==================== design 1
## src/rtl/cpu_pkg.sv

```systemverilog
// Shared definitions for the multi-cycle RISC control unit: FSM states,
// instruction field encodings, datapath select codes and a decode helper.
package cpu_pkg;

  // Controller states
  typedef enum logic [2:0] {
    S_WAIT,
    S_DECODE,
    S_GET_A,
    S_GET_B,
    S_OPERATE,
    S_WRITE_REG,
    S_WRITE_IMM
  } state_t;

  // Instruction classes recognised by the controller
  typedef enum logic [2:0] {
    INS_MOV_IMM,
    INS_MOV_REG,
    INS_ADD,
    INS_CMP,
    INS_AND,
    INS_MVN,
    INS_UNDEF
  } instr_t;

  // Opcode field values (IR[15:13])
  localparam logic [2:0] OPC_MOV = 3'b110;
  localparam logic [2:0] OPC_ALU = 3'b101;

  // Op field values (IR[12:11]) under each opcode
  localparam logic [1:0] OP_MOV_REG = 2'b00;
  localparam logic [1:0] OP_MOV_IMM = 2'b10;
  localparam logic [1:0] OP_ADD     = 2'b00;
  localparam logic [1:0] OP_CMP     = 2'b01;
  localparam logic [1:0] OP_AND     = 2'b10;
  localparam logic [1:0] OP_MVN     = 2'b11;

  // Register-file write-back source select
  localparam logic [1:0] VSEL_MDATA = 2'b00;
  localparam logic [1:0] VSEL_IMM8  = 2'b01;
  localparam logic [1:0] VSEL_PC    = 2'b10;
  localparam logic [1:0] VSEL_C     = 2'b11;

  // ALU operation codes (the op field drives ALUop directly)
  localparam logic [1:0] ALU_ADD = 2'b00;
  localparam logic [1:0] ALU_SUB = 2'b01;
  localparam logic [1:0] ALU_AND = 2'b10;
  localparam logic [1:0] ALU_NOT = 2'b11;

  // Register-number field select for the decoder
  localparam logic [1:0] NSEL_RN = 2'd0;
  localparam logic [1:0] NSEL_RM = 2'd1;
  localparam logic [1:0] NSEL_RD = 2'd2;

  // Map opcode/op onto an instruction class; anything unknown is INS_UNDEF
  function automatic instr_t decodeInstr(input logic [2:0] opcode, input logic [1:0] op);
    instr_t result;
    result = INS_UNDEF;
    if (opcode == OPC_MOV) begin
      if (op == OP_MOV_IMM)      result = INS_MOV_IMM;
      else if (op == OP_MOV_REG) result = INS_MOV_REG;
    end else if (opcode == OPC_ALU) begin
      case (op)
        OP_ADD:  result = INS_ADD;
        OP_CMP:  result = INS_CMP;
        OP_AND:  result = INS_AND;
        default: result = INS_MVN;
      endcase
    end
    return result;
  endfunction

endpackage

```

## src/rtl/cpu_controller_decoder.sv

```systemverilog
// Combinational instruction field extractor: splits the IR into its fields,
// sign-extends the immediates and muxes out the requested register number.
module instr_decoder
  import cpu_pkg::*;
(
  input  logic [15:0] i_ir,
  input  logic [1:0]  i_nsel,
  output logic [2:0]  o_regNum,
  output logic [2:0]  o_opcode,
  output logic [1:0]  o_op,
  output logic [1:0]  o_shift,
  output logic [15:0] o_sximm8,
  output logic [15:0] o_sximm5
);

  assign o_opcode = i_ir[15:13];
  assign o_op     = i_ir[12:11];
  assign o_shift  = i_ir[4:3];
  assign o_sximm8 = {{8{i_ir[7]}}, i_ir[7:0]};
  assign o_sximm5 = {{11{i_ir[4]}}, i_ir[4:0]};

  // Pick Rn, Rm or Rd according to which operand the controller needs next
  always_comb begin
    o_regNum = i_ir[10:8];
    case (i_nsel)
      NSEL_RM: o_regNum = i_ir[2:0];
      NSEL_RD: o_regNum = i_ir[7:5];
      default: o_regNum = i_ir[10:8];
    endcase
  end

endmodule

```

## src/rtl/cpu_controller.sv

```systemverilog
// Multi-cycle control unit: instruction register plus a Moore FSM whose
// outputs are registered, computed alongside each state transition so they
// always reflect the state being entered.
module cpu_controller
  import cpu_pkg::*;
(
  input  logic        clk,
  input  logic        reset,
  input  logic        s,
  input  logic        load,
  input  logic [15:0] in,
  input  logic        Z,
  input  logic        N,
  input  logic        V,
  output logic        w,
  output logic [2:0]  writenum,
  output logic [2:0]  readnum,
  output logic        write,
  output logic        loada,
  output logic        loadb,
  output logic        loadc,
  output logic        loads,
  output logic        asel,
  output logic        bsel,
  output logic [1:0]  vsel,
  output logic [1:0]  shift,
  output logic [1:0]  ALUop,
  output logic [15:0] sximm8,
  output logic [15:0] sximm5
);

  state_t      r_state;
  logic [15:0] r_ir;
  logic [1:0]  w_nsel;
  logic [2:0]  w_regNum;
  logic [2:0]  w_opcode;
  logic [1:0]  w_op;
  logic [1:0]  w_shift;
  instr_t      w_instr;
  logic        w_unusedFlags;

  // Status flags are reserved for future branch support
  assign w_unusedFlags = ^{Z, N, V};

  assign w_instr = decodeInstr(w_opcode, w_op);
  assign ALUop   = w_op;

  instr_decoder u_decoder (
    .i_ir     (r_ir),
    .i_nsel   (w_nsel),
    .o_regNum (w_regNum),
    .o_opcode (w_opcode),
    .o_op     (w_op),
    .o_shift  (w_shift),
    .o_sximm8 (sximm8),
    .o_sximm5 (sximm5)
  );

  // Select the register field that the state being entered next will present
  always_comb begin
    w_nsel = NSEL_RN;
    case (r_state)
      S_DECODE:  if (w_instr == INS_MOV_REG || w_instr == INS_MVN) w_nsel = NSEL_RM;
      S_GET_A:   w_nsel = NSEL_RM;
      S_OPERATE: w_nsel = NSEL_RD;
      default:   w_nsel = NSEL_RN;
    endcase
  end

  // Instruction register only accepts a new word while idle
  always_ff @(posedge clk or posedge reset) begin
    if (reset)                          r_ir <= 16'h0000;
    else if (r_state == S_WAIT && load) r_ir <= in;
  end

  // State sequencing with registered Moore outputs for the next state
  always_ff @(posedge clk or posedge reset) begin
    if (reset) begin
      r_state  <= S_WAIT;
      w        <= 1'b1;
      write    <= 1'b0;
      loada    <= 1'b0;
      loadb    <= 1'b0;
      loadc    <= 1'b0;
      loads    <= 1'b0;
      asel     <= 1'b0;
      bsel     <= 1'b0;
      readnum  <= 3'b000;
      writenum <= 3'b000;
      vsel     <= VSEL_MDATA;
      shift    <= 2'b00;
    end else begin
      w        <= 1'b0;
      write    <= 1'b0;
      loada    <= 1'b0;
      loadb    <= 1'b0;
      loadc    <= 1'b0;
      loads    <= 1'b0;
      asel     <= 1'b0;
      bsel     <= 1'b0;
      readnum  <= 3'b000;
      writenum <= 3'b000;
      vsel     <= VSEL_MDATA;
      shift    <= 2'b00;
      case (r_state)
        S_WAIT: begin
          if (s) r_state <= S_DECODE;
          else   w       <= 1'b1;
        end
        S_DECODE: begin
          case (w_instr)
            INS_MOV_IMM: begin
              r_state  <= S_WRITE_IMM;
              writenum <= w_regNum;
              vsel     <= VSEL_IMM8;
              write    <= 1'b1;
            end
            INS_MOV_REG, INS_MVN: begin
              r_state <= S_GET_B;
              readnum <= w_regNum;
              loadb   <= 1'b1;
            end
            INS_ADD, INS_CMP, INS_AND: begin
              r_state <= S_GET_A;
              readnum <= w_regNum;
              loada   <= 1'b1;
            end
            default: begin
              r_state <= S_WAIT;
              w       <= 1'b1;
            end
          endcase
        end
        S_GET_A: begin
          r_state <= S_GET_B;
          readnum <= w_regNum;
          loadb   <= 1'b1;
        end
        S_GET_B: begin
          r_state <= S_OPERATE;
          shift   <= w_shift;
          asel    <= (w_instr == INS_MOV_REG) || (w_instr == INS_MVN);
          loads   <= (w_instr == INS_CMP);
          loadc   <= (w_instr != INS_CMP);
        end
        S_OPERATE: begin
          if (w_instr == INS_CMP) begin
            r_state <= S_WAIT;
            w       <= 1'b1;
          end else begin
            r_state  <= S_WRITE_REG;
            writenum <= w_regNum;
            vsel     <= VSEL_C;
            write    <= 1'b1;
          end
        end
        default: begin
          r_state <= S_WAIT;
          w       <= 1'b1;
        end
      endcase
    end
  end

endmodule

```

## config.mk

```make
export PLATFORM = sky130hd
export DESIGN_NAME = cpu_controller
export DESIGN_NICKNAME = d
export VERILOG_FILES = /design/src/rtl/cpu_pkg.sv /design/src/rtl/cpu_controller_decoder.sv /design/src/rtl/cpu_controller.sv
export SDC_FILE = /design/constraint.sdc
export NUM_CORES = 1
export LEC_CHECK = 0
export CAP_MARGIN = 40
export CORE_MARGIN = 10
export CORE_UTILIZATION = 45
export DETAILED_ROUTE_END_ITERATION = 7
export GPL_TIMING_DRIVEN = 0
export PLACE_DENSITY = 0.84
export SLEW_MARGIN = 10
export SYNTH_ARGS = -nofsm -noshare
export SYNTH_HDL_FRONTEND = slang
export SYNTH_SLANG_ARGS = --single-unit
```

## constraint.sdc

```tcl
create_clock -name clk -period 4.2 [get_ports clk]
set_input_delay 0.42 -clock clk [delete_from_list [all_inputs] [get_ports clk]]
set_output_delay 0.42 -clock clk [all_outputs]
set_load 0.01 [all_outputs]
```

==================== design 2
## src/rtl/cv32e40p_lsu_obi.sv

```systemverilog
// Data-side load/store unit driving an OBI bus (req/gnt address phase, rvalid response phase).
// Latency: address phase issued combinationally from lsu_en_i; load result combinational on the terminating rvalid.
// Backpressure: lsu_ready_ex_o low until the last address phase is granted; at most one bus transaction outstanding.
//
// Ports:
//   clk, rst_n                         core clock, async active-low reset
//   lsu_en_i/we_i/type_i/sign_ext_i    command from EX (type 00=word 01=half 10=byte 11=word)
//   addr_i, wdata_i                    byte address, LSB-aligned store data
//   wb_ready_i                         WB acceptance (no back-pressure path in this unit)
//   data_*                             OBI data bus
//   lsu_rdata_o/lsu_err_o              extended load result / 1-cycle error pulse
//   lsu_ready_ex_o/lsu_ready_wb_o      EX part done / no response pending
//   busy_o                             transaction outstanding or splitting
`default_nettype none
module cv32e40p_lsu_obi #(
  parameter bit PULP_OBI = 1'b0
) (
  input  logic        clk,
  input  logic        rst_n,
  input  logic        lsu_en_i,
  input  logic        we_i,
  input  logic [1:0]  type_i,
  input  logic        sign_ext_i,
  input  logic [31:0] addr_i,
  input  logic [31:0] wdata_i,
  input  logic        wb_ready_i,
  output logic        data_req_o,
  input  logic        data_gnt_i,
  output logic [31:0] data_addr_o,
  output logic        data_we_o,
  output logic [3:0]  data_be_o,
  output logic [31:0] data_wdata_o,
  input  logic        data_rvalid_i,
  input  logic        data_err_i,
  input  logic [31:0] data_rdata_i,
  output logic [31:0] lsu_rdata_o,
  output logic        lsu_ready_ex_o,
  output logic        lsu_ready_wb_o,
  output logic        lsu_err_o,
  output logic        busy_o
);

  typedef enum logic [1:0] {IDLE, WAIT_RV1, REQ2, WAIT_RV2} state_e;

  state_e      state_q, state_d;
  logic [1:0]  off_q, off_d, type_q, type_d;
  logic        sign_q, sign_d, we_q, we_d, mis_q, mis_d, pend_q, pend_d;
  logic [29:0] waddr_q, waddr_d;
  logic [31:0] wdata_q, wdata_d, beat_q, beat_d;

  // The result is presented for exactly one cycle; WB readiness does not stall the bus side.
  logic wb_ready_unused;
  assign wb_ready_unused = wb_ready_i;

  // Byte enables of both phases: low nibble = phase 1, high nibble = phase 2.
  function automatic logic [7:0] be_span(input logic [1:0] t, input logic [1:0] o);
    logic [7:0] base;
    case (t)
      2'b01:   base = 8'h03;
      2'b10:   base = 8'h01;
      default: base = 8'h0F;
    endcase
    return base << o;
  endfunction

  function automatic logic [31:0] rotl8(input logic [31:0] d, input logic [1:0] o);
    logic [63:0] dd;
    dd = {d, d} << {o, 3'b000};
    return dd[63:32];
  endfunction

  function automatic logic misaligned(input logic [1:0] t, input logic [1:0] o);
    case (t)
      2'b01:   return (o == 2'b11);
      2'b10:   return 1'b0;
      default: return (o != 2'b00);
    endcase
  endfunction

  logic        use_reg, cmd_vld, cmd_we, cmd_sign, cmd_mis, issue, rsp_term;
  logic [1:0]  cmd_type;
  logic [31:0] cmd_addr, cmd_wdata, wrot, rd_sh, ld_ext;
  logic [63:0] rd64;
  logic [7:0]  be8;

  always_comb begin
    // Strict OBI: a request left ungranted replays from the registers until granted.
    use_reg   = !PULP_OBI && pend_q;
    cmd_vld   = lsu_en_i | use_reg;
    cmd_addr  = use_reg ? {waddr_q, off_q} : addr_i;
    cmd_we    = use_reg ? we_q    : we_i;
    cmd_type  = use_reg ? type_q  : type_i;
    cmd_sign  = use_reg ? sign_q  : sign_ext_i;
    cmd_wdata = use_reg ? wdata_q : wdata_i;
    cmd_mis   = misaligned(cmd_type, cmd_addr[1:0]);

    // Load assembly from the latched access; only meaningful on a terminating rvalid.
    rd64  = mis_q ? {data_rdata_i, beat_q} : {32'b0, data_rdata_i};
    rd_sh = 32'(rd64 >> {off_q, 3'b000});
    case (type_q)
      2'b01:   ld_ext = {{16{sign_q & rd_sh[15]}}, rd_sh[15:0]};
      2'b10:   ld_ext = {{24{sign_q & rd_sh[7]}},  rd_sh[7:0]};
      default: ld_ext = rd_sh;
    endcase
  end

  always_comb begin
    state_d = state_q;
    off_d   = off_q;
    type_d  = type_q;
    sign_d  = sign_q;
    we_d    = we_q;
    mis_d   = mis_q;
    pend_d  = pend_q;
    waddr_d = waddr_q;
    wdata_d = wdata_q;
    beat_d  = beat_q;

    data_req_o     = 1'b0;
    data_addr_o    = 32'b0;
    data_we_o      = 1'b0;
    data_be_o      = 4'b0;
    data_wdata_o   = 32'b0;
    lsu_rdata_o    = 32'b0;
    lsu_ready_ex_o = 1'b1;
    lsu_ready_wb_o = 1'b0;
    lsu_err_o      = 1'b0;
    issue          = 1'b0;
    rsp_term       = 1'b0;

    be8  = (state_q == REQ2) ? be_span(type_q, off_q) : be_span(cmd_type, cmd_addr[1:0]);
    wrot = (state_q == REQ2) ? rotl8(wdata_q, off_q)  : rotl8(cmd_wdata, cmd_addr[1:0]);

    case (state_q)
      IDLE: begin
        lsu_ready_wb_o = 1'b1;
        issue          = 1'b1;
      end
      WAIT_RV1: begin
        lsu_ready_ex_o = !lsu_en_i;
        if (data_rvalid_i) begin
          if (data_err_i) begin
            lsu_err_o = 1'b1;
            rsp_term  = 1'b1;
            state_d   = IDLE;
            // A split access still owns lsu_en_i: complete it with the error instead of reissuing it.
            if (mis_q) lsu_ready_ex_o = 1'b1;
            else       issue = 1'b1;
          end else if (mis_q) begin
            beat_d  = data_rdata_i;
            state_d = REQ2;
          end else begin
            rsp_term = 1'b1;
            state_d  = IDLE;
            issue    = 1'b1;
          end
        end
      end
      REQ2: begin
        data_req_o     = 1'b1;
        data_addr_o    = {waddr_q + 30'd1, 2'b00};
        data_we_o      = we_q;
        data_be_o      = be8[7:4];
        data_wdata_o   = wrot;
        lsu_ready_ex_o = data_gnt_i;
        if (data_gnt_i) state_d = WAIT_RV2;
      end
      WAIT_RV2: begin
        lsu_ready_ex_o = !lsu_en_i;
        if (data_rvalid_i) begin
          lsu_err_o = data_err_i;
          rsp_term  = 1'b1;
          state_d   = IDLE;
          issue     = 1'b1;
        end
      end
      default: state_d = IDLE;
    endcase

    if (rsp_term) begin
      lsu_ready_wb_o = 1'b1;
      if (!we_q && !lsu_err_o) lsu_rdata_o = ld_ext;
    end

    // Issue a new command from IDLE or in the same cycle as a terminating response.
    if (issue) begin
      lsu_ready_ex_o = !cmd_vld | (data_gnt_i & !cmd_mis);
      if (cmd_vld) begin
        data_req_o   = 1'b1;
        data_addr_o  = {cmd_addr[31:2], 2'b00};
        data_we_o    = cmd_we;
        data_be_o    = be8[3:0];
        data_wdata_o = wrot;
        if (data_gnt_i || !PULP_OBI) begin
          off_d   = cmd_addr[1:0];
          type_d  = cmd_type;
          sign_d  = cmd_sign;
          we_d    = cmd_we;
          mis_d   = cmd_mis;
          waddr_d = cmd_addr[31:2];
          wdata_d = cmd_wdata;
          pend_d  = !data_gnt_i;
          if (data_gnt_i) state_d = WAIT_RV1;
        end
      end
    end

    // Reset drops the request and restores the idle handshake immediately.
    if (!rst_n) begin
      data_req_o     = 1'b0;
      data_addr_o    = 32'b0;
      data_we_o      = 1'b0;
      data_be_o      = 4'b0;
      data_wdata_o   = 32'b0;
      lsu_rdata_o    = 32'b0;
      lsu_ready_ex_o = 1'b1;
      lsu_ready_wb_o = 1'b1;
      lsu_err_o      = 1'b0;
    end
  end

  assign busy_o = (state_q != IDLE);

  always_ff @(posedge clk or negedge rst_n) begin
    if (!rst_n) begin
      state_q <= IDLE;
      off_q   <= 2'b0;
      type_q  <= 2'b0;
      sign_q  <= 1'b0;
      we_q    <= 1'b0;
      mis_q   <= 1'b0;
      pend_q  <= 1'b0;
      waddr_q <= 30'b0;
      wdata_q <= 32'b0;
      beat_q  <= 32'b0;
    end else begin
      state_q <= state_d;
      off_q   <= off_d;
      type_q  <= type_d;
      sign_q  <= sign_d;
      we_q    <= we_d;
      mis_q   <= mis_d;
      pend_q  <= pend_d;
      waddr_q <= waddr_d;
      wdata_q <= wdata_d;
      beat_q  <= beat_d;
    end
  end

endmodule
`default_nettype wire

```

## config.mk

```make
export PLATFORM = sky130hd
export DESIGN_NAME = cv32e40p_lsu_obi
export DESIGN_NICKNAME = d
export VERILOG_FILES = /design/src/rtl/cv32e40p_lsu_obi.sv
export SDC_FILE = /design/constraint.sdc
export NUM_CORES = 1
export LEC_CHECK = 0
export CAP_MARGIN = 10
export CORE_ASPECT_RATIO = 0.8
export CORE_MARGIN = 1
export CORE_UTILIZATION = 50
export CTS_CLUSTER_DIAMETER = 40
export CTS_CLUSTER_SIZE = 8
export DETAILED_ROUTE_END_ITERATION = 10
export PLACE_DENSITY = 0.81
export SLEW_MARGIN = 20
export SYNTH_ARGS = -nofsm -noshare
export SYNTH_HDL_FRONTEND = slang
export SYNTH_SLANG_ARGS = --single-unit
```

## constraint.sdc

```tcl
create_clock -name clk -period 6.9 [get_ports clk]
set_clock_uncertainty 0.2 [all_clocks]
set_input_delay 0.69 -clock clk [delete_from_list [all_inputs] [get_ports clk]]
set_output_delay 0.69 -clock clk [all_outputs]
set_load 0.01 [all_outputs]
```

==================== design 3
**config.mk**
```make
export PLATFORM = sky130hd
export DESIGN_NAME = vecmac_job_sched_flat
export DESIGN_NICKNAME = d
export VERILOG_FILES = /design/src/rtl/vecmac_job_sched_if.sv /design/src/rtl/vecmac_job_sched.sv /design/src/flat_wrapper.sv
export SDC_FILE = /design/constraint.sdc
export NUM_CORES = 1
export LEC_CHECK = 0
export CAP_MARGIN = 10
export CORE_ASPECT_RATIO = 1.2
export CORE_UTILIZATION = 55
export CTS_CLUSTER_SIZE = 10
export DETAILED_ROUTE_END_ITERATION = 7
export PLACE_DENSITY_LB_ADDON = 0.2
export SETUP_SLACK_MARGIN = 0.1
export SYNTH_ARGS = -nofsm -noshare
export SYNTH_HDL_FRONTEND = slang
export SYNTH_SLANG_ARGS = --single-unit
```
**constraint.sdc**
```tcl
create_clock -name clk -period 11.1 [get_ports clk]
set_input_delay 2.22 -clock clk [delete_from_list [all_inputs] [get_ports clk]]
set_output_delay 2.22 -clock clk [all_outputs]
set_load 0.02 [all_outputs]
```
**src/rtl/vecmac_job_sched_if.sv**
```systemverilog
// rtl/vecmac_job_sched_if.sv - command, operand-beat, accumulator and result bundle of the job sequencer
interface vecmac_job_sched_if #(
  parameter int ADDR_W = 16,
  parameter int W_ACC  = 32
);
  logic              cmd_valid;
  logic              cmd_ready;
  logic [4:0]        cmd_lanes;
  logic [ADDR_W-1:0] cmd_base;

  logic              beat_valid;
  logic              beat_ready;
  logic [ADDR_W-1:0] beat_addr;
  logic [15:0]       beat_mask;
  logic              beat_last;

  logic              acc_start;
  logic [4:0]        acc_lanes;
  logic              acc_result_valid;
  logic [W_ACC-1:0]  acc_final_sum;

  logic              res_valid;
  logic              res_ready;
  logic [W_ACC-1:0]  res_sum;
  logic              res_err;

  modport master (
    output cmd_valid, cmd_lanes, cmd_base, beat_ready,
    output acc_result_valid, acc_final_sum, res_ready,
    input  cmd_ready, beat_valid, beat_addr, beat_mask, beat_last,
    input  acc_start, acc_lanes, res_valid, res_sum, res_err
  );

  modport slave (
    input  cmd_valid, cmd_lanes, cmd_base, beat_ready,
    input  acc_result_valid, acc_final_sum, res_ready,
    output cmd_ready, beat_valid, beat_addr, beat_mask, beat_last,
    output acc_start, acc_lanes, res_valid, res_sum, res_err
  );
endinterface

```
**src/rtl/vecmac_job_sched.sv**
```systemverilog
// rtl/vecmac_job_sched.sv - sequences one dot-product job: operand beats, accumulator drain, result handshake
module vecmac_job_sched #(
  parameter int ELEMS   = 1000,
  parameter int W_ACC   = 32,
  parameter int ADDR_W  = 16,
  parameter int TIMEOUT = 4096
) (
  input  logic                  clk,
  input  logic                  rst_n,
  vecmac_job_sched_if.slave     bus,
  output logic                  busy
);

  localparam int IDX_W = $clog2(ELEMS + 1);
  localparam int CNT_W = (TIMEOUT > 1) ? $clog2(TIMEOUT) : 1;

  typedef enum logic [1:0] {
    S_IDLE  = 2'd0,
    S_ISSUE = 2'd1,
    S_DRAIN = 2'd2,
    S_RESP  = 2'd3
  } state_t;

  state_t            state, state_nx;

  logic [4:0]        lanes_q;
  logic [2:0]        shift_q;
  logic [ADDR_W-1:0] base_q;
  logic [IDX_W-1:0]  beat_idx;
  logic [IDX_W-1:0]  nbeats;
  logic [4:0]        rem_q;
  logic [CNT_W-1:0]  drain_cnt;
  logic              start_q;
  logic [W_ACC-1:0]  sum_q;
  logic              err_q;

  logic              cmd_fire;
  logic              lanes_legal;
  logic [2:0]        cmd_shift;
  logic [31:0]       nb_full;
  logic [31:0]       rem_full;
  logic              beat_fire;
  logic              last_beat;
  logic              timeout_hit;
  logic [31:0]       beat_off;

  function automatic logic [15:0] lane_mask(input logic [4:0] n);
    logic [15:0] m;
    for (int i = 0; i < 16; i++) begin
      m[i] = (5'(i) < n);
    end
    return m;
  endfunction

  // Lane counts are powers of two, so the beat count and offset reduce to shifts.
  always_comb begin
    lanes_legal = 1'b1;
    cmd_shift   = 3'd0;
    case (bus.cmd_lanes)
      5'd1:    cmd_shift = 3'd0;
      5'd2:    cmd_shift = 3'd1;
      5'd4:    cmd_shift = 3'd2;
      5'd8:    cmd_shift = 3'd3;
      5'd16:   cmd_shift = 3'd4;
      default: lanes_legal = 1'b0;
    endcase
    nb_full  = (32'(ELEMS) + 32'(bus.cmd_lanes) - 32'd1) >> cmd_shift;
    rem_full = 32'(ELEMS) - ((nb_full - 32'd1) << cmd_shift);
  end

  assign cmd_fire    = bus.cmd_valid && (state == S_IDLE);
  assign beat_fire   = bus.beat_ready && (state == S_ISSUE);
  assign last_beat   = (beat_idx == nbeats - 1'b1);
  assign timeout_hit = (drain_cnt == CNT_W'(TIMEOUT - 1));
  assign beat_off    = 32'(beat_idx) << shift_q;

  always_ff @(posedge clk) begin
    if (!rst_n) begin
      state <= S_IDLE;
    end else begin
      state <= state_nx;
    end
  end

  always_comb begin
    state_nx = state;
    case (state)
      S_IDLE:  if (cmd_fire) state_nx = lanes_legal ? S_ISSUE : S_RESP;
      S_ISSUE: if (beat_fire && last_beat) state_nx = S_DRAIN;
      S_DRAIN: if (bus.acc_result_valid || timeout_hit) state_nx = S_RESP;
      S_RESP:  if (bus.res_ready) state_nx = S_IDLE;
      default: state_nx = S_IDLE;
    endcase
  end

  always_ff @(posedge clk) begin
    if (!rst_n) begin
      lanes_q   <= 5'd1;
      shift_q   <= 3'd0;
      base_q    <= '0;
      beat_idx  <= '0;
      nbeats    <= '0;
      rem_q     <= 5'd0;
      drain_cnt <= '0;
      start_q   <= 1'b0;
      sum_q     <= '0;
      err_q     <= 1'b0;
    end else begin
      start_q <= 1'b0;
      case (state)
        S_IDLE: begin
          if (cmd_fire) begin
            base_q    <= bus.cmd_base;
            beat_idx  <= '0;
            drain_cnt <= '0;
            sum_q     <= '0;
            err_q     <= !lanes_legal;
            // acc_lanes only follows legal commands so the accumulator never sees a bad count.
            if (lanes_legal) begin
              lanes_q <= bus.cmd_lanes;
              shift_q <= cmd_shift;
              nbeats  <= IDX_W'(nb_full);
              rem_q   <= 5'(rem_full);
              start_q <= 1'b1;
            end
          end
        end
        S_ISSUE: begin
          if (beat_fire) beat_idx <= beat_idx + 1'b1;
        end
        S_DRAIN: begin
          if (bus.acc_result_valid) begin
            sum_q <= bus.acc_final_sum;
            err_q <= 1'b0;
          end else if (timeout_hit) begin
            sum_q <= '0;
            err_q <= 1'b1;
          end else begin
            drain_cnt <= drain_cnt + 1'b1;
          end
        end
        default: ;
      endcase
    end
  end

  always_comb begin
    bus.cmd_ready  = (state == S_IDLE);
    bus.beat_valid = (state == S_ISSUE);
    bus.beat_last  = (state == S_ISSUE) && last_beat;
    bus.beat_addr  = '0;
    bus.beat_mask  = '0;
    if (state == S_ISSUE) begin
      bus.beat_addr = base_q + beat_off[ADDR_W-1:0];
      bus.beat_mask = lane_mask(last_beat ? rem_q : lanes_q);
    end
    bus.acc_start  = start_q;
    bus.acc_lanes  = lanes_q;
    bus.res_valid  = (state == S_RESP);
    bus.res_sum    = sum_q;
    bus.res_err    = err_q;
    busy           = (state != S_IDLE);
  end

endmodule
```
**src/flat_wrapper.sv**
```systemverilog
// flat-port wrapper written by rule: the top's interface ports become plain ports
module vecmac_job_sched_flat 
#(
  parameter int ELEMS   = 1000,
  parameter int W_ACC   = 32,
  parameter int ADDR_W  = 16,
  parameter int TIMEOUT = 4096
)
  (clk, rst_n, busy, bus_cmd_valid, bus_cmd_lanes, bus_cmd_base, bus_beat_ready, bus_acc_result_valid, bus_acc_final_sum, bus_res_ready, bus_cmd_ready, bus_beat_valid, bus_beat_addr, bus_beat_mask, bus_beat_last, bus_acc_start, bus_acc_lanes, bus_res_valid, bus_res_sum, bus_res_err);
  vecmac_job_sched_if #(.ADDR_W(ADDR_W), .W_ACC(W_ACC)) bus_i ();
  input  logic clk;
  input  logic rst_n;
  output logic busy;
  input wire logic [$bits(bus_i.cmd_valid)-1:0] bus_cmd_valid;
  input wire logic [$bits(bus_i.cmd_lanes)-1:0] bus_cmd_lanes;
  input wire logic [$bits(bus_i.cmd_base)-1:0] bus_cmd_base;
  input wire logic [$bits(bus_i.beat_ready)-1:0] bus_beat_ready;
  input wire logic [$bits(bus_i.acc_result_valid)-1:0] bus_acc_result_valid;
  input wire logic [$bits(bus_i.acc_final_sum)-1:0] bus_acc_final_sum;
  input wire logic [$bits(bus_i.res_ready)-1:0] bus_res_ready;
  output wire logic [$bits(bus_i.cmd_ready)-1:0] bus_cmd_ready;
  output wire logic [$bits(bus_i.beat_valid)-1:0] bus_beat_valid;
  output wire logic [$bits(bus_i.beat_addr)-1:0] bus_beat_addr;
  output wire logic [$bits(bus_i.beat_mask)-1:0] bus_beat_mask;
  output wire logic [$bits(bus_i.beat_last)-1:0] bus_beat_last;
  output wire logic [$bits(bus_i.acc_start)-1:0] bus_acc_start;
  output wire logic [$bits(bus_i.acc_lanes)-1:0] bus_acc_lanes;
  output wire logic [$bits(bus_i.res_valid)-1:0] bus_res_valid;
  output wire logic [$bits(bus_i.res_sum)-1:0] bus_res_sum;
  output wire logic [$bits(bus_i.res_err)-1:0] bus_res_err;
  assign bus_i.cmd_valid = bus_cmd_valid;
  assign bus_i.cmd_lanes = bus_cmd_lanes;
  assign bus_i.cmd_base = bus_cmd_base;
  assign bus_i.beat_ready = bus_beat_ready;
  assign bus_i.acc_result_valid = bus_acc_result_valid;
  assign bus_i.acc_final_sum = bus_acc_final_sum;
  assign bus_i.res_ready = bus_res_ready;
  assign bus_cmd_ready = bus_i.cmd_ready;
  assign bus_beat_valid = bus_i.beat_valid;
  assign bus_beat_addr = bus_i.beat_addr;
  assign bus_beat_mask = bus_i.beat_mask;
  assign bus_beat_last = bus_i.beat_last;
  assign bus_acc_start = bus_i.acc_start;
  assign bus_acc_lanes = bus_i.acc_lanes;
  assign bus_res_valid = bus_i.res_valid;
  assign bus_res_sum = bus_i.res_sum;
  assign bus_res_err = bus_i.res_err;
  vecmac_job_sched #(.ELEMS(ELEMS), .W_ACC(W_ACC), .ADDR_W(ADDR_W), .TIMEOUT(TIMEOUT)) u_core (.clk(clk), .rst_n(rst_n), .bus(bus_i), .busy(busy));
endmodule
```
Design 2, wiring by layer:
Only two layers are drawn.
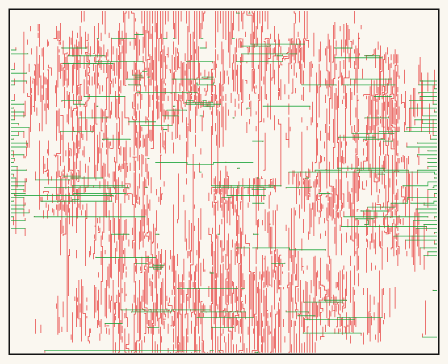
[met2] red | wire length: 11300 um
[met3] green | wire length: 1720 um

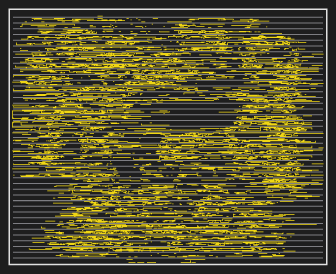
Design 2: signal wires on met1
Supply wires on this layer in gray.
wire length on this layer: 11400 um
nets with wire on the layer: 1093
longest straight run: 38.6 um

==> summary.txt, design 2 <==
The flow completed. The run finished with clean final reports. Core outline area landed at ~17000 um2. In the Yosys report, the sequential cells make up approximately 30% of the chip area. Setup repair after global routing left no endpoint under its margin.

Of the cells placed in the final design, the portion with a size suffix greater than 1 is between 10% and 20%. In the synthesized netlist the async set-or-reset flop fraction comes to 100.0%. Number of sinks handled by clock tree synthesis landed at between 100 and 150. Port buffering added ~210 buffers. Buffers added to address setup during post-CTS repair amount to 0. The script computed a power per unit cell area of between 400 and 500 nW/um2. The cell sequence reported for the critical path is buf_4, inv_2, and3_1, a311oi_1, a21boi_2, o21ai_0, clkdlybuf4s50_1. Summing over every cut layer, the via total after detailed routing is around 8300.

STA classifies the critical path startpoint as a flop. Post-synthesis cell area landed at around 9000 um2. After synthesis, the largest area contributor takes up 29.69% of total cell area. Number of global-route vias before repair landed at slightly below 8000. The area recorded from the Yosys report for this design is about 8800 um2.

Total of fill cells in the finished design landed at between 1000 and 1500. Slew of the pin with the lowest slew margin landed at around 1.0 ns. Per the CTS log, the maximum H-tree level is 3. In the final routed layout, each cell accounts on average for 18.58 um.

Per the CTS log, the root buffer master is sky130_fd_sc_hd__clkbuf_16. Summed over all layers, the global routing overflow is 0. The number of maximum-capacitance violations recorded for the run is 0. The launch point of the worst register-to-register path is recorded as state_q[0]. The flow measured a signed area growth from synthesis to layout of 27.53%.

Max-slew check failures listed in the final report amount to 0. met2 is the most crowded layer. Length of routed met3 wiring landed at about 1700 um.
[design 2: cell families after synthesis]
kind of cell             after synthesis  synth area share (%)
multiplexers                         248                 31.74
flip-flops                           104                 29.69
AND-OR/OR-AND                        204                 15.42
adder cells (fa/ha/maj)                6                0.8564
XOR/XNOR                              17                 1.699
buffers and inverters                 94                 4.453
AND/OR/NAND/NOR                      300                 16.10
other                                  1               0.04278
[design 2: layout make-up]
cell class,count,share of cell area [%]
clock inverters,3,0.4029
well taps,220,2.462
inverters,11,0.3693
multi-input cells,777,51.84
flip-flops and latches,104,23.36
clock buffers,12,2.115
repair buffers,221,19.45
[design 2: flip-flops by register name (all words and copies together) (netlist names)]
name,flops
we_q,1
waddr_q,30
sign_q,1
mis_q,1
beat_q,32
wdata_q,32
off_q,2
type_q,2
pend_q,1
state_q,2
[design 2: power by group through the flow]
stage | Clock, uW | Combinational [uW] | Sequential [uW]
after floorplan | 0 | 2130 | 1130
after detailed placement | 0 | 2780 | 1340
after global routing | 545 | 3080 | 1400
final | 506 | 2810 | 1340
after CTS | 518 | 2800 | 1330
after global placement | 0 | 2720 | 1320
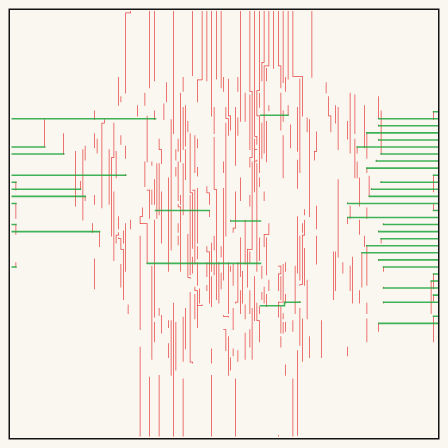
Design 1: wiring by layer
Only two layers are drawn.
[met2] red | wire length: 2000 um
[met3] green | wire length: 453 um

==> summary.txt, design 1 <==
The flow completed. The run finished with clean final reports. The internal portion of the total power is 1389 uW. The worst register-to-register path ends at readnum[2]. The longest clock path from root to sink contains 2 buffers.

Summed standard-cell area reported by yosys landed at approximately 1800 um2. TritonCTS built the clock tree. Met3 capacity usage during global routing landed at under 10%. Yosys stat counts ~150 cells in the synthesized netlist. The final critical path takes up a little under three fifths of the cycle.

In the synthesized netlist the async set-or-reset flop fraction comes to 100.0%. Power consumed by sequential cells landed at slightly above 600 uW. Count of input and output buffers landed at approximately 70. Post-route clock skew landed at a little over 0.004 ns. The number of global-route vias before repair is ~1300. In this run the register-to-register setup slack is 1.81 ns.

Area of the multi-input gates landed at 571.8 um2. In this run the worst hold path is classified as flop to flop. Looking at the max-slew report, the worst-margin pin has a slew of approximately 0.70 ns.

Fraction of the core area covered by cells at the end of the flow landed at roughly 70%. Routed via count divided by cell count landed at roughly 4.7. In the hold report, the worst path ends at r_ir[8].

Number of sinks handled by clock tree synthesis landed at 35. Instance tally after logic synthesis landed at between 150 and 200. Total design power landed at about 2100 uW.
[design 1: cell families after synthesis]
group | share of synthesized area, %
AOI/OAI and AO/OA | 9.182
buffers and inverters | 17.58
and+or+nand+nor | 11.46
DFF | 49.89
other | 0.2133
muxes | 10.25
adders and majority gates | 1.423
[design 1: sequential cells by signal (all words and copies together), names as in the netlist]
signal    count
asel          1
loada         1
loadb         1
loadc         1
loads         1
r_ir         16
r_state       3
readnum       3
shift         2
vsel          2
w             1
writenum      3
[design 1: cell type report]
cell class	instances	share of cell area [%]
Sequential cell	35	33.49
Timing Repair Buffer	70	26.76
Multi-Input combinational cell	75	21.83
Buffer	39	11.08
Clock buffer	8	3.822
Tap cell	48	2.293
Inverter	5	0.7167
[design 1: critical path, cell delays in order (launching register included)]
cell and delay (ns):
sky130_fd_sc_hd__dfrtp_1 0.48, sky130_fd_sc_hd__nor4b_1 0.52, sky130_fd_sc_hd__o21ai_0 0.27, sky130_fd_sc_hd__a21o_1 0.23, sky130_fd_sc_hd__ha_1 0.23, sky130_fd_sc_hd__a221o_1 0.31, sky130_fd_sc_hd__o21ai_0 0.13, sky130_fd_sc_hd__nor3_1 0.10
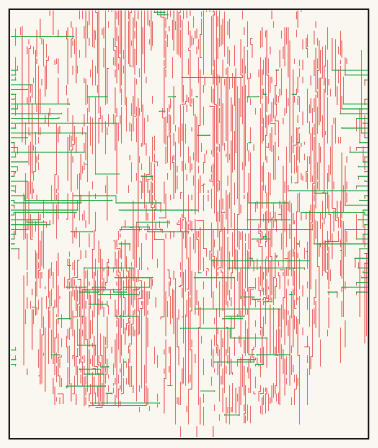
Design 3: wiring by layer
Only two layers are drawn.
[met2] red | wire length: 8250 um
[met3] green | wire length: 1030 um

==> summary.txt, design 3 <==
The flow completed. The run finished with clean final reports. Cells fill a little over two thirds of the core in the end. In the finished design, the share of the clock period the worst path needs comes to 60.05%. Total number of yosys warnings landed at 0.

For the combinational group, total power comes out at 417 uW. The most critical hold endpoint after final layout shows a slack of between 0.4 and 0.5 ns. The most common cell in the synthesized netlist is sky130_fd_sc_hd__nand2_1. Post-synth the commonest register cell is sky130_fd_sc_hd__dfxtp_1. Synthesis-stage register bit count landed at 97. Final hold violation count landed at 0. Setup repair after global routing left no endpoint under its margin.

By area the synthesized netlist is led by sky130_fd_sc_hd__dfxtp_1 30%, sky130_fd_sc_hd__nand2_1 7.6%, sky130_fd_sc_hd__ha_1 5.6%, sky130_fd_sc_hd__a21oi_1 5.5%, sky130_fd_sc_hd__nor2_1 4.5%. Final setup slack of the worst path landed at between 4 and 5 ns. By count the netlist is led by 131 x sky130_fd_sc_hd__nand2_1, 97 x sky130_fd_sc_hd__dfxtp_1, 77 x sky130_fd_sc_hd__nor2_1. Post-synthesis, Yosys gives the total cell area as roughly 6500 um2.

The analysis reports a worst IR drop on VDD of between 0.08 and 0.09 mV. For this run, global-route usage on met2 was measured as 49.10%. Per the timing report, the most critical flop-to-flop path finishes at u_core.beat_idx[5]. For this run, design rule violations remaining after detail routing come to 0. Sorting the Yosys area breakdown by cell type puts at the top sky130_fd_sc_hd__dfxtp_1.
-- design 3: cell type report --
class	count	area, um2	area share, %
inverters	21	78.83	0.9667
flip-flops and latches	97	1942	23.81
multi-input cells	688	4232	51.90
clock inverters	7	93.84	1.151
well taps	157	196.4	2.409
clock buffers	9	225.2	2.762
repair buffers	140	1386	17.00
-- design 3: critical path: stages, from the launching register on --
cell	delay (ns)
sky130_fd_sc_hd__dfxtp_1	0.71
sky130_fd_sc_hd__inv_1	0.24
sky130_fd_sc_hd__nand2_1	0.15
sky130_fd_sc_hd__nor3_1	0.06
sky130_fd_sc_hd__ha_1	0.25
sky130_fd_sc_hd__fa_1	0.41
sky130_fd_sc_hd__a21o_1	0.17
sky130_fd_sc_hd__a21oi_1	0.22
sky130_fd_sc_hd__o21bai_1	0.12
sky130_fd_sc_hd__a31oi_1	0.22
sky130_fd_sc_hd__o21ai_0	0.14
sky130_fd_sc_hd__nor4_1	0.35
sky130_fd_sc_hd__o31ai_1	0.17
sky130_fd_sc_hd__xnor2_1	0.14
sky130_fd_sc_hd__nor2_1	0.11
sky130_fd_sc_hd__clkdlybuf4s50_1	0.64

==================== design 4
Design 4, the clock network:
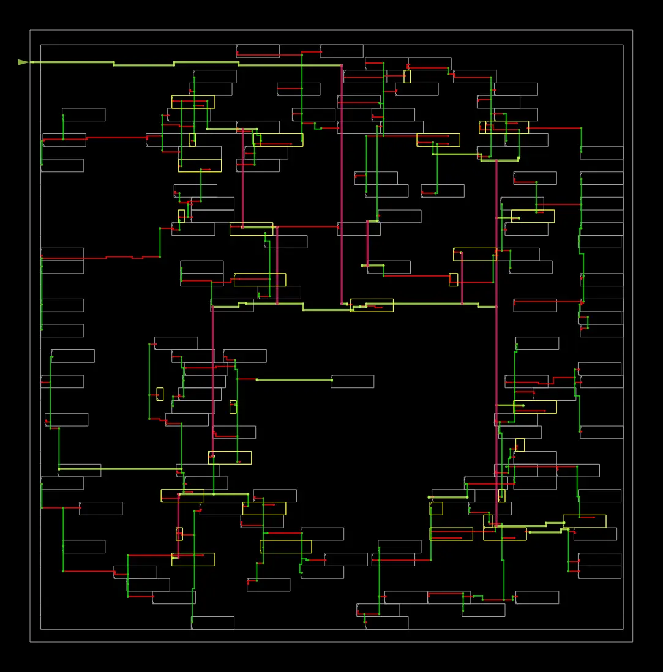

`config.mk`:
```
export PLATFORM = sky130hd
export DESIGN_NAME = payment_gate_controller
export DESIGN_NICKNAME = d
export VERILOG_FILES = /design/src/rtl/payment_gate_controller.sv
export SDC_FILE = /design/constraint.sdc
export NUM_CORES = 1
export LEC_CHECK = 0
export CORE_AREA = 2 2 127 129
export CTS_BUF_LIST = sky130_fd_sc_hd__clkbuf_16
export CTS_CLUSTER_SIZE = 12
export DETAILED_ROUTE_END_ITERATION = 8
export DIE_AREA = 0 0 129 131
export DONT_BUFFER_PORTS = 1
export PLACE_DENSITY = 0.87
export SLEW_MARGIN = 20
export SYNTH_ARGS = -nofsm -noshare
export SYNTH_HDL_FRONTEND = slang
export SYNTH_SLANG_ARGS = --single-unit
```
`constraint.sdc`:
```
create_clock -name clk -period 3.8 [get_ports clk]
set_clock_uncertainty 0.15 [all_clocks]
set_input_delay 0.76 -clock clk [delete_from_list [all_inputs] [get_ports clk]]
set_output_delay 0.76 -clock clk [all_outputs]
set_load 0.05 [all_outputs]
```
`src/rtl/payment_gate_controller.sv`:
```
// payment_gate_controller: collects coin/card payment for a computed fee, reports change or refund, opens exit gate
// Ports:
//   clk, reset (async, active-low)
//   fee/calculation_done            fee strobe from the fee calculator, taken only in IDLE
//   coin_valid/coin_value           accepted coin strobe and its value (zero-extended)
//   card_valid/card_ok              card authorisation strobe and result
//   cancel                          driver abort
//   busy                            high whenever a transaction is in progress
//   paid_total                      running amount tendered
//   change_due/change_valid         change or refund amount with its one-cycle qualifier
//   payment_done/payment_failed     one-cycle outcome pulses
//   card_declined                   one-cycle pulse on a declined card
//   gate_open                       barrier drive, high GATE_OPEN_CYCLES cycles after success
// Optional: define REVENUE_LOG_EN to add revenue_total (wrapping) and txn_count (saturating).
module payment_gate_controller #(
    parameter int FEE_WIDTH        = 32,
    parameter int TIMEOUT_CYCLES   = 1000,
    parameter int GATE_OPEN_CYCLES = 50
) (
    input  logic                 clk,
    input  logic                 reset,
    input  logic [FEE_WIDTH-1:0] fee,
    input  logic                 calculation_done,
    input  logic                 coin_valid,
    input  logic [7:0]           coin_value,
    input  logic                 card_valid,
    input  logic                 card_ok,
    input  logic                 cancel,
    output logic                 busy,
    output logic [FEE_WIDTH-1:0] paid_total,
    output logic [FEE_WIDTH-1:0] change_due,
    output logic                 change_valid,
    output logic                 payment_done,
    output logic                 payment_failed,
    output logic                 card_declined,
    output logic                 gate_open
`ifdef REVENUE_LOG_EN
    ,
    output logic [31:0]          revenue_total,
    output logic [15:0]          txn_count
`endif
);
    localparam int TW = $clog2(TIMEOUT_CYCLES + 1);
    localparam int GW = $clog2(GATE_OPEN_CYCLES + 1);

    typedef enum logic [2:0] {IDLE, AWAIT_PAY, SETTLE, GATE, FAIL} state_t;

    state_t               state;
    logic [FEE_WIDTH-1:0] fee_reg;
    logic [TW-1:0]        timer;
    logic [GW-1:0]        gate_cnt;
    logic [FEE_WIDTH:0]   coin_sum;
    logic [FEE_WIDTH-1:0] coin_total;

    // one extra bit catches the carry so the running total clamps at all-ones
    assign coin_sum   = {1'b0, paid_total} + (FEE_WIDTH + 1)'(coin_value);
    assign coin_total = coin_sum[FEE_WIDTH] ? '1 : coin_sum[FEE_WIDTH-1:0];

    always_ff @(posedge clk or negedge reset) begin
        if (!reset) begin
            state          <= IDLE;
            fee_reg        <= '0;
            timer          <= '0;
            gate_cnt       <= '0;
            busy           <= 1'b0;
            paid_total     <= '0;
            change_due     <= '0;
            change_valid   <= 1'b0;
            payment_done   <= 1'b0;
            payment_failed <= 1'b0;
            card_declined  <= 1'b0;
            gate_open      <= 1'b0;
`ifdef REVENUE_LOG_EN
            revenue_total  <= '0;
            txn_count      <= '0;
`endif
        end else begin
            change_valid   <= 1'b0;
            payment_done   <= 1'b0;
            payment_failed <= 1'b0;
            card_declined  <= 1'b0;
            case (state)
                IDLE: if (calculation_done) begin
                    fee_reg    <= fee;
                    paid_total <= '0;
                    timer      <= '0;
                    busy       <= 1'b1;
                    state      <= (fee == '0) ? SETTLE : AWAIT_PAY;
                end
                // cancel beats card beats coin; losers in the same cycle are dropped
                AWAIT_PAY: if (cancel) begin
                    state <= FAIL;
                end else if (card_valid && card_ok) begin
                    paid_total <= fee_reg;
                    state      <= SETTLE;
                end else if (card_valid) begin
                    card_declined <= 1'b1;
                    timer         <= '0;
                end else if (coin_valid) begin
                    paid_total <= coin_total;
                    timer      <= '0;
                    if (coin_total >= fee_reg) state <= SETTLE;
                end else if (timer == TW'(TIMEOUT_CYCLES - 1)) begin
                    state <= FAIL;
                end else begin
                    timer <= timer + 1'b1;
                end
                SETTLE: begin
                    change_due   <= paid_total - fee_reg;
                    change_valid <= 1'b1;
                    payment_done <= 1'b1;
                    gate_open    <= 1'b1;
                    gate_cnt     <= '0;
                    state        <= GATE;
`ifdef REVENUE_LOG_EN
                    revenue_total <= revenue_total + 32'(fee_reg);
                    txn_count     <= (txn_count == 16'hFFFF) ? txn_count : txn_count + 1'b1;
`endif
                end
                // gate_open was raised on the SETTLE edge, so that edge is cycle one
                GATE: if (gate_cnt == GW'(GATE_OPEN_CYCLES - 1)) begin
                    gate_open <= 1'b0;
                    busy      <= 1'b0;
                    state     <= IDLE;
                end else begin
                    gate_cnt <= gate_cnt + 1'b1;
                end
                FAIL: begin
                    change_due     <= paid_total;
                    change_valid   <= 1'b1;
                    payment_failed <= 1'b1;
                    busy           <= 1'b0;
                    state          <= IDLE;
                end
                default: begin
                    gate_open <= 1'b0;
                    busy      <= 1'b0;
                    state     <= IDLE;
                end
            endcase
        end
    end
endmodule
```
==================== design 5
--- src/rtl/uart_rx_fifo_pkg.sv ---
// Shared UART receive constants: FSM encodings, FIFO sizing and bit timing defaults.
// Also used by the 6809-facing uart_interface so both sides agree on sizes.
package uart_rx_fifo_pkg;

    // 44.33 MHz oscillator / 115200 baud
    localparam int unsigned CLKS_PER_BIT_DEF = 385;
    localparam int unsigned FIFO_DEPTH_DEF   = 16;
    localparam int unsigned CNT_W_DEF        = 5;
    localparam int unsigned DATA_W           = 8;

    localparam logic [2:0] ST_IDLE      = 3'd0;
    localparam logic [2:0] ST_START     = 3'd1;
    localparam logic [2:0] ST_DATA      = 3'd2;
    localparam logic [2:0] ST_STOP      = 3'd3;
    localparam logic [2:0] ST_WAIT_HIGH = 3'd4;

    // Outcome of one stop-bit sample: a byte to push or a framing error
    typedef struct packed {
        logic              push;
        logic              framing;
        logic [DATA_W-1:0] data;
    } rx_evt_t;

endpackage

--- src/rtl/sync_fifo.sv ---
// Single-clock show-ahead FIFO with a separately kept occupancy count.
// Head byte, valid, full and count are all registered; an empty FIFO presents zero data.
module sync_fifo
    import uart_rx_fifo_pkg::*;
#(
    parameter int unsigned WIDTH = DATA_W,
    parameter int unsigned DEPTH = FIFO_DEPTH_DEF,
    parameter int unsigned CNT_W = CNT_W_DEF
) (
    input  logic             clk,
    input  logic             rst_n,
    input  logic             push,
    input  logic [WIDTH-1:0] wr_data,
    input  logic             pop,
    output logic [WIDTH-1:0] rd_data,
    output logic             not_empty,
    output logic             full,
    output logic [CNT_W-1:0] count,
    output logic             drop_c
);

    localparam int unsigned AW = CNT_W - 1;

    logic [WIDTH-1:0] mem_q [DEPTH];
    logic [AW-1:0]    wr_ptr_q, wr_ptr_d;
    logic [AW-1:0]    rd_ptr_q, rd_ptr_d;
    logic [CNT_W-1:0] count_q, count_d;
    logic [WIDTH-1:0] head_q, head_d;
    logic             valid_q, valid_d;
    logic             full_q, full_d;
    logic             push_ok_c, pop_ok_c;

    // A push into a full FIFO still lands when a pop frees a slot in the same cycle
    always_comb begin
        pop_ok_c  = pop && (count_q != '0);
        push_ok_c = push && ((count_q != CNT_W'(DEPTH)) || pop_ok_c);
        drop_c    = push && !push_ok_c;

        wr_ptr_d = wr_ptr_q;
        rd_ptr_d = rd_ptr_q;
        count_d  = count_q;
        if (push_ok_c) begin
            wr_ptr_d = wr_ptr_q + AW'(1);
        end
        if (pop_ok_c) begin
            rd_ptr_d = rd_ptr_q + AW'(1);
        end
        if (push_ok_c && !pop_ok_c) begin
            count_d = count_q + CNT_W'(1);
        end else if (pop_ok_c && !push_ok_c) begin
            count_d = count_q - CNT_W'(1);
        end

        valid_d = (count_d != '0);
        full_d  = (count_d == CNT_W'(DEPTH));

        // The byte written this cycle is the new head only when it is the sole entry
        head_d = '0;
        if (count_d != '0) begin
            if (push_ok_c && (rd_ptr_d == wr_ptr_q)) begin
                head_d = wr_data;
            end else begin
                head_d = mem_q[rd_ptr_d];
            end
        end
    end

    always_ff @(posedge clk) begin
        if (push_ok_c) begin
            mem_q[wr_ptr_q] <= wr_data;
        end
    end

    always_ff @(posedge clk or negedge rst_n) begin
        if (!rst_n) begin
            wr_ptr_q <= '0;
            rd_ptr_q <= '0;
            count_q  <= '0;
            head_q   <= '0;
            valid_q  <= 1'b0;
            full_q   <= 1'b0;
        end else begin
            wr_ptr_q <= wr_ptr_d;
            rd_ptr_q <= rd_ptr_d;
            count_q  <= count_d;
            head_q   <= head_d;
            valid_q  <= valid_d;
            full_q   <= full_d;
        end
    end

    assign rd_data   = head_q;
    assign not_empty = valid_q;
    assign full      = full_q;
    assign count     = count_q;

endmodule

--- src/rtl/uart_rx_fifo.sv ---
// 8N1 UART receiver feeding a show-ahead receive FIFO for the 6809 register block.
// Holds the serial FSM, the line synchronizer and the sticky overrun/framing flags.
module uart_rx_fifo
    import uart_rx_fifo_pkg::*;
#(
    parameter int unsigned CLKS_PER_BIT = CLKS_PER_BIT_DEF,
    parameter int unsigned FIFO_DEPTH   = FIFO_DEPTH_DEF,
    parameter int unsigned CNT_W        = CNT_W_DEF
) (
    input  logic              clk,
    input  logic              reset,
    input  logic              i_UART_TX,
    input  logic              i_rd_strobe,
    input  logic              i_clear_err,
    input  logic              i_irq_en,
    output logic [DATA_W-1:0] o_rx_data,
    output logic              o_rx_valid,
    output logic              o_rx_full,
    output logic [CNT_W-1:0]  o_rx_count,
    output logic              o_overrun,
    output logic              o_framing_err,
    output logic              o_irq_req
);

    localparam int unsigned    BIT_CW  = $clog2(CLKS_PER_BIT);
    localparam logic [BIT_CW-1:0] HALF_M1 = BIT_CW'(CLKS_PER_BIT / 2 - 1);
    localparam logic [BIT_CW-1:0] FULL_M1 = BIT_CW'(CLKS_PER_BIT - 1);

    logic              rx_meta_q, rx_s_q;
    logic [2:0]        state_q, state_d;
    logic [BIT_CW-1:0] cnt_q, cnt_d;
    logic [2:0]        bit_idx_q, bit_idx_d;
    logic [DATA_W-1:0] shift_q, shift_d;
    logic              overrun_q, overrun_d;
    logic              framing_q, framing_d;
    rx_evt_t           evt_c;
    logic              fifo_drop_c;

    // Line idles high, so the synchronizer resets to 1 to avoid a false start bit
    always_ff @(posedge clk or negedge reset) begin
        if (!reset) begin
            rx_meta_q <= 1'b1;
            rx_s_q    <= 1'b1;
        end else begin
            rx_meta_q <= i_UART_TX;
            rx_s_q    <= rx_meta_q;
        end
    end

    always_comb begin
        state_d       = state_q;
        cnt_d         = cnt_q + BIT_CW'(1);
        bit_idx_d     = bit_idx_q;
        shift_d       = shift_q;
        evt_c         = '0;
        evt_c.data    = shift_q;

        case (state_q)
            ST_IDLE: begin
                cnt_d = '0;
                if (!rx_s_q) begin
                    state_d = ST_START;
                end
            end
            ST_START: begin
                if (cnt_q == HALF_M1) begin
                    cnt_d     = '0;
                    bit_idx_d = '0;
                    state_d   = rx_s_q ? ST_IDLE : ST_DATA;
                end
            end
            ST_DATA: begin
                if (cnt_q == FULL_M1) begin
                    cnt_d     = '0;
                    shift_d   = {rx_s_q, shift_q[DATA_W-1:1]};
                    bit_idx_d = bit_idx_q + 3'd1;
                    if (bit_idx_q == 3'd7) begin
                        state_d = ST_STOP;
                    end
                end
            end
            ST_STOP: begin
                if (cnt_q == FULL_M1) begin
                    cnt_d = '0;
                    if (rx_s_q) begin
                        evt_c.push = 1'b1;
                        state_d    = ST_IDLE;
                    end else begin
                        evt_c.framing = 1'b1;
                        state_d       = ST_WAIT_HIGH;
                    end
                end
            end
            ST_WAIT_HIGH: begin
                // A held-low break must not look like a stream of new start bits
                cnt_d = '0;
                if (rx_s_q) begin
                    state_d = ST_IDLE;
                end
            end
            default: begin
                cnt_d   = '0;
                state_d = ST_IDLE;
            end
        endcase

        overrun_d = (overrun_q & ~i_clear_err) | fifo_drop_c;
        framing_d = (framing_q & ~i_clear_err) | evt_c.framing;
    end

    always_ff @(posedge clk or negedge reset) begin
        if (!reset) begin
            state_q   <= ST_IDLE;
            cnt_q     <= '0;
            bit_idx_q <= '0;
            shift_q   <= '0;
            overrun_q <= 1'b0;
            framing_q <= 1'b0;
        end else begin
            state_q   <= state_d;
            cnt_q     <= cnt_d;
            bit_idx_q <= bit_idx_d;
            shift_q   <= shift_d;
            overrun_q <= overrun_d;
            framing_q <= framing_d;
        end
    end

    sync_fifo #(
        .WIDTH (DATA_W),
        .DEPTH (FIFO_DEPTH),
        .CNT_W (CNT_W)
    ) u_fifo (
        .clk       (clk),
        .rst_n     (reset),
        .push      (evt_c.push),
        .wr_data   (evt_c.data),
        .pop       (i_rd_strobe),
        .rd_data   (o_rx_data),
        .not_empty (o_rx_valid),
        .full      (o_rx_full),
        .count     (o_rx_count),
        .drop_c    (fifo_drop_c)
    );

    assign o_overrun     = overrun_q;
    assign o_framing_err = framing_q;
    assign o_irq_req     = o_rx_valid & i_irq_en;

endmodule

--- config.mk ---
export PLATFORM = sky130hd
export DESIGN_NAME = uart_rx_fifo
export DESIGN_NICKNAME = d
export VERILOG_FILES = /design/src/rtl/uart_rx_fifo_pkg.sv /design/src/rtl/sync_fifo.sv /design/src/rtl/uart_rx_fifo.sv
export SDC_FILE = /design/constraint.sdc
export NUM_CORES = 1
export LEC_CHECK = 0
export CORE_MARGIN = 2
export CORE_UTILIZATION = 45
export DETAILED_ROUTE_END_ITERATION = 8
export SLEW_MARGIN = 20
export SYNTH_ARGS = -nofsm -noshare
export SYNTH_HDL_FRONTEND = slang
export SYNTH_SLANG_ARGS = --single-unit
--- constraint.sdc ---
create_clock -name clk -period 3.4 [get_ports clk]
set_input_delay 0.34 -clock clk [delete_from_list [all_inputs] [get_ports clk]]
set_output_delay 0.34 -clock clk [all_outputs]
set_load 0.05 [all_outputs]
==================== design 6
**src/rtl/carry_lookahead_adder_bist.sv**
```systemverilog
// carry_lookahead_adder_bist -- exhaustive-sweep self-test controller for carry_lookahead_adder
// Rev 1.0
`default_nettype none

module carry_lookahead_adder_bist #(
   parameter int WIDTH          = 3,
   parameter int NUM_ITERATIONS = 10,
   parameter int CNT_W          = 16
) (
   input  logic               i_clk,
   input  logic               i_rst_n,
   input  logic               i_start,
   input  logic               i_inject_err,
   output logic [WIDTH-1:0]   o_add1,
   output logic [WIDTH-1:0]   o_add2,
   input  logic [WIDTH:0]     i_result,
   output logic               o_busy,
   output logic               o_done,
   output logic               o_pass,
   output logic [CNT_W-1:0]   o_error_cnt,
   output logic [WIDTH-1:0]   o_fail_add1,
   output logic [WIDTH-1:0]   o_fail_add2,
   output logic [WIDTH:0]     o_fail_result
);

   localparam int ITER_W = (NUM_ITERATIONS > 1) ? $clog2(NUM_ITERATIONS) : 1;
   localparam logic [ITER_W-1:0] LAST_ITER = ITER_W'(NUM_ITERATIONS - 1);

   typedef enum logic [1:0] {
      IDLE  = 2'd0,
      DRIVE = 2'd1,
      CHECK = 2'd2,
      DONE  = 2'd3
   } state_t;

   state_t              state;
   state_t              state_next;
   logic [ITER_W-1:0]   iter;
   logic                fail_seen;

   logic [WIDTH:0]      sum_ref;
   logic [WIDTH:0]      expected;
   logic                inject_hit;
   logic                mismatch;
   logic [CNT_W-1:0]    cnt_next;
   logic                last_vec;

   // Reference sum and injected corruption; only used while in CHECK
   always_comb begin
      sum_ref    = {1'b0, o_add1} + {1'b0, o_add2};
      inject_hit = i_inject_err && (iter != '0) && (&o_add1);
      expected   = inject_hit ? ~sum_ref : sum_ref;
      mismatch   = (i_result != expected);
      cnt_next   = (mismatch && (o_error_cnt != '1)) ? o_error_cnt + CNT_W'(1) : o_error_cnt;
      last_vec   = (&o_add1) && (&o_add2) && (iter == LAST_ITER);
   end

   always_ff @(posedge i_clk or negedge i_rst_n) begin
      if (!i_rst_n) begin
         state <= IDLE;
      end else begin
         state <= state_next;
      end
   end

   always_comb begin
      state_next = state;
      case (state)
         IDLE:    if (i_start) state_next = DRIVE;
         DRIVE:   state_next = CHECK;
         CHECK:   state_next = last_vec ? DONE : DRIVE;
         DONE:    state_next = IDLE;
         default: state_next = IDLE;
      endcase
   end

   always_ff @(posedge i_clk or negedge i_rst_n) begin
      if (!i_rst_n) begin
         o_add1        <= '0;
         o_add2        <= '0;
         iter          <= '0;
         o_busy        <= 1'b0;
         o_done        <= 1'b0;
         o_pass        <= 1'b0;
         o_error_cnt   <= '0;
         o_fail_add1   <= '0;
         o_fail_add2   <= '0;
         o_fail_result <= '0;
         fail_seen     <= 1'b0;
      end else begin
         case (state)
            IDLE: begin
               if (i_start) begin
                  o_add1        <= '0;
                  o_add2        <= '0;
                  iter          <= '0;
                  o_busy        <= 1'b1;
                  o_pass        <= 1'b0;
                  o_error_cnt   <= '0;
                  o_fail_add1   <= '0;
                  o_fail_add2   <= '0;
                  o_fail_result <= '0;
                  fail_seen     <= 1'b0;
               end
            end
            CHECK: begin
               o_error_cnt <= cnt_next;
               if (mismatch && !fail_seen) begin
                  o_fail_add1   <= o_add1;
                  o_fail_add2   <= o_add2;
                  o_fail_result <= i_result;
                  fail_seen     <= 1'b1;
               end
               // add2 inner, add1 middle, iteration outer; all wrap to zero
               o_add2 <= o_add2 + WIDTH'(1);
               if (&o_add2) begin
                  o_add1 <= o_add1 + WIDTH'(1);
                  if (&o_add1) begin
                     iter <= (iter == LAST_ITER) ? '0 : iter + ITER_W'(1);
                  end
               end
               if (last_vec) begin
                  o_busy <= 1'b0;
                  o_done <= 1'b1;
                  o_pass <= (cnt_next == '0);
               end
            end
            DONE: begin
               o_done <= 1'b0;
            end
            default: begin
            end
         endcase
      end
   end

endmodule

`default_nettype wire

```
**config.mk**
```make
export PLATFORM = sky130hd
export DESIGN_NAME = carry_lookahead_adder_bist
export DESIGN_NICKNAME = d
export VERILOG_FILES = /design/src/rtl/carry_lookahead_adder_bist.sv
export SDC_FILE = /design/constraint.sdc
export NUM_CORES = 1
export LEC_CHECK = 0
export ABC_AREA = 1
export CAP_MARGIN = 10
export CORE_MARGIN = 3
export CORE_UTILIZATION = 35
export DETAILED_ROUTE_END_ITERATION = 16
export HOLD_SLACK_MARGIN = 0.1
export PLACE_DENSITY = 0.7
export SYNTH_ARGS = -nofsm -noshare
export SYNTH_HDL_FRONTEND = slang
export SYNTH_SLANG_ARGS = --single-unit
```
**constraint.sdc**
```tcl
create_clock -name i_clk -period 2.4 [get_ports i_clk]
set_input_delay 0.24 -clock i_clk [delete_from_list [all_inputs] [get_ports i_clk]]
set_output_delay 0.24 -clock i_clk [all_outputs]
set_load 0.03 [all_outputs]
```
Design 6, the clock network:
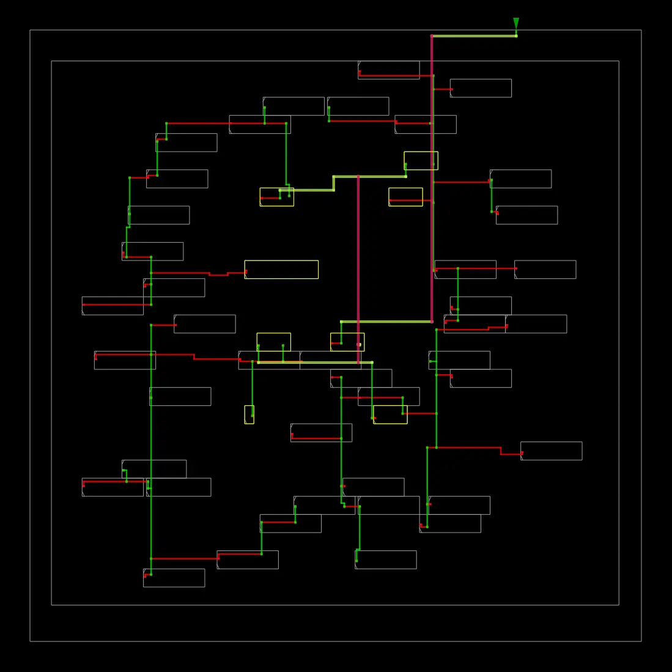
power drawn by the clock network: 592 uW
Final Skew: 0.01086 ns
clock buffers: 7
CTS Buf Count: 5

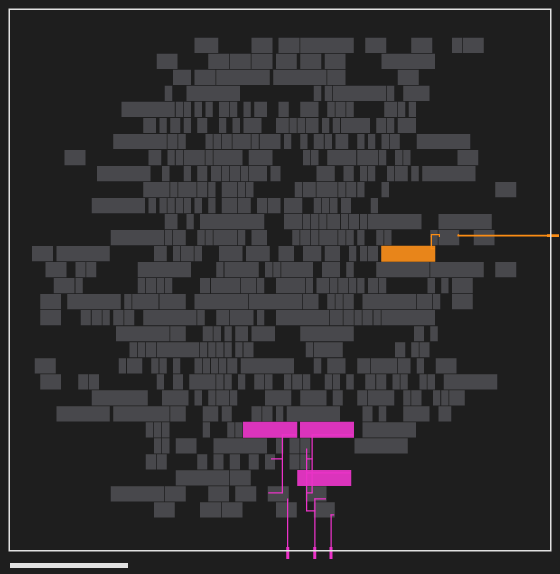
Design 6: port wiring
Scale bar: 20 um.
[`o_pass`] orange | direction: output | end cells: 1 | wire: 20.1 um
[`o_fail_add1`] magenta | direction: output | end cells: 3 | wire: 78.8 um

==> summary.txt, design 6 <==
The flow completed. The flow ran to the end, but the final reports show violations. The final reports fail on setup timing. Fill cells in the final layout number between 600 and 700.

The post-synth count of flops with an enable pin is 0. In this run the full chip footprint comes out at approximately 8400 um2. TritonCTS built the clock tree. Number of nets with antenna violations after routing landed at 0.

The floorplan report lists the tap cell count as around 96. Cell depth of the worst flop-to-flop path landed at 17. Setup slack on the critical path of the routed design comes to -0.1008 ns. Growth of design area from synthesis to finish landed at 31.89%. Finished layout cell area landed at 3390 um2. The multi-input combinational cells in the finished layout cover a total of 1325 um2. The end-of-flow timing check tallies setup violations at 1. By count the netlist is led by 90 x sky130_fd_sc_hd__nand2_1, 56 x sky130_fd_sc_hd__inv_1, 42 x sky130_fd_sc_hd__dfrtp_1. Count of inverters not on the clock network in the layout landed at 59.

The min-delay analysis places its worst path in the category input pin to asynchronous set/reset pin. Global-route wire length before repair landed at roughly 11000 um. Final non-filler cell total landed at 501. After floorplanning, the core was divided into 30 placement rows. Initial DRC count landed at ~120. Detailed routing inserted a total of around 2400 vias. Placed wire-length estimate after detailed placement landed at slightly below 5000 um. For this sky-water flow run, the detailed-routed wirelength per cell is reported as roughly 13 um. The fraction of cell area in sequential cells is reported as between 30% and 40%.

Max-slew violation count landed at 0. The number of global-route vias before repair was roughly 2400. sky130_fd_sc_hd__nand2_1 is the most common cell in the netlist.
design 6: worst max path at each step:
stage               cells past startpoint       from  endpoint  slack, ns
floorplan                              19  o_add1[0]    o_pass      0.005
finish                                 17  o_add1[0]    o_pass      -0.10
global placement                       18  o_add1[0]    o_pass      -0.12
global route                           19  o_add1[0]    o_pass      -0.26
detailed placement                     18  o_add1[0]    o_pass      -0.22
CTS                                    18  o_add1[0]    o_pass      -0.09
design 6: layer usage:
metal	GRT usage [%]	share of wire, %	vias up
met1	21.89	45	1132
met3	2.871	4.5	5
li1	-	-	1226
met2	26.78	49	64
met5	0	0	-
met4	5.446	1.1	0
design 6: sequential cells by signal, summed over array words and instances (netlist names), 2 cells and up:
| name | flops |
|---|---|
| o_fail_add1 | 3 |
| o_fail_add2 | 3 |
| o_fail_result | 4 |
| o_add1 | 3 |
| state | 2 |
| o_error_cnt | 16 |
| iter | 4 |
| o_add2 | 3 |
design 6: cells by family after synthesis:
group                      after synthesis  synth area share, %
xor gates and xnor gates                 7                2.386
AOI/OAI and AO/OA                       50                10.66
adders and majority gates               12                6.134
buffers and inverters                   66                10.03
DFF                                     42                40.90
and+or+nand+nor                        169                29.89
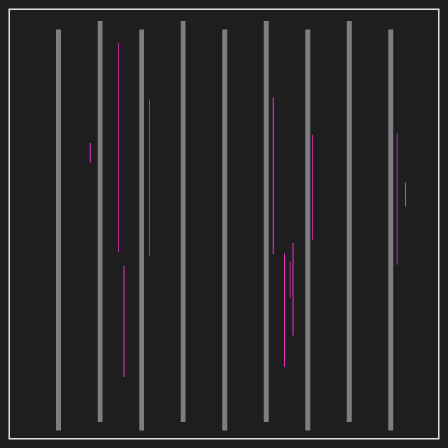
Design 5: metal 4
Supply wires on this layer in gray.
main direction: vertical
share of all routed wire: 1.8%
wire length on this layer: 375 um
nets with wire on the layer: 8
longest straight run: 68.0 um

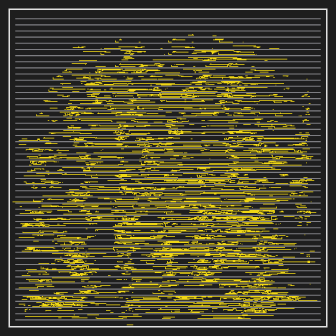
Design 5: signal wires on met1
Supply wires on this layer in gray.
main direction: horizontal
nets with wire on the layer: 670

==> summary.txt, design 5 <==
The flow completed. The run finished with clean final reports. Total met2 wirelength after detailed routing landed at 9452 um. Placed wire-length estimate after detailed placement landed at 13630 um. The share of the Yosys chip area taken by registers is between 60 and 70%. The fraction of final cell area spent on non-clock buffers in this run is under 10%. In this design, the largest share of critical-path delay is due to simple AND/OR/NAND/NOR gates.

Upper clock frequency limit landed at roughly 310 MHz. The net switching power in the latest report is around 830 uW. Total CTS buffers landed at 17. Depth of the CTS H-tree landed at 4. In this run, flip-flops and latches consume a little over half of the power. Clock distribution power landed at a little under 2000 uW. Number of instances resized during post-cts repair landed at 0.

Summed over all cells, the static leakage comes to between 0.003 and 0.004 uW. Number of sinks handled by clock tree synthesis landed at about 180. The most critical min-delay path falls under input pin to asynchronous set/reset pin.

Total routed wirelength landed at just over 20000 um. Summed standard-cell area reported by yosys landed at roughly 8300 um2. Number of library cell types mapped by synthesis landed at 67. Per the final layout report, the fraction of cells sized above drive strength 1 comes to between 10% and 20%. In the post-synthesis netlist, the cell with the most instances is sky130_fd_sc_hd__edfxtp_1.

The initial antenna violation count was 0. Internal power of the cells landed at between 3000 and 4000 uW. For the final routed database, the setup TNS stands at 0 ns. Entering global routing, the biggest net connects ~61 pins.
==> design 5: worst paths after layout <==
| kind | start | end | slack, ns | depth (start not counted) |
|---|---|---|---|---|
| min in group clk | i_UART_TX | rx_meta_q | 0.31 | 1 |
| worst min register to register | rx_meta_q | rx_s_q | 0.36 | 0 |
| max in group asynchronous | reset | rx_s_q | 2.58 | 2 |
| worst max-delay path | u_fifo.count[0] | u_fifo.rd_data[2] | 0.21 | 10 |
| worst min-delay path | reset | state_q[0] | 0.01 | 1 |
| worst max register to register | u_fifo.count[0] | u_fifo.rd_data[2] | 0.21 | 10 |
==> design 5: registers in the layout, summed over array words and instances (netlist names) <==
signal            count
u_fifo.not_empty      1
bit_idx_q             3
shift_q               8
u_fifo.full           1
u_fifo.rd_data        8
cnt_q                 9
u_fifo.count          5
o_overrun             1
u_fifo.rd_ptr_q       4
o_framing_err         1
u_fifo.mem_q        128
u_fifo.wr_ptr_q       4
rx_s_q                1
state_q               3
rx_meta_q             1
==> design 5: cell families after synthesis <==
| family | share of synthesized area [%] |
|---|---|
| xor+xnor | 2.169 |
| flops | 61.37 |
| mux | 5.152 |
| fa+ha+maj | 1.808 |
| simple gates | 10.89 |
| compound gates | 15.76 |
| buf+inv | 2.847 |
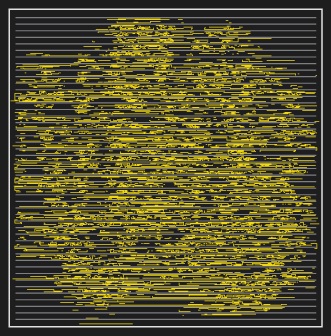
Design 4: signal wires on met1
Supply wires on this layer in gray.
main direction: horizontal
longest straight run: 46.9 um
share of all routed wire: 39%

Notes on 'the clock network' of design 4 above:
CTS Buf Count: 17
Insertion Delay late pin: 0.44 ns

==> summary.txt, design 4 <==
The flow completed. The run finished, with violations left. The checks that failed: setup timing. Detailed-route iteration 0 reported a violation count of approximately 1100.

Counting flops with a built-in enable in the synthesized netlist gives 0. Share of power burned in registers landed at 41.2%. Per report_power, the top consumer among the power groups is the clock network. Mean post-synth cell area landed at roughly 8.4 um2.

Cell row count landed at between 40 and 50. Initial antenna violation count landed at 0. Final critical path time including I/O delays and setup landed at ~4.2 ns.

Looking at area per cell type in the netlist, the leader is sky130_fd_sc_hd__dfrtp_1. Number of setup violations in the final report landed at 3. Counting only logic cells after layout, the most numerous master is sky130_fd_sc_hd__nand2_1. Tracing the worst setup path back leads to its startpoint at paid_total[0]. Per the breakdown, switching nets consume between 20% and 30% of all power. The synthesized netlist was found by Yosys to have 1071 cells. In this run, placement finished with an instance count of around 1400. The H-tree generated during clock tree synthesis spans 4 levels. IR analysis of the VDD net gives a maximum drop of 0.3392 mV. Setup repair after global routing could not meet its margin everywhere.

Final setup slack of the worst path landed at -0.4101 ns.
==> design 4: metal layers <==
metal	global-route usage (%)	up-vias
met5	0	-
met4	13.17	0
met3	10.30	99
met2	57.77	592
met1	43.74	4358
li1	-	4126
==> design 4: timing repair <==
| action | CTS | global route |
|---|---|---|
| resized | 9 | 28 |
| endpoints found under the setup margin | 3 | 3 |
| setup buffers | 5 | 6 |
| endpoints found under the hold margin | 121 | 0 |
| pin swaps | 17 | 26 |
| hold buffers | 1 | 0 |
==> design 4: metrics by stage <==
stage | util [%] | hold slack [ns]
after floorplan | - | 0.2883
after global routing | 69.81 | 0.1990
after global placement | 64.34 | 0.3166
after CTS | 68.46 | 0.1754
final | 69.81 | 0.06853
after detailed placement | 64.34 | 0.3137
==> design 4: layout make-up <==
type                    count  area (um2)
multi-input cells         851        5849
repair buffers            129        1012
clock inverters            15       116.4
flip-flops and latches    121        3028
inverters                  50       187.7
well taps                 216       270.3
fillers                  1123        4708
clock buffers              17       425.4
==> design 4: kinds of logic after synthesis <==
group	synth area share [%]
muxes	1.654
buffers and inverters	4.393
adders and majority gates	10.73
AOI/OAI and AO/OA	25.65
and+or+nand+nor	19.46
xor gates and xnor gates	4.476
DFF	33.64

==> screenshots <==
Zoomed window.
shot_01.png
Scale bar: 10 um. Window x 55 to 85, y 55 to 85 um. Cells in gray, sequential cells in the stronger gray; small squares are vias.
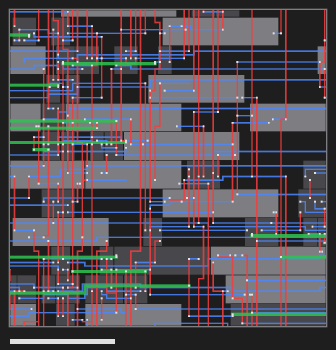
shot_02.png
Scale bar: 10 um. Window x 31 to 61, y 31 to 61 um. Cells in gray, sequential cells in the stronger gray; small squares are vias.
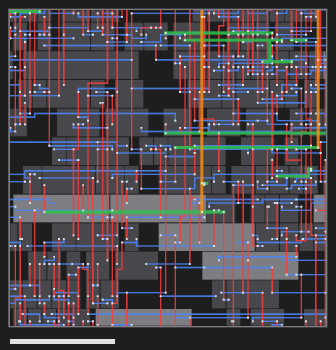
shot_03.png
Scale bar: 10 um. Window x 50 to 80, y 50 to 80 um. Cells in gray, sequential cells in the stronger gray; small squares are vias.
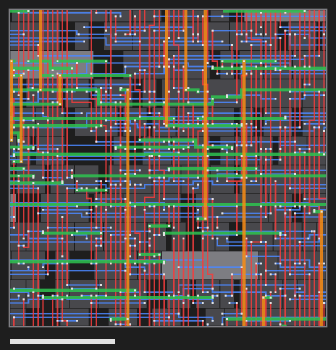
| picture | from |
|---|---|
| shot_03.png | design 4 |
| shot_02.png | design 6 |
| shot_01.png | design 5 |

Key to shot_01.png:
[met3] green
[met1] blue
[met2] red
most frequent: edfxtp_1 (8), nor2_1 (7)
sequential cells in the window: 12
cells with their middle in the window: 42
netlist names of flops here include: `u_fifo.mem_q` (8), `u_fifo.rd_data` (4)


==================== design 7
Design 7, metal 4:
Supply wires on this layer in gray.
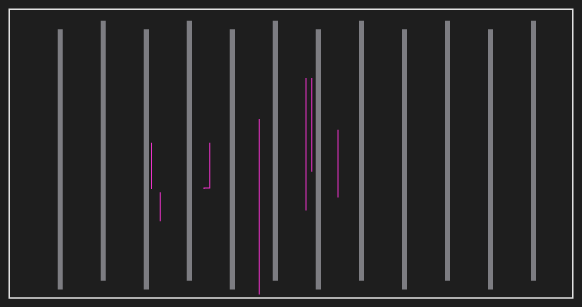

`src/rtl/arb_req_frontend.sv`:
```
// rtl/arb_req_frontend.sv - four-channel FIFO requester front-end feeding a round-robin arbiter
// Optional grant checker enabled by defining ARB_REQ_GRANT_CHECK_EN.
module arb_req_frontend #(
    parameter int DW    = 8,
    parameter int DEPTH = 4
) (
    input  logic            clk,
    input  logic            rst,
    input  logic [3:0]      wr_en,
    input  logic [4*DW-1:0] wr_data,
    output logic [3:0]      full,
    output logic [3:0]      req,
    input  logic [3:0]      grant,
    output logic            out_valid,
    output logic [DW-1:0]   out_data,
    output logic [1:0]      out_ch,
    output logic            grant_err
);
    localparam int AW = $clog2(DEPTH);
    localparam int CW = AW + 1;
    localparam logic [CW-1:0] FULL_CNT = CW'(DEPTH);

    logic [DW-1:0] r_mem  [4][DEPTH];
    logic [AW-1:0] r_wptr [4];
    logic [AW-1:0] r_rptr [4];
    logic [CW-1:0] r_cnt  [4];

    logic [3:0]    w_push;
    logic [3:0]    w_pop;
    logic          w_onehot;
    logic          w_pop_any;
    logic [1:0]    w_pop_ch;
    logic [DW-1:0] w_pop_data;

    always_comb begin
        req  = 4'b0;
        full = 4'b0;
        for (int i = 0; i < 4; i++) begin
            req[i]  = (r_cnt[i] != '0);
            full[i] = (r_cnt[i] == FULL_CNT);
        end
    end

    // A multi-bit grant pops nothing; full is sampled before any same-cycle pop.
    assign w_onehot = (grant != 4'b0) && ((grant & (grant - 4'd1)) == 4'b0);
    assign w_pop    = w_onehot ? (grant & req) : 4'b0;
    assign w_push   = wr_en & ~full;

    always_ff @(posedge clk or negedge rst) begin
        if (!rst) begin
            for (int i = 0; i < 4; i++) begin
                r_wptr[i] <= '0;
                r_rptr[i] <= '0;
                r_cnt[i]  <= '0;
            end
        end else begin
            for (int i = 0; i < 4; i++) begin
                if (w_push[i]) r_wptr[i] <= r_wptr[i] + AW'(1);
                if (w_pop[i])  r_rptr[i] <= r_rptr[i] + AW'(1);
                if (w_push[i] && !w_pop[i])
                    r_cnt[i] <= r_cnt[i] + CW'(1);
                else if (w_pop[i] && !w_push[i])
                    r_cnt[i] <= r_cnt[i] - CW'(1);
            end
        end
    end

    always_ff @(posedge clk) begin
        for (int i = 0; i < 4; i++) begin
            if (w_push[i]) r_mem[i][r_wptr[i]] <= wr_data[i*DW +: DW];
        end
    end

    always_comb begin
        w_pop_any  = 1'b0;
        w_pop_ch   = 2'd0;
        w_pop_data = '0;
        for (int i = 0; i < 4; i++) begin
            if (w_pop[i]) begin
                w_pop_any  = 1'b1;
                w_pop_ch   = 2'(i);
                w_pop_data = r_mem[i][r_rptr[i]];
            end
        end
    end

    always_ff @(posedge clk or negedge rst) begin
        if (!rst) begin
            out_valid <= 1'b0;
            out_data  <= '0;
            out_ch    <= 2'd0;
        end else begin
            out_valid <= w_pop_any;
            if (w_pop_any) begin
                out_data <= w_pop_data;
                out_ch   <= w_pop_ch;
            end
        end
    end

`ifdef ARB_REQ_GRANT_CHECK_EN
    logic       r_req_d1;
    logic       r_req_d2;
    logic [3:0] r_grant_d1;
    logic       w_bad;

    // A held grant is legal; only a newly appearing grant needs a recent request.
    assign w_bad = ((grant != 4'b0) && !w_onehot) ||
                   (w_onehot && (grant != r_grant_d1) && !r_req_d1 && !r_req_d2);

    always_ff @(posedge clk or negedge rst) begin
        if (!rst) begin
            r_req_d1   <= 1'b0;
            r_req_d2   <= 1'b0;
            r_grant_d1 <= 4'b0;
            grant_err  <= 1'b0;
        end else begin
            r_req_d1   <= |req;
            r_req_d2   <= r_req_d1;
            r_grant_d1 <= grant;
            if (w_bad) grant_err <= 1'b1;
        end
    end
`else
    assign grant_err = 1'b0;
`endif

endmodule

```
`config.mk`:
```
export PLATFORM = sky130hd
export DESIGN_NAME = arb_req_frontend
export DESIGN_NICKNAME = d
export VERILOG_FILES = /design/src/rtl/arb_req_frontend.sv
export SDC_FILE = /design/constraint.sdc
export NUM_CORES = 1
export LEC_CHECK = 0
export ABC_AREA = 1
export CAP_MARGIN = 40
export CORE_ASPECT_RATIO = 0.5
export CORE_MARGIN = 2
export CORE_UTILIZATION = 50
export CTS_CLUSTER_DIAMETER = 40
export DETAILED_ROUTE_END_ITERATION = 6
export PLACE_DENSITY = 0.74
export REMOVE_ABC_BUFFERS = 1
export SLEW_MARGIN = 0
export SYNTH_ARGS = -nofsm -noshare
export SYNTH_HDL_FRONTEND = slang
export SYNTH_SLANG_ARGS = --single-unit
```
`constraint.sdc`:
```
create_clock -name clk -period 2.6 [get_ports clk]
set_clock_uncertainty 0.15 [all_clocks]
set_input_delay 0.52 -clock clk [delete_from_list [all_inputs] [get_ports clk]]
set_output_delay 0.52 -clock clk [all_outputs]
set_load 0.005 [all_outputs]
```
==================== design 8
File: config.mk
export PLATFORM = sky130hd
export DESIGN_NAME = arcade_input_mapper
export DESIGN_NICKNAME = d
export VERILOG_FILES = /design/src/rtl/arcade_input_pkg.sv /design/src/rtl/coin_pulser.sv /design/src/rtl/arcade_input_mapper.sv
export SDC_FILE = /design/constraint.sdc
export NUM_CORES = 1
export LEC_CHECK = 0
export CAP_MARGIN = 10
export CORE_UTILIZATION = 45
export CTS_CLUSTER_SIZE = 28
export DETAILED_ROUTE_END_ITERATION = 16
export HOLD_SLACK_MARGIN = 0.06
export PLACE_DENSITY = 0.78
export RECOVER_POWER = 50
export SETUP_SLACK_MARGIN = 0.3
export SLEW_MARGIN = 20
export SYNTH_ARGS = -nofsm -noshare
export SYNTH_HDL_FRONTEND = slang
export SYNTH_HIERARCHICAL = 1
export SYNTH_SLANG_ARGS = --single-unit
File: constraint.sdc
create_clock -name clk_sys -period 2.2 [get_ports clk_sys]
set_clock_uncertainty 0.05 [all_clocks]
set_input_delay 0.66 -clock clk_sys [delete_from_list [all_inputs] [get_ports clk_sys]]
set_output_delay 0.66 -clock clk_sys [all_outputs]
set_load 0.03 [all_outputs]
File: src/rtl/arcade_input_pkg.sv
// Shared types and constants for the arcade input front end.
//   rot_mode_e   : screen rotation select
//   coin_state_e : coin pulser states
//   key_evt_t    : one decoded ps2_key event
//   JOY_*        : bit positions inside a 16-bit joystick word
//   KEY_*        : {extended, scancode} values of mapped keys
//   KL_*         : bit positions inside the key-state vector
package arcade_input_pkg;

  typedef enum logic [1:0] {
    ROT_NONE = 2'd0,
    ROT_CW   = 2'd1,
    ROT_CCW  = 2'd2,
    ROT_180  = 2'd3
  } rot_mode_e;

  typedef enum logic [1:0] {
    IDLE    = 2'd0,
    PULSE   = 2'd1,
    HOLDOFF = 2'd2
  } coin_state_e;

  // One decoded keyboard event; code is {extended, scancode}
  typedef struct packed {
    logic       valid;
    logic       pressed;
    logic [8:0] code;
  } key_evt_t;

  // Joystick word layout (start/coin follow the buttons)
  localparam int unsigned JOY_WORD_W = 16;
  localparam int unsigned JOY_RIGHT  = 0;
  localparam int unsigned JOY_LEFT   = 1;
  localparam int unsigned JOY_DOWN   = 2;
  localparam int unsigned JOY_UP     = 3;
  localparam int unsigned JOY_BTN0   = 4;

  localparam logic [7:0] PS2_BREAK = 8'hF0;
  localparam logic [7:0] PS2_EXT   = 8'hE0;

  // Player 0: arrows (extended) and keypad 8/2/4/6 (non-extended)
  localparam logic [8:0] KEY_UP_E    = 9'h175;
  localparam logic [8:0] KEY_DOWN_E  = 9'h172;
  localparam logic [8:0] KEY_LEFT_E  = 9'h16B;
  localparam logic [8:0] KEY_RIGHT_E = 9'h174;
  localparam logic [8:0] KEY_KP8     = 9'h075;
  localparam logic [8:0] KEY_KP2     = 9'h072;
  localparam logic [8:0] KEY_KP4     = 9'h06B;
  localparam logic [8:0] KEY_KP6     = 9'h074;
  localparam logic [8:0] KEY_LCTRL   = 9'h014;
  localparam logic [8:0] KEY_LALT    = 9'h011;
  localparam logic [8:0] KEY_SPACE   = 9'h029;
  localparam logic [8:0] KEY_LSHIFT  = 9'h012;
  // Player 1
  localparam logic [8:0] KEY_R       = 9'h02D;
  localparam logic [8:0] KEY_F       = 9'h02B;
  localparam logic [8:0] KEY_D       = 9'h023;
  localparam logic [8:0] KEY_G       = 9'h034;
  localparam logic [8:0] KEY_A       = 9'h01C;
  localparam logic [8:0] KEY_S       = 9'h01B;
  localparam logic [8:0] KEY_Q       = 9'h015;
  localparam logic [8:0] KEY_W       = 9'h01D;
  // Start / coin
  localparam logic [8:0] KEY_F1      = 9'h005;
  localparam logic [8:0] KEY_F2      = 9'h006;
  localparam logic [8:0] KEY_1       = 9'h016;
  localparam logic [8:0] KEY_2       = 9'h01E;
  localparam logic [8:0] KEY_5       = 9'h02E;
  localparam logic [8:0] KEY_6       = 9'h036;

  // Key-state vector layout: two 8-line player blocks, then starts, then coins
  localparam int unsigned KL_UP      = 0;
  localparam int unsigned KL_DOWN    = 1;
  localparam int unsigned KL_LEFT    = 2;
  localparam int unsigned KL_RIGHT   = 3;
  localparam int unsigned KL_BTN0    = 4;
  localparam int unsigned KL_STRIDE  = 8;
  localparam int unsigned KL_START0  = 16;
  localparam int unsigned KL_COIN0   = 18;
  localparam int unsigned KEY_LINES  = 20;

  // Which key-state lines a {ext, code} value drives; zero for unmapped keys
  function automatic logic [KEY_LINES-1:0] key_line_mask(input logic [8:0] key);
    logic [KEY_LINES-1:0] m;
    m = '0;
    case (key)
      KEY_UP_E,    KEY_KP8: m[KL_UP]                  = 1'b1;
      KEY_DOWN_E,  KEY_KP2: m[KL_DOWN]                = 1'b1;
      KEY_LEFT_E,  KEY_KP4: m[KL_LEFT]                = 1'b1;
      KEY_RIGHT_E, KEY_KP6: m[KL_RIGHT]               = 1'b1;
      KEY_LCTRL:            m[KL_BTN0]                = 1'b1;
      KEY_LALT:             m[KL_BTN0+1]              = 1'b1;
      KEY_SPACE:            m[KL_BTN0+2]              = 1'b1;
      KEY_LSHIFT:           m[KL_BTN0+3]              = 1'b1;
      KEY_R:                m[KL_STRIDE+KL_UP]        = 1'b1;
      KEY_F:                m[KL_STRIDE+KL_DOWN]      = 1'b1;
      KEY_D:                m[KL_STRIDE+KL_LEFT]      = 1'b1;
      KEY_G:                m[KL_STRIDE+KL_RIGHT]     = 1'b1;
      KEY_A:                m[KL_STRIDE+KL_BTN0]      = 1'b1;
      KEY_S:                m[KL_STRIDE+KL_BTN0+1]    = 1'b1;
      KEY_Q:                m[KL_STRIDE+KL_BTN0+2]    = 1'b1;
      KEY_W:                m[KL_STRIDE+KL_BTN0+3]    = 1'b1;
      KEY_F1, KEY_1:        m[KL_START0]              = 1'b1;
      KEY_F2, KEY_2:        m[KL_START0+1]            = 1'b1;
      KEY_5:                m[KL_COIN0]               = 1'b1;
      KEY_6:                m[KL_COIN0+1]             = 1'b1;
      default:              m                         = '0;
    endcase
    return m;
  endfunction

endpackage

File: src/rtl/coin_pulser.sv
// Timed coin pulse for one player.
// A rising edge of req starts PULSE_CYCLES of coin high, followed by
// PULSE_CYCLES of holdoff; edges seen outside IDLE are dropped.
//   clk_sys : system clock
//   rst_n   : asynchronous reset, active low
//   req     : coin request level
//   coin    : registered coin pulse
module coin_pulser
  import arcade_input_pkg::*;
#(
  parameter int unsigned PULSE_CYCLES = 2400000
) (
  input  logic clk_sys,
  input  logic rst_n,
  input  logic req,
  output logic coin
);

  localparam int unsigned        CNT_W    = $clog2(PULSE_CYCLES + 1);
  localparam logic [CNT_W-1:0]   CNT_LAST = CNT_W'(PULSE_CYCLES - 1);

  coin_state_e      state_q, state_n;
  logic [CNT_W-1:0] cnt_q, cnt_n;
  logic             req_q;
  logic             req_rise;

  // req_q resets high so a request held across reset needs a fresh edge
  assign req_rise = req & ~req_q;

  // State, counter, edge detector and output registers
  always_ff @(posedge clk_sys or negedge rst_n) begin
    if (!rst_n) begin
      state_q <= IDLE;
      cnt_q   <= '0;
      req_q   <= 1'b1;
      coin    <= 1'b0;
    end else begin
      state_q <= state_n;
      cnt_q   <= cnt_n;
      req_q   <= req;
      coin    <= (state_n == PULSE);
    end
  end

  // Next-state and counter logic
  always_comb begin
    state_n = state_q;
    cnt_n   = cnt_q;
    case (state_q)
      IDLE: begin
        if (req_rise) begin
          state_n = PULSE;
          cnt_n   = '0;
        end
      end
      PULSE: begin
        if (cnt_q == CNT_LAST) begin
          state_n = HOLDOFF;
          cnt_n   = '0;
        end else begin
          cnt_n = cnt_q + CNT_W'(1);
        end
      end
      HOLDOFF: begin
        if (cnt_q == CNT_LAST) begin
          state_n = IDLE;
          cnt_n   = '0;
        end else begin
          cnt_n = cnt_q + CNT_W'(1);
        end
      end
      default: begin
        state_n = IDLE;
        cnt_n   = '0;
      end
    endcase
  end

endmodule

File: src/rtl/arcade_input_mapper.sv
// Player-input front end: decodes hps_io ps2_key events and joystick words
// into per-player direction/button/start/coin lines with rotation remap and
// timed coin pulses. Optional autofire is built when AUTOFIRE_EN is defined.
//   clk_sys, RESET_N        : clock, asynchronous active-low reset
//   ps2_key[64:0]           : key event, bit 64 toggles per event
//   joystick[16*NP-1:0]     : player p word at [16p+15:16p]
//   rot_mode[1:0]           : rot_mode_e
//   joy_merge               : OR all joystick words into player 0
//   coin_on_start           : start also requests a coin
//   autofire[NP*NB-1:0]     : per-button autofire enable (AUTOFIRE_EN only)
//   p_up/p_down/p_left/p_right[NP-1:0] : rotated directions
//   p_btn[NP*NB-1:0]        : button b of player p at [p*NB+b]
//   p_start[NP-1:0]         : start level
//   p_coin[NP-1:0]          : coin pulse
module arcade_input_mapper
  import arcade_input_pkg::*;
#(
  parameter int unsigned NUM_PLAYERS       = 2,
  parameter int unsigned NUM_BUTTONS       = 4,
  parameter int unsigned COIN_PULSE_CYCLES = 2400000
`ifdef AUTOFIRE_EN
  , parameter int unsigned AUTOFIRE_HALF_PERIOD = 1200000
`endif
) (
  input  logic                             clk_sys,
  input  logic                             RESET_N,
  input  logic [64:0]                      ps2_key,
  input  logic [16*NUM_PLAYERS-1:0]        joystick,
  input  logic [1:0]                       rot_mode,
  input  logic                             joy_merge,
  input  logic                             coin_on_start,
`ifdef AUTOFIRE_EN
  input  logic [NUM_PLAYERS*NUM_BUTTONS-1:0] autofire,
`endif
  output logic [NUM_PLAYERS-1:0]           p_up,
  output logic [NUM_PLAYERS-1:0]           p_down,
  output logic [NUM_PLAYERS-1:0]           p_left,
  output logic [NUM_PLAYERS-1:0]           p_right,
  output logic [NUM_PLAYERS*NUM_BUTTONS-1:0] p_btn,
  output logic [NUM_PLAYERS-1:0]           p_start,
  output logic [NUM_PLAYERS-1:0]           p_coin
);

  localparam int unsigned NPB = NUM_PLAYERS * NUM_BUTTONS;

  // ---------------------------------------------------------------- keys
  logic                 key_sample_q;
  logic                 primed_q;
  logic [KEY_LINES-1:0] key_state_q;
  key_evt_t             key_evt_c;
  logic [KEY_LINES-1:0] key_mask_c;

  // Decode the current ps2_key word; valid only on a toggle once primed
  always_comb begin
    key_evt_c         = '0;
    key_evt_c.pressed = (ps2_key[15:8] != PS2_BREAK);
    key_evt_c.code    = {(key_evt_c.pressed ? (ps2_key[15:8] == PS2_EXT)
                                            : (ps2_key[23:16] == PS2_EXT)),
                         ps2_key[7:0]};
    key_evt_c.valid   = primed_q && (ps2_key[64] != key_sample_q)
                        && (ps2_key[63:24] == 40'h0);
  end

  assign key_mask_c = key_line_mask(key_evt_c.code);

  // First clock after reset only captures the toggle bit
  always_ff @(posedge clk_sys or negedge RESET_N) begin
    if (!RESET_N) begin
      key_sample_q <= 1'b0;
      primed_q     <= 1'b0;
      key_state_q  <= '0;
    end else begin
      key_sample_q <= ps2_key[64];
      primed_q     <= 1'b1;
      if (key_evt_c.valid) begin
        key_state_q <= key_evt_c.pressed ? (key_state_q | key_mask_c)
                                         : (key_state_q & ~key_mask_c);
      end
    end
  end

  // ------------------------------------------------------- raw per player
  logic [JOY_WORD_W-1:0]  joy_others_c;
  logic [NUM_PLAYERS-1:0] raw_up, raw_down, raw_left, raw_right;
  logic [NUM_PLAYERS-1:0] raw_start, raw_coin, coin_req;
  logic [NPB-1:0]         raw_btn;
  logic                   unused_key_lines;

  assign unused_key_lines = ^key_state_q;

  // OR of players 1..N-1, folded into player 0 when merging
  always_comb begin
    joy_others_c = '0;
    for (int unsigned p = 1; p < NUM_PLAYERS; p++) begin
      joy_others_c = joy_others_c | joystick[16*p +: 16];
    end
  end

  for (genvar p = 0; p < NUM_PLAYERS; p++) begin : g_player
    logic [JOY_WORD_W-1:0]  joy_w;
    logic                   k_up, k_down, k_left, k_right, k_start, k_coin;
    logic [NUM_BUTTONS-1:0] k_btn;
    logic                   unused_joy_bits;

    // Merged players lose their own word; it already feeds player 0
    if (p == 0) begin : g_p0
      assign joy_w = joystick[15:0] | (joy_merge ? joy_others_c : '0);
    end else begin : g_pn
      assign joy_w = joy_merge ? '0 : joystick[16*p +: 16];
    end

    assign unused_joy_bits = ^joy_w;

    // Keyboard covers players 0 and 1 only
    if (p < 2) begin : g_key
      localparam int unsigned KB = p * KL_STRIDE;
      assign k_up    = key_state_q[KB + KL_UP];
      assign k_down  = key_state_q[KB + KL_DOWN];
      assign k_left  = key_state_q[KB + KL_LEFT];
      assign k_right = key_state_q[KB + KL_RIGHT];
      assign k_btn   = key_state_q[KB + KL_BTN0 +: NUM_BUTTONS];
      assign k_start = key_state_q[KL_START0 + p];
      assign k_coin  = key_state_q[KL_COIN0 + p];
    end else begin : g_nokey
      assign k_up    = 1'b0;
      assign k_down  = 1'b0;
      assign k_left  = 1'b0;
      assign k_right = 1'b0;
      assign k_btn   = '0;
      assign k_start = 1'b0;
      assign k_coin  = 1'b0;
    end

    assign raw_up[p]    = k_up    | joy_w[JOY_UP];
    assign raw_down[p]  = k_down  | joy_w[JOY_DOWN];
    assign raw_left[p]  = k_left  | joy_w[JOY_LEFT];
    assign raw_right[p] = k_right | joy_w[JOY_RIGHT];
    assign raw_btn[p*NUM_BUTTONS +: NUM_BUTTONS] = k_btn | joy_w[JOY_BTN0 +: NUM_BUTTONS];
    assign raw_start[p] = k_start | joy_w[JOY_BTN0 + NUM_BUTTONS];
    assign raw_coin[p]  = k_coin  | joy_w[JOY_BTN0 + NUM_BUTTONS + 1];
    assign coin_req[p]  = raw_coin[p] | (coin_on_start & raw_start[p]);

    coin_pulser #(
      .PULSE_CYCLES (COIN_PULSE_CYCLES)
    ) u_coin (
      .clk_sys (clk_sys),
      .rst_n   (RESET_N),
      .req     (coin_req[p]),
      .coin    (p_coin[p])
    );
  end

  // ------------------------------------------------------------ rotation
  logic [NUM_PLAYERS-1:0] rot_up_c, rot_down_c, rot_left_c, rot_right_c;

  always_comb begin
    rot_up_c    = raw_up;
    rot_down_c  = raw_down;
    rot_left_c  = raw_left;
    rot_right_c = raw_right;
    case (rot_mode_e'(rot_mode))
      ROT_CW: begin
        rot_up_c    = raw_left;
        rot_down_c  = raw_right;
        rot_left_c  = raw_down;
        rot_right_c = raw_up;
      end
      ROT_CCW: begin
        rot_up_c    = raw_right;
        rot_down_c  = raw_left;
        rot_left_c  = raw_up;
        rot_right_c = raw_down;
      end
      ROT_180: begin
        rot_up_c    = raw_down;
        rot_down_c  = raw_up;
        rot_left_c  = raw_right;
        rot_right_c = raw_left;
      end
      default: ;
    endcase
  end

  // ------------------------------------------------------------ buttons
  logic [NPB-1:0] btn_out_c;

`ifdef AUTOFIRE_EN
  localparam int unsigned AF_W = $clog2(AUTOFIRE_HALF_PERIOD + 1);

  logic [AF_W-1:0] af_cnt_q, af_cnt_n;
  logic            af_phase_q, af_phase_n;
  logic [NPB-1:0]  af_btn_q;
  logic [NPB-1:0]  af_press_c;

  assign af_press_c = raw_btn & ~af_btn_q & autofire;

  // Shared phase; any enabled press restarts it high
  always_comb begin
    af_cnt_n   = af_cnt_q + AF_W'(1);
    af_phase_n = af_phase_q;
    if (|af_press_c) begin
      af_cnt_n   = '0;
      af_phase_n = 1'b1;
    end else if (af_cnt_q == AF_W'(AUTOFIRE_HALF_PERIOD - 1)) begin
      af_cnt_n   = '0;
      af_phase_n = ~af_phase_q;
    end
  end

  always_ff @(posedge clk_sys or negedge RESET_N) begin
    if (!RESET_N) begin
      af_cnt_q   <= '0;
      af_phase_q <= 1'b1;
      af_btn_q   <= '0;
    end else begin
      af_cnt_q   <= af_cnt_n;
      af_phase_q <= af_phase_n;
      af_btn_q   <= raw_btn;
    end
  end

  // Next phase is used so the first registered output after a press is high
  assign btn_out_c = raw_btn & (~autofire | {NPB{af_phase_n}});
`else
  assign btn_out_c = raw_btn;
`endif

  // --------------------------------------------------------- output regs
  always_ff @(posedge clk_sys or negedge RESET_N) begin
    if (!RESET_N) begin
      p_up    <= '0;
      p_down  <= '0;
      p_left  <= '0;
      p_right <= '0;
      p_btn   <= '0;
      p_start <= '0;
    end else begin
      p_up    <= rot_up_c;
      p_down  <= rot_down_c;
      p_left  <= rot_left_c;
      p_right <= rot_right_c;
      p_btn   <= btn_out_c;
      p_start <= raw_start;
    end
  end

endmodule

==================== design 9
### src/rtl/reply_serializer_pkg.sv
// Shared definitions for the reply serializer: FSM state codes, default
// sizing and the reply identifiers used by each command handler.
package reply_serializer_pkg;

  localparam int DEFAULT_MAX_BYTES = 8;
  localparam int DEFAULT_LEN_W     = 4;

  // FSM state codes, kept as plain constants so older tools can share them.
  localparam logic [2:0] ST_IDLE = 3'd0;
  localparam logic [2:0] ST_ID   = 3'd1;
  localparam logic [2:0] ST_LEN  = 3'd2;
  localparam logic [2:0] ST_DATA = 3'd3;
  localparam logic [2:0] ST_CSUM = 3'd4;

  // Reply identifiers, one per command handler.
  localparam logic [7:0] REPLY_ID_STROBE_CTL = 8'h00;
  localparam logic [7:0] REPLY_ID_SEQOP      = 8'h01;
  localparam logic [7:0] REPLY_ID_PULSESEQ0  = 8'h02;
  localparam logic [7:0] REPLY_ID_PULSESEQ1  = 8'h03;
  localparam logic [7:0] REPLY_ID_PULSESEQ2  = 8'h04;
  localparam logic [7:0] REPLY_ID_PULSESEQ3  = 8'h05;
  localparam logic [7:0] REPLY_ID_SAMPLE_CNT = 8'h06;

  // True in every state that presents a byte on the reply bus.
  function automatic logic state_has_byte(input logic [2:0] st);
    return (st != ST_IDLE);
  endfunction

endpackage

### src/rtl/reply_serializer_byte_sel.sv
// Output datapath of the reply serializer: picks the byte presented on the
// reply bus from the captured request and the running checksum.
module reply_serializer_byte_sel
  import reply_serializer_pkg::*;
#(
  parameter int MAX_BYTES = DEFAULT_MAX_BYTES,
  parameter int LEN_W     = DEFAULT_LEN_W,
  parameter int IDX_W     = 3
) (
  input  logic [2:0]             state,
  input  logic [7:0]             id_q,
  input  logic [LEN_W-1:0]       len_q,
  input  logic [8*MAX_BYTES-1:0] data_q,
  input  logic [IDX_W-1:0]       idx,
  input  logic [7:0]             csum,
  output logic                   reply_rdy,
  output logic [7:0]             reply,
  output logic                   reply_end
);

  logic [7:0] data_byte;

  // Payload byte k lives at bits [8k+7:8k]; payload goes out LSB first.
  assign data_byte = data_q[{idx, 3'b000} +: 8];

  // Byte mux: every output is a pure function of held registers, so the
  // presented byte cannot change while the host stalls.
  always_comb begin
    reply     = 8'h00;
    reply_end = 1'b0;
    reply_rdy = state_has_byte(state);
    case (state)
      ST_ID:   reply = id_q;
      ST_LEN:  reply = 8'(len_q);
      ST_DATA: reply = data_byte;
      ST_CSUM: begin
        reply     = csum;
        reply_end = 1'b1;
      end
      default: reply = 8'h00;
    endcase
  end

endmodule

### src/rtl/reply_serializer.sv
// FPGA->host reply transmitter. Accepts one request word, then sends
// ID, LEN, LEN payload bytes (LSB first) and an XOR checksum byte.
//
// Handshakes: a request transfers on any rising edge with
// req_valid & req_ready; a reply byte transfers on any rising edge with
// reply_rdy & reply_ack. Neither side may retract or alter an offered
// word before it transfers, and reply_ack without reply_rdy is ignored.
module reply_serializer
  import reply_serializer_pkg::*;
#(
  parameter int MAX_BYTES = DEFAULT_MAX_BYTES,
  parameter int LEN_W     = DEFAULT_LEN_W
) (
  input  logic                   clk,
  input  logic                   reset,
  input  logic                   req_valid,
  output logic                   req_ready,
  input  logic [7:0]             req_id,
  input  logic [LEN_W-1:0]       req_len,
  input  logic [8*MAX_BYTES-1:0] req_data,
  output logic                   reply_rdy,
  output logic [7:0]             reply,
  input  logic                   reply_ack,
  output logic                   reply_end,
  output logic                   len_err,
  output logic [2:0]             fsm_state
);

  localparam int               IDX_W   = (MAX_BYTES > 1) ? $clog2(MAX_BYTES) : 1;
  localparam logic [LEN_W-1:0] MAX_LEN = LEN_W'(MAX_BYTES);

  logic [2:0]             state;
  logic [2:0]             state_nxt;
  logic [7:0]             id_q;
  logic [LEN_W-1:0]       len_q;
  logic [8*MAX_BYTES-1:0] data_q;
  logic [IDX_W-1:0]       idx;
  logic [7:0]             csum;
  logic                   accept;
  logic                   advance;
  logic                   last_data;

  assign req_ready = (state == ST_IDLE);
  assign accept    = req_valid & req_ready;
  assign advance   = reply_rdy & reply_ack;
  assign last_data = (LEN_W'(idx) == (len_q - LEN_W'(1)));
  assign fsm_state = state;

  // Next-state logic: one transition per accepted request or acked byte.
  always_comb begin
    state_nxt = state;
    case (state)
      ST_IDLE: if (accept) state_nxt = ST_ID;
      ST_ID:   if (advance) state_nxt = ST_LEN;
      ST_LEN:  if (advance) state_nxt = (len_q != '0) ? ST_DATA : ST_CSUM;
      ST_DATA: if (advance && last_data) state_nxt = ST_CSUM;
      ST_CSUM: if (advance) state_nxt = ST_IDLE;
      default: state_nxt = ST_IDLE;
    endcase
  end

  // State register; reset abandons any frame in flight.
  always_ff @(posedge clk) begin
    if (reset) state <= ST_IDLE;
    else       state <= state_nxt;
  end

  // Holding registers for the accepted request; length clamped on capture
  // so the LEN byte and the payload count always agree.
  always_ff @(posedge clk) begin
    if (reset) begin
      id_q   <= 8'h00;
      len_q  <= '0;
      data_q <= '0;
    end else if (accept) begin
      id_q   <= req_id;
      len_q  <= (req_len > MAX_LEN) ? MAX_LEN : req_len;
      data_q <= req_data;
    end
  end

  // Length error: a single-cycle flag raised the cycle after an oversize
  // request is accepted; the frame still goes out with the clamped length.
  always_ff @(posedge clk) begin
    if (reset) len_err <= 1'b0;
    else       len_err <= accept && (req_len > MAX_LEN);
  end

  // Running checksum: restarted per frame, folds in every acked byte that
  // precedes the checksum byte itself.
  always_ff @(posedge clk) begin
    if (reset) begin
      csum <= 8'h00;
    end else if (accept) begin
      csum <= 8'h00;
    end else if (advance && (state != ST_CSUM)) begin
      csum <= csum ^ reply;
    end
  end

  // Payload byte index: steps on each acked data byte, back to 0 once the
  // last payload byte is acked.
  always_ff @(posedge clk) begin
    if (reset) begin
      idx <= '0;
    end else if (advance && (state == ST_DATA)) begin
      idx <= last_data ? '0 : idx + IDX_W'(1);
    end
  end

  reply_serializer_byte_sel #(
    .MAX_BYTES (MAX_BYTES),
    .LEN_W     (LEN_W),
    .IDX_W     (IDX_W)
  ) u_byte_sel (
    .state     (state),
    .id_q      (id_q),
    .len_q     (len_q),
    .data_q    (data_q),
    .idx       (idx),
    .csum      (csum),
    .reply_rdy (reply_rdy),
    .reply     (reply),
    .reply_end (reply_end)
  );

endmodule

### config.mk
export PLATFORM = sky130hd
export DESIGN_NAME = reply_serializer
export DESIGN_NICKNAME = d
export VERILOG_FILES = /design/src/rtl/reply_serializer_pkg.sv /design/src/rtl/reply_serializer_byte_sel.sv /design/src/rtl/reply_serializer.sv
export SDC_FILE = /design/constraint.sdc
export NUM_CORES = 1
export LEC_CHECK = 0
export CORE_MARGIN = 4
export CORE_UTILIZATION = 45
export CTS_CLUSTER_DIAMETER = 150
export DETAILED_ROUTE_END_ITERATION = 8
export PLACE_DENSITY = 0.76
export SKIP_LAST_GASP = 1
export SLEW_MARGIN = 20
export SYNTH_ARGS = -nofsm -noshare
export SYNTH_HDL_FRONTEND = slang
export SYNTH_SLANG_ARGS = --single-unit
### constraint.sdc
create_clock -name clk -period 1.6 [get_ports clk]
set_input_delay 0.32 -clock clk [delete_from_list [all_inputs] [get_ports clk]]
set_output_delay 0.32 -clock clk [all_outputs]
set_load 0.05 [all_outputs]
Design 9, signal wires on met1:
Supply wires on this layer in gray.
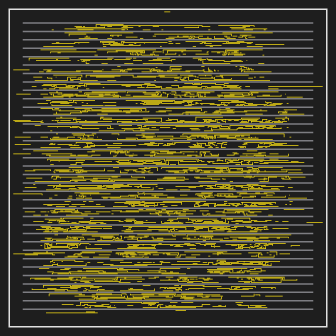
main direction: horizontal
wire length on this layer: 6340 um
nets with wire on the layer: 586
longest straight run: 34.5 um

==> summary.txt, design 9 <==
The flow completed. The flow ran to the end, but the final reports show violations. The checks that failed: setup timing. After synthesis, the mean cell area works out to 10.27 um2. Number of enable-type register cells in the synthesized netlist landed at 0. Worst ir drop on vdd landed at about 0.96 mV. The last timing report of the flow puts the setup violation total at around 100. Summed standard-cell area reported by yosys landed at 3986 um2.

Per the detail_route log, the uppermost layer with routed signals is met4. Total power normalized to cell area comes to 1435 nW/um2. On met2, the global router reports a usage of between 50 and 60%. Buffering stage count on the worst path with inverters included landed at 3. The final route contains around 4400 vias. Once routing completed, OpenROAD measured the worst setup slack at -0.6142 ns. On the critical path the largest part of the delay comes from flip-flops. Post-route clock skew landed at between 0.01 and 0.015 ns. Largest incremental delay on the critical path landed at 0.46 ns. Of all cell types, the one taking the most synthesized area is sky130_fd_sc_hd__dfxtp_1. Number of nets at the end of the flow landed at approximately 650. Number of instances resized during post-cts repair landed at 107. The largest registers in the layout are data_q x64, csum x8, id_q x8.
## design 9: per-stage QoR
stage          instance area, um2  power (uW)
3_3_place_gp                 5453        6150
4_1_cts                      6820        9477
5_1_grt                      7173       10560
6_report                     7173       10290
2_1_floorplan                4108        4939
3_5_place_dp                 5453        6214
## design 9: where the power goes
group	internal, uW	total, uW	switching [uW]	leakage [uW]
Sequential	2760	3230	467	0.000749
Combinational	2980	5420	2440	0.00188
Clock	733	1640	905	0.0000901
Total	6470	10300	3820	0.00272
## design 9: path summary, 6_finish.rpt
kind | to | cells past startpoint | slack [ns] | startpoint
worst max-delay path | reply[0] | 6 | -0.61 | idx[1]
worst min-delay path | id_q[2] | 1 | 0.49 | id_q[2]
worst max register to register | csum[0] | 8 | -0.49 | fsm_state[0]
worst min register to register | id_q[2] | 1 | 0.49 | id_q[2]
## design 9: final cells by class
| cell class | count | area, um2 |
|---|---|---|
| timing repair buffer | 198 | 2507 |
| multi-input combinational | 249 | 2432 |
| sequential | 91 | 1842 |
| fill | 425 | 1505 |
| tap | 108 | 135.1 |
| clock buffer | 11 | 131.4 |
| clock inverter | 5 | 62.56 |
| inverter | 13 | 62.56 |
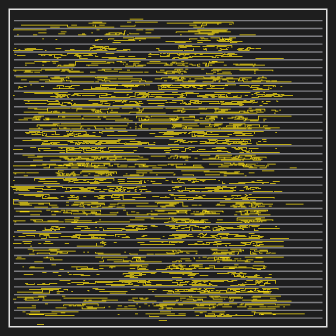
Design 8: signal wires on met1
Supply wires on this layer in gray.
longest straight run: 35.4 um
wire length on this layer: 6600 um
share of all routed wire: 34%
main direction: horizontal

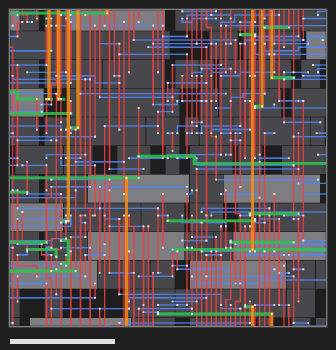
Design 8: zoomed window
Scale bar: 10 um. Window x 40 to 70, y 40 to 70 um. Cells in gray, sequential cells in the stronger gray; small squares are vias.
[met3] green
[met4] orange
[met1] blue
[met2] red
sequential cells in the window: 8
most frequent: buf_4 (11), dfrtp_1 (7), buf_6 (7)
netlist names of flops here include: `g_player.u_coin/cnt_q` (5), `g_player.u_coin/req_q` (1)
cells with their middle in the window: 69

==> summary.txt, design 8 <==
The flow completed. The number of nets in the synthesized netlist is between 600 and 700. Yosys reports that the most numerous cell types are 90 x sky130_fd_sc_hd__dfrtp_1, 47 x sky130_fd_sc_hd__nand2_1, 39 x sky130_fd_sc_hd__nor2_1. The worst register-to-register path ends at g_player[1].u_coin/cnt_q[18].

Number of nets at the end of the flow landed at 826. Across all setup checks in the final design, the least slack found is -0.006757 ns. Number of setup violations in the final report landed at 1.

Post-CTS setup buffer count landed at 29. Cell depth of the worst flop-to-flop path landed at 5. In this run the remaining antenna-violating nets after routing total 0. Average detailed-routed wire length per instance landed at around 23 um. Largest incremental delay on the critical path landed at ~0.30 ns. Overall die width landed at roughly 110 um. The checks that failed: setup timing. Sequential area share after synthesis landed at between 40 and 50%. Core outline area landed at roughly 11000 um2. Number of standard cells reported by yosys landed at approximately 510.

The cell-mix breakdown from Yosys lists the adder-cell area share as under 10%. In this run the worst hold path is classified as input pin to asynchronous set/reset pin. The flow ran to the end, but the final reports show violations. Number of enable-type register cells in the synthesized netlist landed at 0. In the synthesized netlist the dominant register cell turns out to be sky130_fd_sc_hd__dfrtp_1. Number of global-route vias before repair landed at 5463. In this build the clock could be raised as far as 453.2 MHz. Iteration count of the initial detailed-routing pass landed at 7.
## design 8: per-stage QoR
step	area (um2)	hold slack, ns	worst slack (ns)
2_1_floorplan	5522	0.3144	-0.04576
3_3_place_gp	7121	0.4148	-0.6718
3_5_place_dp	7121	0.4176	-0.7797
4_1_cts	8034	0.2233	0.1060
5_1_grt	8347	0.4156	-0.05523
6_report	8347	0.3577	-0.006757
## design 8: area by class of cell
cell class | instances | area [um2]
clock buffers | 10 | 239.0
multi-input cells | 383 | 3590
fillers | 660 | 2731
flip-flops and latches | 92 | 2312
inverters | 16 | 86.33
clock inverters | 6 | 52.55
well taps | 140 | 175.2
repair buffers | 211 | 1892
## design 8: cell families after synthesis
logic type | after synthesis
other cells | 1
compound gates | 86
xor+xnor | 18
flops | 92
simple gates | 233
mux | 34
fa+ha+maj | 10
buf+inv | 34
## design 8: routing by layer
layer / up-vias / track usage [%] / part of all wire, %
met4: 0 / 15.43 / 5.7
met3: 112 / 5.631 / 8.2
met5: - / 0 / 0
li1: 2300 / - / -
met1: 2691 / 34.30 / 34
met2: 403 / 54.46 / 52
## design 8: power breakdown
group | switching (uW) | internal (uW)
clock | 746 | 821
sequential | 99.2 | 1810
combinational | 1270 | 1140
total | 2110 | 3760
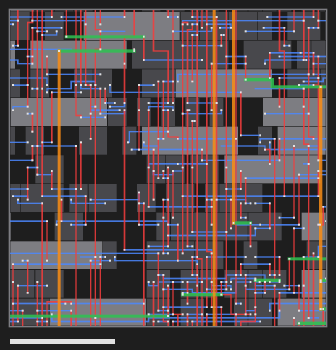
Design 7: zoomed window
Scale bar: 10 um. Window x 74 to 104, y 30 to 60 um. Cells in gray, sequential cells in the stronger gray; small squares are vias.
[met1] blue
[met2] red
[met4] orange
[met3] green
most frequent: dfrtp_1 (11), nand2_1 (10), buf_4 (10)
netlist names of flops here include: `r_cnt` (5), `out_data` (2), `r_wptr` (2)
sequential cells in the window: 11
cells with their middle in the window: 69

About 'metal 4' of design 7:
longest straight run: 55.1 um
share of all routed wire: 1.2%
nets with wire on the layer: 6
wire length on this layer: 186 um

==> summary.txt, design 7 <==
The flow completed. The report puts the cell count of the worst reg-to-reg path at 8. The run finished with clean final reports. The cell-mix breakdown from Yosys lists the simple-gate area share as 16.60%. Area of the multi-input gates landed at roughly 2100 um2. Number of non-clock buffers in the layout landed at between 100 and 150. After layout, the worst path uses between 90% and 100% of the clock period. According to the cell report, the number of logic gates is a little under 400. Global placement routability congestion landed at 0.7819. Per the detailed-route log, wirelength across all metal layers totals around 15000 um. Iteration count of the initial detailed-routing pass landed at 5. Sequential area share after synthesis landed at between 60 and 70%. Summed standard-cell area reported by yosys landed at 7507 um2.

After global routing the overflow that remains totals 0. 0 antenna diodes ended up in the layout. Sequential standard cell area landed at between 4000 and 5000 um2. The synthesized design contains between 100 and 150 enable-type register cells.

Depth of the CTS H-tree landed at 4. Largest net degree at the start of global routing landed at 36. The mapped netlist covers between 7000 and 8000 um2. The script parses the final routing iteration and logs DRC violations as 0.
[design 7: per-stage QoR]
step	setup WS, ns	hold WS (ns)	cells
final	0.09734	0.3025	1029
after global routing	0.003486	0.3116	1029
after floorplan	0.06775	0.07441	688
after detailed placement	-0.1869	0.2088	996
after global placement	-0.1268	0.3123	995
after CTS	0.09021	0.2917	1029
[design 7: worst max-delay path by stage]
stage / to / cells after the start / slack [ns]
after floorplan: r_cnt[4] / 9 / 0.07
after global placement: r_cnt[7] / 11 / -0.13
after detailed placement: r_cnt[7] / 11 / -0.19
after CTS: full[1] / 4 / 0.09
after global routing: full[3] / 4 / 0.003
final: full[1] / 4 / 0.1
[design 7: sequential cells by signal, indices dropped and copies added (netlist names)]
signal,flops
r_mem,128
r_cnt,12
out_data,8
r_rptr,8
r_wptr,8
out_ch,2
out_valid,1
[design 7: worst max-delay path, delay by kind of cell (launching register included)]
| kind | cells | cell delay, ns |
|---|---|---|
| buf+inv | 2 | 0.59 |
| flops | 1 | 0.43 |
| simple gates | 2 | 0.40 |
[design 7: where the power goes]
group | switching (uW) | internal (uW)
Combinational | 2030 | 1380
Clock | 1040 | 1360
Sequential | 459 | 3630

==================== design 10
Design 10, signal wires on met1:
Supply wires on this layer in gray.
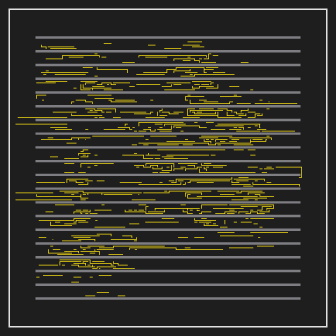

--- src/rtl/fault_qualifier.sv ---
`default_nettype none
// ============================================================================
// Module   : fault_qualifier
// Purpose  : Synchronises and debounces a raw fault sensor line into a clean,
//            registered true_fault level. A fault is declared only after a
//            programmable run of active samples and released after a run of
//            inactive samples, or held until acknowledged in latched mode.
//            Aborted candidates are counted (saturating) for diagnostics.
// Revision : 1.0 - initial release
// ============================================================================
module fault_qualifier #(
  parameter int DEBOUNCE_CYCLES = 16,
  parameter int CLEAR_CYCLES    = 16,
  parameter int CNT_W           = 16,
  parameter int LATCH           = 0
) (
  input  logic       clk,
  input  logic       reset,
  input  logic       raw_fault,
  input  logic       fault_ack,
  output logic       true_fault,
  output logic       fault_pending,
  output logic [7:0] glitch_count
);

  // State encoding
  localparam logic [1:0] C_ST_IDLE     = 2'd0;
  localparam logic [1:0] C_ST_PENDING  = 2'd1;
  localparam logic [1:0] C_ST_FAULT    = 2'd2;
  localparam logic [1:0] C_ST_CLEARING = 2'd3;

  // Terminal counts; the compare ends each run before the counter can wrap.
  localparam logic [CNT_W-1:0] C_DEB_LAST = CNT_W'(DEBOUNCE_CYCLES - 1);
  localparam logic [CNT_W-1:0] C_CLR_LAST = CNT_W'(CLEAR_CYCLES - 1);
  localparam logic [CNT_W-1:0] C_CNT_ONE  = CNT_W'(1);
  localparam logic [7:0]       C_GL_MAX   = 8'hFF;

  logic             s1_q, s1_d;
  logic             s_q, s_d;
  logic [1:0]       state_q, state_d;
  logic [CNT_W-1:0] cnt_q, cnt_d;
  logic             true_fault_q, true_fault_d;
  logic             fault_pending_q, fault_pending_d;
  logic [7:0]       glitch_q, glitch_d;

  // Next-state logic: synchroniser shift, qualification FSM and output decode
  always_comb begin
    s1_d     = raw_fault;
    s_d      = s1_q;
    state_d  = state_q;
    cnt_d    = cnt_q;
    glitch_d = glitch_q;

    case (state_q)
      C_ST_IDLE: begin
        if (s_q) begin
          state_d = C_ST_PENDING;
          cnt_d   = C_CNT_ONE;
        end else begin
          cnt_d   = '0;
        end
      end

      C_ST_PENDING: begin
        if (!s_q) begin
          // Candidate aborted before qualifying: record one glitch.
          state_d = C_ST_IDLE;
          cnt_d   = '0;
          if (glitch_q != C_GL_MAX) begin
            glitch_d = glitch_q + 8'd1;
          end
        end else if (cnt_q == C_DEB_LAST) begin
          state_d = C_ST_FAULT;
          cnt_d   = '0;
        end else begin
          cnt_d   = cnt_q + C_CNT_ONE;
        end
      end

      C_ST_FAULT: begin
        if (LATCH != 0) begin
          // Acknowledge only takes effect once the line is already quiet.
          if (fault_ack && !s_q) begin
            state_d = C_ST_IDLE;
            cnt_d   = '0;
          end
        end else if (!s_q) begin
          state_d = C_ST_CLEARING;
          cnt_d   = C_CNT_ONE;
        end
      end

      default: begin // C_ST_CLEARING
        if (s_q) begin
          // Bounce while releasing is not a glitch; fault simply persists.
          state_d = C_ST_FAULT;
          cnt_d   = '0;
        end else if (cnt_q == C_CLR_LAST) begin
          state_d = C_ST_IDLE;
          cnt_d   = '0;
        end else begin
          cnt_d   = cnt_q + C_CNT_ONE;
        end
      end
    endcase

    // Outputs decode the next state so they change on the same edge as it.
    true_fault_d    = (state_d == C_ST_FAULT) || (state_d == C_ST_CLEARING);
    fault_pending_d = (state_d == C_ST_PENDING);
  end

  // State registers with synchronous, highest-priority reset
  always_ff @(posedge clk) begin
    if (reset) begin
      s1_q            <= 1'b0;
      s_q             <= 1'b0;
      state_q         <= C_ST_IDLE;
      cnt_q           <= '0;
      true_fault_q    <= 1'b0;
      fault_pending_q <= 1'b0;
      glitch_q        <= 8'd0;
    end else begin
      s1_q            <= s1_d;
      s_q             <= s_d;
      state_q         <= state_d;
      cnt_q           <= cnt_d;
      true_fault_q    <= true_fault_d;
      fault_pending_q <= fault_pending_d;
      glitch_q        <= glitch_d;
    end
  end

  assign true_fault    = true_fault_q;
  assign fault_pending = fault_pending_q;
  assign glitch_count  = glitch_q;

endmodule
`default_nettype wire

--- config.mk ---
export PLATFORM = sky130hd
export DESIGN_NAME = fault_qualifier
export DESIGN_NICKNAME = d
export VERILOG_FILES = /design/src/rtl/fault_qualifier.sv
export SDC_FILE = /design/constraint.sdc
export NUM_CORES = 1
export LEC_CHECK = 0
export CORE_MARGIN = 5
export CORE_UTILIZATION = 50
export DETAILED_ROUTE_END_ITERATION = 8
export PLACE_DENSITY = 0.72
export RECOVER_POWER = 50
export SYNTH_ARGS = -nofsm -noshare
export SYNTH_HDL_FRONTEND = slang
export SYNTH_SLANG_ARGS = --single-unit
--- constraint.sdc ---
create_clock -name clk -period 2.2 [get_ports clk]
set_input_delay 0.44 -clock clk [delete_from_list [all_inputs] [get_ports clk]]
set_output_delay 0.44 -clock clk [all_outputs]
set_load 0.05 [all_outputs]
==================== design 11
[src/rtl/cm0_pmu_cdc_recv_hs_pkg.sv]
// Shared definitions for the PMU req/ack CDC receive path: FSM state encodings and default sync depth.
package cm0_pmu_cdc_recv_hs_pkg;

    localparam int CM0_PMU_CDC_SYNC_STAGES_DEF = 2;

    typedef enum logic [1:0] {
        CM0_PMU_CDC_ST_IDLE     = 2'b00,
        CM0_PMU_CDC_ST_VALID    = 2'b01,
        CM0_PMU_CDC_ST_ACK_WAIT = 2'b10
    } cm0_pmu_cdc_state_t;

endpackage

[src/rtl/cm0_pmu_cdc_sync.sv]
// Single-bit SYNC_STAGES-deep synchroniser flop chain, shared by every PMU receive crossing.
module cm0_pmu_cdc_sync
    import cm0_pmu_cdc_recv_hs_pkg::*;
#(
    parameter int SYNC_STAGES = CM0_PMU_CDC_SYNC_STAGES_DEF
) (
    input  logic REGCLK,
    input  logic REGRST,
    input  logic d,
    output logic q
);

    logic [SYNC_STAGES-1:0] chain;

    // Bit 0 is the metastability-catching flop; the top bit is safe to use locally.
    always_ff @(posedge REGCLK) begin
        if (REGRST) begin
            chain <= '0;
        end else begin
            chain <= {chain[SYNC_STAGES-2:0], d};
        end
    end

    assign q = chain[SYNC_STAGES-1];

endmodule

[src/rtl/cm0_pmu_cdc_recv_hs.sv]
// Receive end of the PMU 4-phase req/ack handshake; SYNC_STAGES legal range 2..4.
// Optional ACK_WAIT timeout flag is built only when CM0_PMU_CDC_RECV_TIMEOUT_EN is defined.
module cm0_pmu_cdc_recv_hs
    import cm0_pmu_cdc_recv_hs_pkg::*;
#(
    parameter int SYNC_STAGES = CM0_PMU_CDC_SYNC_STAGES_DEF,
    parameter int DW          = 8,
    parameter int TO_CYCLES   = 1024
) (
    input  logic          REGCLK,
    input  logic          REGRST,
    input  logic          REQASYNC,
    input  logic [DW-1:0] DATAASYNC,
    input  logic          DATAREADY,
    output logic          DATAVALID,
    output logic [DW-1:0] DATAOUT,
    output logic          ACKOUT,
    output logic          TIMEOUT
);

    cm0_pmu_cdc_state_t state;
    cm0_pmu_cdc_state_t state_nxt;
    logic               reqs;
    logic               capture;
    logic               transfer;
    logic               valid_nxt;
    logic               ack_nxt;

    cm0_pmu_cdc_sync #(
        .SYNC_STAGES (SYNC_STAGES)
    ) u_req_sync (
        .REGCLK (REGCLK),
        .REGRST (REGRST),
        .d      (REQASYNC),
        .q      (reqs)
    );

    always_ff @(posedge REGCLK) begin
        if (REGRST) begin
            state <= CM0_PMU_CDC_ST_IDLE;
        end else begin
            state <= state_nxt;
        end
    end

    // A request in VALID that drops early still has to finish locally before ACK_WAIT.
    always_comb begin
        state_nxt = state;
        case (state)
            CM0_PMU_CDC_ST_IDLE:     if (reqs)      state_nxt = CM0_PMU_CDC_ST_VALID;
            CM0_PMU_CDC_ST_VALID:    if (transfer)  state_nxt = CM0_PMU_CDC_ST_ACK_WAIT;
            CM0_PMU_CDC_ST_ACK_WAIT: if (!reqs)     state_nxt = CM0_PMU_CDC_ST_IDLE;
            default:                                state_nxt = CM0_PMU_CDC_ST_IDLE;
        endcase
    end

    always_comb begin
        capture   = 1'b0;
        transfer  = 1'b0;
        valid_nxt = DATAVALID;
        ack_nxt   = ACKOUT;
        case (state)
            CM0_PMU_CDC_ST_IDLE: begin
                if (reqs) begin
                    capture   = 1'b1;
                    valid_nxt = 1'b1;
                end
            end
            CM0_PMU_CDC_ST_VALID: begin
                if (DATAVALID && DATAREADY) begin
                    transfer  = 1'b1;
                    valid_nxt = 1'b0;
                    ack_nxt   = 1'b1;
                end
            end
            CM0_PMU_CDC_ST_ACK_WAIT: begin
                if (!reqs) begin
                    ack_nxt = 1'b0;
                end
            end
            default: begin
                valid_nxt = 1'b0;
                ack_nxt   = 1'b0;
            end
        endcase
    end

    // ACKOUT and the data word are registered so the remote side only ever sees clean edges.
    always_ff @(posedge REGCLK) begin
        if (REGRST) begin
            DATAVALID <= 1'b0;
            DATAOUT   <= '0;
            ACKOUT    <= 1'b0;
        end else begin
            DATAVALID <= valid_nxt;
            ACKOUT    <= ack_nxt;
            if (capture) begin
                DATAOUT <= DATAASYNC;
            end
        end
    end

`ifdef CM0_PMU_CDC_RECV_TIMEOUT_EN
    localparam int CW = $clog2(TO_CYCLES + 1);

    logic [CW-1:0] to_cnt;
    logic [CW-1:0] to_cnt_inc;

    assign to_cnt_inc = to_cnt + CW'(1);

    // Count saturates at TO_CYCLES; the flag stays set until reset even after req drops.
    always_ff @(posedge REGCLK) begin
        if (REGRST) begin
            to_cnt  <= '0;
            TIMEOUT <= 1'b0;
        end else begin
            if (transfer) begin
                to_cnt <= '0;
            end else if (state == CM0_PMU_CDC_ST_ACK_WAIT && to_cnt != CW'(TO_CYCLES)) begin
                to_cnt <= to_cnt_inc;
            end
            if (state == CM0_PMU_CDC_ST_ACK_WAIT && to_cnt_inc == CW'(TO_CYCLES)) begin
                TIMEOUT <= 1'b1;
            end
        end
    end
`else
    // No counter in this build; TO_CYCLES is still referenced so both builds share one parameter list.
    assign TIMEOUT = (TO_CYCLES < 0);
`endif

endmodule

[config.mk]
export PLATFORM = sky130hd
export DESIGN_NAME = cm0_pmu_cdc_recv_hs
export DESIGN_NICKNAME = d
export VERILOG_FILES = /design/src/rtl/cm0_pmu_cdc_recv_hs_pkg.sv /design/src/rtl/cm0_pmu_cdc_sync.sv /design/src/rtl/cm0_pmu_cdc_recv_hs.sv
export SDC_FILE = /design/constraint.sdc
export NUM_CORES = 1
export LEC_CHECK = 0
export ABC_AREA = 1
export CORE_MARGIN = 8
export CORE_UTILIZATION = 30
export CTS_BUF_LIST = sky130_fd_sc_hd__clkbuf_4 sky130_fd_sc_hd__clkbuf_8 sky130_fd_sc_hd__clkbuf_16
export DETAILED_ROUTE_END_ITERATION = 10
export GPL_ROUTABILITY_DRIVEN = 1
export REMOVE_ABC_BUFFERS = 1
export SYNTH_ARGS = -nofsm -noshare
export SYNTH_HDL_FRONTEND = slang
export SYNTH_SLANG_ARGS = --single-unit
export TNS_END_PERCENT = 1
[constraint.sdc]
create_clock -name REGCLK -period 2.25 [get_ports REGCLK]
set_input_delay 0.675 -clock REGCLK [delete_from_list [all_inputs] [get_ports REGCLK]]
set_output_delay 0.675 -clock REGCLK [all_outputs]
set_load 0.03 [all_outputs]
==================== design 12
## src/rtl/int_ctrl_pkg.sv

```systemverilog
// Shared types and defaults for the edge-triggered interrupt controller.
package int_ctrl_pkg;

    localparam int ADDR_W = 27;
    localparam logic [ADDR_W-1:0] VECTOR_BASE = 27'd1;

    typedef enum logic [1:0] {
        IDLE = 2'd0,
        REQ  = 2'd1,
        SVC  = 2'd2
    } state_e;

    // Index width for an n-line vector; never narrower than one bit.
    function automatic int idx_width(input int n);
        return (n > 1) ? $clog2(n) : 1;
    endfunction

endpackage

```

## src/rtl/irq_prio_enc.sv

```systemverilog
// Combinational priority encoder: lowest set bit wins.
module irq_prio_enc #(
    parameter int N     = 8,
    parameter int IDX_W = 3
) (
    input  logic [N-1:0]     vec_i,
    output logic             valid_o,
    output logic [IDX_W-1:0] idx_o
);

    always_comb begin
        valid_o = |vec_i;
        idx_o   = '0;
        // Scan downwards so the lowest set index is the last assignment.
        for (int i = N - 1; i >= 0; i--) begin
            if (vec_i[i]) begin
                idx_o = IDX_W'(i);
            end
        end
    end

endmodule

```

## src/rtl/interrupt_controller.sv

```systemverilog
// Edge-latching, masked, lowest-index-first interrupt controller with a
// non-nesting request / acknowledge / return handshake towards the CPU.
module interrupt_controller #(
    parameter int                NUM_IRQ     = 8,
    parameter int                ADDR_W      = int_ctrl_pkg::ADDR_W,
    parameter logic [ADDR_W-1:0] VECTOR_BASE = ADDR_W'(int_ctrl_pkg::VECTOR_BASE)
) (
    input  logic               clk,
    input  logic               reset,
    input  logic [NUM_IRQ-1:0] irq,
    input  logic               mask_we,
    input  logic [NUM_IRQ-1:0] mask_wdata,
    input  logic               int_ack,
    input  logic               reti,
    output logic               int_req,
    output logic [ADDR_W-1:0]  int_vec,
    output logic [NUM_IRQ-1:0] pending,
    output logic [NUM_IRQ-1:0] mask,
    output logic [NUM_IRQ-1:0] in_service
);

    import int_ctrl_pkg::*;

    localparam int IDX_W = idx_width(NUM_IRQ);

    state_e             state_q, state_d;
    logic [NUM_IRQ-1:0] irq_prev_q;
    logic [NUM_IRQ-1:0] pending_q, pending_d;
    logic [NUM_IRQ-1:0] mask_q;
    logic [NUM_IRQ-1:0] in_service_q, in_service_d;
    logic [IDX_W-1:0]   sel_q, sel_d;
    logic               int_req_q, int_req_d;
    logic [ADDR_W-1:0]  int_vec_q, int_vec_d;

    logic [NUM_IRQ-1:0] rise;
    logic [NUM_IRQ-1:0] eligible;
    logic [NUM_IRQ-1:0] sel_onehot;
    logic [NUM_IRQ-1:0] clr;
    logic               ack_fire;
    logic               enc_valid;
    logic [IDX_W-1:0]   enc_idx;

    assign rise     = irq & ~irq_prev_q;
    assign eligible = pending_q & ~mask_q;

    irq_prio_enc #(
        .N     (NUM_IRQ),
        .IDX_W (IDX_W)
    ) u_prio_enc (
        .vec_i   (eligible),
        .valid_o (enc_valid),
        .idx_o   (enc_idx)
    );

    // Per-line pending logic: a new edge beats the acknowledge clear.
    generate
        for (genvar gi = 0; gi < NUM_IRQ; gi++) begin : g_line
            assign sel_onehot[gi] = (sel_q == IDX_W'(gi));
            assign clr[gi]        = ack_fire & sel_onehot[gi];
            assign pending_d[gi]  = rise[gi] | (pending_q[gi] & ~clr[gi]);
        end
    endgenerate

    always_comb begin
        state_d      = state_q;
        sel_d        = sel_q;
        int_req_d    = int_req_q;
        int_vec_d    = int_vec_q;
        in_service_d = in_service_q;
        ack_fire     = 1'b0;
        case (state_q)
            IDLE: begin
                if (enc_valid) begin
                    sel_d     = enc_idx;
                    int_vec_d = VECTOR_BASE + ADDR_W'(enc_idx);
                    int_req_d = 1'b1;
                    state_d   = REQ;
                end
            end
            REQ: begin
                // Selection and vector stay frozen until the CPU takes them.
                if (int_ack) begin
                    ack_fire     = 1'b1;
                    int_req_d    = 1'b0;
                    in_service_d = sel_onehot;
                    state_d      = SVC;
                end
            end
            SVC: begin
                if (reti) begin
                    in_service_d = '0;
                    state_d      = IDLE;
                end
            end
            default: begin
                state_d      = IDLE;
                int_req_d    = 1'b0;
                in_service_d = '0;
            end
        endcase
    end

    always_ff @(posedge clk) begin
        if (reset) begin
            state_q      <= IDLE;
            // Lines already high at reset release must not look like edges.
            irq_prev_q   <= irq;
            pending_q    <= '0;
            mask_q       <= '1;
            in_service_q <= '0;
            sel_q        <= '0;
            int_req_q    <= 1'b0;
            int_vec_q    <= VECTOR_BASE;
        end else begin
            state_q      <= state_d;
            irq_prev_q   <= irq;
            pending_q    <= pending_d;
            in_service_q <= in_service_d;
            sel_q        <= sel_d;
            int_req_q    <= int_req_d;
            int_vec_q    <= int_vec_d;
            if (mask_we) begin
                mask_q <= mask_wdata;
            end
        end
    end

    assign int_req    = int_req_q;
    assign int_vec    = int_vec_q;
    assign pending    = pending_q;
    assign mask       = mask_q;
    assign in_service = in_service_q;

endmodule

```

## config.mk

```make
export PLATFORM = sky130hd
export DESIGN_NAME = interrupt_controller
export DESIGN_NICKNAME = d
export VERILOG_FILES = /design/src/rtl/int_ctrl_pkg.sv /design/src/rtl/irq_prio_enc.sv /design/src/rtl/interrupt_controller.sv
export SDC_FILE = /design/constraint.sdc
export NUM_CORES = 1
export LEC_CHECK = 0
export ABC_AREA = 0
export CAP_MARGIN = 40
export CORE_MARGIN = 2
export CORE_UTILIZATION = 25
export CTS_CLUSTER_DIAMETER = 200
export CTS_CLUSTER_SIZE = 14
export DETAILED_ROUTE_END_ITERATION = 10
export GPL_TIMING_DRIVEN = 0
export PLACE_DENSITY = 0.56
export SLEW_MARGIN = 20
export SYNTH_ARGS = -nofsm -noshare
export SYNTH_HDL_FRONTEND = slang
export SYNTH_SLANG_ARGS = --single-unit
export TNS_END_PERCENT = 100
```

## constraint.sdc

```tcl
create_clock -name clk -period 1.5 [get_ports clk]
set_input_delay 0.375 -clock clk [delete_from_list [all_inputs] [get_ports clk]]
set_output_delay 0.375 -clock clk [all_outputs]
set_load 0.02 [all_outputs]
```

==================== design 13
===== src/rtl/aes_round_ctrl.sv =====
// aes_round_ctrl: iterative AES encryption round sequencer.
// Drives one shared round datapath: an initial AddRoundKey, NR-1 full rounds,
// and a final round with MixColumns bypassed.
// The block is framed by a valid/ready handshake on the input and on the output.
module aes_round_ctrl #(
    parameter int NR = 10,  // number of rounds, 2..14
    parameter int RW = 4    // round counter width, 2**RW > NR
) (
    input  logic          clk,
    input  logic          rst_n,
    input  logic          abort,
    input  logic          in_valid,
    output logic          in_ready,
    output logic          out_valid,
    input  logic          out_ready,
    output logic          load_init,
    output logic          state_en,
    output logic          key_step,
    output logic          mix_bypass,
    output logic [RW-1:0] round_idx,
    output logic [7:0]    rcon,
    output logic          busy
);

    // Reject parameter sets that cannot sequence a legal AES schedule
    if (NR < 2 || NR > 14 || (2 ** RW) <= NR) begin : g_param_check
        $error("aes_round_ctrl: illegal NR/RW combination");
    end

    typedef enum logic [2:0] {
        S_IDLE  = 3'd0,
        S_INIT  = 3'd1,
        S_ROUND = 3'd2,
        S_FINAL = 3'd3,
        S_HOLD  = 3'd4
    } state_e;

    state_e        state_q, state_d;
    logic [RW-1:0] round_q, round_d;
    logic [7:0]    rcon_q,  rcon_d;
    logic          accept;

    // GF(2^8) doubling, used to step the round constant
    function automatic logic [7:0] xtime(input logic [7:0] x);
        return {x[6:0], 1'b0} ^ (x[7] ? 8'h1B : 8'h00);
    endfunction

    // Input handshake: a new block is taken when idle, or from HOLD in the
    // same cycle the result is consumed, so back-to-back blocks need no bubble
    always_comb begin
        in_ready = ~abort & ((state_q == S_IDLE) | ((state_q == S_HOLD) & out_ready));
        accept   = in_valid & in_ready;
    end

    // Next state, round counter and round constant. Abort overrides everything
    always_comb begin
        state_d = state_q;
        round_d = round_q;
        rcon_d  = rcon_q;
        unique case (state_q)
            S_IDLE: begin
                if (accept) state_d = S_INIT;
            end
            S_INIT: begin
                state_d = (NR == 1) ? S_FINAL : S_ROUND;
                round_d = RW'(1);
                rcon_d  = 8'h01;
            end
            S_ROUND: begin
                round_d = round_q + 1'b1;
                rcon_d  = xtime(rcon_q);
                if (round_q == RW'(NR - 1)) state_d = S_FINAL;
            end
            S_FINAL: begin
                state_d = S_HOLD;
            end
            S_HOLD: begin
                // Counters stay at the final values while the result is held
                if (out_ready) begin
                    state_d = accept ? S_INIT : S_IDLE;
                    round_d = '0;
                    rcon_d  = 8'h01;
                end
            end
            default: begin
                state_d = S_IDLE;
                round_d = '0;
                rcon_d  = 8'h01;
            end
        endcase
        if (abort) begin
            state_d = S_IDLE;
            round_d = '0;
            rcon_d  = 8'h01;
        end
    end

    // State, round counter and Rcon registers
    always_ff @(posedge clk or negedge rst_n) begin
        if (!rst_n) begin
            state_q <= S_IDLE;
            round_q <= '0;
            rcon_q  <= 8'h01;
        end else begin
            state_q <= state_d;
            round_q <= round_d;
            rcon_q  <= rcon_d;
        end
    end

    // Moore strobes decoded from the registered state only
    always_comb begin
        load_init  = (state_q == S_INIT);
        state_en   = (state_q == S_ROUND) | (state_q == S_FINAL);
        key_step   = (state_q == S_ROUND) | (state_q == S_FINAL);
        mix_bypass = (state_q == S_FINAL);
        out_valid  = (state_q == S_HOLD);
        busy       = (state_q == S_INIT) | (state_q == S_ROUND) | (state_q == S_FINAL);
        round_idx  = round_q;
        rcon       = rcon_q;
    end

endmodule


===== config.mk =====
export PLATFORM = sky130hd
export DESIGN_NAME = aes_round_ctrl
export DESIGN_NICKNAME = d
export VERILOG_FILES = /design/src/rtl/aes_round_ctrl.sv
export SDC_FILE = /design/constraint.sdc
export NUM_CORES = 1
export LEC_CHECK = 0
export CORE_UTILIZATION = 45
export DETAILED_ROUTE_END_ITERATION = 16
export GPL_TIMING_DRIVEN = 0
export PLACE_DENSITY = 0.84
export SKIP_CTS_REPAIR_TIMING = 1
export SLEW_MARGIN = 15
export SYNTH_ARGS = -nofsm -noshare
export SYNTH_HDL_FRONTEND = slang
export SYNTH_SLANG_ARGS = --single-unit

===== constraint.sdc =====
create_clock -name clk -period 1.37 [get_ports clk]
set_input_delay 0.2055 -clock clk [delete_from_list [all_inputs] [get_ports clk]]
set_output_delay 0.2055 -clock clk [all_outputs]
set_load 0.005 [all_outputs]


==> notes/layouts.md <==
Pictures saved along the way, in no particular order.

Zoomed window.
image #1
Scale bar: 10 um. Window x 16 to 46, y 16 to 46 um. Cells in gray, sequential cells in the stronger gray; small squares are vias.
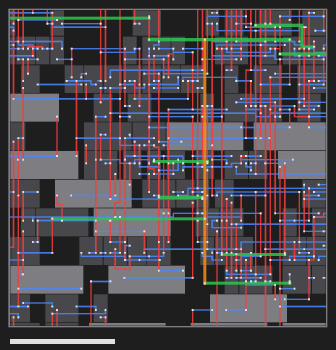
image #2
Scale bar: 10 um. Window x 15 to 45, y 15 to 45 um. Cells in gray, sequential cells in the stronger gray; small squares are vias.
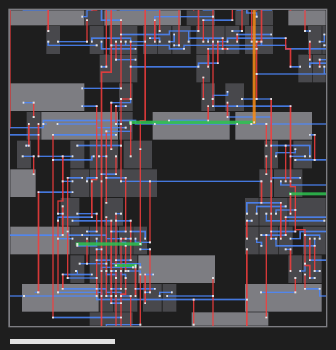
image #3
Scale bar: 10 um. Window x 30 to 60, y 30 to 60 um. Cells in gray, sequential cells in the stronger gray; small squares are vias.
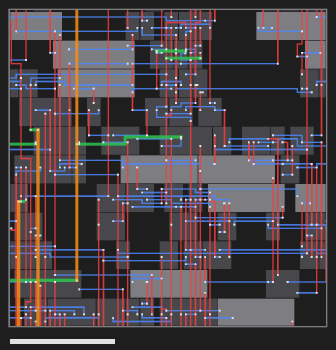
image #2 -> design 11
image #3 -> design 12
image #1 -> design 10

Key to image #2:
[met1] blue
[met4] orange
[met3] green
[met2] red
cells with their middle in the window: 67
netlist names of flops here include: `DATAOUT` (5), `state` (2)
sequential cells in the window: 10
most frequent: nand2_1 (15), a21oi_1 (11)

Design 10, port wiring:
Scale bar: 20 um.
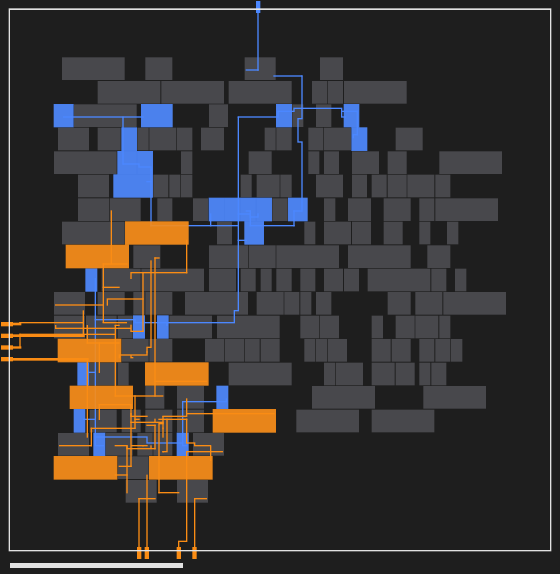
[`reset`] blue | direction: input | end cells: 23 | wire: 184 um
[`glitch_count`] orange | direction: output | end cells: 8 | wire: 305 um

## Picture notes: 'signal wires on met1' of design 10
nets with wire on the layer: 170
main direction: horizontal
longest straight run: 13.8 um
wire length on this layer: 1280 um
share of all routed wire: 44%

==> summary.txt, design 10 <==
The flow completed. Worst ir drop on vdd landed at 0.5298 mV. The tool warning count for the run is 27. Compared with the post-synthesis result, the final layout area differs by 14.49%. Per the synthesis report, the number of distinct cell types is ~40.

Measured against its own limit, the worst slew margin works out to between 40% and 50%. In this run the most critical hold path is launched from s1_q. Register-to-register setup slack landed at ~0.14 ns. The worst setup path is launched from a flop. Total design power landed at 919.3 uW. Grouping stages by cell kind, the critical path spends the most delay in buffers and inverters. The type recorded for the worst min-delay path is flop to flop. After routing, the total negative slack on setup checks comes to 0 ns. For this run, the detailed router's first-pass iteration total came to 4.

The flow ran to the end, and the final reports show no timing, DRC or antenna violations. Slew of the pin with the lowest slew margin landed at roughly 0.84 ns. Per the placement log, port buffering inserted 12 buffers. In this run, placement finished with an instance count of 200.

The die is 62.56 um wide. Average detailed-routed wire length per instance landed at 13.88 um. Portion of the clock cycle consumed by the worst path in the final layout landed at a little over nine tenths.
design 10: cell type report:
class	count	area (um2)	area share, %
Multi-Input combinational cell	122	738.2	46.68
Sequential cell	30	600.6	37.97
Clock buffer	7	55.05	3.481
Clock inverter	1	5.005	0.3165
Timing Repair Buffer	16	140.1	8.861
Tap cell	31	38.79	2.453
Inverter	1	3.754	0.2373
design 10: cells by family after synthesis:
family,synth area share [%]
and+or+nand+nor,29.17
adders and majority gates,1.811
AOI/OAI and AO/OA,14.49
muxes,0.7247
xor gates and xnor gates,7.609
DFF,43.48
buffers and inverters,2.717
design 10: how the worst max path moves through the flow:
stage	slack (ns)	depth (start not counted)	endpoint
finish	0.11	1	glitch_count[2]
global route	0.02	8	cnt_q[12]
CTS	0.10	1	glitch_count[2]
detailed placement	0.19	4	cnt_q[15]
global placement	0.22	4	cnt_q[15]
floorplan	0.21	7	cnt_q[15]
design 10: power by group through the flow:
stage | Clock (uW) | Sequential (uW) | Combinational (uW)
after detailed placement | 0 | 562 | 29.1
final | 342 | 550 | 27.9
after CTS | 353 | 550 | 29.2
after global placement | 0 | 562 | 28.4
after floorplan | 0 | 567 | 12.7
after global routing | 381 | 551 | 30.8
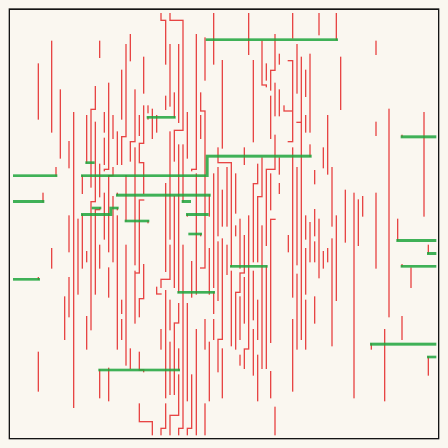
Design 13: wiring by layer
Only two layers are drawn.
[met3] green | wire length: 108 um
[met2] red | wire length: 1170 um

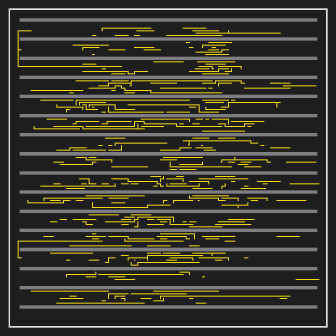
Design 13: signal wires on met1
Supply wires on this layer in gray.
nets with wire on the layer: 118
share of all routed wire: 42%
longest straight run: 18.4 um
wire length on this layer: 942 um

==> summary.txt, design 13 <==
The flow completed. Total CTS buffers landed at 3. The run finished, with violations left. Per report_power, the top consumer among the power groups is registers. Setup repair after global routing could not meet its margin everywhere.

Per the synthesis report, the single largest cell type by area occupies between 40% and 50% of cell area. The worst register-to-register path depth is 4. In the setup report, the worst path falls into the class flop to output port. Final setup slack of the worst path landed at -0.1949 ns. The layout report lists the multi-input gate area as approximately 420 um2.

Portion of the clock cycle consumed by the worst path in the final layout landed at 114.2%. For this design, the sink count on the clock tree is 15. In this run, synthesis produced a sequential element count of 15. The checks that failed: setup timing. Depth of the CTS H-tree landed at 1. Iteration count of the initial detailed-routing pass landed at 4. According to the cell report, flip-flops and latches in the layout number 15.

According to the floorplan report, the die height is 44.94 um. Number of setup violations in the final report landed at 16. Once detail routing completed, the nets flagged for antenna violations numbered 0. For this run, global-route usage on met2 was measured as between 20 and 30%.
==> design 13: state kept, by name (all words and copies together), names as in the netlist <==
signal     count
rcon           8
state_q        3
round_idx      4
==> design 13: worst max-delay path: cells and delay by family (launching register included) <==
family                 cells  cell delay, ns
buffers and inverters      2            0.32
AND/OR/NAND/NOR            2            0.33
flip-flops                 1            0.42
==> design 13: logic make-up after synthesis <==
| logic type | Yosys count | share of synthesized area, % |
|---|---|---|
| xor+xnor | 4 | 4.223 |
| compound gates | 19 | 17.95 |
| simple gates | 25 | 17.20 |
| buf+inv | 18 | 9.803 |
| flops | 15 | 45.40 |
| mux | 2 | 2.413 |
| fa+ha+maj | 2 | 3.016 |
==> design 13: worst max-delay path by stage <==
stage / slack (ns) / endpoint / from / depth (start not counted)
after floorplan: 0.14 / rcon[0] / state_q[1] / 4
after global placement: -0.61 / in_ready / abort / 4
after detailed placement: -0.65 / in_ready / abort / 4
after CTS: -0.65 / in_ready / abort / 4
after global routing: -0.23 / rcon[4] / state_q[1] / 4
final: -0.19 / in_ready / state_q[2] / 4
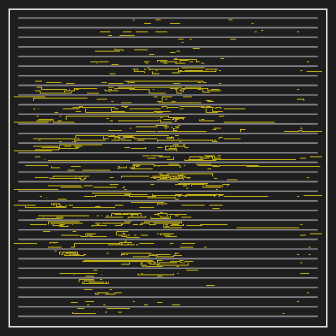
Design 12: signal wires on met1
Supply wires on this layer in gray.
main direction: horizontal
share of all routed wire: 44%
longest straight run: 29.0 um

==> summary.txt, design 12 <==
The flow completed. Number of max-cap violations landed at 0. Reported net switching power landed at around 720 uW. For this run, the slowest stage of the critical path takes between 0.3 and 0.4 ns.

Per the detail_route log, met3 wirelength is between 200 and 300 um. Total power normalized to cell area comes to ~950 nW/um2. In the Yosys report the total cell count is approximately 200. Per report_power, the top consumer among the power groups is registers. For the finished layout, the period the worst path requires is roughly 1.4 ns.

The run finished with clean final reports. The script extracted a total leakage power of 0.001136 uW. In this run the critical path is formed by nor2_1, o21ai_4, a32o_1, a311oi_2. The later pin in the worst-skew pair is clocked with a latency of 0.29 ns. Fraction of the mapped netlist area in adder cells landed at 0%.

Leaving out buffers and inverters, the combinational logic in the layout accounts for between 800 and 900 um2. On the critical path the data arrives at around 1.7 ns.
[design 12: cells in the mapped netlist (all sizes together)]
library cell	count	area, um2
dfxtp	42	840.8
a21oi	23	115.1
buf	23	172.7
nor2b	22	145.1
nand2	18	67.56
nor2	16	60.06
a211o	8	70.07
nand2b	8	60.06
clkbuf	6	22.52
inv	4	15.01
nand3b	3	22.52
o21ai	3	22.52
a211oi	2	15.01
a21o	2	15.01
and2b	2	15.01
nand3	2	10.01
a311oi	1	15.01
a31o	1	17.52
a32o	1	10.01
a32oi	1	8.760
conb	1	3.750
mux2i	1	10.01
nand4	1	6.260
nor3	1	5.000
nor4	1	6.260
o2111ai	1	15.01
o211ai	1	12.51
o21bai	1	7.510
o41ai	1	8.760
or2	1	6.260
or3b	1	8.760
xnor2	1	8.760
[design 12: how the worst max path moves through the flow]
| stage | end | slack (ns) |
|---|---|---|
| global route | sel_q[0] | -0.06 |
| CTS | sel_q[1] | -0.003 |
| detailed placement | mask[6] | -0.32 |
| global placement | mask[7] | -0.30 |
| finish | int_vec[2] | 0.07 |
| floorplan | sel_q[1] | 0.01 |
[design 12: what timing repair did]
action,4_1_cts,5_1_grt
setup endpoints to repair,35,20
pin swaps,0,3
buffers inserted,0,5
resized,31,13
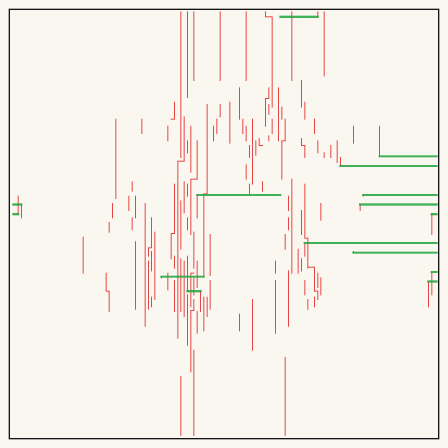
Design 11: wiring by layer
Only two layers are drawn.
[met3] green | wire length: 102 um
[met2] red | wire length: 610 um

==> summary.txt, design 11 <==
The flow completed. The worst-case IR drop observed on VDD is roughly 0.3 mV. The report lists the number of standard-cell rows as 16. Post-synthesis cell area landed at just under 600 um2. The post-route netlist has 5.155% of its cells at a drive strength greater than 1. In this run the tools logged warnings totalling 25.

Post-route clock skew landed at ~0.0021 ns. For this design, Yosys synthesis ends with a cell count of approximately 76. The launch point of the critical path was reported as DATAVALID. The worst register-to-register path ends at DATAVALID. On the critical path, the stage with the largest delay is an instance of sky130_fd_sc_hd__clkdlybuf4s50_1. Post-detailed-placement cell area landed at 799.5 um2. Counting I/O delays and the setup requirement, the final critical path takes 2.059 ns. At the worst endpoint, the arrival time is between 1 and 1.5 ns.

In this run, post-CTS hold repair placed 0 buffers. The flow ran to the end, and the final reports show no timing, DRC or antenna violations. The floorplan report gives the top-level pin count as 23. Yosys mapped a number of flops with a built-in enable equal to 0.
[design 11: worst register-to-register path, delay by kind of cell, from the launching register on]
kind	cells	cell delay [ns]
DFF	1	0.70
and+or+nand+nor	4	0.36
[design 11: sequential cells by signal, summed over array words and instances, names as in the netlist]
register,flops
DATAOUT,8
state,2
u_req_sync.chain,2
ACKOUT,1
DATAVALID,1
[design 11: power by group]
part	switching (uW)	leakage, uW	internal (uW)
registers	9.94	0.000114	259
logic	44.8	0.000186	44.7
clock network	82.3	0.0000210	98.4
[design 11: layer usage]
layer / up-vias / global-route usage (%) / part of all wire, %
met1: 246 / 8.354 / 44
met5: - / 0 / 0
met3: 2 / 2.966 / 7.8
li1: 285 / - / -
met2: 17 / 11.89 / 47
met4: 0 / 6.312 / 1.9
[design 11: cells by family after synthesis]
group / after synthesis / synth area share [%]
and+or+nand+nor: 38 / 31.22
DFF: 14 / 47.26
AOI/OAI and AO/OA: 12 / 10.13
buffers and inverters: 11 / 10.76
other: 1 / 0.6323
[design 11: final cells by class]
type	count	area (um2)
Fill cell	211	1086
Clock buffer	4	36.28
Inverter	7	26.28
Sequential cell	14	280.3
Timing Repair Buffer	21	210.2
Tap cell	27	33.78
Multi-Input combinational cell	51	249.0

==================== design 14
Design 14, the clock network:
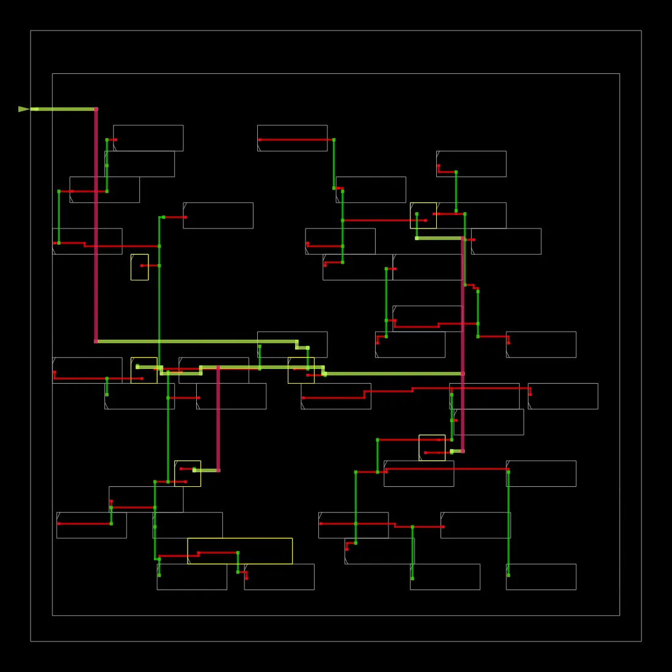

[config.mk]
export PLATFORM = sky130hd
export DESIGN_NAME = spi_master_seq
export DESIGN_NICKNAME = d
export VERILOG_FILES = /design/src/rtl/spi_master_seq.sv
export SDC_FILE = /design/constraint.sdc
export NUM_CORES = 1
export LEC_CHECK = 0
export CORE_MARGIN = 2
export CORE_UTILIZATION = 50
export CTS_BUF_LIST = sky130_fd_sc_hd__clkbuf_4 sky130_fd_sc_hd__clkbuf_8
export CTS_CLUSTER_SIZE = 10
export DETAILED_ROUTE_END_ITERATION = 8
export PLACE_DENSITY = 0.8
export RECOVER_POWER = 50
export SKIP_LAST_GASP = 1
export SYNTH_ARGS = -nofsm -noshare
export SYNTH_HDL_FRONTEND = slang
export SYNTH_SLANG_ARGS = --single-unit
export TNS_END_PERCENT = 100
[constraint.sdc]
create_clock -name clk -period 2.1 [get_ports clk]
set_input_delay 0.42 -clock clk [delete_from_list [all_inputs] [get_ports clk]]
set_output_delay 0.42 -clock clk [all_outputs]
set_load 0.02 [all_outputs]
[src/rtl/spi_master_seq.sv]
// SPI mode 0 master sequencer: shifts one MSB-first word out on mosi while
// capturing miso, then returns the received word with a one-cycle done pulse.
module spi_master_seq #(
  parameter int WIDTH    = 8,
  parameter int DIV_SLOW = 8,
  parameter int DIV_FAST = 2
) (
  input  logic             clk,
  input  logic             rst,
  input  logic             start,
  input  logic             speed,
  input  logic [WIDTH-1:0] tx_data,
  input  logic             miso,
  output logic             cs,
  output logic             sclk,
  output logic             mosi,
  output logic [WIDTH-1:0] rx_data,
  output logic [3:0]       lds,
  output logic             busy,
  output logic             done
);

  localparam int DIV_MAX = (DIV_SLOW > DIV_FAST) ? DIV_SLOW : DIV_FAST;
  localparam int HW      = $clog2(DIV_MAX + 1);
  localparam int BW      = $clog2(WIDTH + 1);

  localparam logic [2:0] IDLE  = 3'd0;
  localparam logic [2:0] SETUP = 3'd1;
  localparam logic [2:0] HIGH  = 3'd2;
  localparam logic [2:0] LOW   = 3'd3;
  localparam logic [2:0] DONE  = 3'd4;

  logic [2:0]       state;
  logic [HW-1:0]    half;
  logic [HW-1:0]    hcnt;
  logic [BW-1:0]    bitcnt;
  logic [WIDTH-1:0] txsh;
  logic [WIDTH-1:0] rxsh;
  logic             phase_end;

  assign phase_end = (hcnt == half - HW'(1));

  // Pin levels are pure decodes of the state register, so a reset or an
  // aborted transfer can never leave sclk high with cs released.
  assign cs   = (state == IDLE) || (state == DONE);
  assign sclk = (state == HIGH);
  assign busy = (state == SETUP) || (state == HIGH) || (state == LOW);
  assign done = (state == DONE);

  always_ff @(posedge clk) begin
    if (rst) begin
      state   <= IDLE;
      half    <= '0;
      hcnt    <= '0;
      bitcnt  <= '0;
      txsh    <= '0;
      rxsh    <= '0;
      mosi    <= 1'b0;
      rx_data <= '0;
      lds     <= '0;
    end else begin
      case (state)
        IDLE, DONE: begin
          if (start) begin
            state  <= SETUP;
            half   <= speed ? HW'(DIV_FAST) : HW'(DIV_SLOW);
            txsh   <= tx_data;
            mosi   <= tx_data[WIDTH-1];
            rxsh   <= '0;
            bitcnt <= '0;
            hcnt   <= '0;
          end else begin
            state <= IDLE;
          end
        end
        SETUP: begin
          if (phase_end) begin
            state <= HIGH;
            hcnt  <= '0;
          end else begin
            hcnt <= hcnt + HW'(1);
          end
        end
        HIGH: begin
          if (phase_end) begin
            state  <= LOW;
            hcnt   <= '0;
            rxsh   <= {rxsh[WIDTH-2:0], miso};
            bitcnt <= bitcnt + BW'(1);
            // mosi moves on as the low phase starts; the last bit is held
            if (bitcnt < BW'(WIDTH - 1)) begin
              mosi <= txsh[WIDTH-2];
              txsh <= {txsh[WIDTH-2:0], 1'b0};
            end
          end else begin
            hcnt <= hcnt + HW'(1);
          end
        end
        LOW: begin
          if (phase_end) begin
            hcnt <= '0;
            if (bitcnt < BW'(WIDTH)) begin
              state <= HIGH;
            end else begin
              state   <= DONE;
              rx_data <= rxsh;
              lds     <= rxsh[3:0];
            end
          end else begin
            hcnt <= hcnt + HW'(1);
          end
        end
        default: state <= IDLE;
      endcase
    end
  end

endmodule

==================== design 15
===== src/rtl/alu_issue_stage.sv =====
// RV32I decode-and-issue stage feeding the execute ALU.
// Decodes OP/OP-IMM/LUI and holds results in a two-entry skid-buffered ID/EX register.
module alu_issue_stage (
    input  logic        clk,
    input  logic        rst,
    input  logic        in_valid,
    output logic        in_ready,
    input  logic [31:0] instr,
    input  logic [31:0] rf_rdata1,
    input  logic [31:0] rf_rdata2,
    input  logic        flush,
    input  logic        ex_ready,
    output logic        ex_valid,
    output logic [31:0] ex_rs1,
    output logic [31:0] ex_rs2,
    output logic [3:0]  ex_alu_ctrl,
    output logic        ex_unsigned,
    output logic [4:0]  ex_rd,
    output logic        ex_reg_write,
    output logic        ex_illegal
);

    localparam int unsigned N = 32;

    localparam logic [6:0] OPC_OP     = 7'b0110011;
    localparam logic [6:0] OPC_OP_IMM = 7'b0010011;
    localparam logic [6:0] OPC_LUI    = 7'b0110111;
    localparam logic [6:0] F7_BASE    = 7'b0000000;
    localparam logic [6:0] F7_ALT     = 7'b0100000;

    localparam logic [3:0] ALU_AND  = 4'b0000;
    localparam logic [3:0] ALU_OR   = 4'b0001;
    localparam logic [3:0] ALU_ADD  = 4'b0010;
    localparam logic [3:0] ALU_SLL  = 4'b0011;
    localparam logic [3:0] ALU_SLT  = 4'b0100;
    localparam logic [3:0] ALU_SLTU = 4'b0101;
    localparam logic [3:0] ALU_SUB  = 4'b0110;
    localparam logic [3:0] ALU_XOR  = 4'b0111;
    localparam logic [3:0] ALU_SRL  = 4'b1000;
    localparam logic [3:0] ALU_SRA  = 4'b1010;
    localparam logic [3:0] ALU_LUI  = 4'b1100;
    localparam logic [3:0] ALU_NOP  = 4'b1111;

    typedef struct packed {
        logic [N-1:0] rs1;
        logic [N-1:0] rs2;
        logic [3:0]   ctrl;
        logic         uns;
        logic [4:0]   rd;
        logic         rw;
        logic         ill;
    } entry_t;

    localparam entry_t ENTRY_RST = '{rs1: '0, rs2: '0, ctrl: ALU_NOP, uns: 1'b0,
                                     rd: '0, rw: 1'b0, ill: 1'b0};

    typedef enum logic [1:0] {
        ST_EMPTY = 2'd0,
        ST_ONE   = 2'd1,
        ST_FULL  = 2'd2
    } state_t;

    state_t state_q, state_d;
    entry_t head_q, head_d;
    entry_t skid_q, skid_d;
    entry_t dec;
    logic   accept;

    logic [6:0] opcode;
    logic [2:0] funct3;
    logic [6:0] funct7;

    assign opcode = instr[6:0];
    assign funct3 = instr[14:12];
    assign funct7 = instr[31:25];

    function automatic logic [3:0] f3_ctrl(input logic [2:0] f3);
        case (f3)
            3'b000:  f3_ctrl = ALU_ADD;
            3'b001:  f3_ctrl = ALU_SLL;
            3'b010:  f3_ctrl = ALU_SLT;
            3'b011:  f3_ctrl = ALU_SLTU;
            3'b100:  f3_ctrl = ALU_XOR;
            3'b101:  f3_ctrl = ALU_SRL;
            3'b110:  f3_ctrl = ALU_OR;
            default: f3_ctrl = ALU_AND;
        endcase
    endfunction

    // Instruction decode into an issue entry.
    always_comb begin
        dec    = ENTRY_RST;
        dec.rd = instr[11:7];
        case (opcode)
            OPC_OP: begin
                dec.rs1 = rf_rdata1;
                dec.rs2 = rf_rdata2;
                if (funct7 == F7_BASE) begin
                    dec.ctrl = f3_ctrl(funct3);
                    dec.uns  = (funct3 == 3'b011);
                end else if (funct7 == F7_ALT && funct3 == 3'b000) begin
                    dec.ctrl = ALU_SUB;
                end else if (funct7 == F7_ALT && funct3 == 3'b101) begin
                    dec.ctrl = ALU_SRA;
                end else begin
                    dec.ill = 1'b1;
                end
            end
            OPC_OP_IMM: begin
                dec.rs1 = rf_rdata1;
                dec.rs2 = {{20{instr[31]}}, instr[31:20]};
                case (funct3)
                    3'b001: begin
                        dec.rs2 = {27'd0, instr[24:20]};
                        if (funct7 == F7_BASE) dec.ctrl = ALU_SLL;
                        else                   dec.ill  = 1'b1;
                    end
                    3'b101: begin
                        dec.rs2 = {27'd0, instr[24:20]};
                        if (funct7 == F7_BASE)     dec.ctrl = ALU_SRL;
                        else if (funct7 == F7_ALT) dec.ctrl = ALU_SRA;
                        else                       dec.ill  = 1'b1;
                    end
                    default: begin
                        dec.ctrl = f3_ctrl(funct3);
                        dec.uns  = (funct3 == 3'b011);
                    end
                endcase
            end
            OPC_LUI: begin
                dec.rs1  = '0;
                dec.rs2  = {12'd0, instr[31:12]};
                dec.ctrl = ALU_LUI;
            end
            default: dec.ill = 1'b1;
        endcase
        // Illegal entries still issue but are neutralised for the ALU.
        if (dec.ill) begin
            dec.rs1  = '0;
            dec.rs2  = '0;
            dec.ctrl = ALU_NOP;
            dec.uns  = 1'b0;
        end
        dec.rw = !dec.ill && (dec.rd != 5'd0);
    end

    assign in_ready = (state_q != ST_FULL) && !rst;
    assign accept   = in_valid && in_ready;

    // Buffer next-state: head feeds EX, skid catches the entry accepted while stalled.
    always_comb begin
        state_d = state_q;
        head_d  = head_q;
        skid_d  = skid_q;
        case (state_q)
            ST_EMPTY: begin
                if (accept) begin
                    head_d  = dec;
                    state_d = ST_ONE;
                end
            end
            ST_ONE: begin
                if (accept && ex_ready) begin
                    head_d = dec;
                end else if (accept) begin
                    skid_d  = dec;
                    state_d = ST_FULL;
                end else if (ex_ready) begin
                    state_d = ST_EMPTY;
                end
            end
            ST_FULL: begin
                if (ex_ready) begin
                    head_d  = skid_q;
                    skid_d  = ENTRY_RST;
                    state_d = ST_ONE;
                end
            end
            default: state_d = ST_EMPTY;
        endcase
        if (flush) begin
            state_d = ST_EMPTY;
            skid_d  = ENTRY_RST;
        end
    end

    always_ff @(posedge clk) begin
        if (rst) begin
            state_q <= ST_EMPTY;
            head_q  <= ENTRY_RST;
            skid_q  <= ENTRY_RST;
        end else begin
            state_q <= state_d;
            head_q  <= head_d;
            skid_q  <= skid_d;
        end
    end

    assign ex_valid     = (state_q != ST_EMPTY);
    assign ex_rs1       = head_q.rs1;
    assign ex_rs2       = head_q.rs2;
    assign ex_alu_ctrl  = head_q.ctrl;
    assign ex_unsigned  = head_q.uns;
    assign ex_rd        = head_q.rd;
    assign ex_reg_write = head_q.rw;
    assign ex_illegal   = head_q.ill;

endmodule

===== config.mk =====
export PLATFORM = sky130hd
export DESIGN_NAME = alu_issue_stage
export DESIGN_NICKNAME = d
export VERILOG_FILES = /design/src/rtl/alu_issue_stage.sv
export SDC_FILE = /design/constraint.sdc
export NUM_CORES = 1
export LEC_CHECK = 0
export ABC_AREA = 1
export CAP_MARGIN = 15
export CORE_MARGIN = 10
export CORE_UTILIZATION = 50
export DETAILED_ROUTE_END_ITERATION = 10
export PLACE_DENSITY = 0.84
export SYNTH_ARGS = -nofsm -noshare
export SYNTH_HDL_FRONTEND = slang
export SYNTH_SLANG_ARGS = --single-unit

===== constraint.sdc =====
create_clock -name clk -period 2 [get_ports clk]
set_input_delay 0.2 -clock clk [delete_from_list [all_inputs] [get_ports clk]]
set_output_delay 0.2 -clock clk [all_outputs]
set_load 0.01 [all_outputs]

==================== design 16
### src/rtl/vector_output_drain.sv
// vector_output_drain: buffers whole CPU output words in a small FIFO
// and drains them as a lane-by-lane byte stream with valid/ready.
//
// Ports:
//   clock, reset            single clock, async active-high reset
//   outFlag, out            one-cycle strobe qualifying a full output word
//   stallCPU                high while the word FIFO is full
//   byteData, byteValid     current lane of the head word, and its valid
//   byteReady               consumer accepts byteData this cycle
//   lastLane                byteValid on the final lane of a word
//   overflow                sticky, set when a word arrives while full
//   count                   words currently stored, 0..DEPTH
module vector_output_drain #(
  parameter int VECTOR_SIZE  = 6,
  parameter int OUTPUT_WIDTH = 8,
  parameter int DEPTH        = 4,
  parameter int PTR_WIDTH    = 2
) (
  input  logic                                clock,
  input  logic                                reset,
  input  logic                                outFlag,
  input  logic [VECTOR_SIZE*OUTPUT_WIDTH-1:0] out,
  output logic                                stallCPU,
  output logic [OUTPUT_WIDTH-1:0]             byteData,
  output logic                                byteValid,
  input  logic                                byteReady,
  output logic                                lastLane,
  output logic                                overflow,
  output logic [PTR_WIDTH:0]                  count
);

  localparam int WORD_W = VECTOR_SIZE * OUTPUT_WIDTH;
  localparam int LANE_W =
    (VECTOR_SIZE > 1) ? $clog2(VECTOR_SIZE) : 1;

  localparam logic [0:0] IDLE = 1'b0;
  localparam logic [0:0] SEND = 1'b1;

  localparam logic [PTR_WIDTH:0] FULL =
    (PTR_WIDTH+1)'(DEPTH);
  localparam logic [PTR_WIDTH:0] CNT_ONE =
    (PTR_WIDTH+1)'(1);
  localparam logic [PTR_WIDTH-1:0] PTR_ONE =
    PTR_WIDTH'(1);
  localparam logic [LANE_W-1:0] LAST_LANE =
    LANE_W'(VECTOR_SIZE - 1);
  localparam logic [LANE_W-1:0] LANE_ONE =
    LANE_W'(1);

  logic [0:0]           state;
  logic [0:0]           state_next;
  logic [PTR_WIDTH-1:0] wrPtr;
  logic [PTR_WIDTH-1:0] rdPtr;
  logic [LANE_W-1:0]    lane;
  logic [WORD_W-1:0]    mem [DEPTH];
  logic [WORD_W-1:0]    head;
  logic [PTR_WIDTH:0]   count_next;

  logic full;
  logic push;
  logic drop;
  logic xfer;
  logic pop;
  logic on_last;

  // ---------------------------------------------------------------
  // Handshake qualifiers
  // ---------------------------------------------------------------
  assign full     = (count == FULL);
  assign push     = outFlag && !full;
  // A full FIFO drops the word even if a pop frees space this cycle.
  assign drop     = outFlag && full;
  assign byteValid = (state == SEND);
  assign xfer     = byteValid && byteReady;
  assign on_last  = (lane == LAST_LANE);
  assign pop      = xfer && on_last;

  assign stallCPU = full;
  assign lastLane = byteValid && on_last;

  // ---------------------------------------------------------------
  // Output lane select from the head word
  // ---------------------------------------------------------------
  assign head = mem[rdPtr];

  always_comb begin
    byteData = head[lane*OUTPUT_WIDTH +: OUTPUT_WIDTH];
  end

  // ---------------------------------------------------------------
  // Occupancy
  // ---------------------------------------------------------------
  always_comb begin
    count_next = count;
    unique case ({push, pop})
      2'b10:   count_next = count + CNT_ONE;
      2'b01:   count_next = count - CNT_ONE;
      default: count_next = count;
    endcase
  end

  always_ff @(posedge clock or posedge reset) begin
    if (reset) begin
      count <= '0;
    end else begin
      count <= count_next;
    end
  end

  // ---------------------------------------------------------------
  // Word storage; contents need no reset since count gates reads
  // ---------------------------------------------------------------
  always_ff @(posedge clock) begin
    if (push) begin
      mem[wrPtr] <= out;
    end
  end

  always_ff @(posedge clock or posedge reset) begin
    if (reset) begin
      wrPtr <= '0;
    end else if (push) begin
      wrPtr <= wrPtr + PTR_ONE;
    end
  end

  always_ff @(posedge clock or posedge reset) begin
    if (reset) begin
      rdPtr <= '0;
    end else if (pop) begin
      rdPtr <= rdPtr + PTR_ONE;
    end
  end

  // ---------------------------------------------------------------
  // Lane counter: advances on every accepted byte
  // ---------------------------------------------------------------
  always_ff @(posedge clock or posedge reset) begin
    if (reset) begin
      lane <= '0;
    end else if (xfer) begin
      if (on_last) begin
        lane <= '0;
      end else begin
        lane <= lane + LANE_ONE;
      end
    end
  end

  // ---------------------------------------------------------------
  // Drain FSM
  // ---------------------------------------------------------------
  always_comb begin
    state_next = state;
    unique case (state)
      IDLE: begin
        if (count != '0) begin
          state_next = SEND;
        end
      end
      SEND: begin
        // Stay put across word boundaries when more words wait,
        // including one pushed in this same cycle.
        if (pop && (count_next == '0)) begin
          state_next = IDLE;
        end
      end
      default: state_next = IDLE;
    endcase
  end

  always_ff @(posedge clock or posedge reset) begin
    if (reset) begin
      state <= IDLE;
    end else begin
      state <= state_next;
    end
  end

  // ---------------------------------------------------------------
  // Sticky drop flag
  // ---------------------------------------------------------------
  always_ff @(posedge clock or posedge reset) begin
    if (reset) begin
      overflow <= 1'b0;
    end else if (drop) begin
      overflow <= 1'b1;
    end
  end

endmodule

### config.mk
export PLATFORM = sky130hd
export DESIGN_NAME = vector_output_drain
export DESIGN_NICKNAME = d
export VERILOG_FILES = /design/src/rtl/vector_output_drain.sv
export SDC_FILE = /design/constraint.sdc
export NUM_CORES = 1
export LEC_CHECK = 0
export CORE_MARGIN = 2
export CORE_UTILIZATION = 50
export CTS_CLUSTER_DIAMETER = 40
export DETAILED_ROUTE_END_ITERATION = 10
export GPL_TIMING_DRIVEN = 0
export PLACE_DENSITY = 0.82
export SLEW_MARGIN = 20
export SYNTH_ARGS = -nofsm -noshare
export SYNTH_HDL_FRONTEND = slang
export SYNTH_SLANG_ARGS = --single-unit
### constraint.sdc
create_clock -name clock -period 5.65 [get_ports clock]
set_input_delay 0.565 -clock clock [delete_from_list [all_inputs] [get_ports clock]]
set_output_delay 0.565 -clock clock [all_outputs]
set_load 0.03 [all_outputs]
==================== design 17
$ cat config.mk
export PLATFORM = sky130hd
export DESIGN_NAME = reg_file_cfg
export DESIGN_NICKNAME = d
export VERILOG_FILES = /design/src/rtl/reg_file_cfg.sv
export SDC_FILE = /design/constraint.sdc
export NUM_CORES = 1
export LEC_CHECK = 0
export CAP_MARGIN = 10
export CORE_MARGIN = 2
export CORE_UTILIZATION = 30
export CTS_BUF_LIST = sky130_fd_sc_hd__clkbuf_8
export DETAILED_ROUTE_END_ITERATION = 12
export GPL_TIMING_DRIVEN = 0
export PLACE_DENSITY = 0.52
export SLEW_MARGIN = 15
export SYNTH_ARGS = -nofsm -noshare
export SYNTH_HDL_FRONTEND = slang
export SYNTH_SLANG_ARGS = --single-unit
export TNS_END_PERCENT = 20
$ cat constraint.sdc
create_clock -name REF_CLK -period 1.9 [get_ports REF_CLK]
set_clock_uncertainty 0.2 [all_clocks]
set_input_delay 0.19 -clock REF_CLK [delete_from_list [all_inputs] [get_ports REF_CLK]]
set_output_delay 0.19 -clock REF_CLK [all_outputs]
set_load 0.005 [all_outputs]
$ cat src/rtl/reg_file_cfg.sv
// Register file whose low registers double as ALU operands and UART/clock-divider
// configuration; configuration writes are validated and flagged with one-cycle pulses.
module reg_file_cfg #(
  parameter int BUS_WIDTH = 8,
  parameter int DEPTH     = 16,
  parameter int ADDR      = 4
) (
  input  logic                 REF_CLK,
  input  logic                 SYNC_RST,
  input  logic                 WrEn,
  input  logic                 RdEn,
  input  logic [ADDR-1:0]      Addr,
  input  logic [BUS_WIDTH-1:0] Wr_D,
  output logic [BUS_WIDTH-1:0] Rd_D,
  output logic                 Rd_D_Valid,
  output logic [BUS_WIDTH-1:0] REG0,
  output logic [BUS_WIDTH-1:0] REG1,
  output logic                 UART_PAR_EN,
  output logic                 UART_PAR_TYP,
  output logic [5:0]           UART_PRESCALE,
  output logic [BUS_WIDTH-1:0] DIV_RATIO,
  output logic                 CFG_UPDATE,
  output logic                 WR_ERR
);

  localparam logic [ADDR-1:0]      UART_CFG_ADDR = ADDR'(2);
  localparam logic [ADDR-1:0]      DIV_CFG_ADDR  = ADDR'(3);
  localparam logic [BUS_WIDTH-1:0] UART_CFG_RST  = BUS_WIDTH'(8'h81);
  localparam logic [BUS_WIDTH-1:0] DIV_CFG_RST   = BUS_WIDTH'(8'h20);

  logic [BUS_WIDTH-1:0] mem [DEPTH];
  logic                 wr_reject;
  logic                 wr_accept;
  logic                 cfg_accept;
  logic                 rd_accept;

  // NOTE: every variable gets a default before the branches so no latch is inferred.
  always_comb begin
    wr_reject = 1'b0;
    if (WrEn) begin
      if (Addr == UART_CFG_ADDR)
        wr_reject = !(Wr_D[7:2] == 6'd8 || Wr_D[7:2] == 6'd16 || Wr_D[7:2] == 6'd32);
      else if (Addr == DIV_CFG_ADDR)
        wr_reject = (Wr_D == '0);
    end
  end

  assign wr_accept  = WrEn && !wr_reject;
  assign cfg_accept = wr_accept && (Addr == UART_CFG_ADDR || Addr == DIV_CFG_ADDR);
  assign rd_accept  = RdEn && !WrEn;

  // NOTE: the array sits inside the async reset because the config registers need
  // defined power-up values; non-blocking assignments keep all state updates parallel.
  always_ff @(posedge REF_CLK or negedge SYNC_RST) begin
    if (!SYNC_RST) begin
      for (int i = 0; i < DEPTH; i++) begin
        if (i == 2)      mem[i] <= UART_CFG_RST;
        else if (i == 3) mem[i] <= DIV_CFG_RST;
        else             mem[i] <= '0;
      end
    end else if (wr_accept) begin
      mem[Addr] <= Wr_D;
    end
  end

  always_ff @(posedge REF_CLK or negedge SYNC_RST) begin
    if (!SYNC_RST) begin
      Rd_D       <= '0;
      Rd_D_Valid <= 1'b0;
      CFG_UPDATE <= 1'b0;
      WR_ERR     <= 1'b0;
    end else begin
      if (rd_accept) Rd_D <= mem[Addr];
      Rd_D_Valid <= rd_accept;
      CFG_UPDATE <= cfg_accept;
      WR_ERR     <= wr_reject;
    end
  end

  assign REG0          = mem[0];
  assign REG1          = mem[1];
  assign UART_PAR_EN   = mem[2][0];
  assign UART_PAR_TYP  = mem[2][1];
  assign UART_PRESCALE = mem[2][7:2];
  assign DIV_RATIO     = mem[3];

endmodule

Design 16, wiring by layer:
Only two layers are drawn.
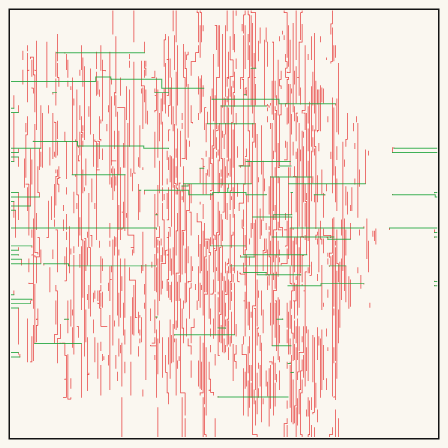
[met3] green | wire length: 804 um
[met2] red | wire length: 8410 um

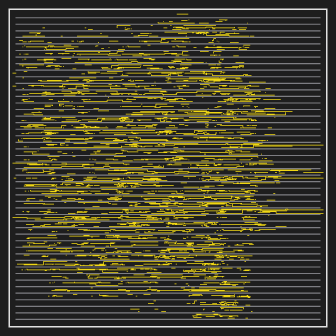
Design 16: signal wires on met1
Supply wires on this layer in gray.
nets with wire on the layer: 501
wire length on this layer: 6500 um

==> summary.txt, design 16 <==
The flow completed. Total routed wirelength landed at 15920 um. Summed over all nets, wire length on met2 after detailed routing comes to between 8000 and 9000 um. Instance count on the critical path landed at 6.

Core outline area landed at around 16000 um2. Timing would allow up to between 200 and 300 MHz. Number of library cell types mapped by synthesis landed at 35. Per the repair_timing log after CTS, setup buffers inserted total 0.

In this run the layout overhead on the synthesized area is reported as 21.24%. Number of enable-type register cells in the synthesized netlist landed at about 190. After detailed routing, the met3 layer carries about 800 um of wire.

Portion of the clock cycle consumed by the worst path in the final layout landed at 66.00%. Worst slack on hold paths landed at roughly 0.38 ns. Cell depth of the worst flop-to-flop path landed at 9. The flow ran to the end, and the final reports show no timing, DRC or antenna violations. Per the GRT congestion report, total overflow comes to 0. Cell leakage power landed at 0.003319 uW. Count of input and output buffers landed at approximately 66. Number of hold buffers added after CTS landed at 0. The first detailed-routing pass took 5 iterations.
-- design 16: report_power, final --
group | internal, uW | leakage, uW | switching [uW] | total, uW
clock | 870 | 0.000371 | 599 | 1470
sequential | 2000 | 0.00190 | 91.5 | 2090
combinational | 743 | 0.00105 | 1030 | 1780
-- design 16: layout make-up --
class                           instances  area share (%)
Sequential cell                       204           62.00
Inverter                                4          0.1535
Buffer                                 21           1.842
Clock inverter                         15           1.317
Clock buffer                           30           6.587
Multi-Input combinational cell        156           18.58
Timing Repair Buffer                   66           6.753
Tap cell                              216           2.763
-- design 16: flip-flops by register name, indices dropped and copies added, names as in the netlist --
name,cells
byteValid,1
mem,192
wrPtr,2
overflow,1
rdPtr,2
lane,3
count,3
-- design 16: metrics by stage --
step,power (uW),util [%]
2_1_floorplan,3278,-
3_3_place_gp,3834,56.86
3_5_place_dp,3903,56.92
4_1_cts,5379,61.81
5_1_grt,5558,61.81
6_report,5340,61.81
-- design 16: metal layers --
metal | GRT usage (%) | up-vias
li1 | - | 1794
met1 | 24.84 | 2110
met2 | 34.26 | 122
met3 | 3.583 | 22
met4 | 3.442 | 0
met5 | 0 | -
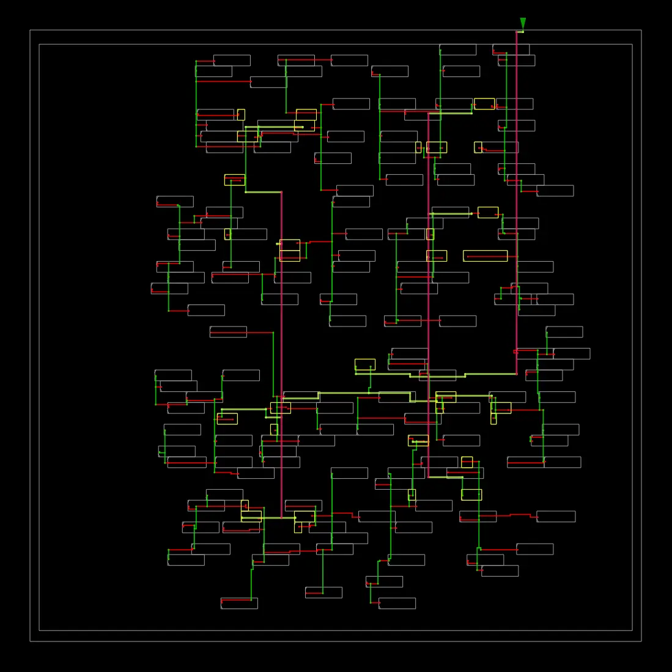
Design 17: the clock network
number of sequential cells in the layout: 139
power drawn by the clock network: 2170 uW
Insertion Delay late pin: 0.45 ns
clock buffers: 19

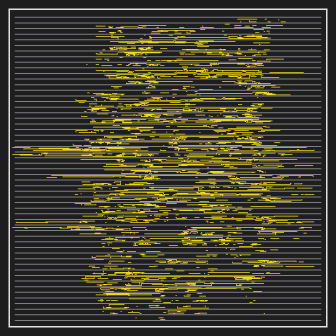
Design 17: signal wires on met1
Supply wires on this layer in gray.
longest straight run: 68.1 um
main direction: horizontal
nets with wire on the layer: 508

==> summary.txt, design 17 <==
The flow completed. Tracing the worst setup path back leads to its startpoint at Wr_D[6]. Finished layout cell area landed at just over 8000 um2. Residual DRC count landed at 0. According to the floorplan report, the placeable core area is between 20000 and 25000 um2. Largest net degree at the start of global routing landed at between 80 and 90.

Growth of design area from synthesis to finish landed at 20.84%. Max-slew violation count landed at 0. I/O pin count landed at roughly 59. After detailed routing, the met2 layer carries 7815 um of wire. The global router reports that the layer with the highest usage is met2. Met3 capacity usage during global routing landed at ~2.8%. Yosys attributes the largest share of cell area to sky130_fd_sc_hd__dfrtp_1 51%, sky130_fd_sc_hd__mux2_2 19%, sky130_fd_sc_hd__mux4_2 6.4%, sky130_fd_sc_hd__mux2i_1 5.1%, sky130_fd_sc_hd__buf_4 4.0%.

Routed via count divided by cell count landed at approximately 4.7. The flow ran to the end, and the final reports show no timing, DRC or antenna violations. For this run, the post-layout net count is roughly 570.

Grouping stages by cell kind, the critical path spends the most delay in buffers and inverters. Power consumed by sequential cells landed at a little under 4000 uW. Signal routing reaches up to met4.

Setup repair after global routing could not meet its margin everywhere. Share of power burned in registers landed at a little under 50%. The post-route report lists met1 wire length as around 7000 um.

According to the timing report, the critical path is captured at UART_PAR_TYP. The net count after synthesis is 483. Slew of the pin with the lowest slew margin landed at 0.5596 ns. Overall die width landed at between 150 and 200 um. The worst-case max-slew headroom was logged as 62.65%.
==> design 17: cell type report <==
cell class	instances	share of cell area [%]
Clock inverter	13	1.101
Timing Repair Buffer	63	8.004
Buffer	60	5.196
Sequential cell	139	43.17
Inverter	1	0.04653
Multi-Input combinational cell	267	34.90
Clock buffer	19	3.242
Tap cell	280	4.343
==> design 17: kinds of logic (layout without fill, tap and decap cells) <==
kind of cell / after synthesis / in the layout
AND-OR/OR-AND: 28 / 28
XOR/XNOR: 1 / 1
buffers and inverters: 61 / 156
flip-flops: 139 / 139
multiplexers: 178 / 178
AND/OR/NAND/NOR: 60 / 60
==> design 17: stage by stage <==
| stage | instances | util, % |
|---|---|---|
| 6_report | 842 | 36.96 |
| 5_1_grt | 842 | 36.96 |
| 4_1_cts | 842 | 36.88 |
| 3_5_place_dp | 801 | 34.77 |
| 3_3_place_gp | 800 | 34.62 |
| 2_1_floorplan | 467 | - |
==> design 17: worst register-to-register path: cells and delay by family (launching register included) <==
kind / cells / cell delay (ns)
simple gates: 1 / 0.16
mux: 2 / 0.69
compound gates: 1 / 0.08
flops: 1 / 0.40
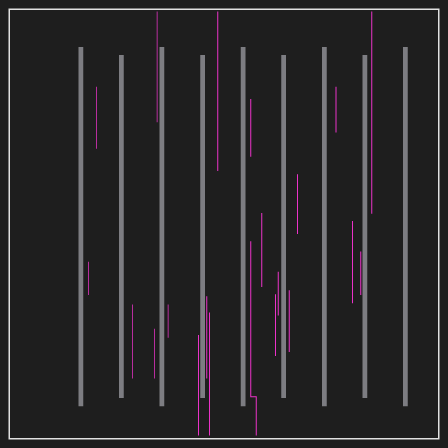
Design 15: metal 4
Supply wires on this layer in gray.
longest straight run: 67.3 um
wire length on this layer: 583 um
nets with wire on the layer: 17

==> summary.txt, design 15 <==
The flow completed. Placed wire-length estimate after detailed placement landed at ~16000 um. Summing the areas of all fa, ha and maj instances in the mapped netlist gives 0% of the synthesized area. Synthesized netlist net count landed at between 1000 and 1500. Power density relative to cell area landed at between 700 and 800 nW/um2. The script computed the net switching share of total power as between 20% and 30%. The run finished with clean final reports.

Relative max-transition margin landed at ~65%. During I/O placement, the number of pins put on the boundary was approximately 180. Height of the chip landed at ~140 um.

Setup repair after global routing left no endpoint under its margin. For the worst-skew pair, the clock arrives at the later sink with an insertion delay of approximately 0.42 ns. Number of instances resized during post-cts repair landed at 0. Die area landed at 20490 um2.

Per the cell usage report, the commonest logic cells after layout are 230 x sky130_fd_sc_hd__a21oi_1, 178 x sky130_fd_sc_hd__clkdlybuf4s50_1, 154 x sky130_fd_sc_hd__dfxtp_1. Reported net switching power landed at approximately 1700 uW. Power attributed to sequential cells is ~3200 uW. Of the synthesized area, sequential elements account for 40.66%. Multiplexer cells account for 0% of the synthesized area. The horizontal die dimension reported for this design is 143.1 um. In the post-route analysis, the smallest setup slack over all paths is between 0.15 and 0.2 ns.
## design 15: metal layers
metal,vias to the layer above,GRT usage (%),share of wire [%]
li1,3917,-,-
met1,3726,29.49,41
met2,362,38.29,48
met3,44,6.368,9.2
met4,0,8.306,2.4
met5,-,0,0
## design 15: path summary, 6_finish.rpt
kind | start | to | cells past startpoint
setup / recovery | state_q[0] | in_ready | 3
hold / removal | rf_rdata1[9] | ex_rs1[9] | 5
setup reg to reg | state_q[0] | skid_q[70] | 8
hold reg to reg | skid_q[2] | skid_q[2] | 2
## design 15: cells by family (layout without fill, tap and decap cells)
kind of cell,Yosys count,after routing
AND-OR/OR-AND,389,389
flip-flops,154,154
buffers and inverters,184,355
AND/OR/NAND/NOR,333,333
## design 15: layout make-up
type / count / area (um2) / area share, %
repair buffers: 231 / 2380 / 22.86
flip-flops and latches: 154 / 3083 / 29.62
clock inverters: 7 / 113.9 / 1.094
multi-input cells: 722 / 3751 / 36.04
inverters: 94 / 352.8 / 3.390
well taps: 184 / 230.2 / 2.212
clock buffers: 23 / 498.0 / 4.784
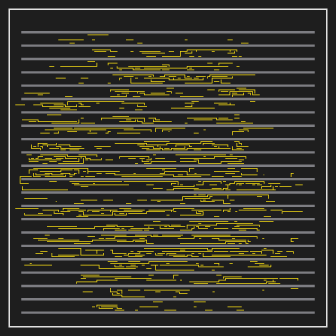
Design 14: signal wires on met1
Supply wires on this layer in gray.
main direction: horizontal
nets with wire on the layer: 220
longest straight run: 12.9 um

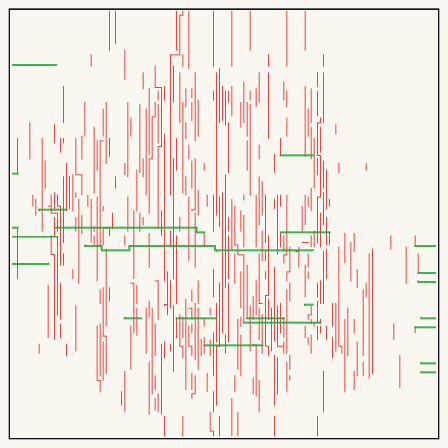
Design 14: wiring by layer
Only two layers are drawn.
[met3] green | wire length: 148 um
[met2] red | wire length: 1760 um

About 'the clock network' of design 14:
number of sequential cells in the layout: 37
Insertion Delay late pin: 0.35 ns
clk sinks: 37
clock buffers: 5

==> summary.txt, design 14 <==
The flow completed. The flow ran to the end, and the final reports show no timing, DRC or antenna violations. The power report lists the combinational group at 145 uW. Number of cells after detailed placement landed at roughly 270. According to the floorplan report, the die height is around 64 um.

The filler cells instantiated in the layout total just over 300. Slew of the pin with the lowest slew margin landed at a little over 0.5 ns. Number of setup violations in the final report landed at 0.

In this run the most critical hold path is launched from rx_data[7]. Per the timing report, the most critical flop-to-flop path finishes at txsh[0]. For hold timing, the worst endpoint is rx_data[7].

Multiplexer share of the synthesized area landed at 5.903%. Post-route clock skew landed at between 0.015 and 0.02 ns. Per the detail_route report, routed wire per instance is around 13 um. Post-CTS repair ended up resizing 4 cells. Instance tally after logic synthesis landed at a little over 200. Switching part of the total power landed at about a quarter. The largest registers in the layout are rx_data x8, rxsh x8, txsh x7. The post-synth count of flops with an enable pin is 0.
## design 14: worst register-to-register path, stage by stage (launching register included)
cell	delay, ns
sky130_fd_sc_hd__dfxtp_1	0.36
sky130_fd_sc_hd__xnor2_1	0.33
sky130_fd_sc_hd__mux2i_2	0.28
sky130_fd_sc_hd__clkbuf_2	0.39
sky130_fd_sc_hd__nor2_1	0.11
sky130_fd_sc_hd__a221oi_1	0.28
## design 14: area by class of cell
type | count | area [um2] | area share, %
clock buffer | 5 | 37.54 | 1.743
clock inverter | 2 | 35.03 | 1.627
inverter | 1 | 3.754 | 0.1743
multi-input combinational | 147 | 917.1 | 42.59
sequential | 37 | 742.0 | 34.46
tap | 46 | 57.56 | 2.673
timing repair buffer | 38 | 360.3 | 16.73
## design 14: how the worst max path moves through the flow
stage / endpoint / slack (ns) / depth (start not counted)
global placement: sclk / 0.20 / 3
global route: cs / 0.02 / 2
floorplan: sclk / 0.41 / 5
finish: cs / 0.12 / 2
CTS: cs / 0.10 / 2
detailed placement: sclk / 0.19 / 3
## design 14: routing by layer
layer	up-vias	part of all wire (%)	wire (um)
met5	-	0	0
met4	0	1.5	57
met3	7	4.0	148
met2	30	48	1759
met1	757	47	1717
li1	791	-	-

==================== design 18
<file path="config.mk">
export PLATFORM = sky130hd
export DESIGN_NAME = mem_copy_ctrl_flat
export DESIGN_NICKNAME = d
export VERILOG_FILES = /design/src/rtl/mem_ctrl_pkg.sv /design/src/rtl/mem_copy_ctrl_if.sv /design/src/rtl/mem_copy_ctrl.sv /design/src/flat_wrapper.sv
export SDC_FILE = /design/constraint.sdc
export NUM_CORES = 1
export LEC_CHECK = 0
export CAP_MARGIN = 5
export CORE_MARGIN = 10
export CORE_UTILIZATION = 50
export CTS_CLUSTER_DIAMETER = 50
export DETAILED_ROUTE_END_ITERATION = 10
export GPL_ROUTABILITY_DRIVEN = 0
export HOLD_SLACK_MARGIN = 0.03
export PLACE_DENSITY = 0.8
export REMOVE_ABC_BUFFERS = 1
export SLEW_MARGIN = 20
export SYNTH_ARGS = -nofsm -noshare
export SYNTH_HDL_FRONTEND = slang
export SYNTH_SLANG_ARGS = --single-unit
</file>
<file path="constraint.sdc">
create_clock -name ck -period 2.2 [get_ports ck]
set_input_delay 0.44 -clock ck [delete_from_list [all_inputs] [get_ports ck]]
set_output_delay 0.44 -clock ck [all_outputs]
set_load 0.02 [all_outputs]
</file>
<file path="src/rtl/mem_ctrl_pkg.sv">
// rtl/mem_ctrl_pkg.sv - shared state type and default RAM geometry for the block-copy controller
package mem_ctrl_pkg;
   localparam int MC_AW = 7;
   localparam int MC_DW = 8;

   typedef enum logic [1:0] {
      IDLE,
      READ,
      WRITE,
      DONE
   } mc_state_t;
endpackage

</file>
<file path="src/rtl/mem_copy_ctrl_if.sv">
// rtl/mem_copy_ctrl_if.sv - single-port RAM bus between the copy controller and the RAM
interface mem_copy_ctrl_if
   import mem_ctrl_pkg::*;
#(
   parameter int AW = MC_AW,
   parameter int DW = MC_DW
);
   logic [AW-1:0] mem_adr;
   logic [DW-1:0] mem_din;
   logic          mem_we;
   logic [DW-1:0] mem_dout;

   modport master (output mem_adr, output mem_din, output mem_we, input mem_dout);
   modport slave  (input mem_adr, input mem_din, input mem_we, output mem_dout);
endinterface

</file>
<file path="src/rtl/mem_copy_ctrl.sv">
// rtl/mem_copy_ctrl.sv - block copy controller for a single-port RAM; MEM_COPY_CTRL_FILL_EN adds a fill mode
module mem_copy_ctrl
   import mem_ctrl_pkg::*;
#(
   parameter int AW = MC_AW,
   parameter int DW = MC_DW
) (
   input  logic          ck,
   input  logic          rst_n,
   input  logic          start,
   input  logic [AW-1:0] src,
   input  logic [AW-1:0] dst,
   input  logic [AW:0]   len,
`ifdef MEM_COPY_CTRL_FILL_EN
   input  logic          fill,
   input  logic [DW-1:0] fill_val,
`endif
   output logic          busy,
   output logic          done,
   mem_copy_ctrl_if.master mem
);

   mc_state_t     state;
   logic [AW-1:0] sp;
   logic [AW-1:0] dp;
   logic [AW:0]   cnt;
   logic [DW-1:0] data_buf;
   logic          fill_q;
   logic          fill_cmd;
   logic [DW-1:0] fill_data;

`ifdef MEM_COPY_CTRL_FILL_EN
   assign fill_cmd  = fill;
   assign fill_data = fill_val;
`else
   assign fill_cmd  = 1'b0;
   assign fill_data = '0;
`endif

   // data_buf doubles as the write-data register; in fill mode it holds the fill value
   assign mem.mem_din = data_buf;

   always_ff @(posedge ck or negedge rst_n) begin
      if (!rst_n) begin
         state       <= IDLE;
         sp          <= '0;
         dp          <= '0;
         cnt         <= '0;
         data_buf    <= '0;
         fill_q      <= 1'b0;
         busy        <= 1'b0;
         done        <= 1'b0;
         mem.mem_we  <= 1'b0;
         mem.mem_adr <= '0;
      end else begin
         case (state)
            IDLE: begin
               if (start) begin
                  sp     <= src;
                  dp     <= dst;
                  cnt    <= len;
                  fill_q <= fill_cmd;
                  busy   <= 1'b1;
                  if (fill_cmd)
                     data_buf <= fill_data;
                  if (len == '0) begin
                     state <= DONE;
                     done  <= 1'b1;
                  end else if (fill_cmd) begin
                     state       <= WRITE;
                     mem.mem_adr <= dst;
                     mem.mem_we  <= 1'b1;
                  end else begin
                     state       <= READ;
                     mem.mem_adr <= src;
                  end
               end
            end
            READ: begin
               data_buf    <= mem.mem_dout;
               state       <= WRITE;
               mem.mem_adr <= dp;
               mem.mem_we  <= 1'b1;
            end
            WRITE: begin
               sp  <= sp + 1'b1;
               dp  <= dp + 1'b1;
               cnt <= cnt - 1'b1;
               // outputs are registered, so the next address is computed one state ahead
               if (cnt == (AW+1)'(1)) begin
                  state      <= DONE;
                  done       <= 1'b1;
                  mem.mem_we <= 1'b0;
               end else if (fill_q) begin
                  mem.mem_adr <= dp + 1'b1;
               end else begin
                  state       <= READ;
                  mem.mem_adr <= sp + 1'b1;
                  mem.mem_we  <= 1'b0;
               end
            end
            DONE: begin
               done  <= 1'b0;
               busy  <= 1'b0;
               state <= IDLE;
            end
            default: state <= IDLE;
         endcase
      end
   end

endmodule

</file>
<file path="src/flat_wrapper.sv">
// flat-port wrapper written by rule: the top's interface ports become plain ports
module mem_copy_ctrl_flat import mem_ctrl_pkg::*;
#(
   parameter int AW = MC_AW,
   parameter int DW = MC_DW
)
  (ck, rst_n, start, src, dst, len, busy, done, mem_mem_adr, mem_mem_din, mem_mem_we, mem_mem_dout);
  mem_copy_ctrl_if #(.AW(AW), .DW(DW)) mem_i ();
  input  logic ck;
  input  logic rst_n;
  input  logic start;
  input  logic [AW-1:0] src;
  input  logic [AW-1:0] dst;
  input  logic [AW:0] len;
  output logic busy;
  output logic done;
  output wire logic [$bits(mem_i.mem_adr)-1:0] mem_mem_adr;
  output wire logic [$bits(mem_i.mem_din)-1:0] mem_mem_din;
  output wire logic [$bits(mem_i.mem_we)-1:0] mem_mem_we;
  input wire logic [$bits(mem_i.mem_dout)-1:0] mem_mem_dout;
  assign mem_mem_adr = mem_i.mem_adr;
  assign mem_mem_din = mem_i.mem_din;
  assign mem_mem_we = mem_i.mem_we;
  assign mem_i.mem_dout = mem_mem_dout;
  mem_copy_ctrl #(.AW(AW), .DW(DW)) u_core (.ck(ck), .rst_n(rst_n), .start(start), .src(src), .dst(dst), .len(len), .busy(busy), .done(done), .mem(mem_i));
endmodule
</file>
==================== design 19
==> src/rtl/game_mode_ctrl.sv <==
// Game-flow sequencer: title/play/pause/over modes, life counting from per-frame
// collision samples, hit immunity and game-over hold timers in frame units.
module game_mode_ctrl #(
  parameter int MAX_HEART        = 5,
  parameter int INVULN_FRAMES    = 60,
  parameter int OVER_HOLD_FRAMES = 120
) (
  input  logic       clk,
  input  logic       rst,
  input  logic       frame_tick,
  input  logic       btn_start,
  input  logic       btn_pause,
  input  logic       collision,
  output logic [1:0] gamemode,
  output logic [2:0] heart,
  output logic       invuln,
  output logic       player_blank,
  output logic       round_reset
);

  // state    | meaning
  // S_INIT   | title screen, waiting for start
  // S_PLAY   | round running, lives and immunity active
  // S_PAUSE  | round frozen, only pause resumes
  // S_OVER   | out of lives, start accepted once hold timer expires
  typedef enum logic [1:0] {
    S_INIT  = 2'b00,
    S_PLAY  = 2'b01,
    S_PAUSE = 2'b10,
    S_OVER  = 2'b11
  } state_t;

  // inv_cnt keeps at least 3 bits so the blink tap on bit 2 always exists
  localparam int INV_RAW  = $clog2(INVULN_FRAMES + 1);
  localparam int INV_W    = (INV_RAW < 3) ? 3 : INV_RAW;
  localparam int HOLD_RAW = $clog2(OVER_HOLD_FRAMES + 1);
  localparam int HOLD_W   = (HOLD_RAW < 1) ? 1 : HOLD_RAW;

  localparam logic [INV_W-1:0]  INV_LOAD  = INV_W'(INVULN_FRAMES);
  localparam logic [HOLD_W-1:0] HOLD_LOAD = HOLD_W'(OVER_HOLD_FRAMES);
  localparam logic [2:0]        HEART_MAX = 3'(MAX_HEART);

  state_t            state;
  logic [INV_W-1:0]  inv_cnt;
  logic [HOLD_W-1:0] hold_cnt;
  logic              start_q;
  logic              pause_q;
  logic              start_rise;
  logic              pause_rise;
  logic              hit;
  logic              fatal_hit;

  assign start_rise = btn_start & ~start_q;
  assign pause_rise = btn_pause & ~pause_q;
  assign hit        = frame_tick && (inv_cnt == '0) && collision;
  assign fatal_hit  = hit && (heart == 3'd1);

  always_ff @(posedge clk) begin
    if (rst) begin
      state       <= S_INIT;
      heart       <= HEART_MAX;
      inv_cnt     <= '0;
      hold_cnt    <= '0;
      start_q     <= 1'b1;
      pause_q     <= 1'b1;
      round_reset <= 1'b0;
    end else begin
      start_q     <= btn_start;
      pause_q     <= btn_pause;
      round_reset <= 1'b0;
      case (state)
        S_INIT: begin
          heart   <= HEART_MAX;
          inv_cnt <= '0;
          if (start_rise) begin
            state       <= S_PLAY;
            round_reset <= 1'b1;
            inv_cnt     <= INV_LOAD;
          end
        end
        S_PLAY: begin
          if (frame_tick && (inv_cnt != '0)) begin
            inv_cnt <= inv_cnt - INV_W'(1);
          end else if (hit) begin
            heart <= heart - 3'd1;
            if (fatal_hit) begin
              state    <= S_OVER;
              hold_cnt <= HOLD_LOAD;
            end else begin
              inv_cnt <= INV_LOAD;
            end
          end
          // a fatal hit in the same cycle outranks the pause request
          if (pause_rise && !fatal_hit) state <= S_PAUSE;
        end
        S_PAUSE: begin
          if (pause_rise) state <= S_PLAY;
        end
        S_OVER: begin
          heart <= 3'd0;
          if (start_rise && (hold_cnt == '0)) begin
            state <= S_INIT;
            heart <= HEART_MAX;
          end else if (frame_tick && (hold_cnt != '0)) begin
            hold_cnt <= hold_cnt - HOLD_W'(1);
          end
        end
        default: state <= S_INIT;
      endcase
    end
  end

  assign gamemode     = state;
  assign invuln       = ((state == S_PLAY) || (state == S_PAUSE)) && (inv_cnt != '0);
  assign player_blank = invuln & inv_cnt[2];

endmodule

==> config.mk <==
export PLATFORM = sky130hd
export DESIGN_NAME = game_mode_ctrl
export DESIGN_NICKNAME = d
export VERILOG_FILES = /design/src/rtl/game_mode_ctrl.sv
export SDC_FILE = /design/constraint.sdc
export NUM_CORES = 1
export LEC_CHECK = 0
export CAP_MARGIN = 40
export CELL_PAD_IN_SITES_DETAIL_PLACEMENT = 0
export CELL_PAD_IN_SITES_GLOBAL_PLACEMENT = 1
export CORE_MARGIN = 2
export CORE_UTILIZATION = 49
export CTS_CLUSTER_SIZE = 24
export DETAILED_ROUTE_END_ITERATION = 10
export DONT_BUFFER_PORTS = 1
export GPL_ROUTABILITY_DRIVEN = 1
export PLACE_DENSITY_LB_ADDON = 0.1
export SKIP_LAST_GASP = 1
export SYNTH_ARGS = -nofsm -noshare
export SYNTH_HDL_FRONTEND = slang
export SYNTH_SLANG_ARGS = --single-unit
export TNS_END_PERCENT = 1
==> constraint.sdc <==
create_clock -name clk -period 3 [get_ports clk]
set_input_delay 0.6 -clock clk [delete_from_list [all_inputs] [get_ports clk]]
set_output_delay 0.6 -clock clk [all_outputs]
set_load 0.05 [all_outputs]
Design 19, the clock network:
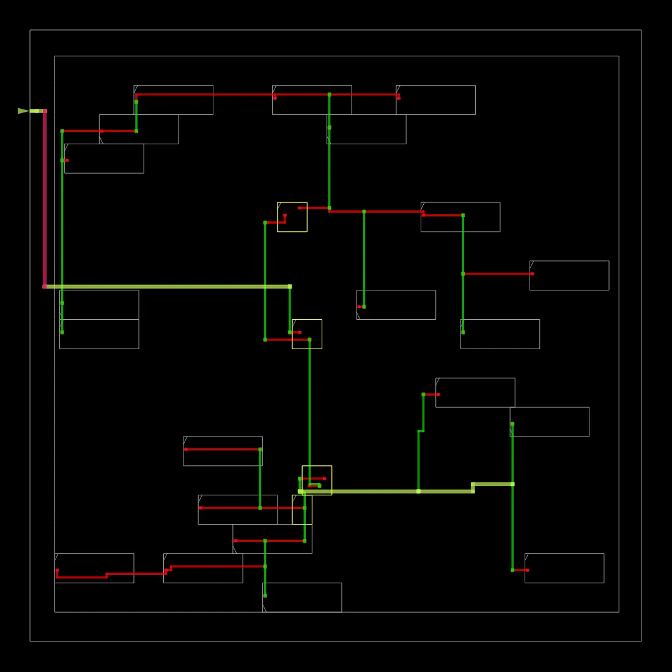
Insertion Delay late pin: 0.31 ns
Final Skew: 0.003617 ns
clk sinks: 21

==> summary.txt, design 19 <==
The flow completed. The flow ran to the end, and the final reports show no timing, DRC or antenna violations. Total routed wirelength landed at 2878 um. In this run the critical register-to-register path is captured at hold_cnt[6].

Looking at the global route congestion table, the highest-usage layer is met2. Number of stages on the worst hold path landed at 1. Setup slack closes at 0.7542 ns.

In this run, the synthesized area fraction spent on xor and xnor cells is recorded as 3.202%. By instance count after routing, the leading logic cell types are 21 x sky130_fd_sc_hd__dfxtp_1, 14 x sky130_fd_sc_hd__a21oi_1, 13 x sky130_fd_sc_hd__inv_1, 13 x sky130_fd_sc_hd__nor2_1, 11 x sky130_fd_sc_hd__ha_1. The count of nets left with antenna violations once routing finished came out at 0.

Global placement routability congestion landed at 0.8430. For the finished layout, the period the worst path requires is approximately 2.2 ns. OpenROAD warning count landed at 33.

Note that the worst hold path type here is input pin to flop. Routing resource usage on met3 recorded by global route was roughly 3.5%. Number of instances resized during post-cts repair landed at 0. For this run, the chip area from Yosys synthesis comes to 1368 um2. Fraction of the mapped netlist area in adder cells landed at between 10% and 20%.

Setup repair after global routing left no endpoint under its margin. Cell leakage power landed at 0.0006105 uW. Buffering stage count on the worst path with inverters included landed at 1. The detailed router finished its first iteration with 41 violations. Among all stages on the critical path, the maximum delay recorded is 0.45 ns. Height of the chip landed at ~57 um.

Area of the multi-input gates landed at about 860 um2. The synthesized design contains 0 enable-type register cells. The chip occupies 3230 um2. Number of nets at the end of the flow landed at about 180.

Note, the detailed placer reported a final HPWL of 2195 um.
## design 19: how the worst max path moves through the flow
stage                   endpoint  slack, ns  cells after the start
floorplan                 invuln       0.12                      3
global placement     hold_cnt[6]       0.94                      6
detailed placement   hold_cnt[6]       0.84                      6
CTS                 player_blank       0.73                      3
global route         hold_cnt[6]       0.61                      6
finish              player_blank       0.75                      3
## design 19: cell type report
type / count / area share [%]
multi-input combinational: 119 / 60.00
sequential: 21 / 29.35
inverter: 13 / 3.406
tap: 31 / 2.707
timing repair buffer: 5 / 2.620
clock buffer: 3 / 1.572
clock inverter: 1 / 0.3493
## design 19: stage by stage
stage	power [uW]	hold WS (ns)	area (um2)
CTS	819.8	0.3244	1433
detailed placement	677.8	0.5080	1405
floorplan	612.7	0.4806	1368
global route	873.9	0.3202	1433
global placement	678.6	0.5011	1405
finish	818.3	0.3413	1433
## design 19: state kept, by name (all words and copies together), names as in the netlist
name         flops
gamemode         2
heart            3
hold_cnt         7
inv_cnt          6
pause_q          1
round_reset      1
start_q          1
## design 19: where the power goes
part	switching, uW	internal [uW]
logic	199	125
clock network	91.4	49.8
registers	43.4	309
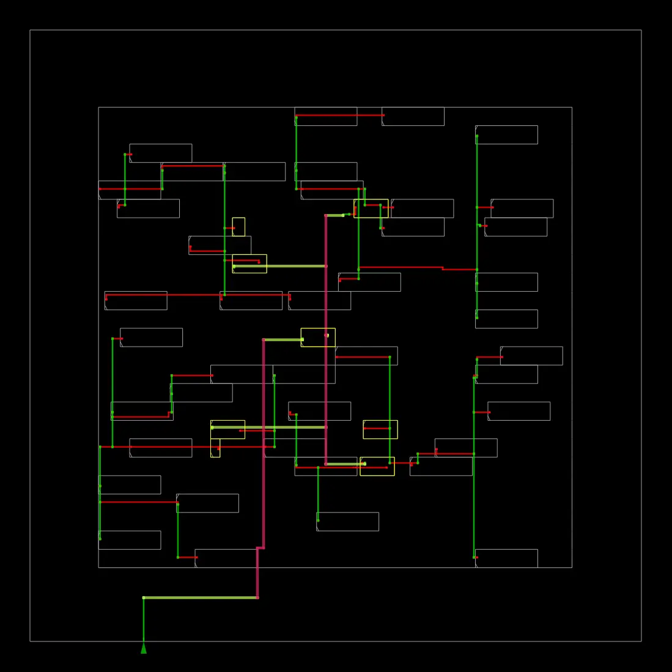
Design 18: the clock network
Insertion Delay late pin: 0.29 ns
clk sinks: 42
number of sequential cells in the layout: 42
clock buffers: 7

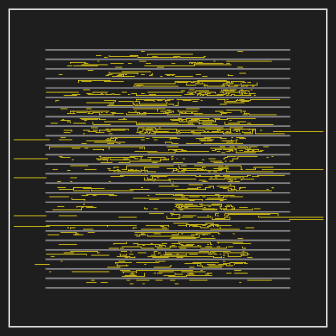
Design 18: signal wires on met1
Supply wires on this layer in gray.
wire length on this layer: 2600 um
nets with wire on the layer: 307
main direction: horizontal
share of all routed wire: 44%
longest straight run: 27.1 um

==> summary.txt, design 18 <==
The flow completed. For reference, the top cells by area after synthesis are sky130_fd_sc_hd__dfrtp_1 43%, sky130_fd_sc_hd__a21oi_1 6.1%, sky130_fd_sc_hd__ha_1 5.1%, sky130_fd_sc_hd__mux2_4 4.3%, sky130_fd_sc_hd__mux2_2 4.1%. The top cell types in the final layout, fill and taps aside, are 49 x sky130_fd_sc_hd__clkdlybuf4s50_1, 42 x sky130_fd_sc_hd__dfrtp_1, 30 x sky130_fd_sc_hd__a21oi_1. Total congestion overflow after global routing landed at 0. Part of the total power dissipated in combinational logic landed at between 50% and 60%.

STA classifies the critical path endpoint as a flop. In the final design database the tool counted ~350 nets. Overall power consumption after layout is estimated at around 5000 uW. At the worst endpoint, the required time is 2.39 ns. The flow ran to the end, and the final reports show no timing, DRC or antenna violations. Number of hold buffers added after CTS landed at 0. For the pin with the worst max-slew slack, the measured transition is roughly 0.54 ns. The multi-input combinational cells in the finished layout cover a total of ~1300 um2. The number of cells on the worst reg-to-reg path is 6. The detailed router reports a met2 wire length of between 2000 and 3000 um. The script logs the ratio of routed vias to standard cells as roughly 5.7. Measured on the final layout, the clock distribution area share stands at roughly 2.9%.

The area fraction of the largest cell type after synthesis is about 43%. The layout contains a multi-input combinational cell count of 191. The final timing report counts setup violations totalling 0. Sorting the synthesized cells by how often they occur yields 42 x sky130_fd_sc_hd__dfrtp_1, 30 x sky130_fd_sc_hd__a21oi_1, 23 x sky130_fd_sc_hd__nand2_1.
==> design 18: state kept, by name, summed over array words and instances, names as in the netlist <==
| name | count |
|---|---|
| u_core.mem.mem_we | 1 |
| u_core.sp | 7 |
| u_core.dp | 7 |
| u_core.cnt | 8 |
| u_core.done | 1 |
| u_core.mem.mem_din | 8 |
| u_core.state | 2 |
| u_core.mem.mem_adr | 7 |
| u_core.busy | 1 |
==> design 18: logic make-up (layout without fill, tap and decap cells) <==
kind of cell / Yosys count / in the layout / share of synthesized area [%]
xor gates and xnor gates: 1 / 1 / 0.3547
and+or+nand+nor: 76 / 76 / 15.96
AOI/OAI and AO/OA: 78 / 78 / 19.20
muxes: 26 / 26 / 12.41
adders and majority gates: 10 / 10 / 5.066
DFF: 42 / 42 / 42.55
buffers and inverters: 24 / 78 / 4.458
==> design 18: through the flow <==
stage,worst slack (ns),std cells
6_report,0.2515,378
5_1_grt,0.1327,378
4_1_cts,0.2524,378
3_5_place_dp,-0.06653,370
3_3_place_gp,-0.03456,370
2_1_floorplan,-0.6436,242

==================== design 20
Design 20, signal wires on met1:
Supply wires on this layer in gray.
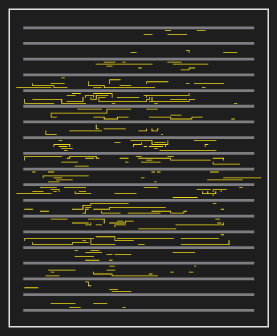

==> config.mk <==
export PLATFORM = sky130hd
export DESIGN_NAME = sid_pipe_sched_flat
export DESIGN_NICKNAME = d
export VERILOG_FILES = /design/src/rtl/sid_pipe_sched_pkg.sv /design/src/rtl/sid_pipe_sched_if.sv /design/src/rtl/sid_pipe_sched_filter_seq.sv /design/src/rtl/sid_pipe_sched.sv /design/src/flat_wrapper.sv
export SDC_FILE = /design/constraint.sdc
export NUM_CORES = 1
export LEC_CHECK = 0
export CAP_MARGIN = 20
export CORE_ASPECT_RATIO = 1.25
export CORE_MARGIN = 2
export CORE_UTILIZATION = 40
export DETAILED_ROUTE_END_ITERATION = 8
export GPL_TIMING_DRIVEN = 0
export PLACE_DENSITY_LB_ADDON = 0.25
export SLEW_MARGIN = 20
export SYNTH_ARGS = -nofsm -noshare
export SYNTH_HDL_FRONTEND = slang
export SYNTH_SLANG_ARGS = --single-unit
==> constraint.sdc <==
create_clock -name clk -period 4.57 [get_ports clk]
set_clock_uncertainty 0.15 [all_clocks]
set_input_delay 0.914 -clock clk [delete_from_list [all_inputs] [get_ports clk]]
set_output_delay 0.914 -clock clk [all_outputs]
set_load 0.02 [all_outputs]
==> src/rtl/sid_pipe_sched_pkg.sv <==
// Shared types and constants for the SID pipeline scheduler.
package sid_pipe_sched_pkg;

  localparam int unsigned MAX_SIDS           = 4;
  localparam int unsigned VOICE_LAT_DEFAULT  = 1;
  localparam int unsigned FILTER_LAT_DEFAULT = 8;

  // SID index at its widest (up to MAX_SIDS cores); narrowed per instance.
  typedef logic [1:0] sched_sid_t;
  typedef logic [1:0] voice_no_t;

  typedef enum logic {F_IDLE, F_RUN} filt_state_t;

  // Index of the lowest set bit; 0 when the mask is empty.
  function automatic sched_sid_t lowest_set(input logic [MAX_SIDS-1:0] mask);
    sched_sid_t r;
    r = '0;
    for (int unsigned i = MAX_SIDS; i > 0; i--) begin
      if (mask[i-1]) r = sched_sid_t'(i - 1);
    end
    return r;
  endfunction

endpackage

==> src/rtl/sid_pipe_sched_if.sv <==
// Control/strobe bundle between the scheduler and the voice/filter pipelines.
interface sid_pipe_sched_if #(
  parameter int unsigned NUM_SIDS   = 2,
  parameter int unsigned FILTER_LAT = 8
);
  import sid_pipe_sched_pkg::*;

  localparam int unsigned SW  = (NUM_SIDS > 1) ? $clog2(NUM_SIDS) : 1;
  localparam int unsigned FSW = $clog2(FILTER_LAT);

  logic                start;
  logic                clr_overrun;
  logic                voice_issue;
  logic [SW-1:0]       voice_sid;
  voice_no_t           voice_no;
  logic                vout_valid;
  logic [SW-1:0]       vout_sid;
  voice_no_t           vout_no;
  logic [NUM_SIDS-1:0] osc3_we;
  logic                filter_start;
  logic [SW-1:0]       filter_sid;
  logic [FSW-1:0]      filter_stage;
  logic                filter_wb;
  logic [SW-1:0]       wb_sid;
  logic                audio_valid;
  logic                busy;
  logic                overrun;

  modport master (
    input  start, clr_overrun,
    output voice_issue, voice_sid, voice_no, vout_valid, vout_sid, vout_no,
           osc3_we, filter_start, filter_sid, filter_stage, filter_wb, wb_sid,
           audio_valid, busy, overrun
  );

  modport slave (
    output start, clr_overrun,
    input  voice_issue, voice_sid, voice_no, vout_valid, vout_sid, vout_no,
           osc3_we, filter_start, filter_sid, filter_stage, filter_wb, wb_sid,
           audio_valid, busy, overrun
  );

endinterface

==> src/rtl/sid_pipe_sched_filter_seq.sv <==
// Filter pass sequencer: queues per-SID requests and runs one pass at a time.
module sid_filter_seq
  import sid_pipe_sched_pkg::*;
#(
  parameter int unsigned NUM_SIDS   = 2,
  parameter int unsigned FILTER_LAT = FILTER_LAT_DEFAULT,
  parameter int unsigned SW         = 1,
  parameter int unsigned FSW        = 3
) (
  input  logic                clk,
  input  logic                rst,
  input  logic [NUM_SIDS-1:0] req,
  output logic                filter_start,
  output logic [SW-1:0]       filter_sid,
  output logic [FSW-1:0]      filter_stage,
  output logic                filter_wb,
  output logic [SW-1:0]       wb_sid
);

  localparam logic [FSW-1:0] LAST_STAGE = FSW'(FILTER_LAT - 1);

  filt_state_t          state, state_nx;
  logic [NUM_SIDS-1:0]  pending, pending_nx, want;
  logic [MAX_SIDS-1:0]  want_w;
  sched_sid_t           pick;
  logic                 launch;
  logic                 start_nx, wb_nx;
  logic [SW-1:0]        fsid_nx, wbsid_nx;
  logic [FSW-1:0]       stage_nx;

  // State, pending mask and registered strobes.
  always_ff @(posedge clk or posedge rst) begin
    if (rst) begin
      state        <= F_IDLE;
      pending      <= '0;
      filter_start <= 1'b0;
      filter_sid   <= '0;
      filter_stage <= '0;
      filter_wb    <= 1'b0;
      wb_sid       <= '0;
    end else begin
      state        <= state_nx;
      pending      <= pending_nx;
      filter_start <= start_nx;
      filter_sid   <= fsid_nx;
      filter_stage <= stage_nx;
      filter_wb    <= wb_nx;
      wb_sid       <= wbsid_nx;
    end
  end

  // Next state: a request arriving this cycle is seen alongside stored ones,
  // so a pass can launch the cycle after the request and back-to-back at wb.
  always_comb begin
    want       = pending | req;
    want_w     = '0;
    want_w[NUM_SIDS-1:0] = want;
    pick       = lowest_set(want_w);
    state_nx   = state;
    pending_nx = want;
    launch     = 1'b0;
    start_nx   = 1'b0;
    wb_nx      = 1'b0;
    fsid_nx    = filter_sid;
    wbsid_nx   = wb_sid;
    stage_nx   = '0;
    case (state)
      F_IDLE: launch = |want;
      F_RUN: begin
        if (filter_stage == LAST_STAGE) begin
          wb_nx    = 1'b1;
          wbsid_nx = filter_sid;
          launch   = |want;
          if (!launch) state_nx = F_IDLE;
        end else begin
          stage_nx = filter_stage + 1'b1;
        end
      end
      default: state_nx = F_IDLE;
    endcase
    if (launch) begin
      start_nx   = 1'b1;
      fsid_nx    = pick[SW-1:0];
      pending_nx = want & ~(NUM_SIDS'(1) << pick);
      state_nx   = F_RUN;
    end
  end

endmodule

==> src/rtl/sid_pipe_sched.sv <==
// Per-SID-cycle scheduler for the shared sid_voice / sid_filter pipelines.
module sid_pipe_sched
  import sid_pipe_sched_pkg::*;
#(
  parameter int unsigned NUM_SIDS   = 2,
  parameter int unsigned VOICE_LAT  = VOICE_LAT_DEFAULT,
  parameter int unsigned FILTER_LAT = FILTER_LAT_DEFAULT
) (
  input  logic clk,
  input  logic rst,
  sid_pipe_sched_if.master bus
);

  localparam int unsigned SW  = (NUM_SIDS > 1) ? $clog2(NUM_SIDS) : 1;
  localparam int unsigned FSW = $clog2(FILTER_LAT);
  localparam logic [SW-1:0] LAST_SID = SW'(NUM_SIDS - 1);

  logic accept;
  assign accept = bus.start && !bus.busy;

  // Start acceptance, busy window and sticky overrun (set beats clear).
  always_ff @(posedge clk or posedge rst) begin
    if (rst) begin
      bus.busy    <= 1'b0;
      bus.overrun <= 1'b0;
    end else begin
      if (accept)               bus.busy <= 1'b1;
      else if (bus.audio_valid) bus.busy <= 1'b0;
      if (bus.start && bus.busy) bus.overrun <= 1'b1;
      else if (bus.clr_overrun)  bus.overrun <= 1'b0;
    end
  end

  // Voice slot issue, SID-major, one slot per cycle.
  always_ff @(posedge clk or posedge rst) begin
    if (rst) begin
      bus.voice_issue <= 1'b0;
      bus.voice_sid   <= '0;
      bus.voice_no    <= '0;
    end else if (accept) begin
      bus.voice_issue <= 1'b1;
      bus.voice_sid   <= '0;
      bus.voice_no    <= '0;
    end else if (bus.voice_issue) begin
      if (bus.voice_no == 2'd2) begin
        bus.voice_no <= '0;
        if (bus.voice_sid == LAST_SID) begin
          bus.voice_issue <= 1'b0;
          bus.voice_sid   <= '0;
        end else begin
          bus.voice_sid <= bus.voice_sid + 1'b1;
        end
      end else begin
        bus.voice_no <= bus.voice_no + 1'b1;
      end
    end
  end

  logic [VOICE_LAT-1:0]         dl_v, pre_v;
  logic [VOICE_LAT-1:0][SW-1:0] dl_sid, pre_sid;
  logic [VOICE_LAT-1:0][1:0]    dl_no, pre_no;

  // Input to each delay stage; the last one also feeds the osc3 decode so
  // osc3_we lands in the same cycle as the matching vout.
  always_comb begin
    pre_v   = '0;
    pre_sid = '0;
    pre_no  = '0;
    pre_v[0]   = bus.voice_issue;
    pre_sid[0] = bus.voice_sid;
    pre_no[0]  = bus.voice_no;
    for (int unsigned j = 1; j < VOICE_LAT; j++) begin
      pre_v[j]   = dl_v[j-1];
      pre_sid[j] = dl_sid[j-1];
      pre_no[j]  = dl_no[j-1];
    end
  end

  // Voice output delay line and OSC3 latch strobe.
  always_ff @(posedge clk or posedge rst) begin
    if (rst) begin
      dl_v        <= '0;
      dl_sid      <= '0;
      dl_no       <= '0;
      bus.osc3_we <= '0;
    end else begin
      dl_v        <= pre_v;
      dl_sid      <= pre_sid;
      dl_no       <= pre_no;
      bus.osc3_we <= (pre_v[VOICE_LAT-1] && pre_no[VOICE_LAT-1] == 2'd2)
                     ? (NUM_SIDS'(1) << pre_sid[VOICE_LAT-1]) : '0;
    end
  end

  assign bus.vout_valid = dl_v[VOICE_LAT-1];
  assign bus.vout_sid   = dl_sid[VOICE_LAT-1];
  assign bus.vout_no    = dl_no[VOICE_LAT-1];

  // Audio sample complete once the last SID's filter pass is written back.
  always_ff @(posedge clk or posedge rst) begin
    if (rst) bus.audio_valid <= 1'b0;
    else     bus.audio_valid <= bus.filter_wb && (bus.wb_sid == LAST_SID);
  end

  sid_filter_seq #(
    .NUM_SIDS  (NUM_SIDS),
    .FILTER_LAT(FILTER_LAT),
    .SW        (SW),
    .FSW       (FSW)
  ) u_filter_seq (
    .clk         (clk),
    .rst         (rst),
    .req         (bus.osc3_we),
    .filter_start(bus.filter_start),
    .filter_sid  (bus.filter_sid),
    .filter_stage(bus.filter_stage),
    .filter_wb   (bus.filter_wb),
    .wb_sid      (bus.wb_sid)
  );

endmodule
==> src/flat_wrapper.sv <==
// flat-port wrapper written by rule: the top's interface ports become plain ports
module sid_pipe_sched_flat import sid_pipe_sched_pkg::*;
#(
  parameter int unsigned NUM_SIDS   = 2,
  parameter int unsigned VOICE_LAT  = VOICE_LAT_DEFAULT,
  parameter int unsigned FILTER_LAT = FILTER_LAT_DEFAULT
)
  (clk, rst, bus_start, bus_clr_overrun, bus_voice_issue, bus_voice_sid, bus_voice_no, bus_vout_valid, bus_vout_sid, bus_vout_no, bus_osc3_we, bus_filter_start, bus_filter_sid, bus_filter_stage, bus_filter_wb, bus_wb_sid, bus_audio_valid, bus_busy, bus_overrun);
  sid_pipe_sched_if #(.NUM_SIDS(NUM_SIDS), .FILTER_LAT(FILTER_LAT)) bus_i ();
  input  logic clk;
  input  logic rst;
  input wire logic [$bits(bus_i.start)-1:0] bus_start;
  input wire logic [$bits(bus_i.clr_overrun)-1:0] bus_clr_overrun;
  output wire logic [$bits(bus_i.voice_issue)-1:0] bus_voice_issue;
  output wire logic [$bits(bus_i.voice_sid)-1:0] bus_voice_sid;
  output wire logic [$bits(bus_i.voice_no)-1:0] bus_voice_no;
  output wire logic [$bits(bus_i.vout_valid)-1:0] bus_vout_valid;
  output wire logic [$bits(bus_i.vout_sid)-1:0] bus_vout_sid;
  output wire logic [$bits(bus_i.vout_no)-1:0] bus_vout_no;
  output wire logic [$bits(bus_i.osc3_we)-1:0] bus_osc3_we;
  output wire logic [$bits(bus_i.filter_start)-1:0] bus_filter_start;
  output wire logic [$bits(bus_i.filter_sid)-1:0] bus_filter_sid;
  output wire logic [$bits(bus_i.filter_stage)-1:0] bus_filter_stage;
  output wire logic [$bits(bus_i.filter_wb)-1:0] bus_filter_wb;
  output wire logic [$bits(bus_i.wb_sid)-1:0] bus_wb_sid;
  output wire logic [$bits(bus_i.audio_valid)-1:0] bus_audio_valid;
  output wire logic [$bits(bus_i.busy)-1:0] bus_busy;
  output wire logic [$bits(bus_i.overrun)-1:0] bus_overrun;
  assign bus_i.start = bus_start;
  assign bus_i.clr_overrun = bus_clr_overrun;
  assign bus_voice_issue = bus_i.voice_issue;
  assign bus_voice_sid = bus_i.voice_sid;
  assign bus_voice_no = bus_i.voice_no;
  assign bus_vout_valid = bus_i.vout_valid;
  assign bus_vout_sid = bus_i.vout_sid;
  assign bus_vout_no = bus_i.vout_no;
  assign bus_osc3_we = bus_i.osc3_we;
  assign bus_filter_start = bus_i.filter_start;
  assign bus_filter_sid = bus_i.filter_sid;
  assign bus_filter_stage = bus_i.filter_stage;
  assign bus_filter_wb = bus_i.filter_wb;
  assign bus_wb_sid = bus_i.wb_sid;
  assign bus_audio_valid = bus_i.audio_valid;
  assign bus_busy = bus_i.busy;
  assign bus_overrun = bus_i.overrun;
  sid_pipe_sched #(.NUM_SIDS(NUM_SIDS), .VOICE_LAT(VOICE_LAT), .FILTER_LAT(FILTER_LAT)) u_core (.clk(clk), .rst(rst), .bus(bus_i));
endmodule
==================== design 21
### src/rtl/load_store_unit.sv
// Load/store unit: data-memory initiator for RV32I loads and stores.
// It decodes funct3 into a byte mask and lane-replicated write data,
// drives the word-addressed memory port, and returns an extended load result or an error code.

`ifndef MEM_CMD_READ
`define MEM_CMD_READ 1'b0
`endif
`ifndef MEM_CMD_WRITE
`define MEM_CMD_WRITE 1'b1
`endif

module load_store_unit #(
    parameter int unsigned TIMEOUT_CYCLES = 16,
    parameter int unsigned CNT_W          = 8
) (
    input  logic        clk,
    input  logic        reset,
    input  logic        req_valid,
    output logic        req_ready,
    input  logic        req_is_store,
    input  logic [2:0]  req_funct3,
    input  logic [31:0] req_addr,
    input  logic [31:0] req_store_data,
    output logic        resp_valid,
    output logic [31:0] resp_load_data,
    output logic [1:0]  resp_error,
    output logic [31:0] mem_addr,
    output logic [3:0]  mem_mask,
    output logic        mem_enable,
    output logic        mem_cmd,
    output logic [31:0] mem_write_data,
    input  logic [31:0] mem_load_data,
    input  logic        mem_valid
);

    localparam logic [1:0] ERR_OK        = 2'b00;
    localparam logic [1:0] ERR_MISALIGN  = 2'b01;
    localparam logic [1:0] ERR_ILLEGAL   = 2'b10;
    localparam logic [1:0] ERR_TIMEOUT   = 2'b11;

    typedef enum logic [1:0] {S_IDLE, S_ACCESS, S_RESP} state_t;

    state_t             state_q, state_d;
    logic [CNT_W-1:0]   cnt_q, cnt_d, cnt_inc_c;
    logic [1:0]         lane_q, lane_d;
    logic [2:0]         funct3_q, funct3_d;
    logic               is_store_q, is_store_d;

    logic               req_ready_d, resp_valid_d, mem_enable_d, mem_cmd_d;
    logic [31:0]        resp_load_data_d, mem_addr_d, mem_write_data_d;
    logic [1:0]         resp_error_d;
    logic [3:0]         mem_mask_d;

    logic               req_illegal_c, req_misaligned_c;
    logic [3:0]         req_mask_c;
    logic [31:0]        req_wdata_c, load_shift_c, load_ext_c;

    // Classify the incoming request and build its byte mask and replicated store data.
    always_comb begin
        req_illegal_c = 1'b1;
        unique case (req_funct3)
            3'b000, 3'b001, 3'b010: req_illegal_c = 1'b0;
            3'b100, 3'b101:         req_illegal_c = req_is_store;
            default:                req_illegal_c = 1'b1;
        endcase
        req_misaligned_c = ((req_funct3[1:0] == 2'b01) && req_addr[0]) ||
                           ((req_funct3[1:0] == 2'b10) && (req_addr[1:0] != 2'b00));
        unique case (req_funct3[1:0])
            2'b00: begin
                req_mask_c  = 4'(4'b0001 << req_addr[1:0]);
                req_wdata_c = {4{req_store_data[7:0]}};
            end
            2'b01: begin
                req_mask_c  = 4'(4'b0011 << req_addr[1:0]);
                req_wdata_c = {2{req_store_data[15:0]}};
            end
            default: begin
                req_mask_c  = 4'b1111;
                req_wdata_c = req_store_data;
            end
        endcase
    end

    // Shift the returned word down to the addressed lane and extend per funct3.
    always_comb begin
        load_shift_c = mem_load_data >> {lane_q, 3'b000};
        unique case (funct3_q)
            3'b000:  load_ext_c = {{24{load_shift_c[7]}}, load_shift_c[7:0]};
            3'b100:  load_ext_c = {24'h0, load_shift_c[7:0]};
            3'b001:  load_ext_c = {{16{load_shift_c[15]}}, load_shift_c[15:0]};
            3'b101:  load_ext_c = {16'h0, load_shift_c[15:0]};
            default: load_ext_c = load_shift_c;
        endcase
    end

    // Next-state and next-output logic.
    always_comb begin
        state_d          = state_q;
        cnt_d            = cnt_q;
        lane_d           = lane_q;
        funct3_d         = funct3_q;
        is_store_d       = is_store_q;
        resp_load_data_d = resp_load_data;
        resp_error_d     = resp_error;
        mem_addr_d       = mem_addr;
        mem_mask_d       = mem_mask;
        mem_cmd_d        = mem_cmd;
        mem_write_data_d = mem_write_data;
        cnt_inc_c        = cnt_q + CNT_W'(1);

        unique case (state_q)
            S_IDLE: begin
                if (req_valid) begin
                    funct3_d   = req_funct3;
                    is_store_d = req_is_store;
                    lane_d     = req_addr[1:0];
                    if (req_illegal_c) begin
                        state_d          = S_RESP;
                        resp_error_d     = ERR_ILLEGAL;
                        resp_load_data_d = '0;
                    end else if (req_misaligned_c) begin
                        state_d          = S_RESP;
                        resp_error_d     = ERR_MISALIGN;
                        resp_load_data_d = '0;
                    end else begin
                        state_d          = S_ACCESS;
                        mem_addr_d       = {req_addr[31:2], 2'b00};
                        mem_mask_d       = req_mask_c;
                        mem_cmd_d        = req_is_store ? `MEM_CMD_WRITE : `MEM_CMD_READ;
                        mem_write_data_d = req_wdata_c;
                    end
                end
            end
            S_ACCESS: begin
                if (is_store_q) begin
                    state_d          = S_RESP;
                    resp_error_d     = ERR_OK;
                    resp_load_data_d = '0;
                end else if (mem_valid) begin
                    state_d          = S_RESP;
                    resp_error_d     = ERR_OK;
                    resp_load_data_d = load_ext_c;
                end else begin
                    cnt_d = cnt_inc_c;
                    if (cnt_inc_c == CNT_W'(TIMEOUT_CYCLES)) begin
                        state_d          = S_RESP;
                        resp_error_d     = ERR_TIMEOUT;
                        resp_load_data_d = '0;
                    end
                end
            end
            S_RESP: begin
                cnt_d   = '0;
                state_d = S_IDLE;
            end
            default: state_d = S_IDLE;
        endcase

        req_ready_d  = (state_d == S_IDLE);
        resp_valid_d = (state_d == S_RESP);
        mem_enable_d = (state_d == S_ACCESS);
    end

    // State, latched request fields and registered outputs.
    always_ff @(posedge clk or negedge reset) begin
        if (!reset) begin
            state_q        <= S_IDLE;
            cnt_q          <= '0;
            lane_q         <= '0;
            funct3_q       <= '0;
            is_store_q     <= 1'b0;
            req_ready      <= 1'b0;
            resp_valid     <= 1'b0;
            resp_load_data <= '0;
            resp_error     <= ERR_OK;
            mem_addr       <= '0;
            mem_mask       <= '0;
            mem_enable     <= 1'b0;
            mem_cmd        <= `MEM_CMD_READ;
            mem_write_data <= '0;
        end else begin
            state_q        <= state_d;
            cnt_q          <= cnt_d;
            lane_q         <= lane_d;
            funct3_q       <= funct3_d;
            is_store_q     <= is_store_d;
            req_ready      <= req_ready_d;
            resp_valid     <= resp_valid_d;
            resp_load_data <= resp_load_data_d;
            resp_error     <= resp_error_d;
            mem_addr       <= mem_addr_d;
            mem_mask       <= mem_mask_d;
            mem_enable     <= mem_enable_d;
            mem_cmd        <= mem_cmd_d;
            mem_write_data <= mem_write_data_d;
        end
    end

endmodule

### config.mk
export PLATFORM = sky130hd
export DESIGN_NAME = load_store_unit
export DESIGN_NICKNAME = d
export VERILOG_FILES = /design/src/rtl/load_store_unit.sv
export SDC_FILE = /design/constraint.sdc
export NUM_CORES = 1
export LEC_CHECK = 0
export CELL_PAD_IN_SITES_DETAIL_PLACEMENT = 1
export CELL_PAD_IN_SITES_GLOBAL_PLACEMENT = 1
export CORE_MARGIN = 4
export CORE_UTILIZATION = 36
export CTS_CLUSTER_SIZE = 10
export DETAILED_ROUTE_END_ITERATION = 7
export PLACE_DENSITY_LB_ADDON = 0.15
export SETUP_SLACK_MARGIN = 0.15
export SLEW_MARGIN = 20
export SYNTH_ARGS = -nofsm -noshare
export SYNTH_HDL_FRONTEND = slang
export SYNTH_SLANG_ARGS = --single-unit
### constraint.sdc
create_clock -name clk -period 5.8 [get_ports clk]
set_input_delay 0.58 -clock clk [delete_from_list [all_inputs] [get_ports clk]]
set_output_delay 0.58 -clock clk [all_outputs]
set_load 0.02 [all_outputs]
==================== design 22
### config.mk
export PLATFORM = sky130hd
export DESIGN_NAME = clock_set_ctrl
export DESIGN_NICKNAME = d
export VERILOG_FILES = /design/src/rtl/clock_set_ctrl.sv
export SDC_FILE = /design/constraint.sdc
export NUM_CORES = 1
export LEC_CHECK = 0
export ABC_AREA = 1
export CAP_MARGIN = 20
export CORE_MARGIN = 4
export CORE_UTILIZATION = 45
export DETAILED_ROUTE_END_ITERATION = 6
export PLACE_DENSITY = 0.59
export SLEW_MARGIN = 20
export SYNTH_ARGS = -nofsm -noshare
export SYNTH_HDL_FRONTEND = slang
export SYNTH_SLANG_ARGS = --single-unit
### constraint.sdc
create_clock -name clk -period 3.9 [get_ports clk]
set_clock_uncertainty 0.15 [all_clocks]
set_input_delay 0.78 -clock clk [delete_from_list [all_inputs] [get_ports clk]]
set_output_delay 0.78 -clock clk [all_outputs]
set_load 0.05 [all_outputs]
### src/rtl/clock_set_ctrl.sv
// clock_set_ctrl: front-panel controller for manual time setting.
// Debounces MODE/INC, steps RUN -> SET_MIN -> SET_HOUR -> RUN and issues
// single-clock minute/hour increment pulses with auto-repeat, idle timeout
// and a blink enable for the field being edited.
module clock_set_ctrl #(
  parameter int unsigned TICK_DIV       = 50000,
  parameter int unsigned DEBOUNCE_TICKS = 20,
  parameter int unsigned REPEAT_DELAY   = 500,
  parameter int unsigned REPEAT_RATE    = 100,
  parameter int unsigned TIMEOUT_TICKS  = 10000,
  parameter int unsigned BLINK_TICKS    = 250
) (
  input  logic       clk,
  input  logic       rst,
  input  logic       key_mode,
  input  logic       key_inc,
  output logic       is_manual_set,
  output logic       min_set,
  output logic       hour_set,
  output logic [1:0] field_sel,
  output logic       blink_on
);

  localparam logic [1:0] ST_RUN  = 2'b00;
  localparam logic [1:0] ST_MIN  = 2'b01;
  localparam logic [1:0] ST_HOUR = 2'b10;

  localparam int PW = $clog2(TICK_DIV + 1);
  localparam int DW = $clog2(DEBOUNCE_TICKS + 1);
  localparam int HW = $clog2(REPEAT_DELAY + 1);
  localparam int RW = $clog2(REPEAT_RATE + 1);
  localparam int IW = $clog2(TIMEOUT_TICKS + 1);
  localparam int BW = $clog2(BLINK_TICKS + 1);

  localparam logic [PW-1:0] PRE_LAST   = PW'(TICK_DIV - 1);
  localparam logic [DW-1:0] DEB_LAST   = DW'(DEBOUNCE_TICKS - 1);
  localparam logic [HW-1:0] HOLD_LAST  = HW'(REPEAT_DELAY - 1);
  localparam logic [HW-1:0] HOLD_FULL  = HW'(REPEAT_DELAY);
  localparam logic [RW-1:0] RATE_LAST  = RW'(REPEAT_RATE - 1);
  localparam logic [IW-1:0] IDLE_FULL  = IW'(TIMEOUT_TICKS);
  localparam logic [BW-1:0] BLINK_LAST = BW'(BLINK_TICKS - 1);

  logic [PW-1:0] pre_q;
  logic          tick_s;
  logic [1:0]    sync1_q, sync2_q;
  logic [DW-1:0] deb_cnt_q [2];
  logic [1:0]    deb_q, deb_prev_q;
  logic          p_mode_s, p_inc_s;
  logic [1:0]    state_q, state_d;
  logic          in_set_s, state_chg_s, timeout_s;
  logic [HW-1:0] hold_q;
  logic [RW-1:0] rep_q;
  logic          hold_ok_s, rep_fire_s, inc_block_q, inc_fire_s;
  logic [IW-1:0] idle_q;
  logic [BW-1:0] blink_cnt_q;
  logic          blink_q, min_set_q, hour_set_q, ism_q;

  assign tick_s      = (pre_q == PRE_LAST);
  assign p_mode_s    = deb_q[0] & ~deb_prev_q[0];
  assign p_inc_s     = deb_q[1] & ~deb_prev_q[1];
  assign in_set_s    = (state_q != ST_RUN);
  assign state_chg_s = (state_d != state_q);
  // A held INC that survived a mode change never repeats in the new field.
  assign hold_ok_s   = in_set_s & deb_q[1] & ~inc_block_q;
  // An increment (press or repeat) counts as activity and beats the timeout.
  assign timeout_s   = in_set_s & (idle_q == IDLE_FULL) & ~p_inc_s & ~rep_fire_s;
  // A mode press in the same clock swallows any increment.
  assign inc_fire_s  = in_set_s & ~p_mode_s & (p_inc_s | rep_fire_s);

  // Prescaler producing the one-clock internal tick.
  always_ff @(posedge clk or negedge rst) begin
    if (!rst) pre_q <= '0;
    else if (tick_s) pre_q <= '0;
    else pre_q <= pre_q + PW'(1);
  end

  // Two-flop synchronizers; bit 0 = MODE, bit 1 = INC.
  always_ff @(posedge clk or negedge rst) begin
    if (!rst) begin
      sync1_q <= 2'b00;
      sync2_q <= 2'b00;
    end else begin
      sync1_q <= {key_inc, key_mode};
      sync2_q <= sync1_q;
    end
  end

  // Debounce: level follows the input after DEBOUNCE_TICKS mismatching ticks.
  always_ff @(posedge clk or negedge rst) begin
    if (!rst) begin
      for (int k = 0; k < 2; k++) deb_cnt_q[k] <= '0;
      deb_q <= 2'b00;
    end else if (tick_s) begin
      for (int k = 0; k < 2; k++) begin
        if (sync2_q[k] != deb_q[k]) begin
          if (deb_cnt_q[k] == DEB_LAST) begin
            deb_q[k]     <= sync2_q[k];
            deb_cnt_q[k] <= '0;
          end else begin
            deb_cnt_q[k] <= deb_cnt_q[k] + DW'(1);
          end
        end else begin
          deb_cnt_q[k] <= '0;
        end
      end
    end
  end

  // Previous debounced level for rising-edge press detection.
  always_ff @(posedge clk or negedge rst) begin
    if (!rst) deb_prev_q <= 2'b00;
    else deb_prev_q <= deb_q;
  end

  // Mode FSM next state; a mode press outranks the timeout.
  always_comb begin
    state_d = state_q;
    case (state_q)
      ST_RUN: begin
        if (p_mode_s) state_d = ST_MIN;
        else state_d = ST_RUN;
      end
      ST_MIN: begin
        if (p_mode_s) state_d = ST_HOUR;
        else if (timeout_s) state_d = ST_RUN;
        else state_d = ST_MIN;
      end
      ST_HOUR: begin
        if (p_mode_s || timeout_s) state_d = ST_RUN;
        else state_d = ST_HOUR;
      end
      default: state_d = ST_RUN;
    endcase
  end

  // Repeat decision: first pulse at REPEAT_DELAY, then every REPEAT_RATE.
  always_comb begin
    rep_fire_s = 1'b0;
    if (hold_ok_s && tick_s) begin
      if (hold_q == HOLD_LAST) rep_fire_s = 1'b1;
      else if ((hold_q == HOLD_FULL) && (rep_q == RATE_LAST)) rep_fire_s = 1'b1;
      else rep_fire_s = 1'b0;
    end else begin
      rep_fire_s = 1'b0;
    end
  end

  // State register and registered status outputs.
  always_ff @(posedge clk or negedge rst) begin
    if (!rst) begin
      state_q    <= ST_RUN;
      ism_q      <= 1'b0;
      min_set_q  <= 1'b0;
      hour_set_q <= 1'b0;
    end else begin
      state_q    <= state_d;
      ism_q      <= (state_d != ST_RUN);
      min_set_q  <= inc_fire_s & (state_q == ST_MIN);
      hour_set_q <= inc_fire_s & (state_q == ST_HOUR);
    end
  end

  // Hold / repeat counters; cleared on release, block or state change.
  always_ff @(posedge clk or negedge rst) begin
    if (!rst) begin
      hold_q <= '0;
      rep_q  <= '0;
    end else if (!hold_ok_s || state_chg_s) begin
      hold_q <= '0;
      rep_q  <= '0;
    end else if (tick_s) begin
      if (hold_q != HOLD_FULL) hold_q <= hold_q + HW'(1);
      else if (rep_q == RATE_LAST) rep_q <= '0;
      else rep_q <= rep_q + RW'(1);
    end else begin
      hold_q <= hold_q;
      rep_q  <= rep_q;
    end
  end

  // Block INC that is still held when the mode changes, until released.
  always_ff @(posedge clk or negedge rst) begin
    if (!rst) inc_block_q <= 1'b0;
    else if (state_chg_s && deb_q[1]) inc_block_q <= 1'b1;
    else if (!deb_q[1]) inc_block_q <= 1'b0;
    else inc_block_q <= inc_block_q;
  end

  // Idle counter for the SET-state timeout; saturates at TIMEOUT_TICKS.
  always_ff @(posedge clk or negedge rst) begin
    if (!rst) idle_q <= '0;
    else if (!in_set_s || state_chg_s || p_mode_s || p_inc_s || rep_fire_s) idle_q <= '0;
    else if (tick_s && (idle_q != IDLE_FULL)) idle_q <= idle_q + IW'(1);
    else idle_q <= idle_q;
  end

  // Blink phase: restarts at 0 on every state change, forced low in RUN.
  always_ff @(posedge clk or negedge rst) begin
    if (!rst) begin
      blink_cnt_q <= '0;
      blink_q     <= 1'b0;
    end else if (state_chg_s || !in_set_s) begin
      blink_cnt_q <= '0;
      blink_q     <= 1'b0;
    end else if (tick_s) begin
      if (blink_cnt_q == BLINK_LAST) begin
        blink_cnt_q <= '0;
        blink_q     <= ~blink_q;
      end else begin
        blink_cnt_q <= blink_cnt_q + BW'(1);
      end
    end else begin
      blink_cnt_q <= blink_cnt_q;
      blink_q     <= blink_q;
    end
  end

  assign is_manual_set = ism_q;
  assign min_set       = min_set_q;
  assign hour_set      = hour_set_q;
  assign field_sel     = state_q;
  assign blink_on      = blink_q;

endmodule

==================== design 23
**src/rtl/pad_debounce_ctrl.sv**
```systemverilog
// Pad input conditioner: 2-flop synchroniser, tick-sampled debouncer, edge pulses and
// per-channel interrupt-pending flags combined into a single IRQ line.
module pad_debounce_ctrl #(
    parameter int NUM_PINS     = 4,
    parameter int SAMPLE_DIV   = 1000,
    parameter int STABLE_COUNT = 4
) (
    input  logic                HCLK,
    input  logic                HRESET,
    input  logic [NUM_PINS-1:0] PAD_IN,
    input  logic [NUM_PINS-1:0] IRQ_EN,
    input  logic [NUM_PINS-1:0] IRQ_EDGE,
    input  logic [NUM_PINS-1:0] IRQ_CLR,
    output logic [NUM_PINS-1:0] DB_OUT,
    output logic [NUM_PINS-1:0] RISE,
    output logic [NUM_PINS-1:0] FALL,
    output logic [NUM_PINS-1:0] IRQ_PENDING,
    output logic                IRQ
);

    localparam int TW = (SAMPLE_DIV > 1) ? $clog2(SAMPLE_DIV) : 1;
    localparam int CW = $clog2(STABLE_COUNT + 1);
    localparam logic [TW-1:0] TICK_LAST = TW'(SAMPLE_DIV - 1);
    localparam logic [CW-1:0] CNT_LAST  = CW'(STABLE_COUNT - 1);

    logic [NUM_PINS-1:0] r_sync1;
    logic [NUM_PINS-1:0] r_sync2;
    logic [TW-1:0]       r_tick_cnt;
    logic [CW-1:0]       r_stab [NUM_PINS];
    logic [NUM_PINS-1:0] r_db;
    logic [NUM_PINS-1:0] r_rise;
    logic [NUM_PINS-1:0] r_fall;
    logic [NUM_PINS-1:0] r_pend;

    logic                w_tick;
    logic [NUM_PINS-1:0] w_diff;
    logic [NUM_PINS-1:0] w_accept;
    logic [NUM_PINS-1:0] w_pend_set;

    always_ff @(posedge HCLK or posedge HRESET) begin
        if (HRESET) begin
            r_sync1 <= '0;
            r_sync2 <= '0;
        end else begin
            r_sync1 <= PAD_IN;
            r_sync2 <= r_sync1;
        end
    end

    // With SAMPLE_DIV == 1 the counter stays at 0 and the tick is permanently high.
    assign w_tick = (r_tick_cnt == TICK_LAST);

    always_ff @(posedge HCLK or posedge HRESET) begin
        if (HRESET) begin
            r_tick_cnt <= '0;
        end else if (w_tick) begin
            r_tick_cnt <= '0;
        end else begin
            r_tick_cnt <= r_tick_cnt + TW'(1);
        end
    end

    assign w_diff = r_sync2 ^ r_db;

    always_comb begin
        w_accept = '0;
        for (int i = 0; i < NUM_PINS; i++) begin
            w_accept[i] = w_tick && w_diff[i] && (r_stab[i] == CNT_LAST);
        end
    end

    always_ff @(posedge HCLK or posedge HRESET) begin
        if (HRESET) begin
            for (int i = 0; i < NUM_PINS; i++) begin
                r_stab[i] <= '0;
            end
        end else if (w_tick) begin
            for (int i = 0; i < NUM_PINS; i++) begin
                if (!w_diff[i] || w_accept[i]) begin
                    r_stab[i] <= '0;
                end else begin
                    r_stab[i] <= r_stab[i] + CW'(1);
                end
            end
        end
    end

    // Edge pulses line up with the first cycle of the new debounced level.
    always_ff @(posedge HCLK or posedge HRESET) begin
        if (HRESET) begin
            r_db   <= '0;
            r_rise <= '0;
            r_fall <= '0;
        end else begin
            r_db   <= r_db ^ w_accept;
            r_rise <= w_accept & ~r_db;
            r_fall <= w_accept & r_db;
        end
    end

    assign w_pend_set = IRQ_EN & ((IRQ_EDGE & r_rise) | (~IRQ_EDGE & r_fall));

    // Set has priority over a simultaneous clear.
    always_ff @(posedge HCLK or posedge HRESET) begin
        if (HRESET) begin
            r_pend <= '0;
        end else begin
            r_pend <= (r_pend & ~IRQ_CLR) | w_pend_set;
        end
    end

    assign DB_OUT      = r_db;
    assign RISE        = r_rise;
    assign FALL        = r_fall;
    assign IRQ_PENDING = r_pend;
    assign IRQ         = |r_pend;

endmodule
```
**config.mk**
```make
export PLATFORM = sky130hd
export DESIGN_NAME = pad_debounce_ctrl
export DESIGN_NICKNAME = d
export VERILOG_FILES = /design/src/rtl/pad_debounce_ctrl.sv
export SDC_FILE = /design/constraint.sdc
export NUM_CORES = 1
export LEC_CHECK = 0
export ABC_AREA = 1
export CORE_ASPECT_RATIO = 1.25
export CORE_MARGIN = 2
export CORE_UTILIZATION = 56
export CTS_CLUSTER_DIAMETER = 30
export DETAILED_ROUTE_END_ITERATION = 12
export PLACE_DENSITY = 0.84
export REMOVE_ABC_BUFFERS = 1
export SYNTH_ARGS = -nofsm -noshare
export SYNTH_HDL_FRONTEND = slang
export SYNTH_SLANG_ARGS = --single-unit
export TNS_END_PERCENT = 5
```
**constraint.sdc**
```tcl
create_clock -name HCLK -period 4.43 [get_ports HCLK]
set_input_delay 0.886 -clock HCLK [delete_from_list [all_inputs] [get_ports HCLK]]
set_output_delay 0.886 -clock HCLK [all_outputs]
set_load 0.02 [all_outputs]
```
Design 22, signal wires on met1:
Supply wires on this layer in gray.
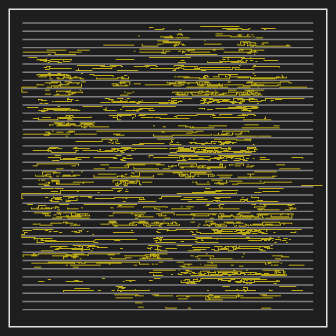
longest straight run: 31.7 um
wire length on this layer: 4090 um
main direction: horizontal
share of all routed wire: 49%
nets with wire on the layer: 505

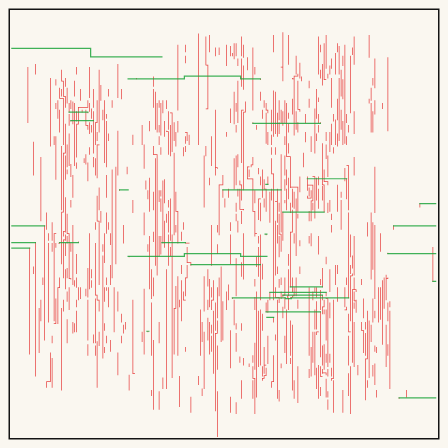
Design 22: wiring by layer
Only two layers are drawn.
[met3] green | wire length: 328 um
[met2] red | wire length: 3870 um

==> summary.txt, design 22 <==
The flow completed. Looking at the max-slew report, the worst-margin pin has a slew of roughly 0.7 ns. Placed wire-length estimate after detailed placement landed at around 6000 um. The arrival time of data at the worst endpoint is listed as approximately 2.7 ns. Setup repair after global routing left no endpoint under its margin. Per the timing report, the achievable frequency comes out to between 300 and 400 MHz. The tightest min-delay check is of the flop to flop type. Largest fanout on the critical path landed at 24. After detailed routing, no signal wire sits above met4.

Depth of the CTS H-tree landed at 3. The run finished with clean final reports. The global route stage reports its total congestion overflow as 0. Routed via count divided by cell count landed at approximately 5. The total area inside the core boundary comes to 9196 um2. Growth of design area from synthesis to finish landed at 8.841%.

Synthesized netlist net count landed at about 540. Total met2 wirelength after detailed routing landed at between 3000 and 4000 um.
==> design 22: final cells by class <==
class	count	area [um2]
inverters	74	277.8
flip-flops and latches	79	1977
fillers	896	4591
repair buffers	9	91.34
clock inverters	2	13.76
clock buffers	14	172.7
well taps	111	138.9
multi-input cells	365	1934
==> design 22: worst paths after layout <==
path / slack, ns / cells after the start / startpoint / endpoint
setup / recovery: 1.28 / 11 / pre_q[0] / idle_q[3]
hold / removal: 0.21 / 0 / sync1_q[1] / sync2_q[1]
setup reg to reg: 1.28 / 11 / pre_q[0] / idle_q[3]
hold reg to reg: 0.21 / 0 / sync1_q[1] / sync2_q[1]
max in group asynchronous: 2.81 / 1 / rst / hold_q[6]
min in group asynchronous: 0.31 / 1 / rst / idle_q[13]
==> design 22: power breakdown <==
group	total (uW)	switching [uW]	internal (uW)
registers	821	1.02	820
logic	19.3	16.1	3.13
clock network	582	297	285
==> design 22: metrics by stage <==
| step | power (uW) | area (um2) |
|---|---|---|
| floorplan | 838.4 | 4232 |
| global placement | 858.5 | 4415 |
| detailed placement | 858.6 | 4415 |
| CTS | 1451 | 4602 |
| global route | 1495 | 4606 |
| finish | 1422 | 4606 |
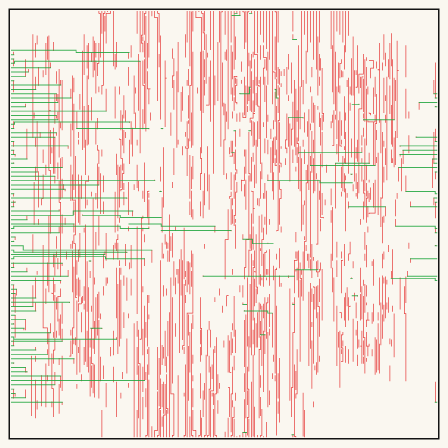
Design 21: wiring by layer
Only two layers are drawn.
[met2] red | wire length: 9360 um
[met3] green | wire length: 1510 um

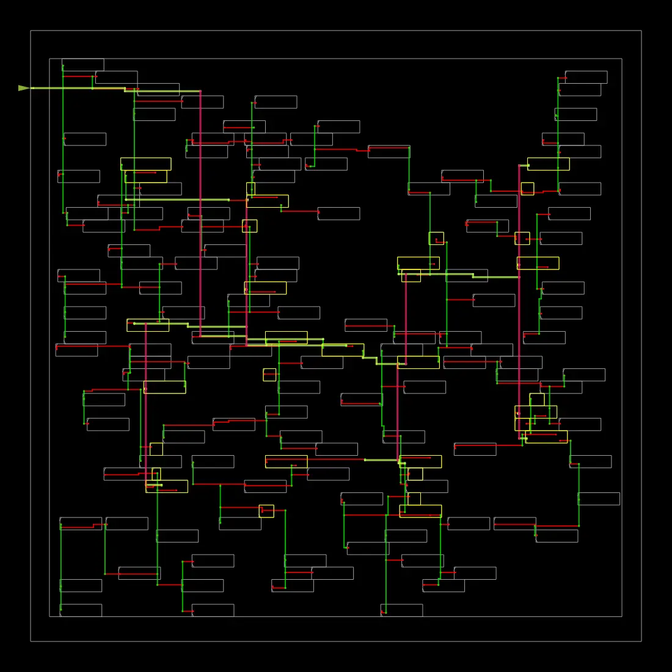
Design 21: the clock network
Insertion Delay late pin: 0.42 ns
clk sinks: 120

==> summary.txt, design 21 <==
The flow completed. By startpoint and endpoint, the worst setup path is classified as input pin to flop. In this run, the clock network consumes between 20% and 30% of the power. For this run, the number of Yosys warnings is 0. The worst setup path is captured at a flop. Count of input and output buffers landed at a little over 200. At the floorplan stage, the core utilization is reported as between 30% and 40%.

Global routing met2 resource utilization landed at between 30% and 40%. Number of antenna diodes landed at 0. Total design power landed at 3592 uW. Cell leakage power landed at between 0.003 and 0.004 uW. The critical path goes through clkdlybuf4s50_1, a221oi_1, o21ai_4, buf_4, mux2_2. The timing report gives the clock slew at the launch and capture registers of the worst setup and hold paths as approximately 0.060 ns. Total global-route track usage over all layers is a little over a fifth. The flow measured a signed area growth from synthesis to layout of 48.60%. The analysis attributes to net switching a power of between 1000 and 1500 uW. On the critical path, the stage with the largest delay is an instance of sky130_fd_sc_hd__clkdlybuf4s50_1. The flow ran to the end, and the final reports show no timing, DRC or antenna violations.
[design 21: layout make-up]
type | instances | area [um2] | share of cell area [%]
Timing Repair Buffer | 214 | 2122 | 24.99
Clock buffer | 17 | 425.4 | 5.009
Inverter | 5 | 18.77 | 0.2210
Sequential cell | 120 | 3003 | 35.36
Tap cell | 211 | 264.0 | 3.108
Clock inverter | 15 | 142.6 | 1.679
Multi-Input combinational cell | 372 | 2517 | 29.64
[design 21: through the flow]
stage          area (um2)  util (%)  setup slack [ns]
2_1_floorplan        5719         -             3.834
3_3_place_gp         7919     51.52             2.079
3_5_place_dp         7925     51.56             1.991
4_1_cts              8493     55.25             2.398
5_1_grt              8493     55.25             2.209
6_report             8493     55.25             2.394
[design 21: power by group through the flow]
| stage | clock network [uW] | logic, uW | registers [uW] |
|---|---|---|---|
| 3_3_place_gp | 0 | 1340 | 1200 |
| 2_1_floorplan | 0 | 447 | 1450 |
| 4_1_cts | 1040 | 1380 | 1210 |
| 5_1_grt | 1090 | 1470 | 1240 |
| 6_report | 1020 | 1370 | 1200 |
| 3_5_place_dp | 0 | 1370 | 1220 |
[design 21: critical path, delay by kind of cell]
kind            cells  cell delay, ns
buf+inv             2            1.63
compound gates      2            1.03
mux                 1            0.41
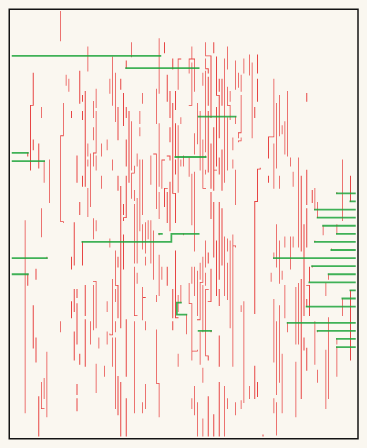
Design 23: wiring by layer
Only two layers are drawn.
[met2] red | wire length: 1730 um
[met3] green | wire length: 195 um

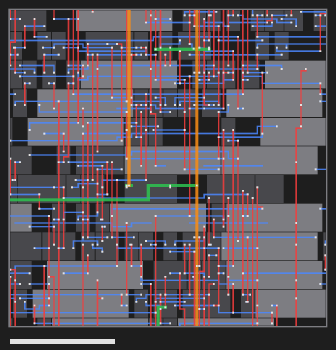
Design 23: zoomed window
Scale bar: 10 um. Window x 14 to 44, y 21 to 51 um. Cells in gray, sequential cells in the stronger gray; small squares are vias.
[met2] red
[met1] blue
[met4] orange
[met3] green
netlist names of flops here include: `r_stab` (7), `r_tick_cnt` (3), `FALL` (2)
cells with their middle in the window: 82
sequential cells in the window: 16
most frequent: nand2_1 (20), dfrtp_1 (16), inv_1 (11)

==> summary.txt, design 23 <==
The flow completed. Post-detailed-placement cell area landed at 2444 um2. The die is around 72 um tall. Cell row count landed at 24. Initial DRC count landed at 30.

The initial antenna violation count came to 0. The flow ran to the end, and the final reports show no timing, DRC or antenna violations. The later pin in the worst-skew pair is clocked with a latency of roughly 0.3 ns. Setup repair after global routing left no endpoint under its margin. Global-route wire length before repair landed at 6175 um. Across the routed clock network, the largest skew measured is around 0.0059 ns.

Summed standard-cell area reported by yosys landed at a little over 2000 um2. Relative max-transition margin landed at between 40 and 50%. The setup check on the worst reg-to-reg path leaves a slack of 2.48 ns. At the worst endpoint, the arrival time is ~1.4 ns. Summing over the stages, the warning tally comes to 29.

At the floorplan stage, the core utilization is reported as 58.94%. Routability-driven placement finished with a final weighted congestion of 0.7946. Simple-gate share of the synthesized area landed at around a fifth. By area, the combinational part of the netlist is dominated by simple AND/OR/NAND/NOR gates. Total of fill cells in the finished design landed at roughly 260.

In the synthesized netlist the dominant register cell turns out to be sky130_fd_sc_hd__dfrtp_1. STA classifies the critical path startpoint as a flop. Depth of the CTS H-tree landed at 2. The die covers between 4000 and 5000 um2. For this run, the script counts the antenna cells in the layout as 0.
-- design 23: final cells by class --
| type | instances | area, um2 | area share (%) |
|---|---|---|---|
| clock buffer | 5 | 68.82 | 2.691 |
| clock inverter | 3 | 45.04 | 1.761 |
| inverter | 46 | 172.7 | 6.751 |
| multi-input combinational | 124 | 730.7 | 28.57 |
| sequential | 46 | 1151 | 45.01 |
| tap | 39 | 48.80 | 1.908 |
| timing repair buffer | 34 | 340.3 | 13.31 |
-- design 23: where the power goes --
part	internal, uW	leakage [uW]	switching [uW]
Sequential	426	0.000606	2.80
Clock	168	0.0000504	142
Combinational	23.9	0.000702	22.8
-- design 23: layer usage --
layer  routed length (um)  GRT usage [%]  up-vias
met1                 1567          23.37      689
met3                  194          5.169        6
met2                 1733          32.83       33
li1                     -              -      759
met5                    0              0        -
met4                   74          9.302        0
-- design 23: flip-flops by register name (all words and copies together), names as in the netlist --
| register | cells |
|---|---|
| r_tick_cnt | 10 |
| r_sync1 | 4 |
| FALL | 4 |
| DB_OUT | 4 |
| r_sync2 | 4 |
| r_stab | 12 |
| RISE | 4 |
| IRQ_PENDING | 4 |
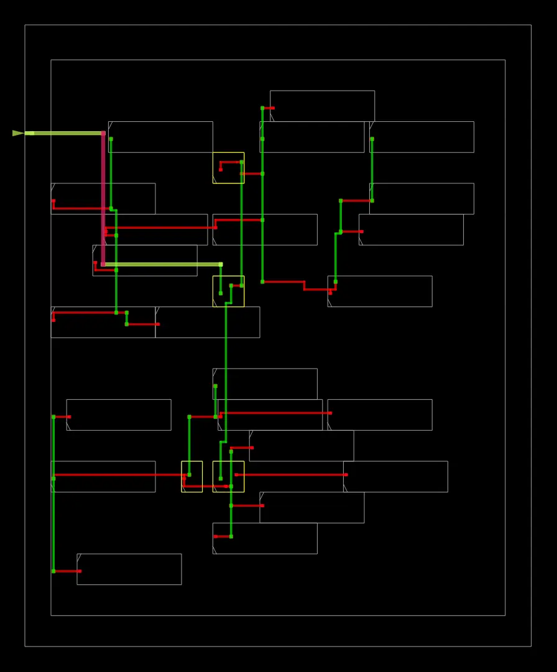
Design 20: the clock network
Insertion Delay late pin: 0.30 ns
power drawn by the clock network: 89.7 uW

Notes on 'signal wires on met1' of design 20 above:
main direction: horizontal
nets with wire on the layer: 81
wire length on this layer: 561 um
longest straight run: 12.0 um
share of all routed wire: 44%

==> summary.txt, design 20 <==
The flow completed. STA classifies the critical path endpoint as an output port. Average detailed-routed wire length per instance landed at roughly 12 um. Height of the chip landed at around 55 um.

Number of standard cells reported by yosys landed at around 63. Post-synthesis cell area landed at between 800 and 900 um2. Met3 capacity usage during global routing landed at 1.980%.

STA puts the critical path data arrival time at ~1.4 ns. Per the run summary, max-cap violations total 0. The run finished with clean final reports. The number of global-route vias before repair was approximately 500. STA lists the endpoint of the worst register-to-register path as u_core.u_filter_seq.wb_sid. The slowest stage of the critical path is the sky130_fd_sc_hd__clkdlybuf4s50_1 cell.

Count of clock-net buffers in the final layout landed at 3. After detailed routing, the number of vias per cell comes to 4.845. OpenSTA lists the critical path endpoint as bus_voice_no[1]. Simple-gate share of the synthesized area landed at between 10% and 20%. According to the tapcell log, the count of inserted taps is 20. In the final design database the tool counted a little under 100 nets.
[design 20: power by group through the flow]
| stage | Clock, uW | Combinational (uW) | Sequential, uW |
|---|---|---|---|
| after global placement | 0 | 274 | 316 |
| after floorplan | 0 | 82.2 | 379 |
| after global routing | 101 | 300 | 321 |
| after detailed placement | 0 | 279 | 317 |
| final | 89.7 | 276 | 311 |
| after CTS | 93.7 | 280 | 312 |
[design 20: flip-flops by register name (all words and copies together) (netlist names), 2 cells and up]
name                              flops
u_core.bus.osc3_we                    2
u_core.u_filter_seq.filter_stage      3
u_core.bus.vout_no                    2
u_core.u_filter_seq.pending           2
u_core.bus.voice_no                   2
[design 20: stage by stage]
| step | power [uW] | area [um2] | util (%) | hold slack (ns) | std cells |
|---|---|---|---|---|---|
| final | 676.6 | 1107 | 56.51 | 0.3162 | 110 |
| after global routing | 722.4 | 1107 | 56.51 | 0.3301 | 110 |
| after CTS | 685.9 | 1107 | 56.51 | 0.3232 | 110 |
| after detailed placement | 595.6 | 1080 | 55.11 | 0.2965 | 106 |
| after global placement | 590.1 | 1080 | 55.11 | 0.2872 | 106 |
| after floorplan | 460.9 | 824.5 | - | 0.3121 | 63 |


==> notes/layouts.md <==
Pictures saved along the way, in no particular order.

Metal 4.
Supply wires on this layer in gray.
panel A
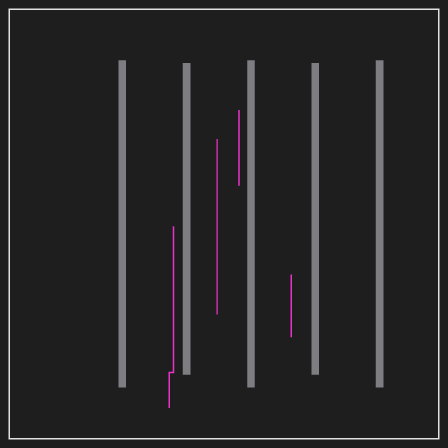
panel B
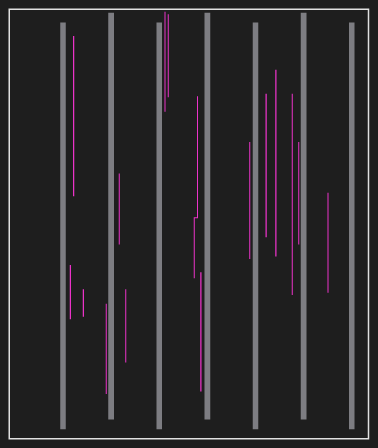
panel C
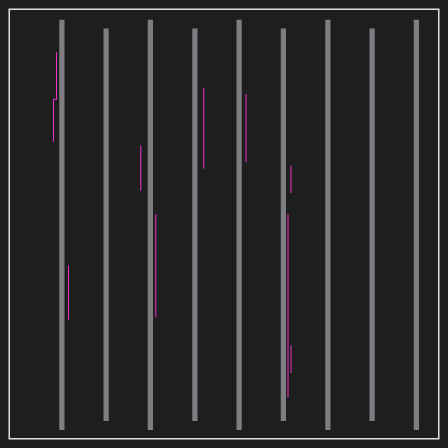
panel D
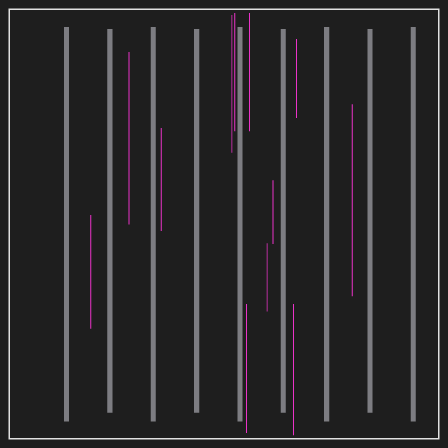
panel E
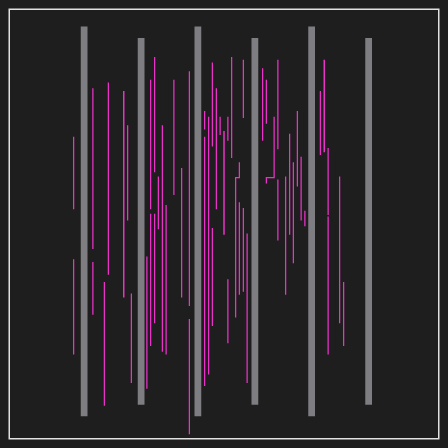
panel F
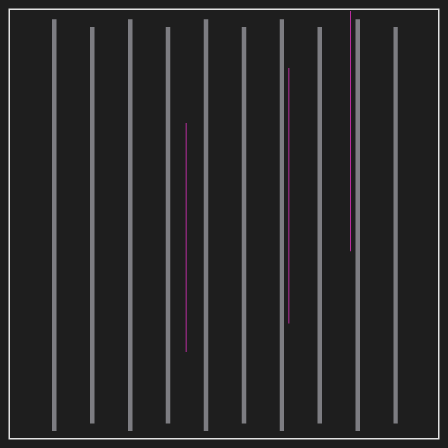
Panel E comes from design 9.
Panel A comes from design 18.
Panel B comes from design 3.
Panel D comes from design 21.
Panel F comes from design 17.
Panel C comes from design 16.


==> gallery <==
Port wiring.
picture 1
Scale bar: 10 um.
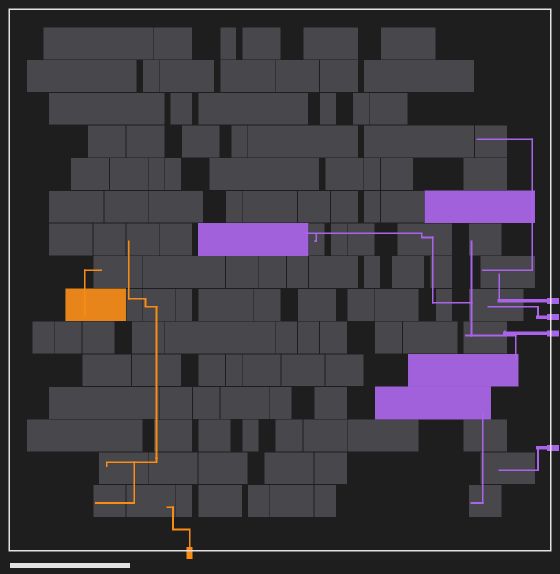
picture 2
Scale bar: 20 um.
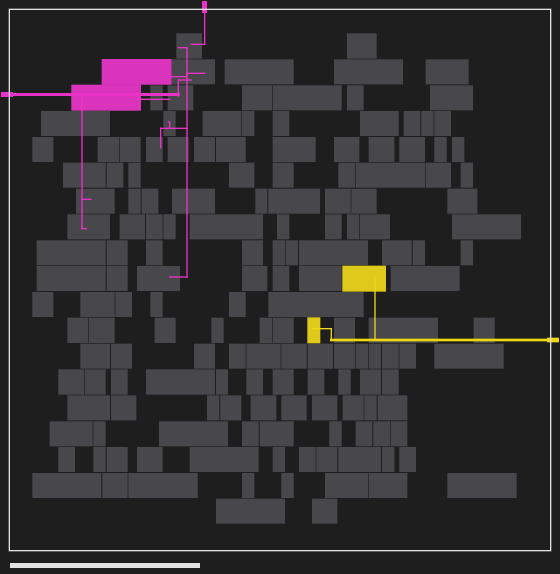
picture 3
Scale bar: 20 um.
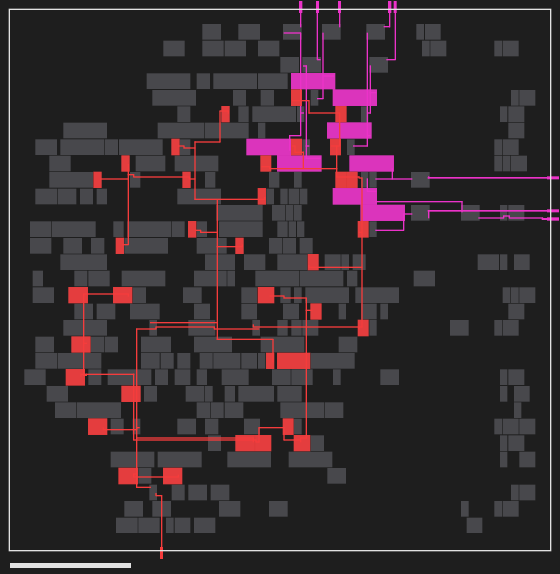
picture 4
Scale bar: 20 um.
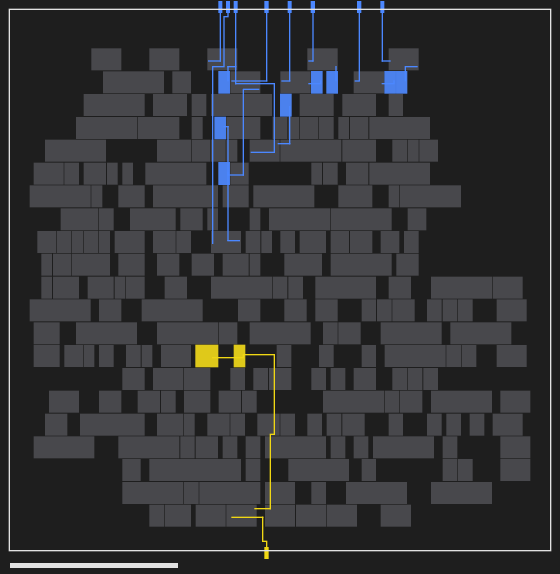
picture 5
Scale bar: 20 um.
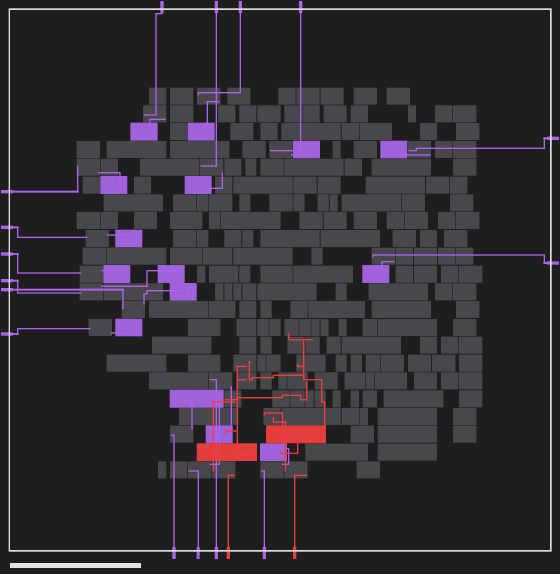
picture 6
Scale bar: 20 um.
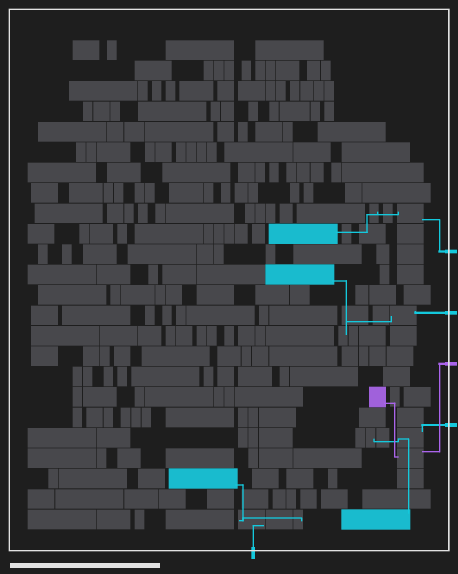
The one with the fewest cells is picture 1.
The one with the largest die is picture 3.
design 1 -> picture 5
design 19 -> picture 2
design 13 -> picture 1
design 23 -> picture 6
design 12 -> picture 3
design 14 -> picture 4

Power and IR drop assume default switching activity.
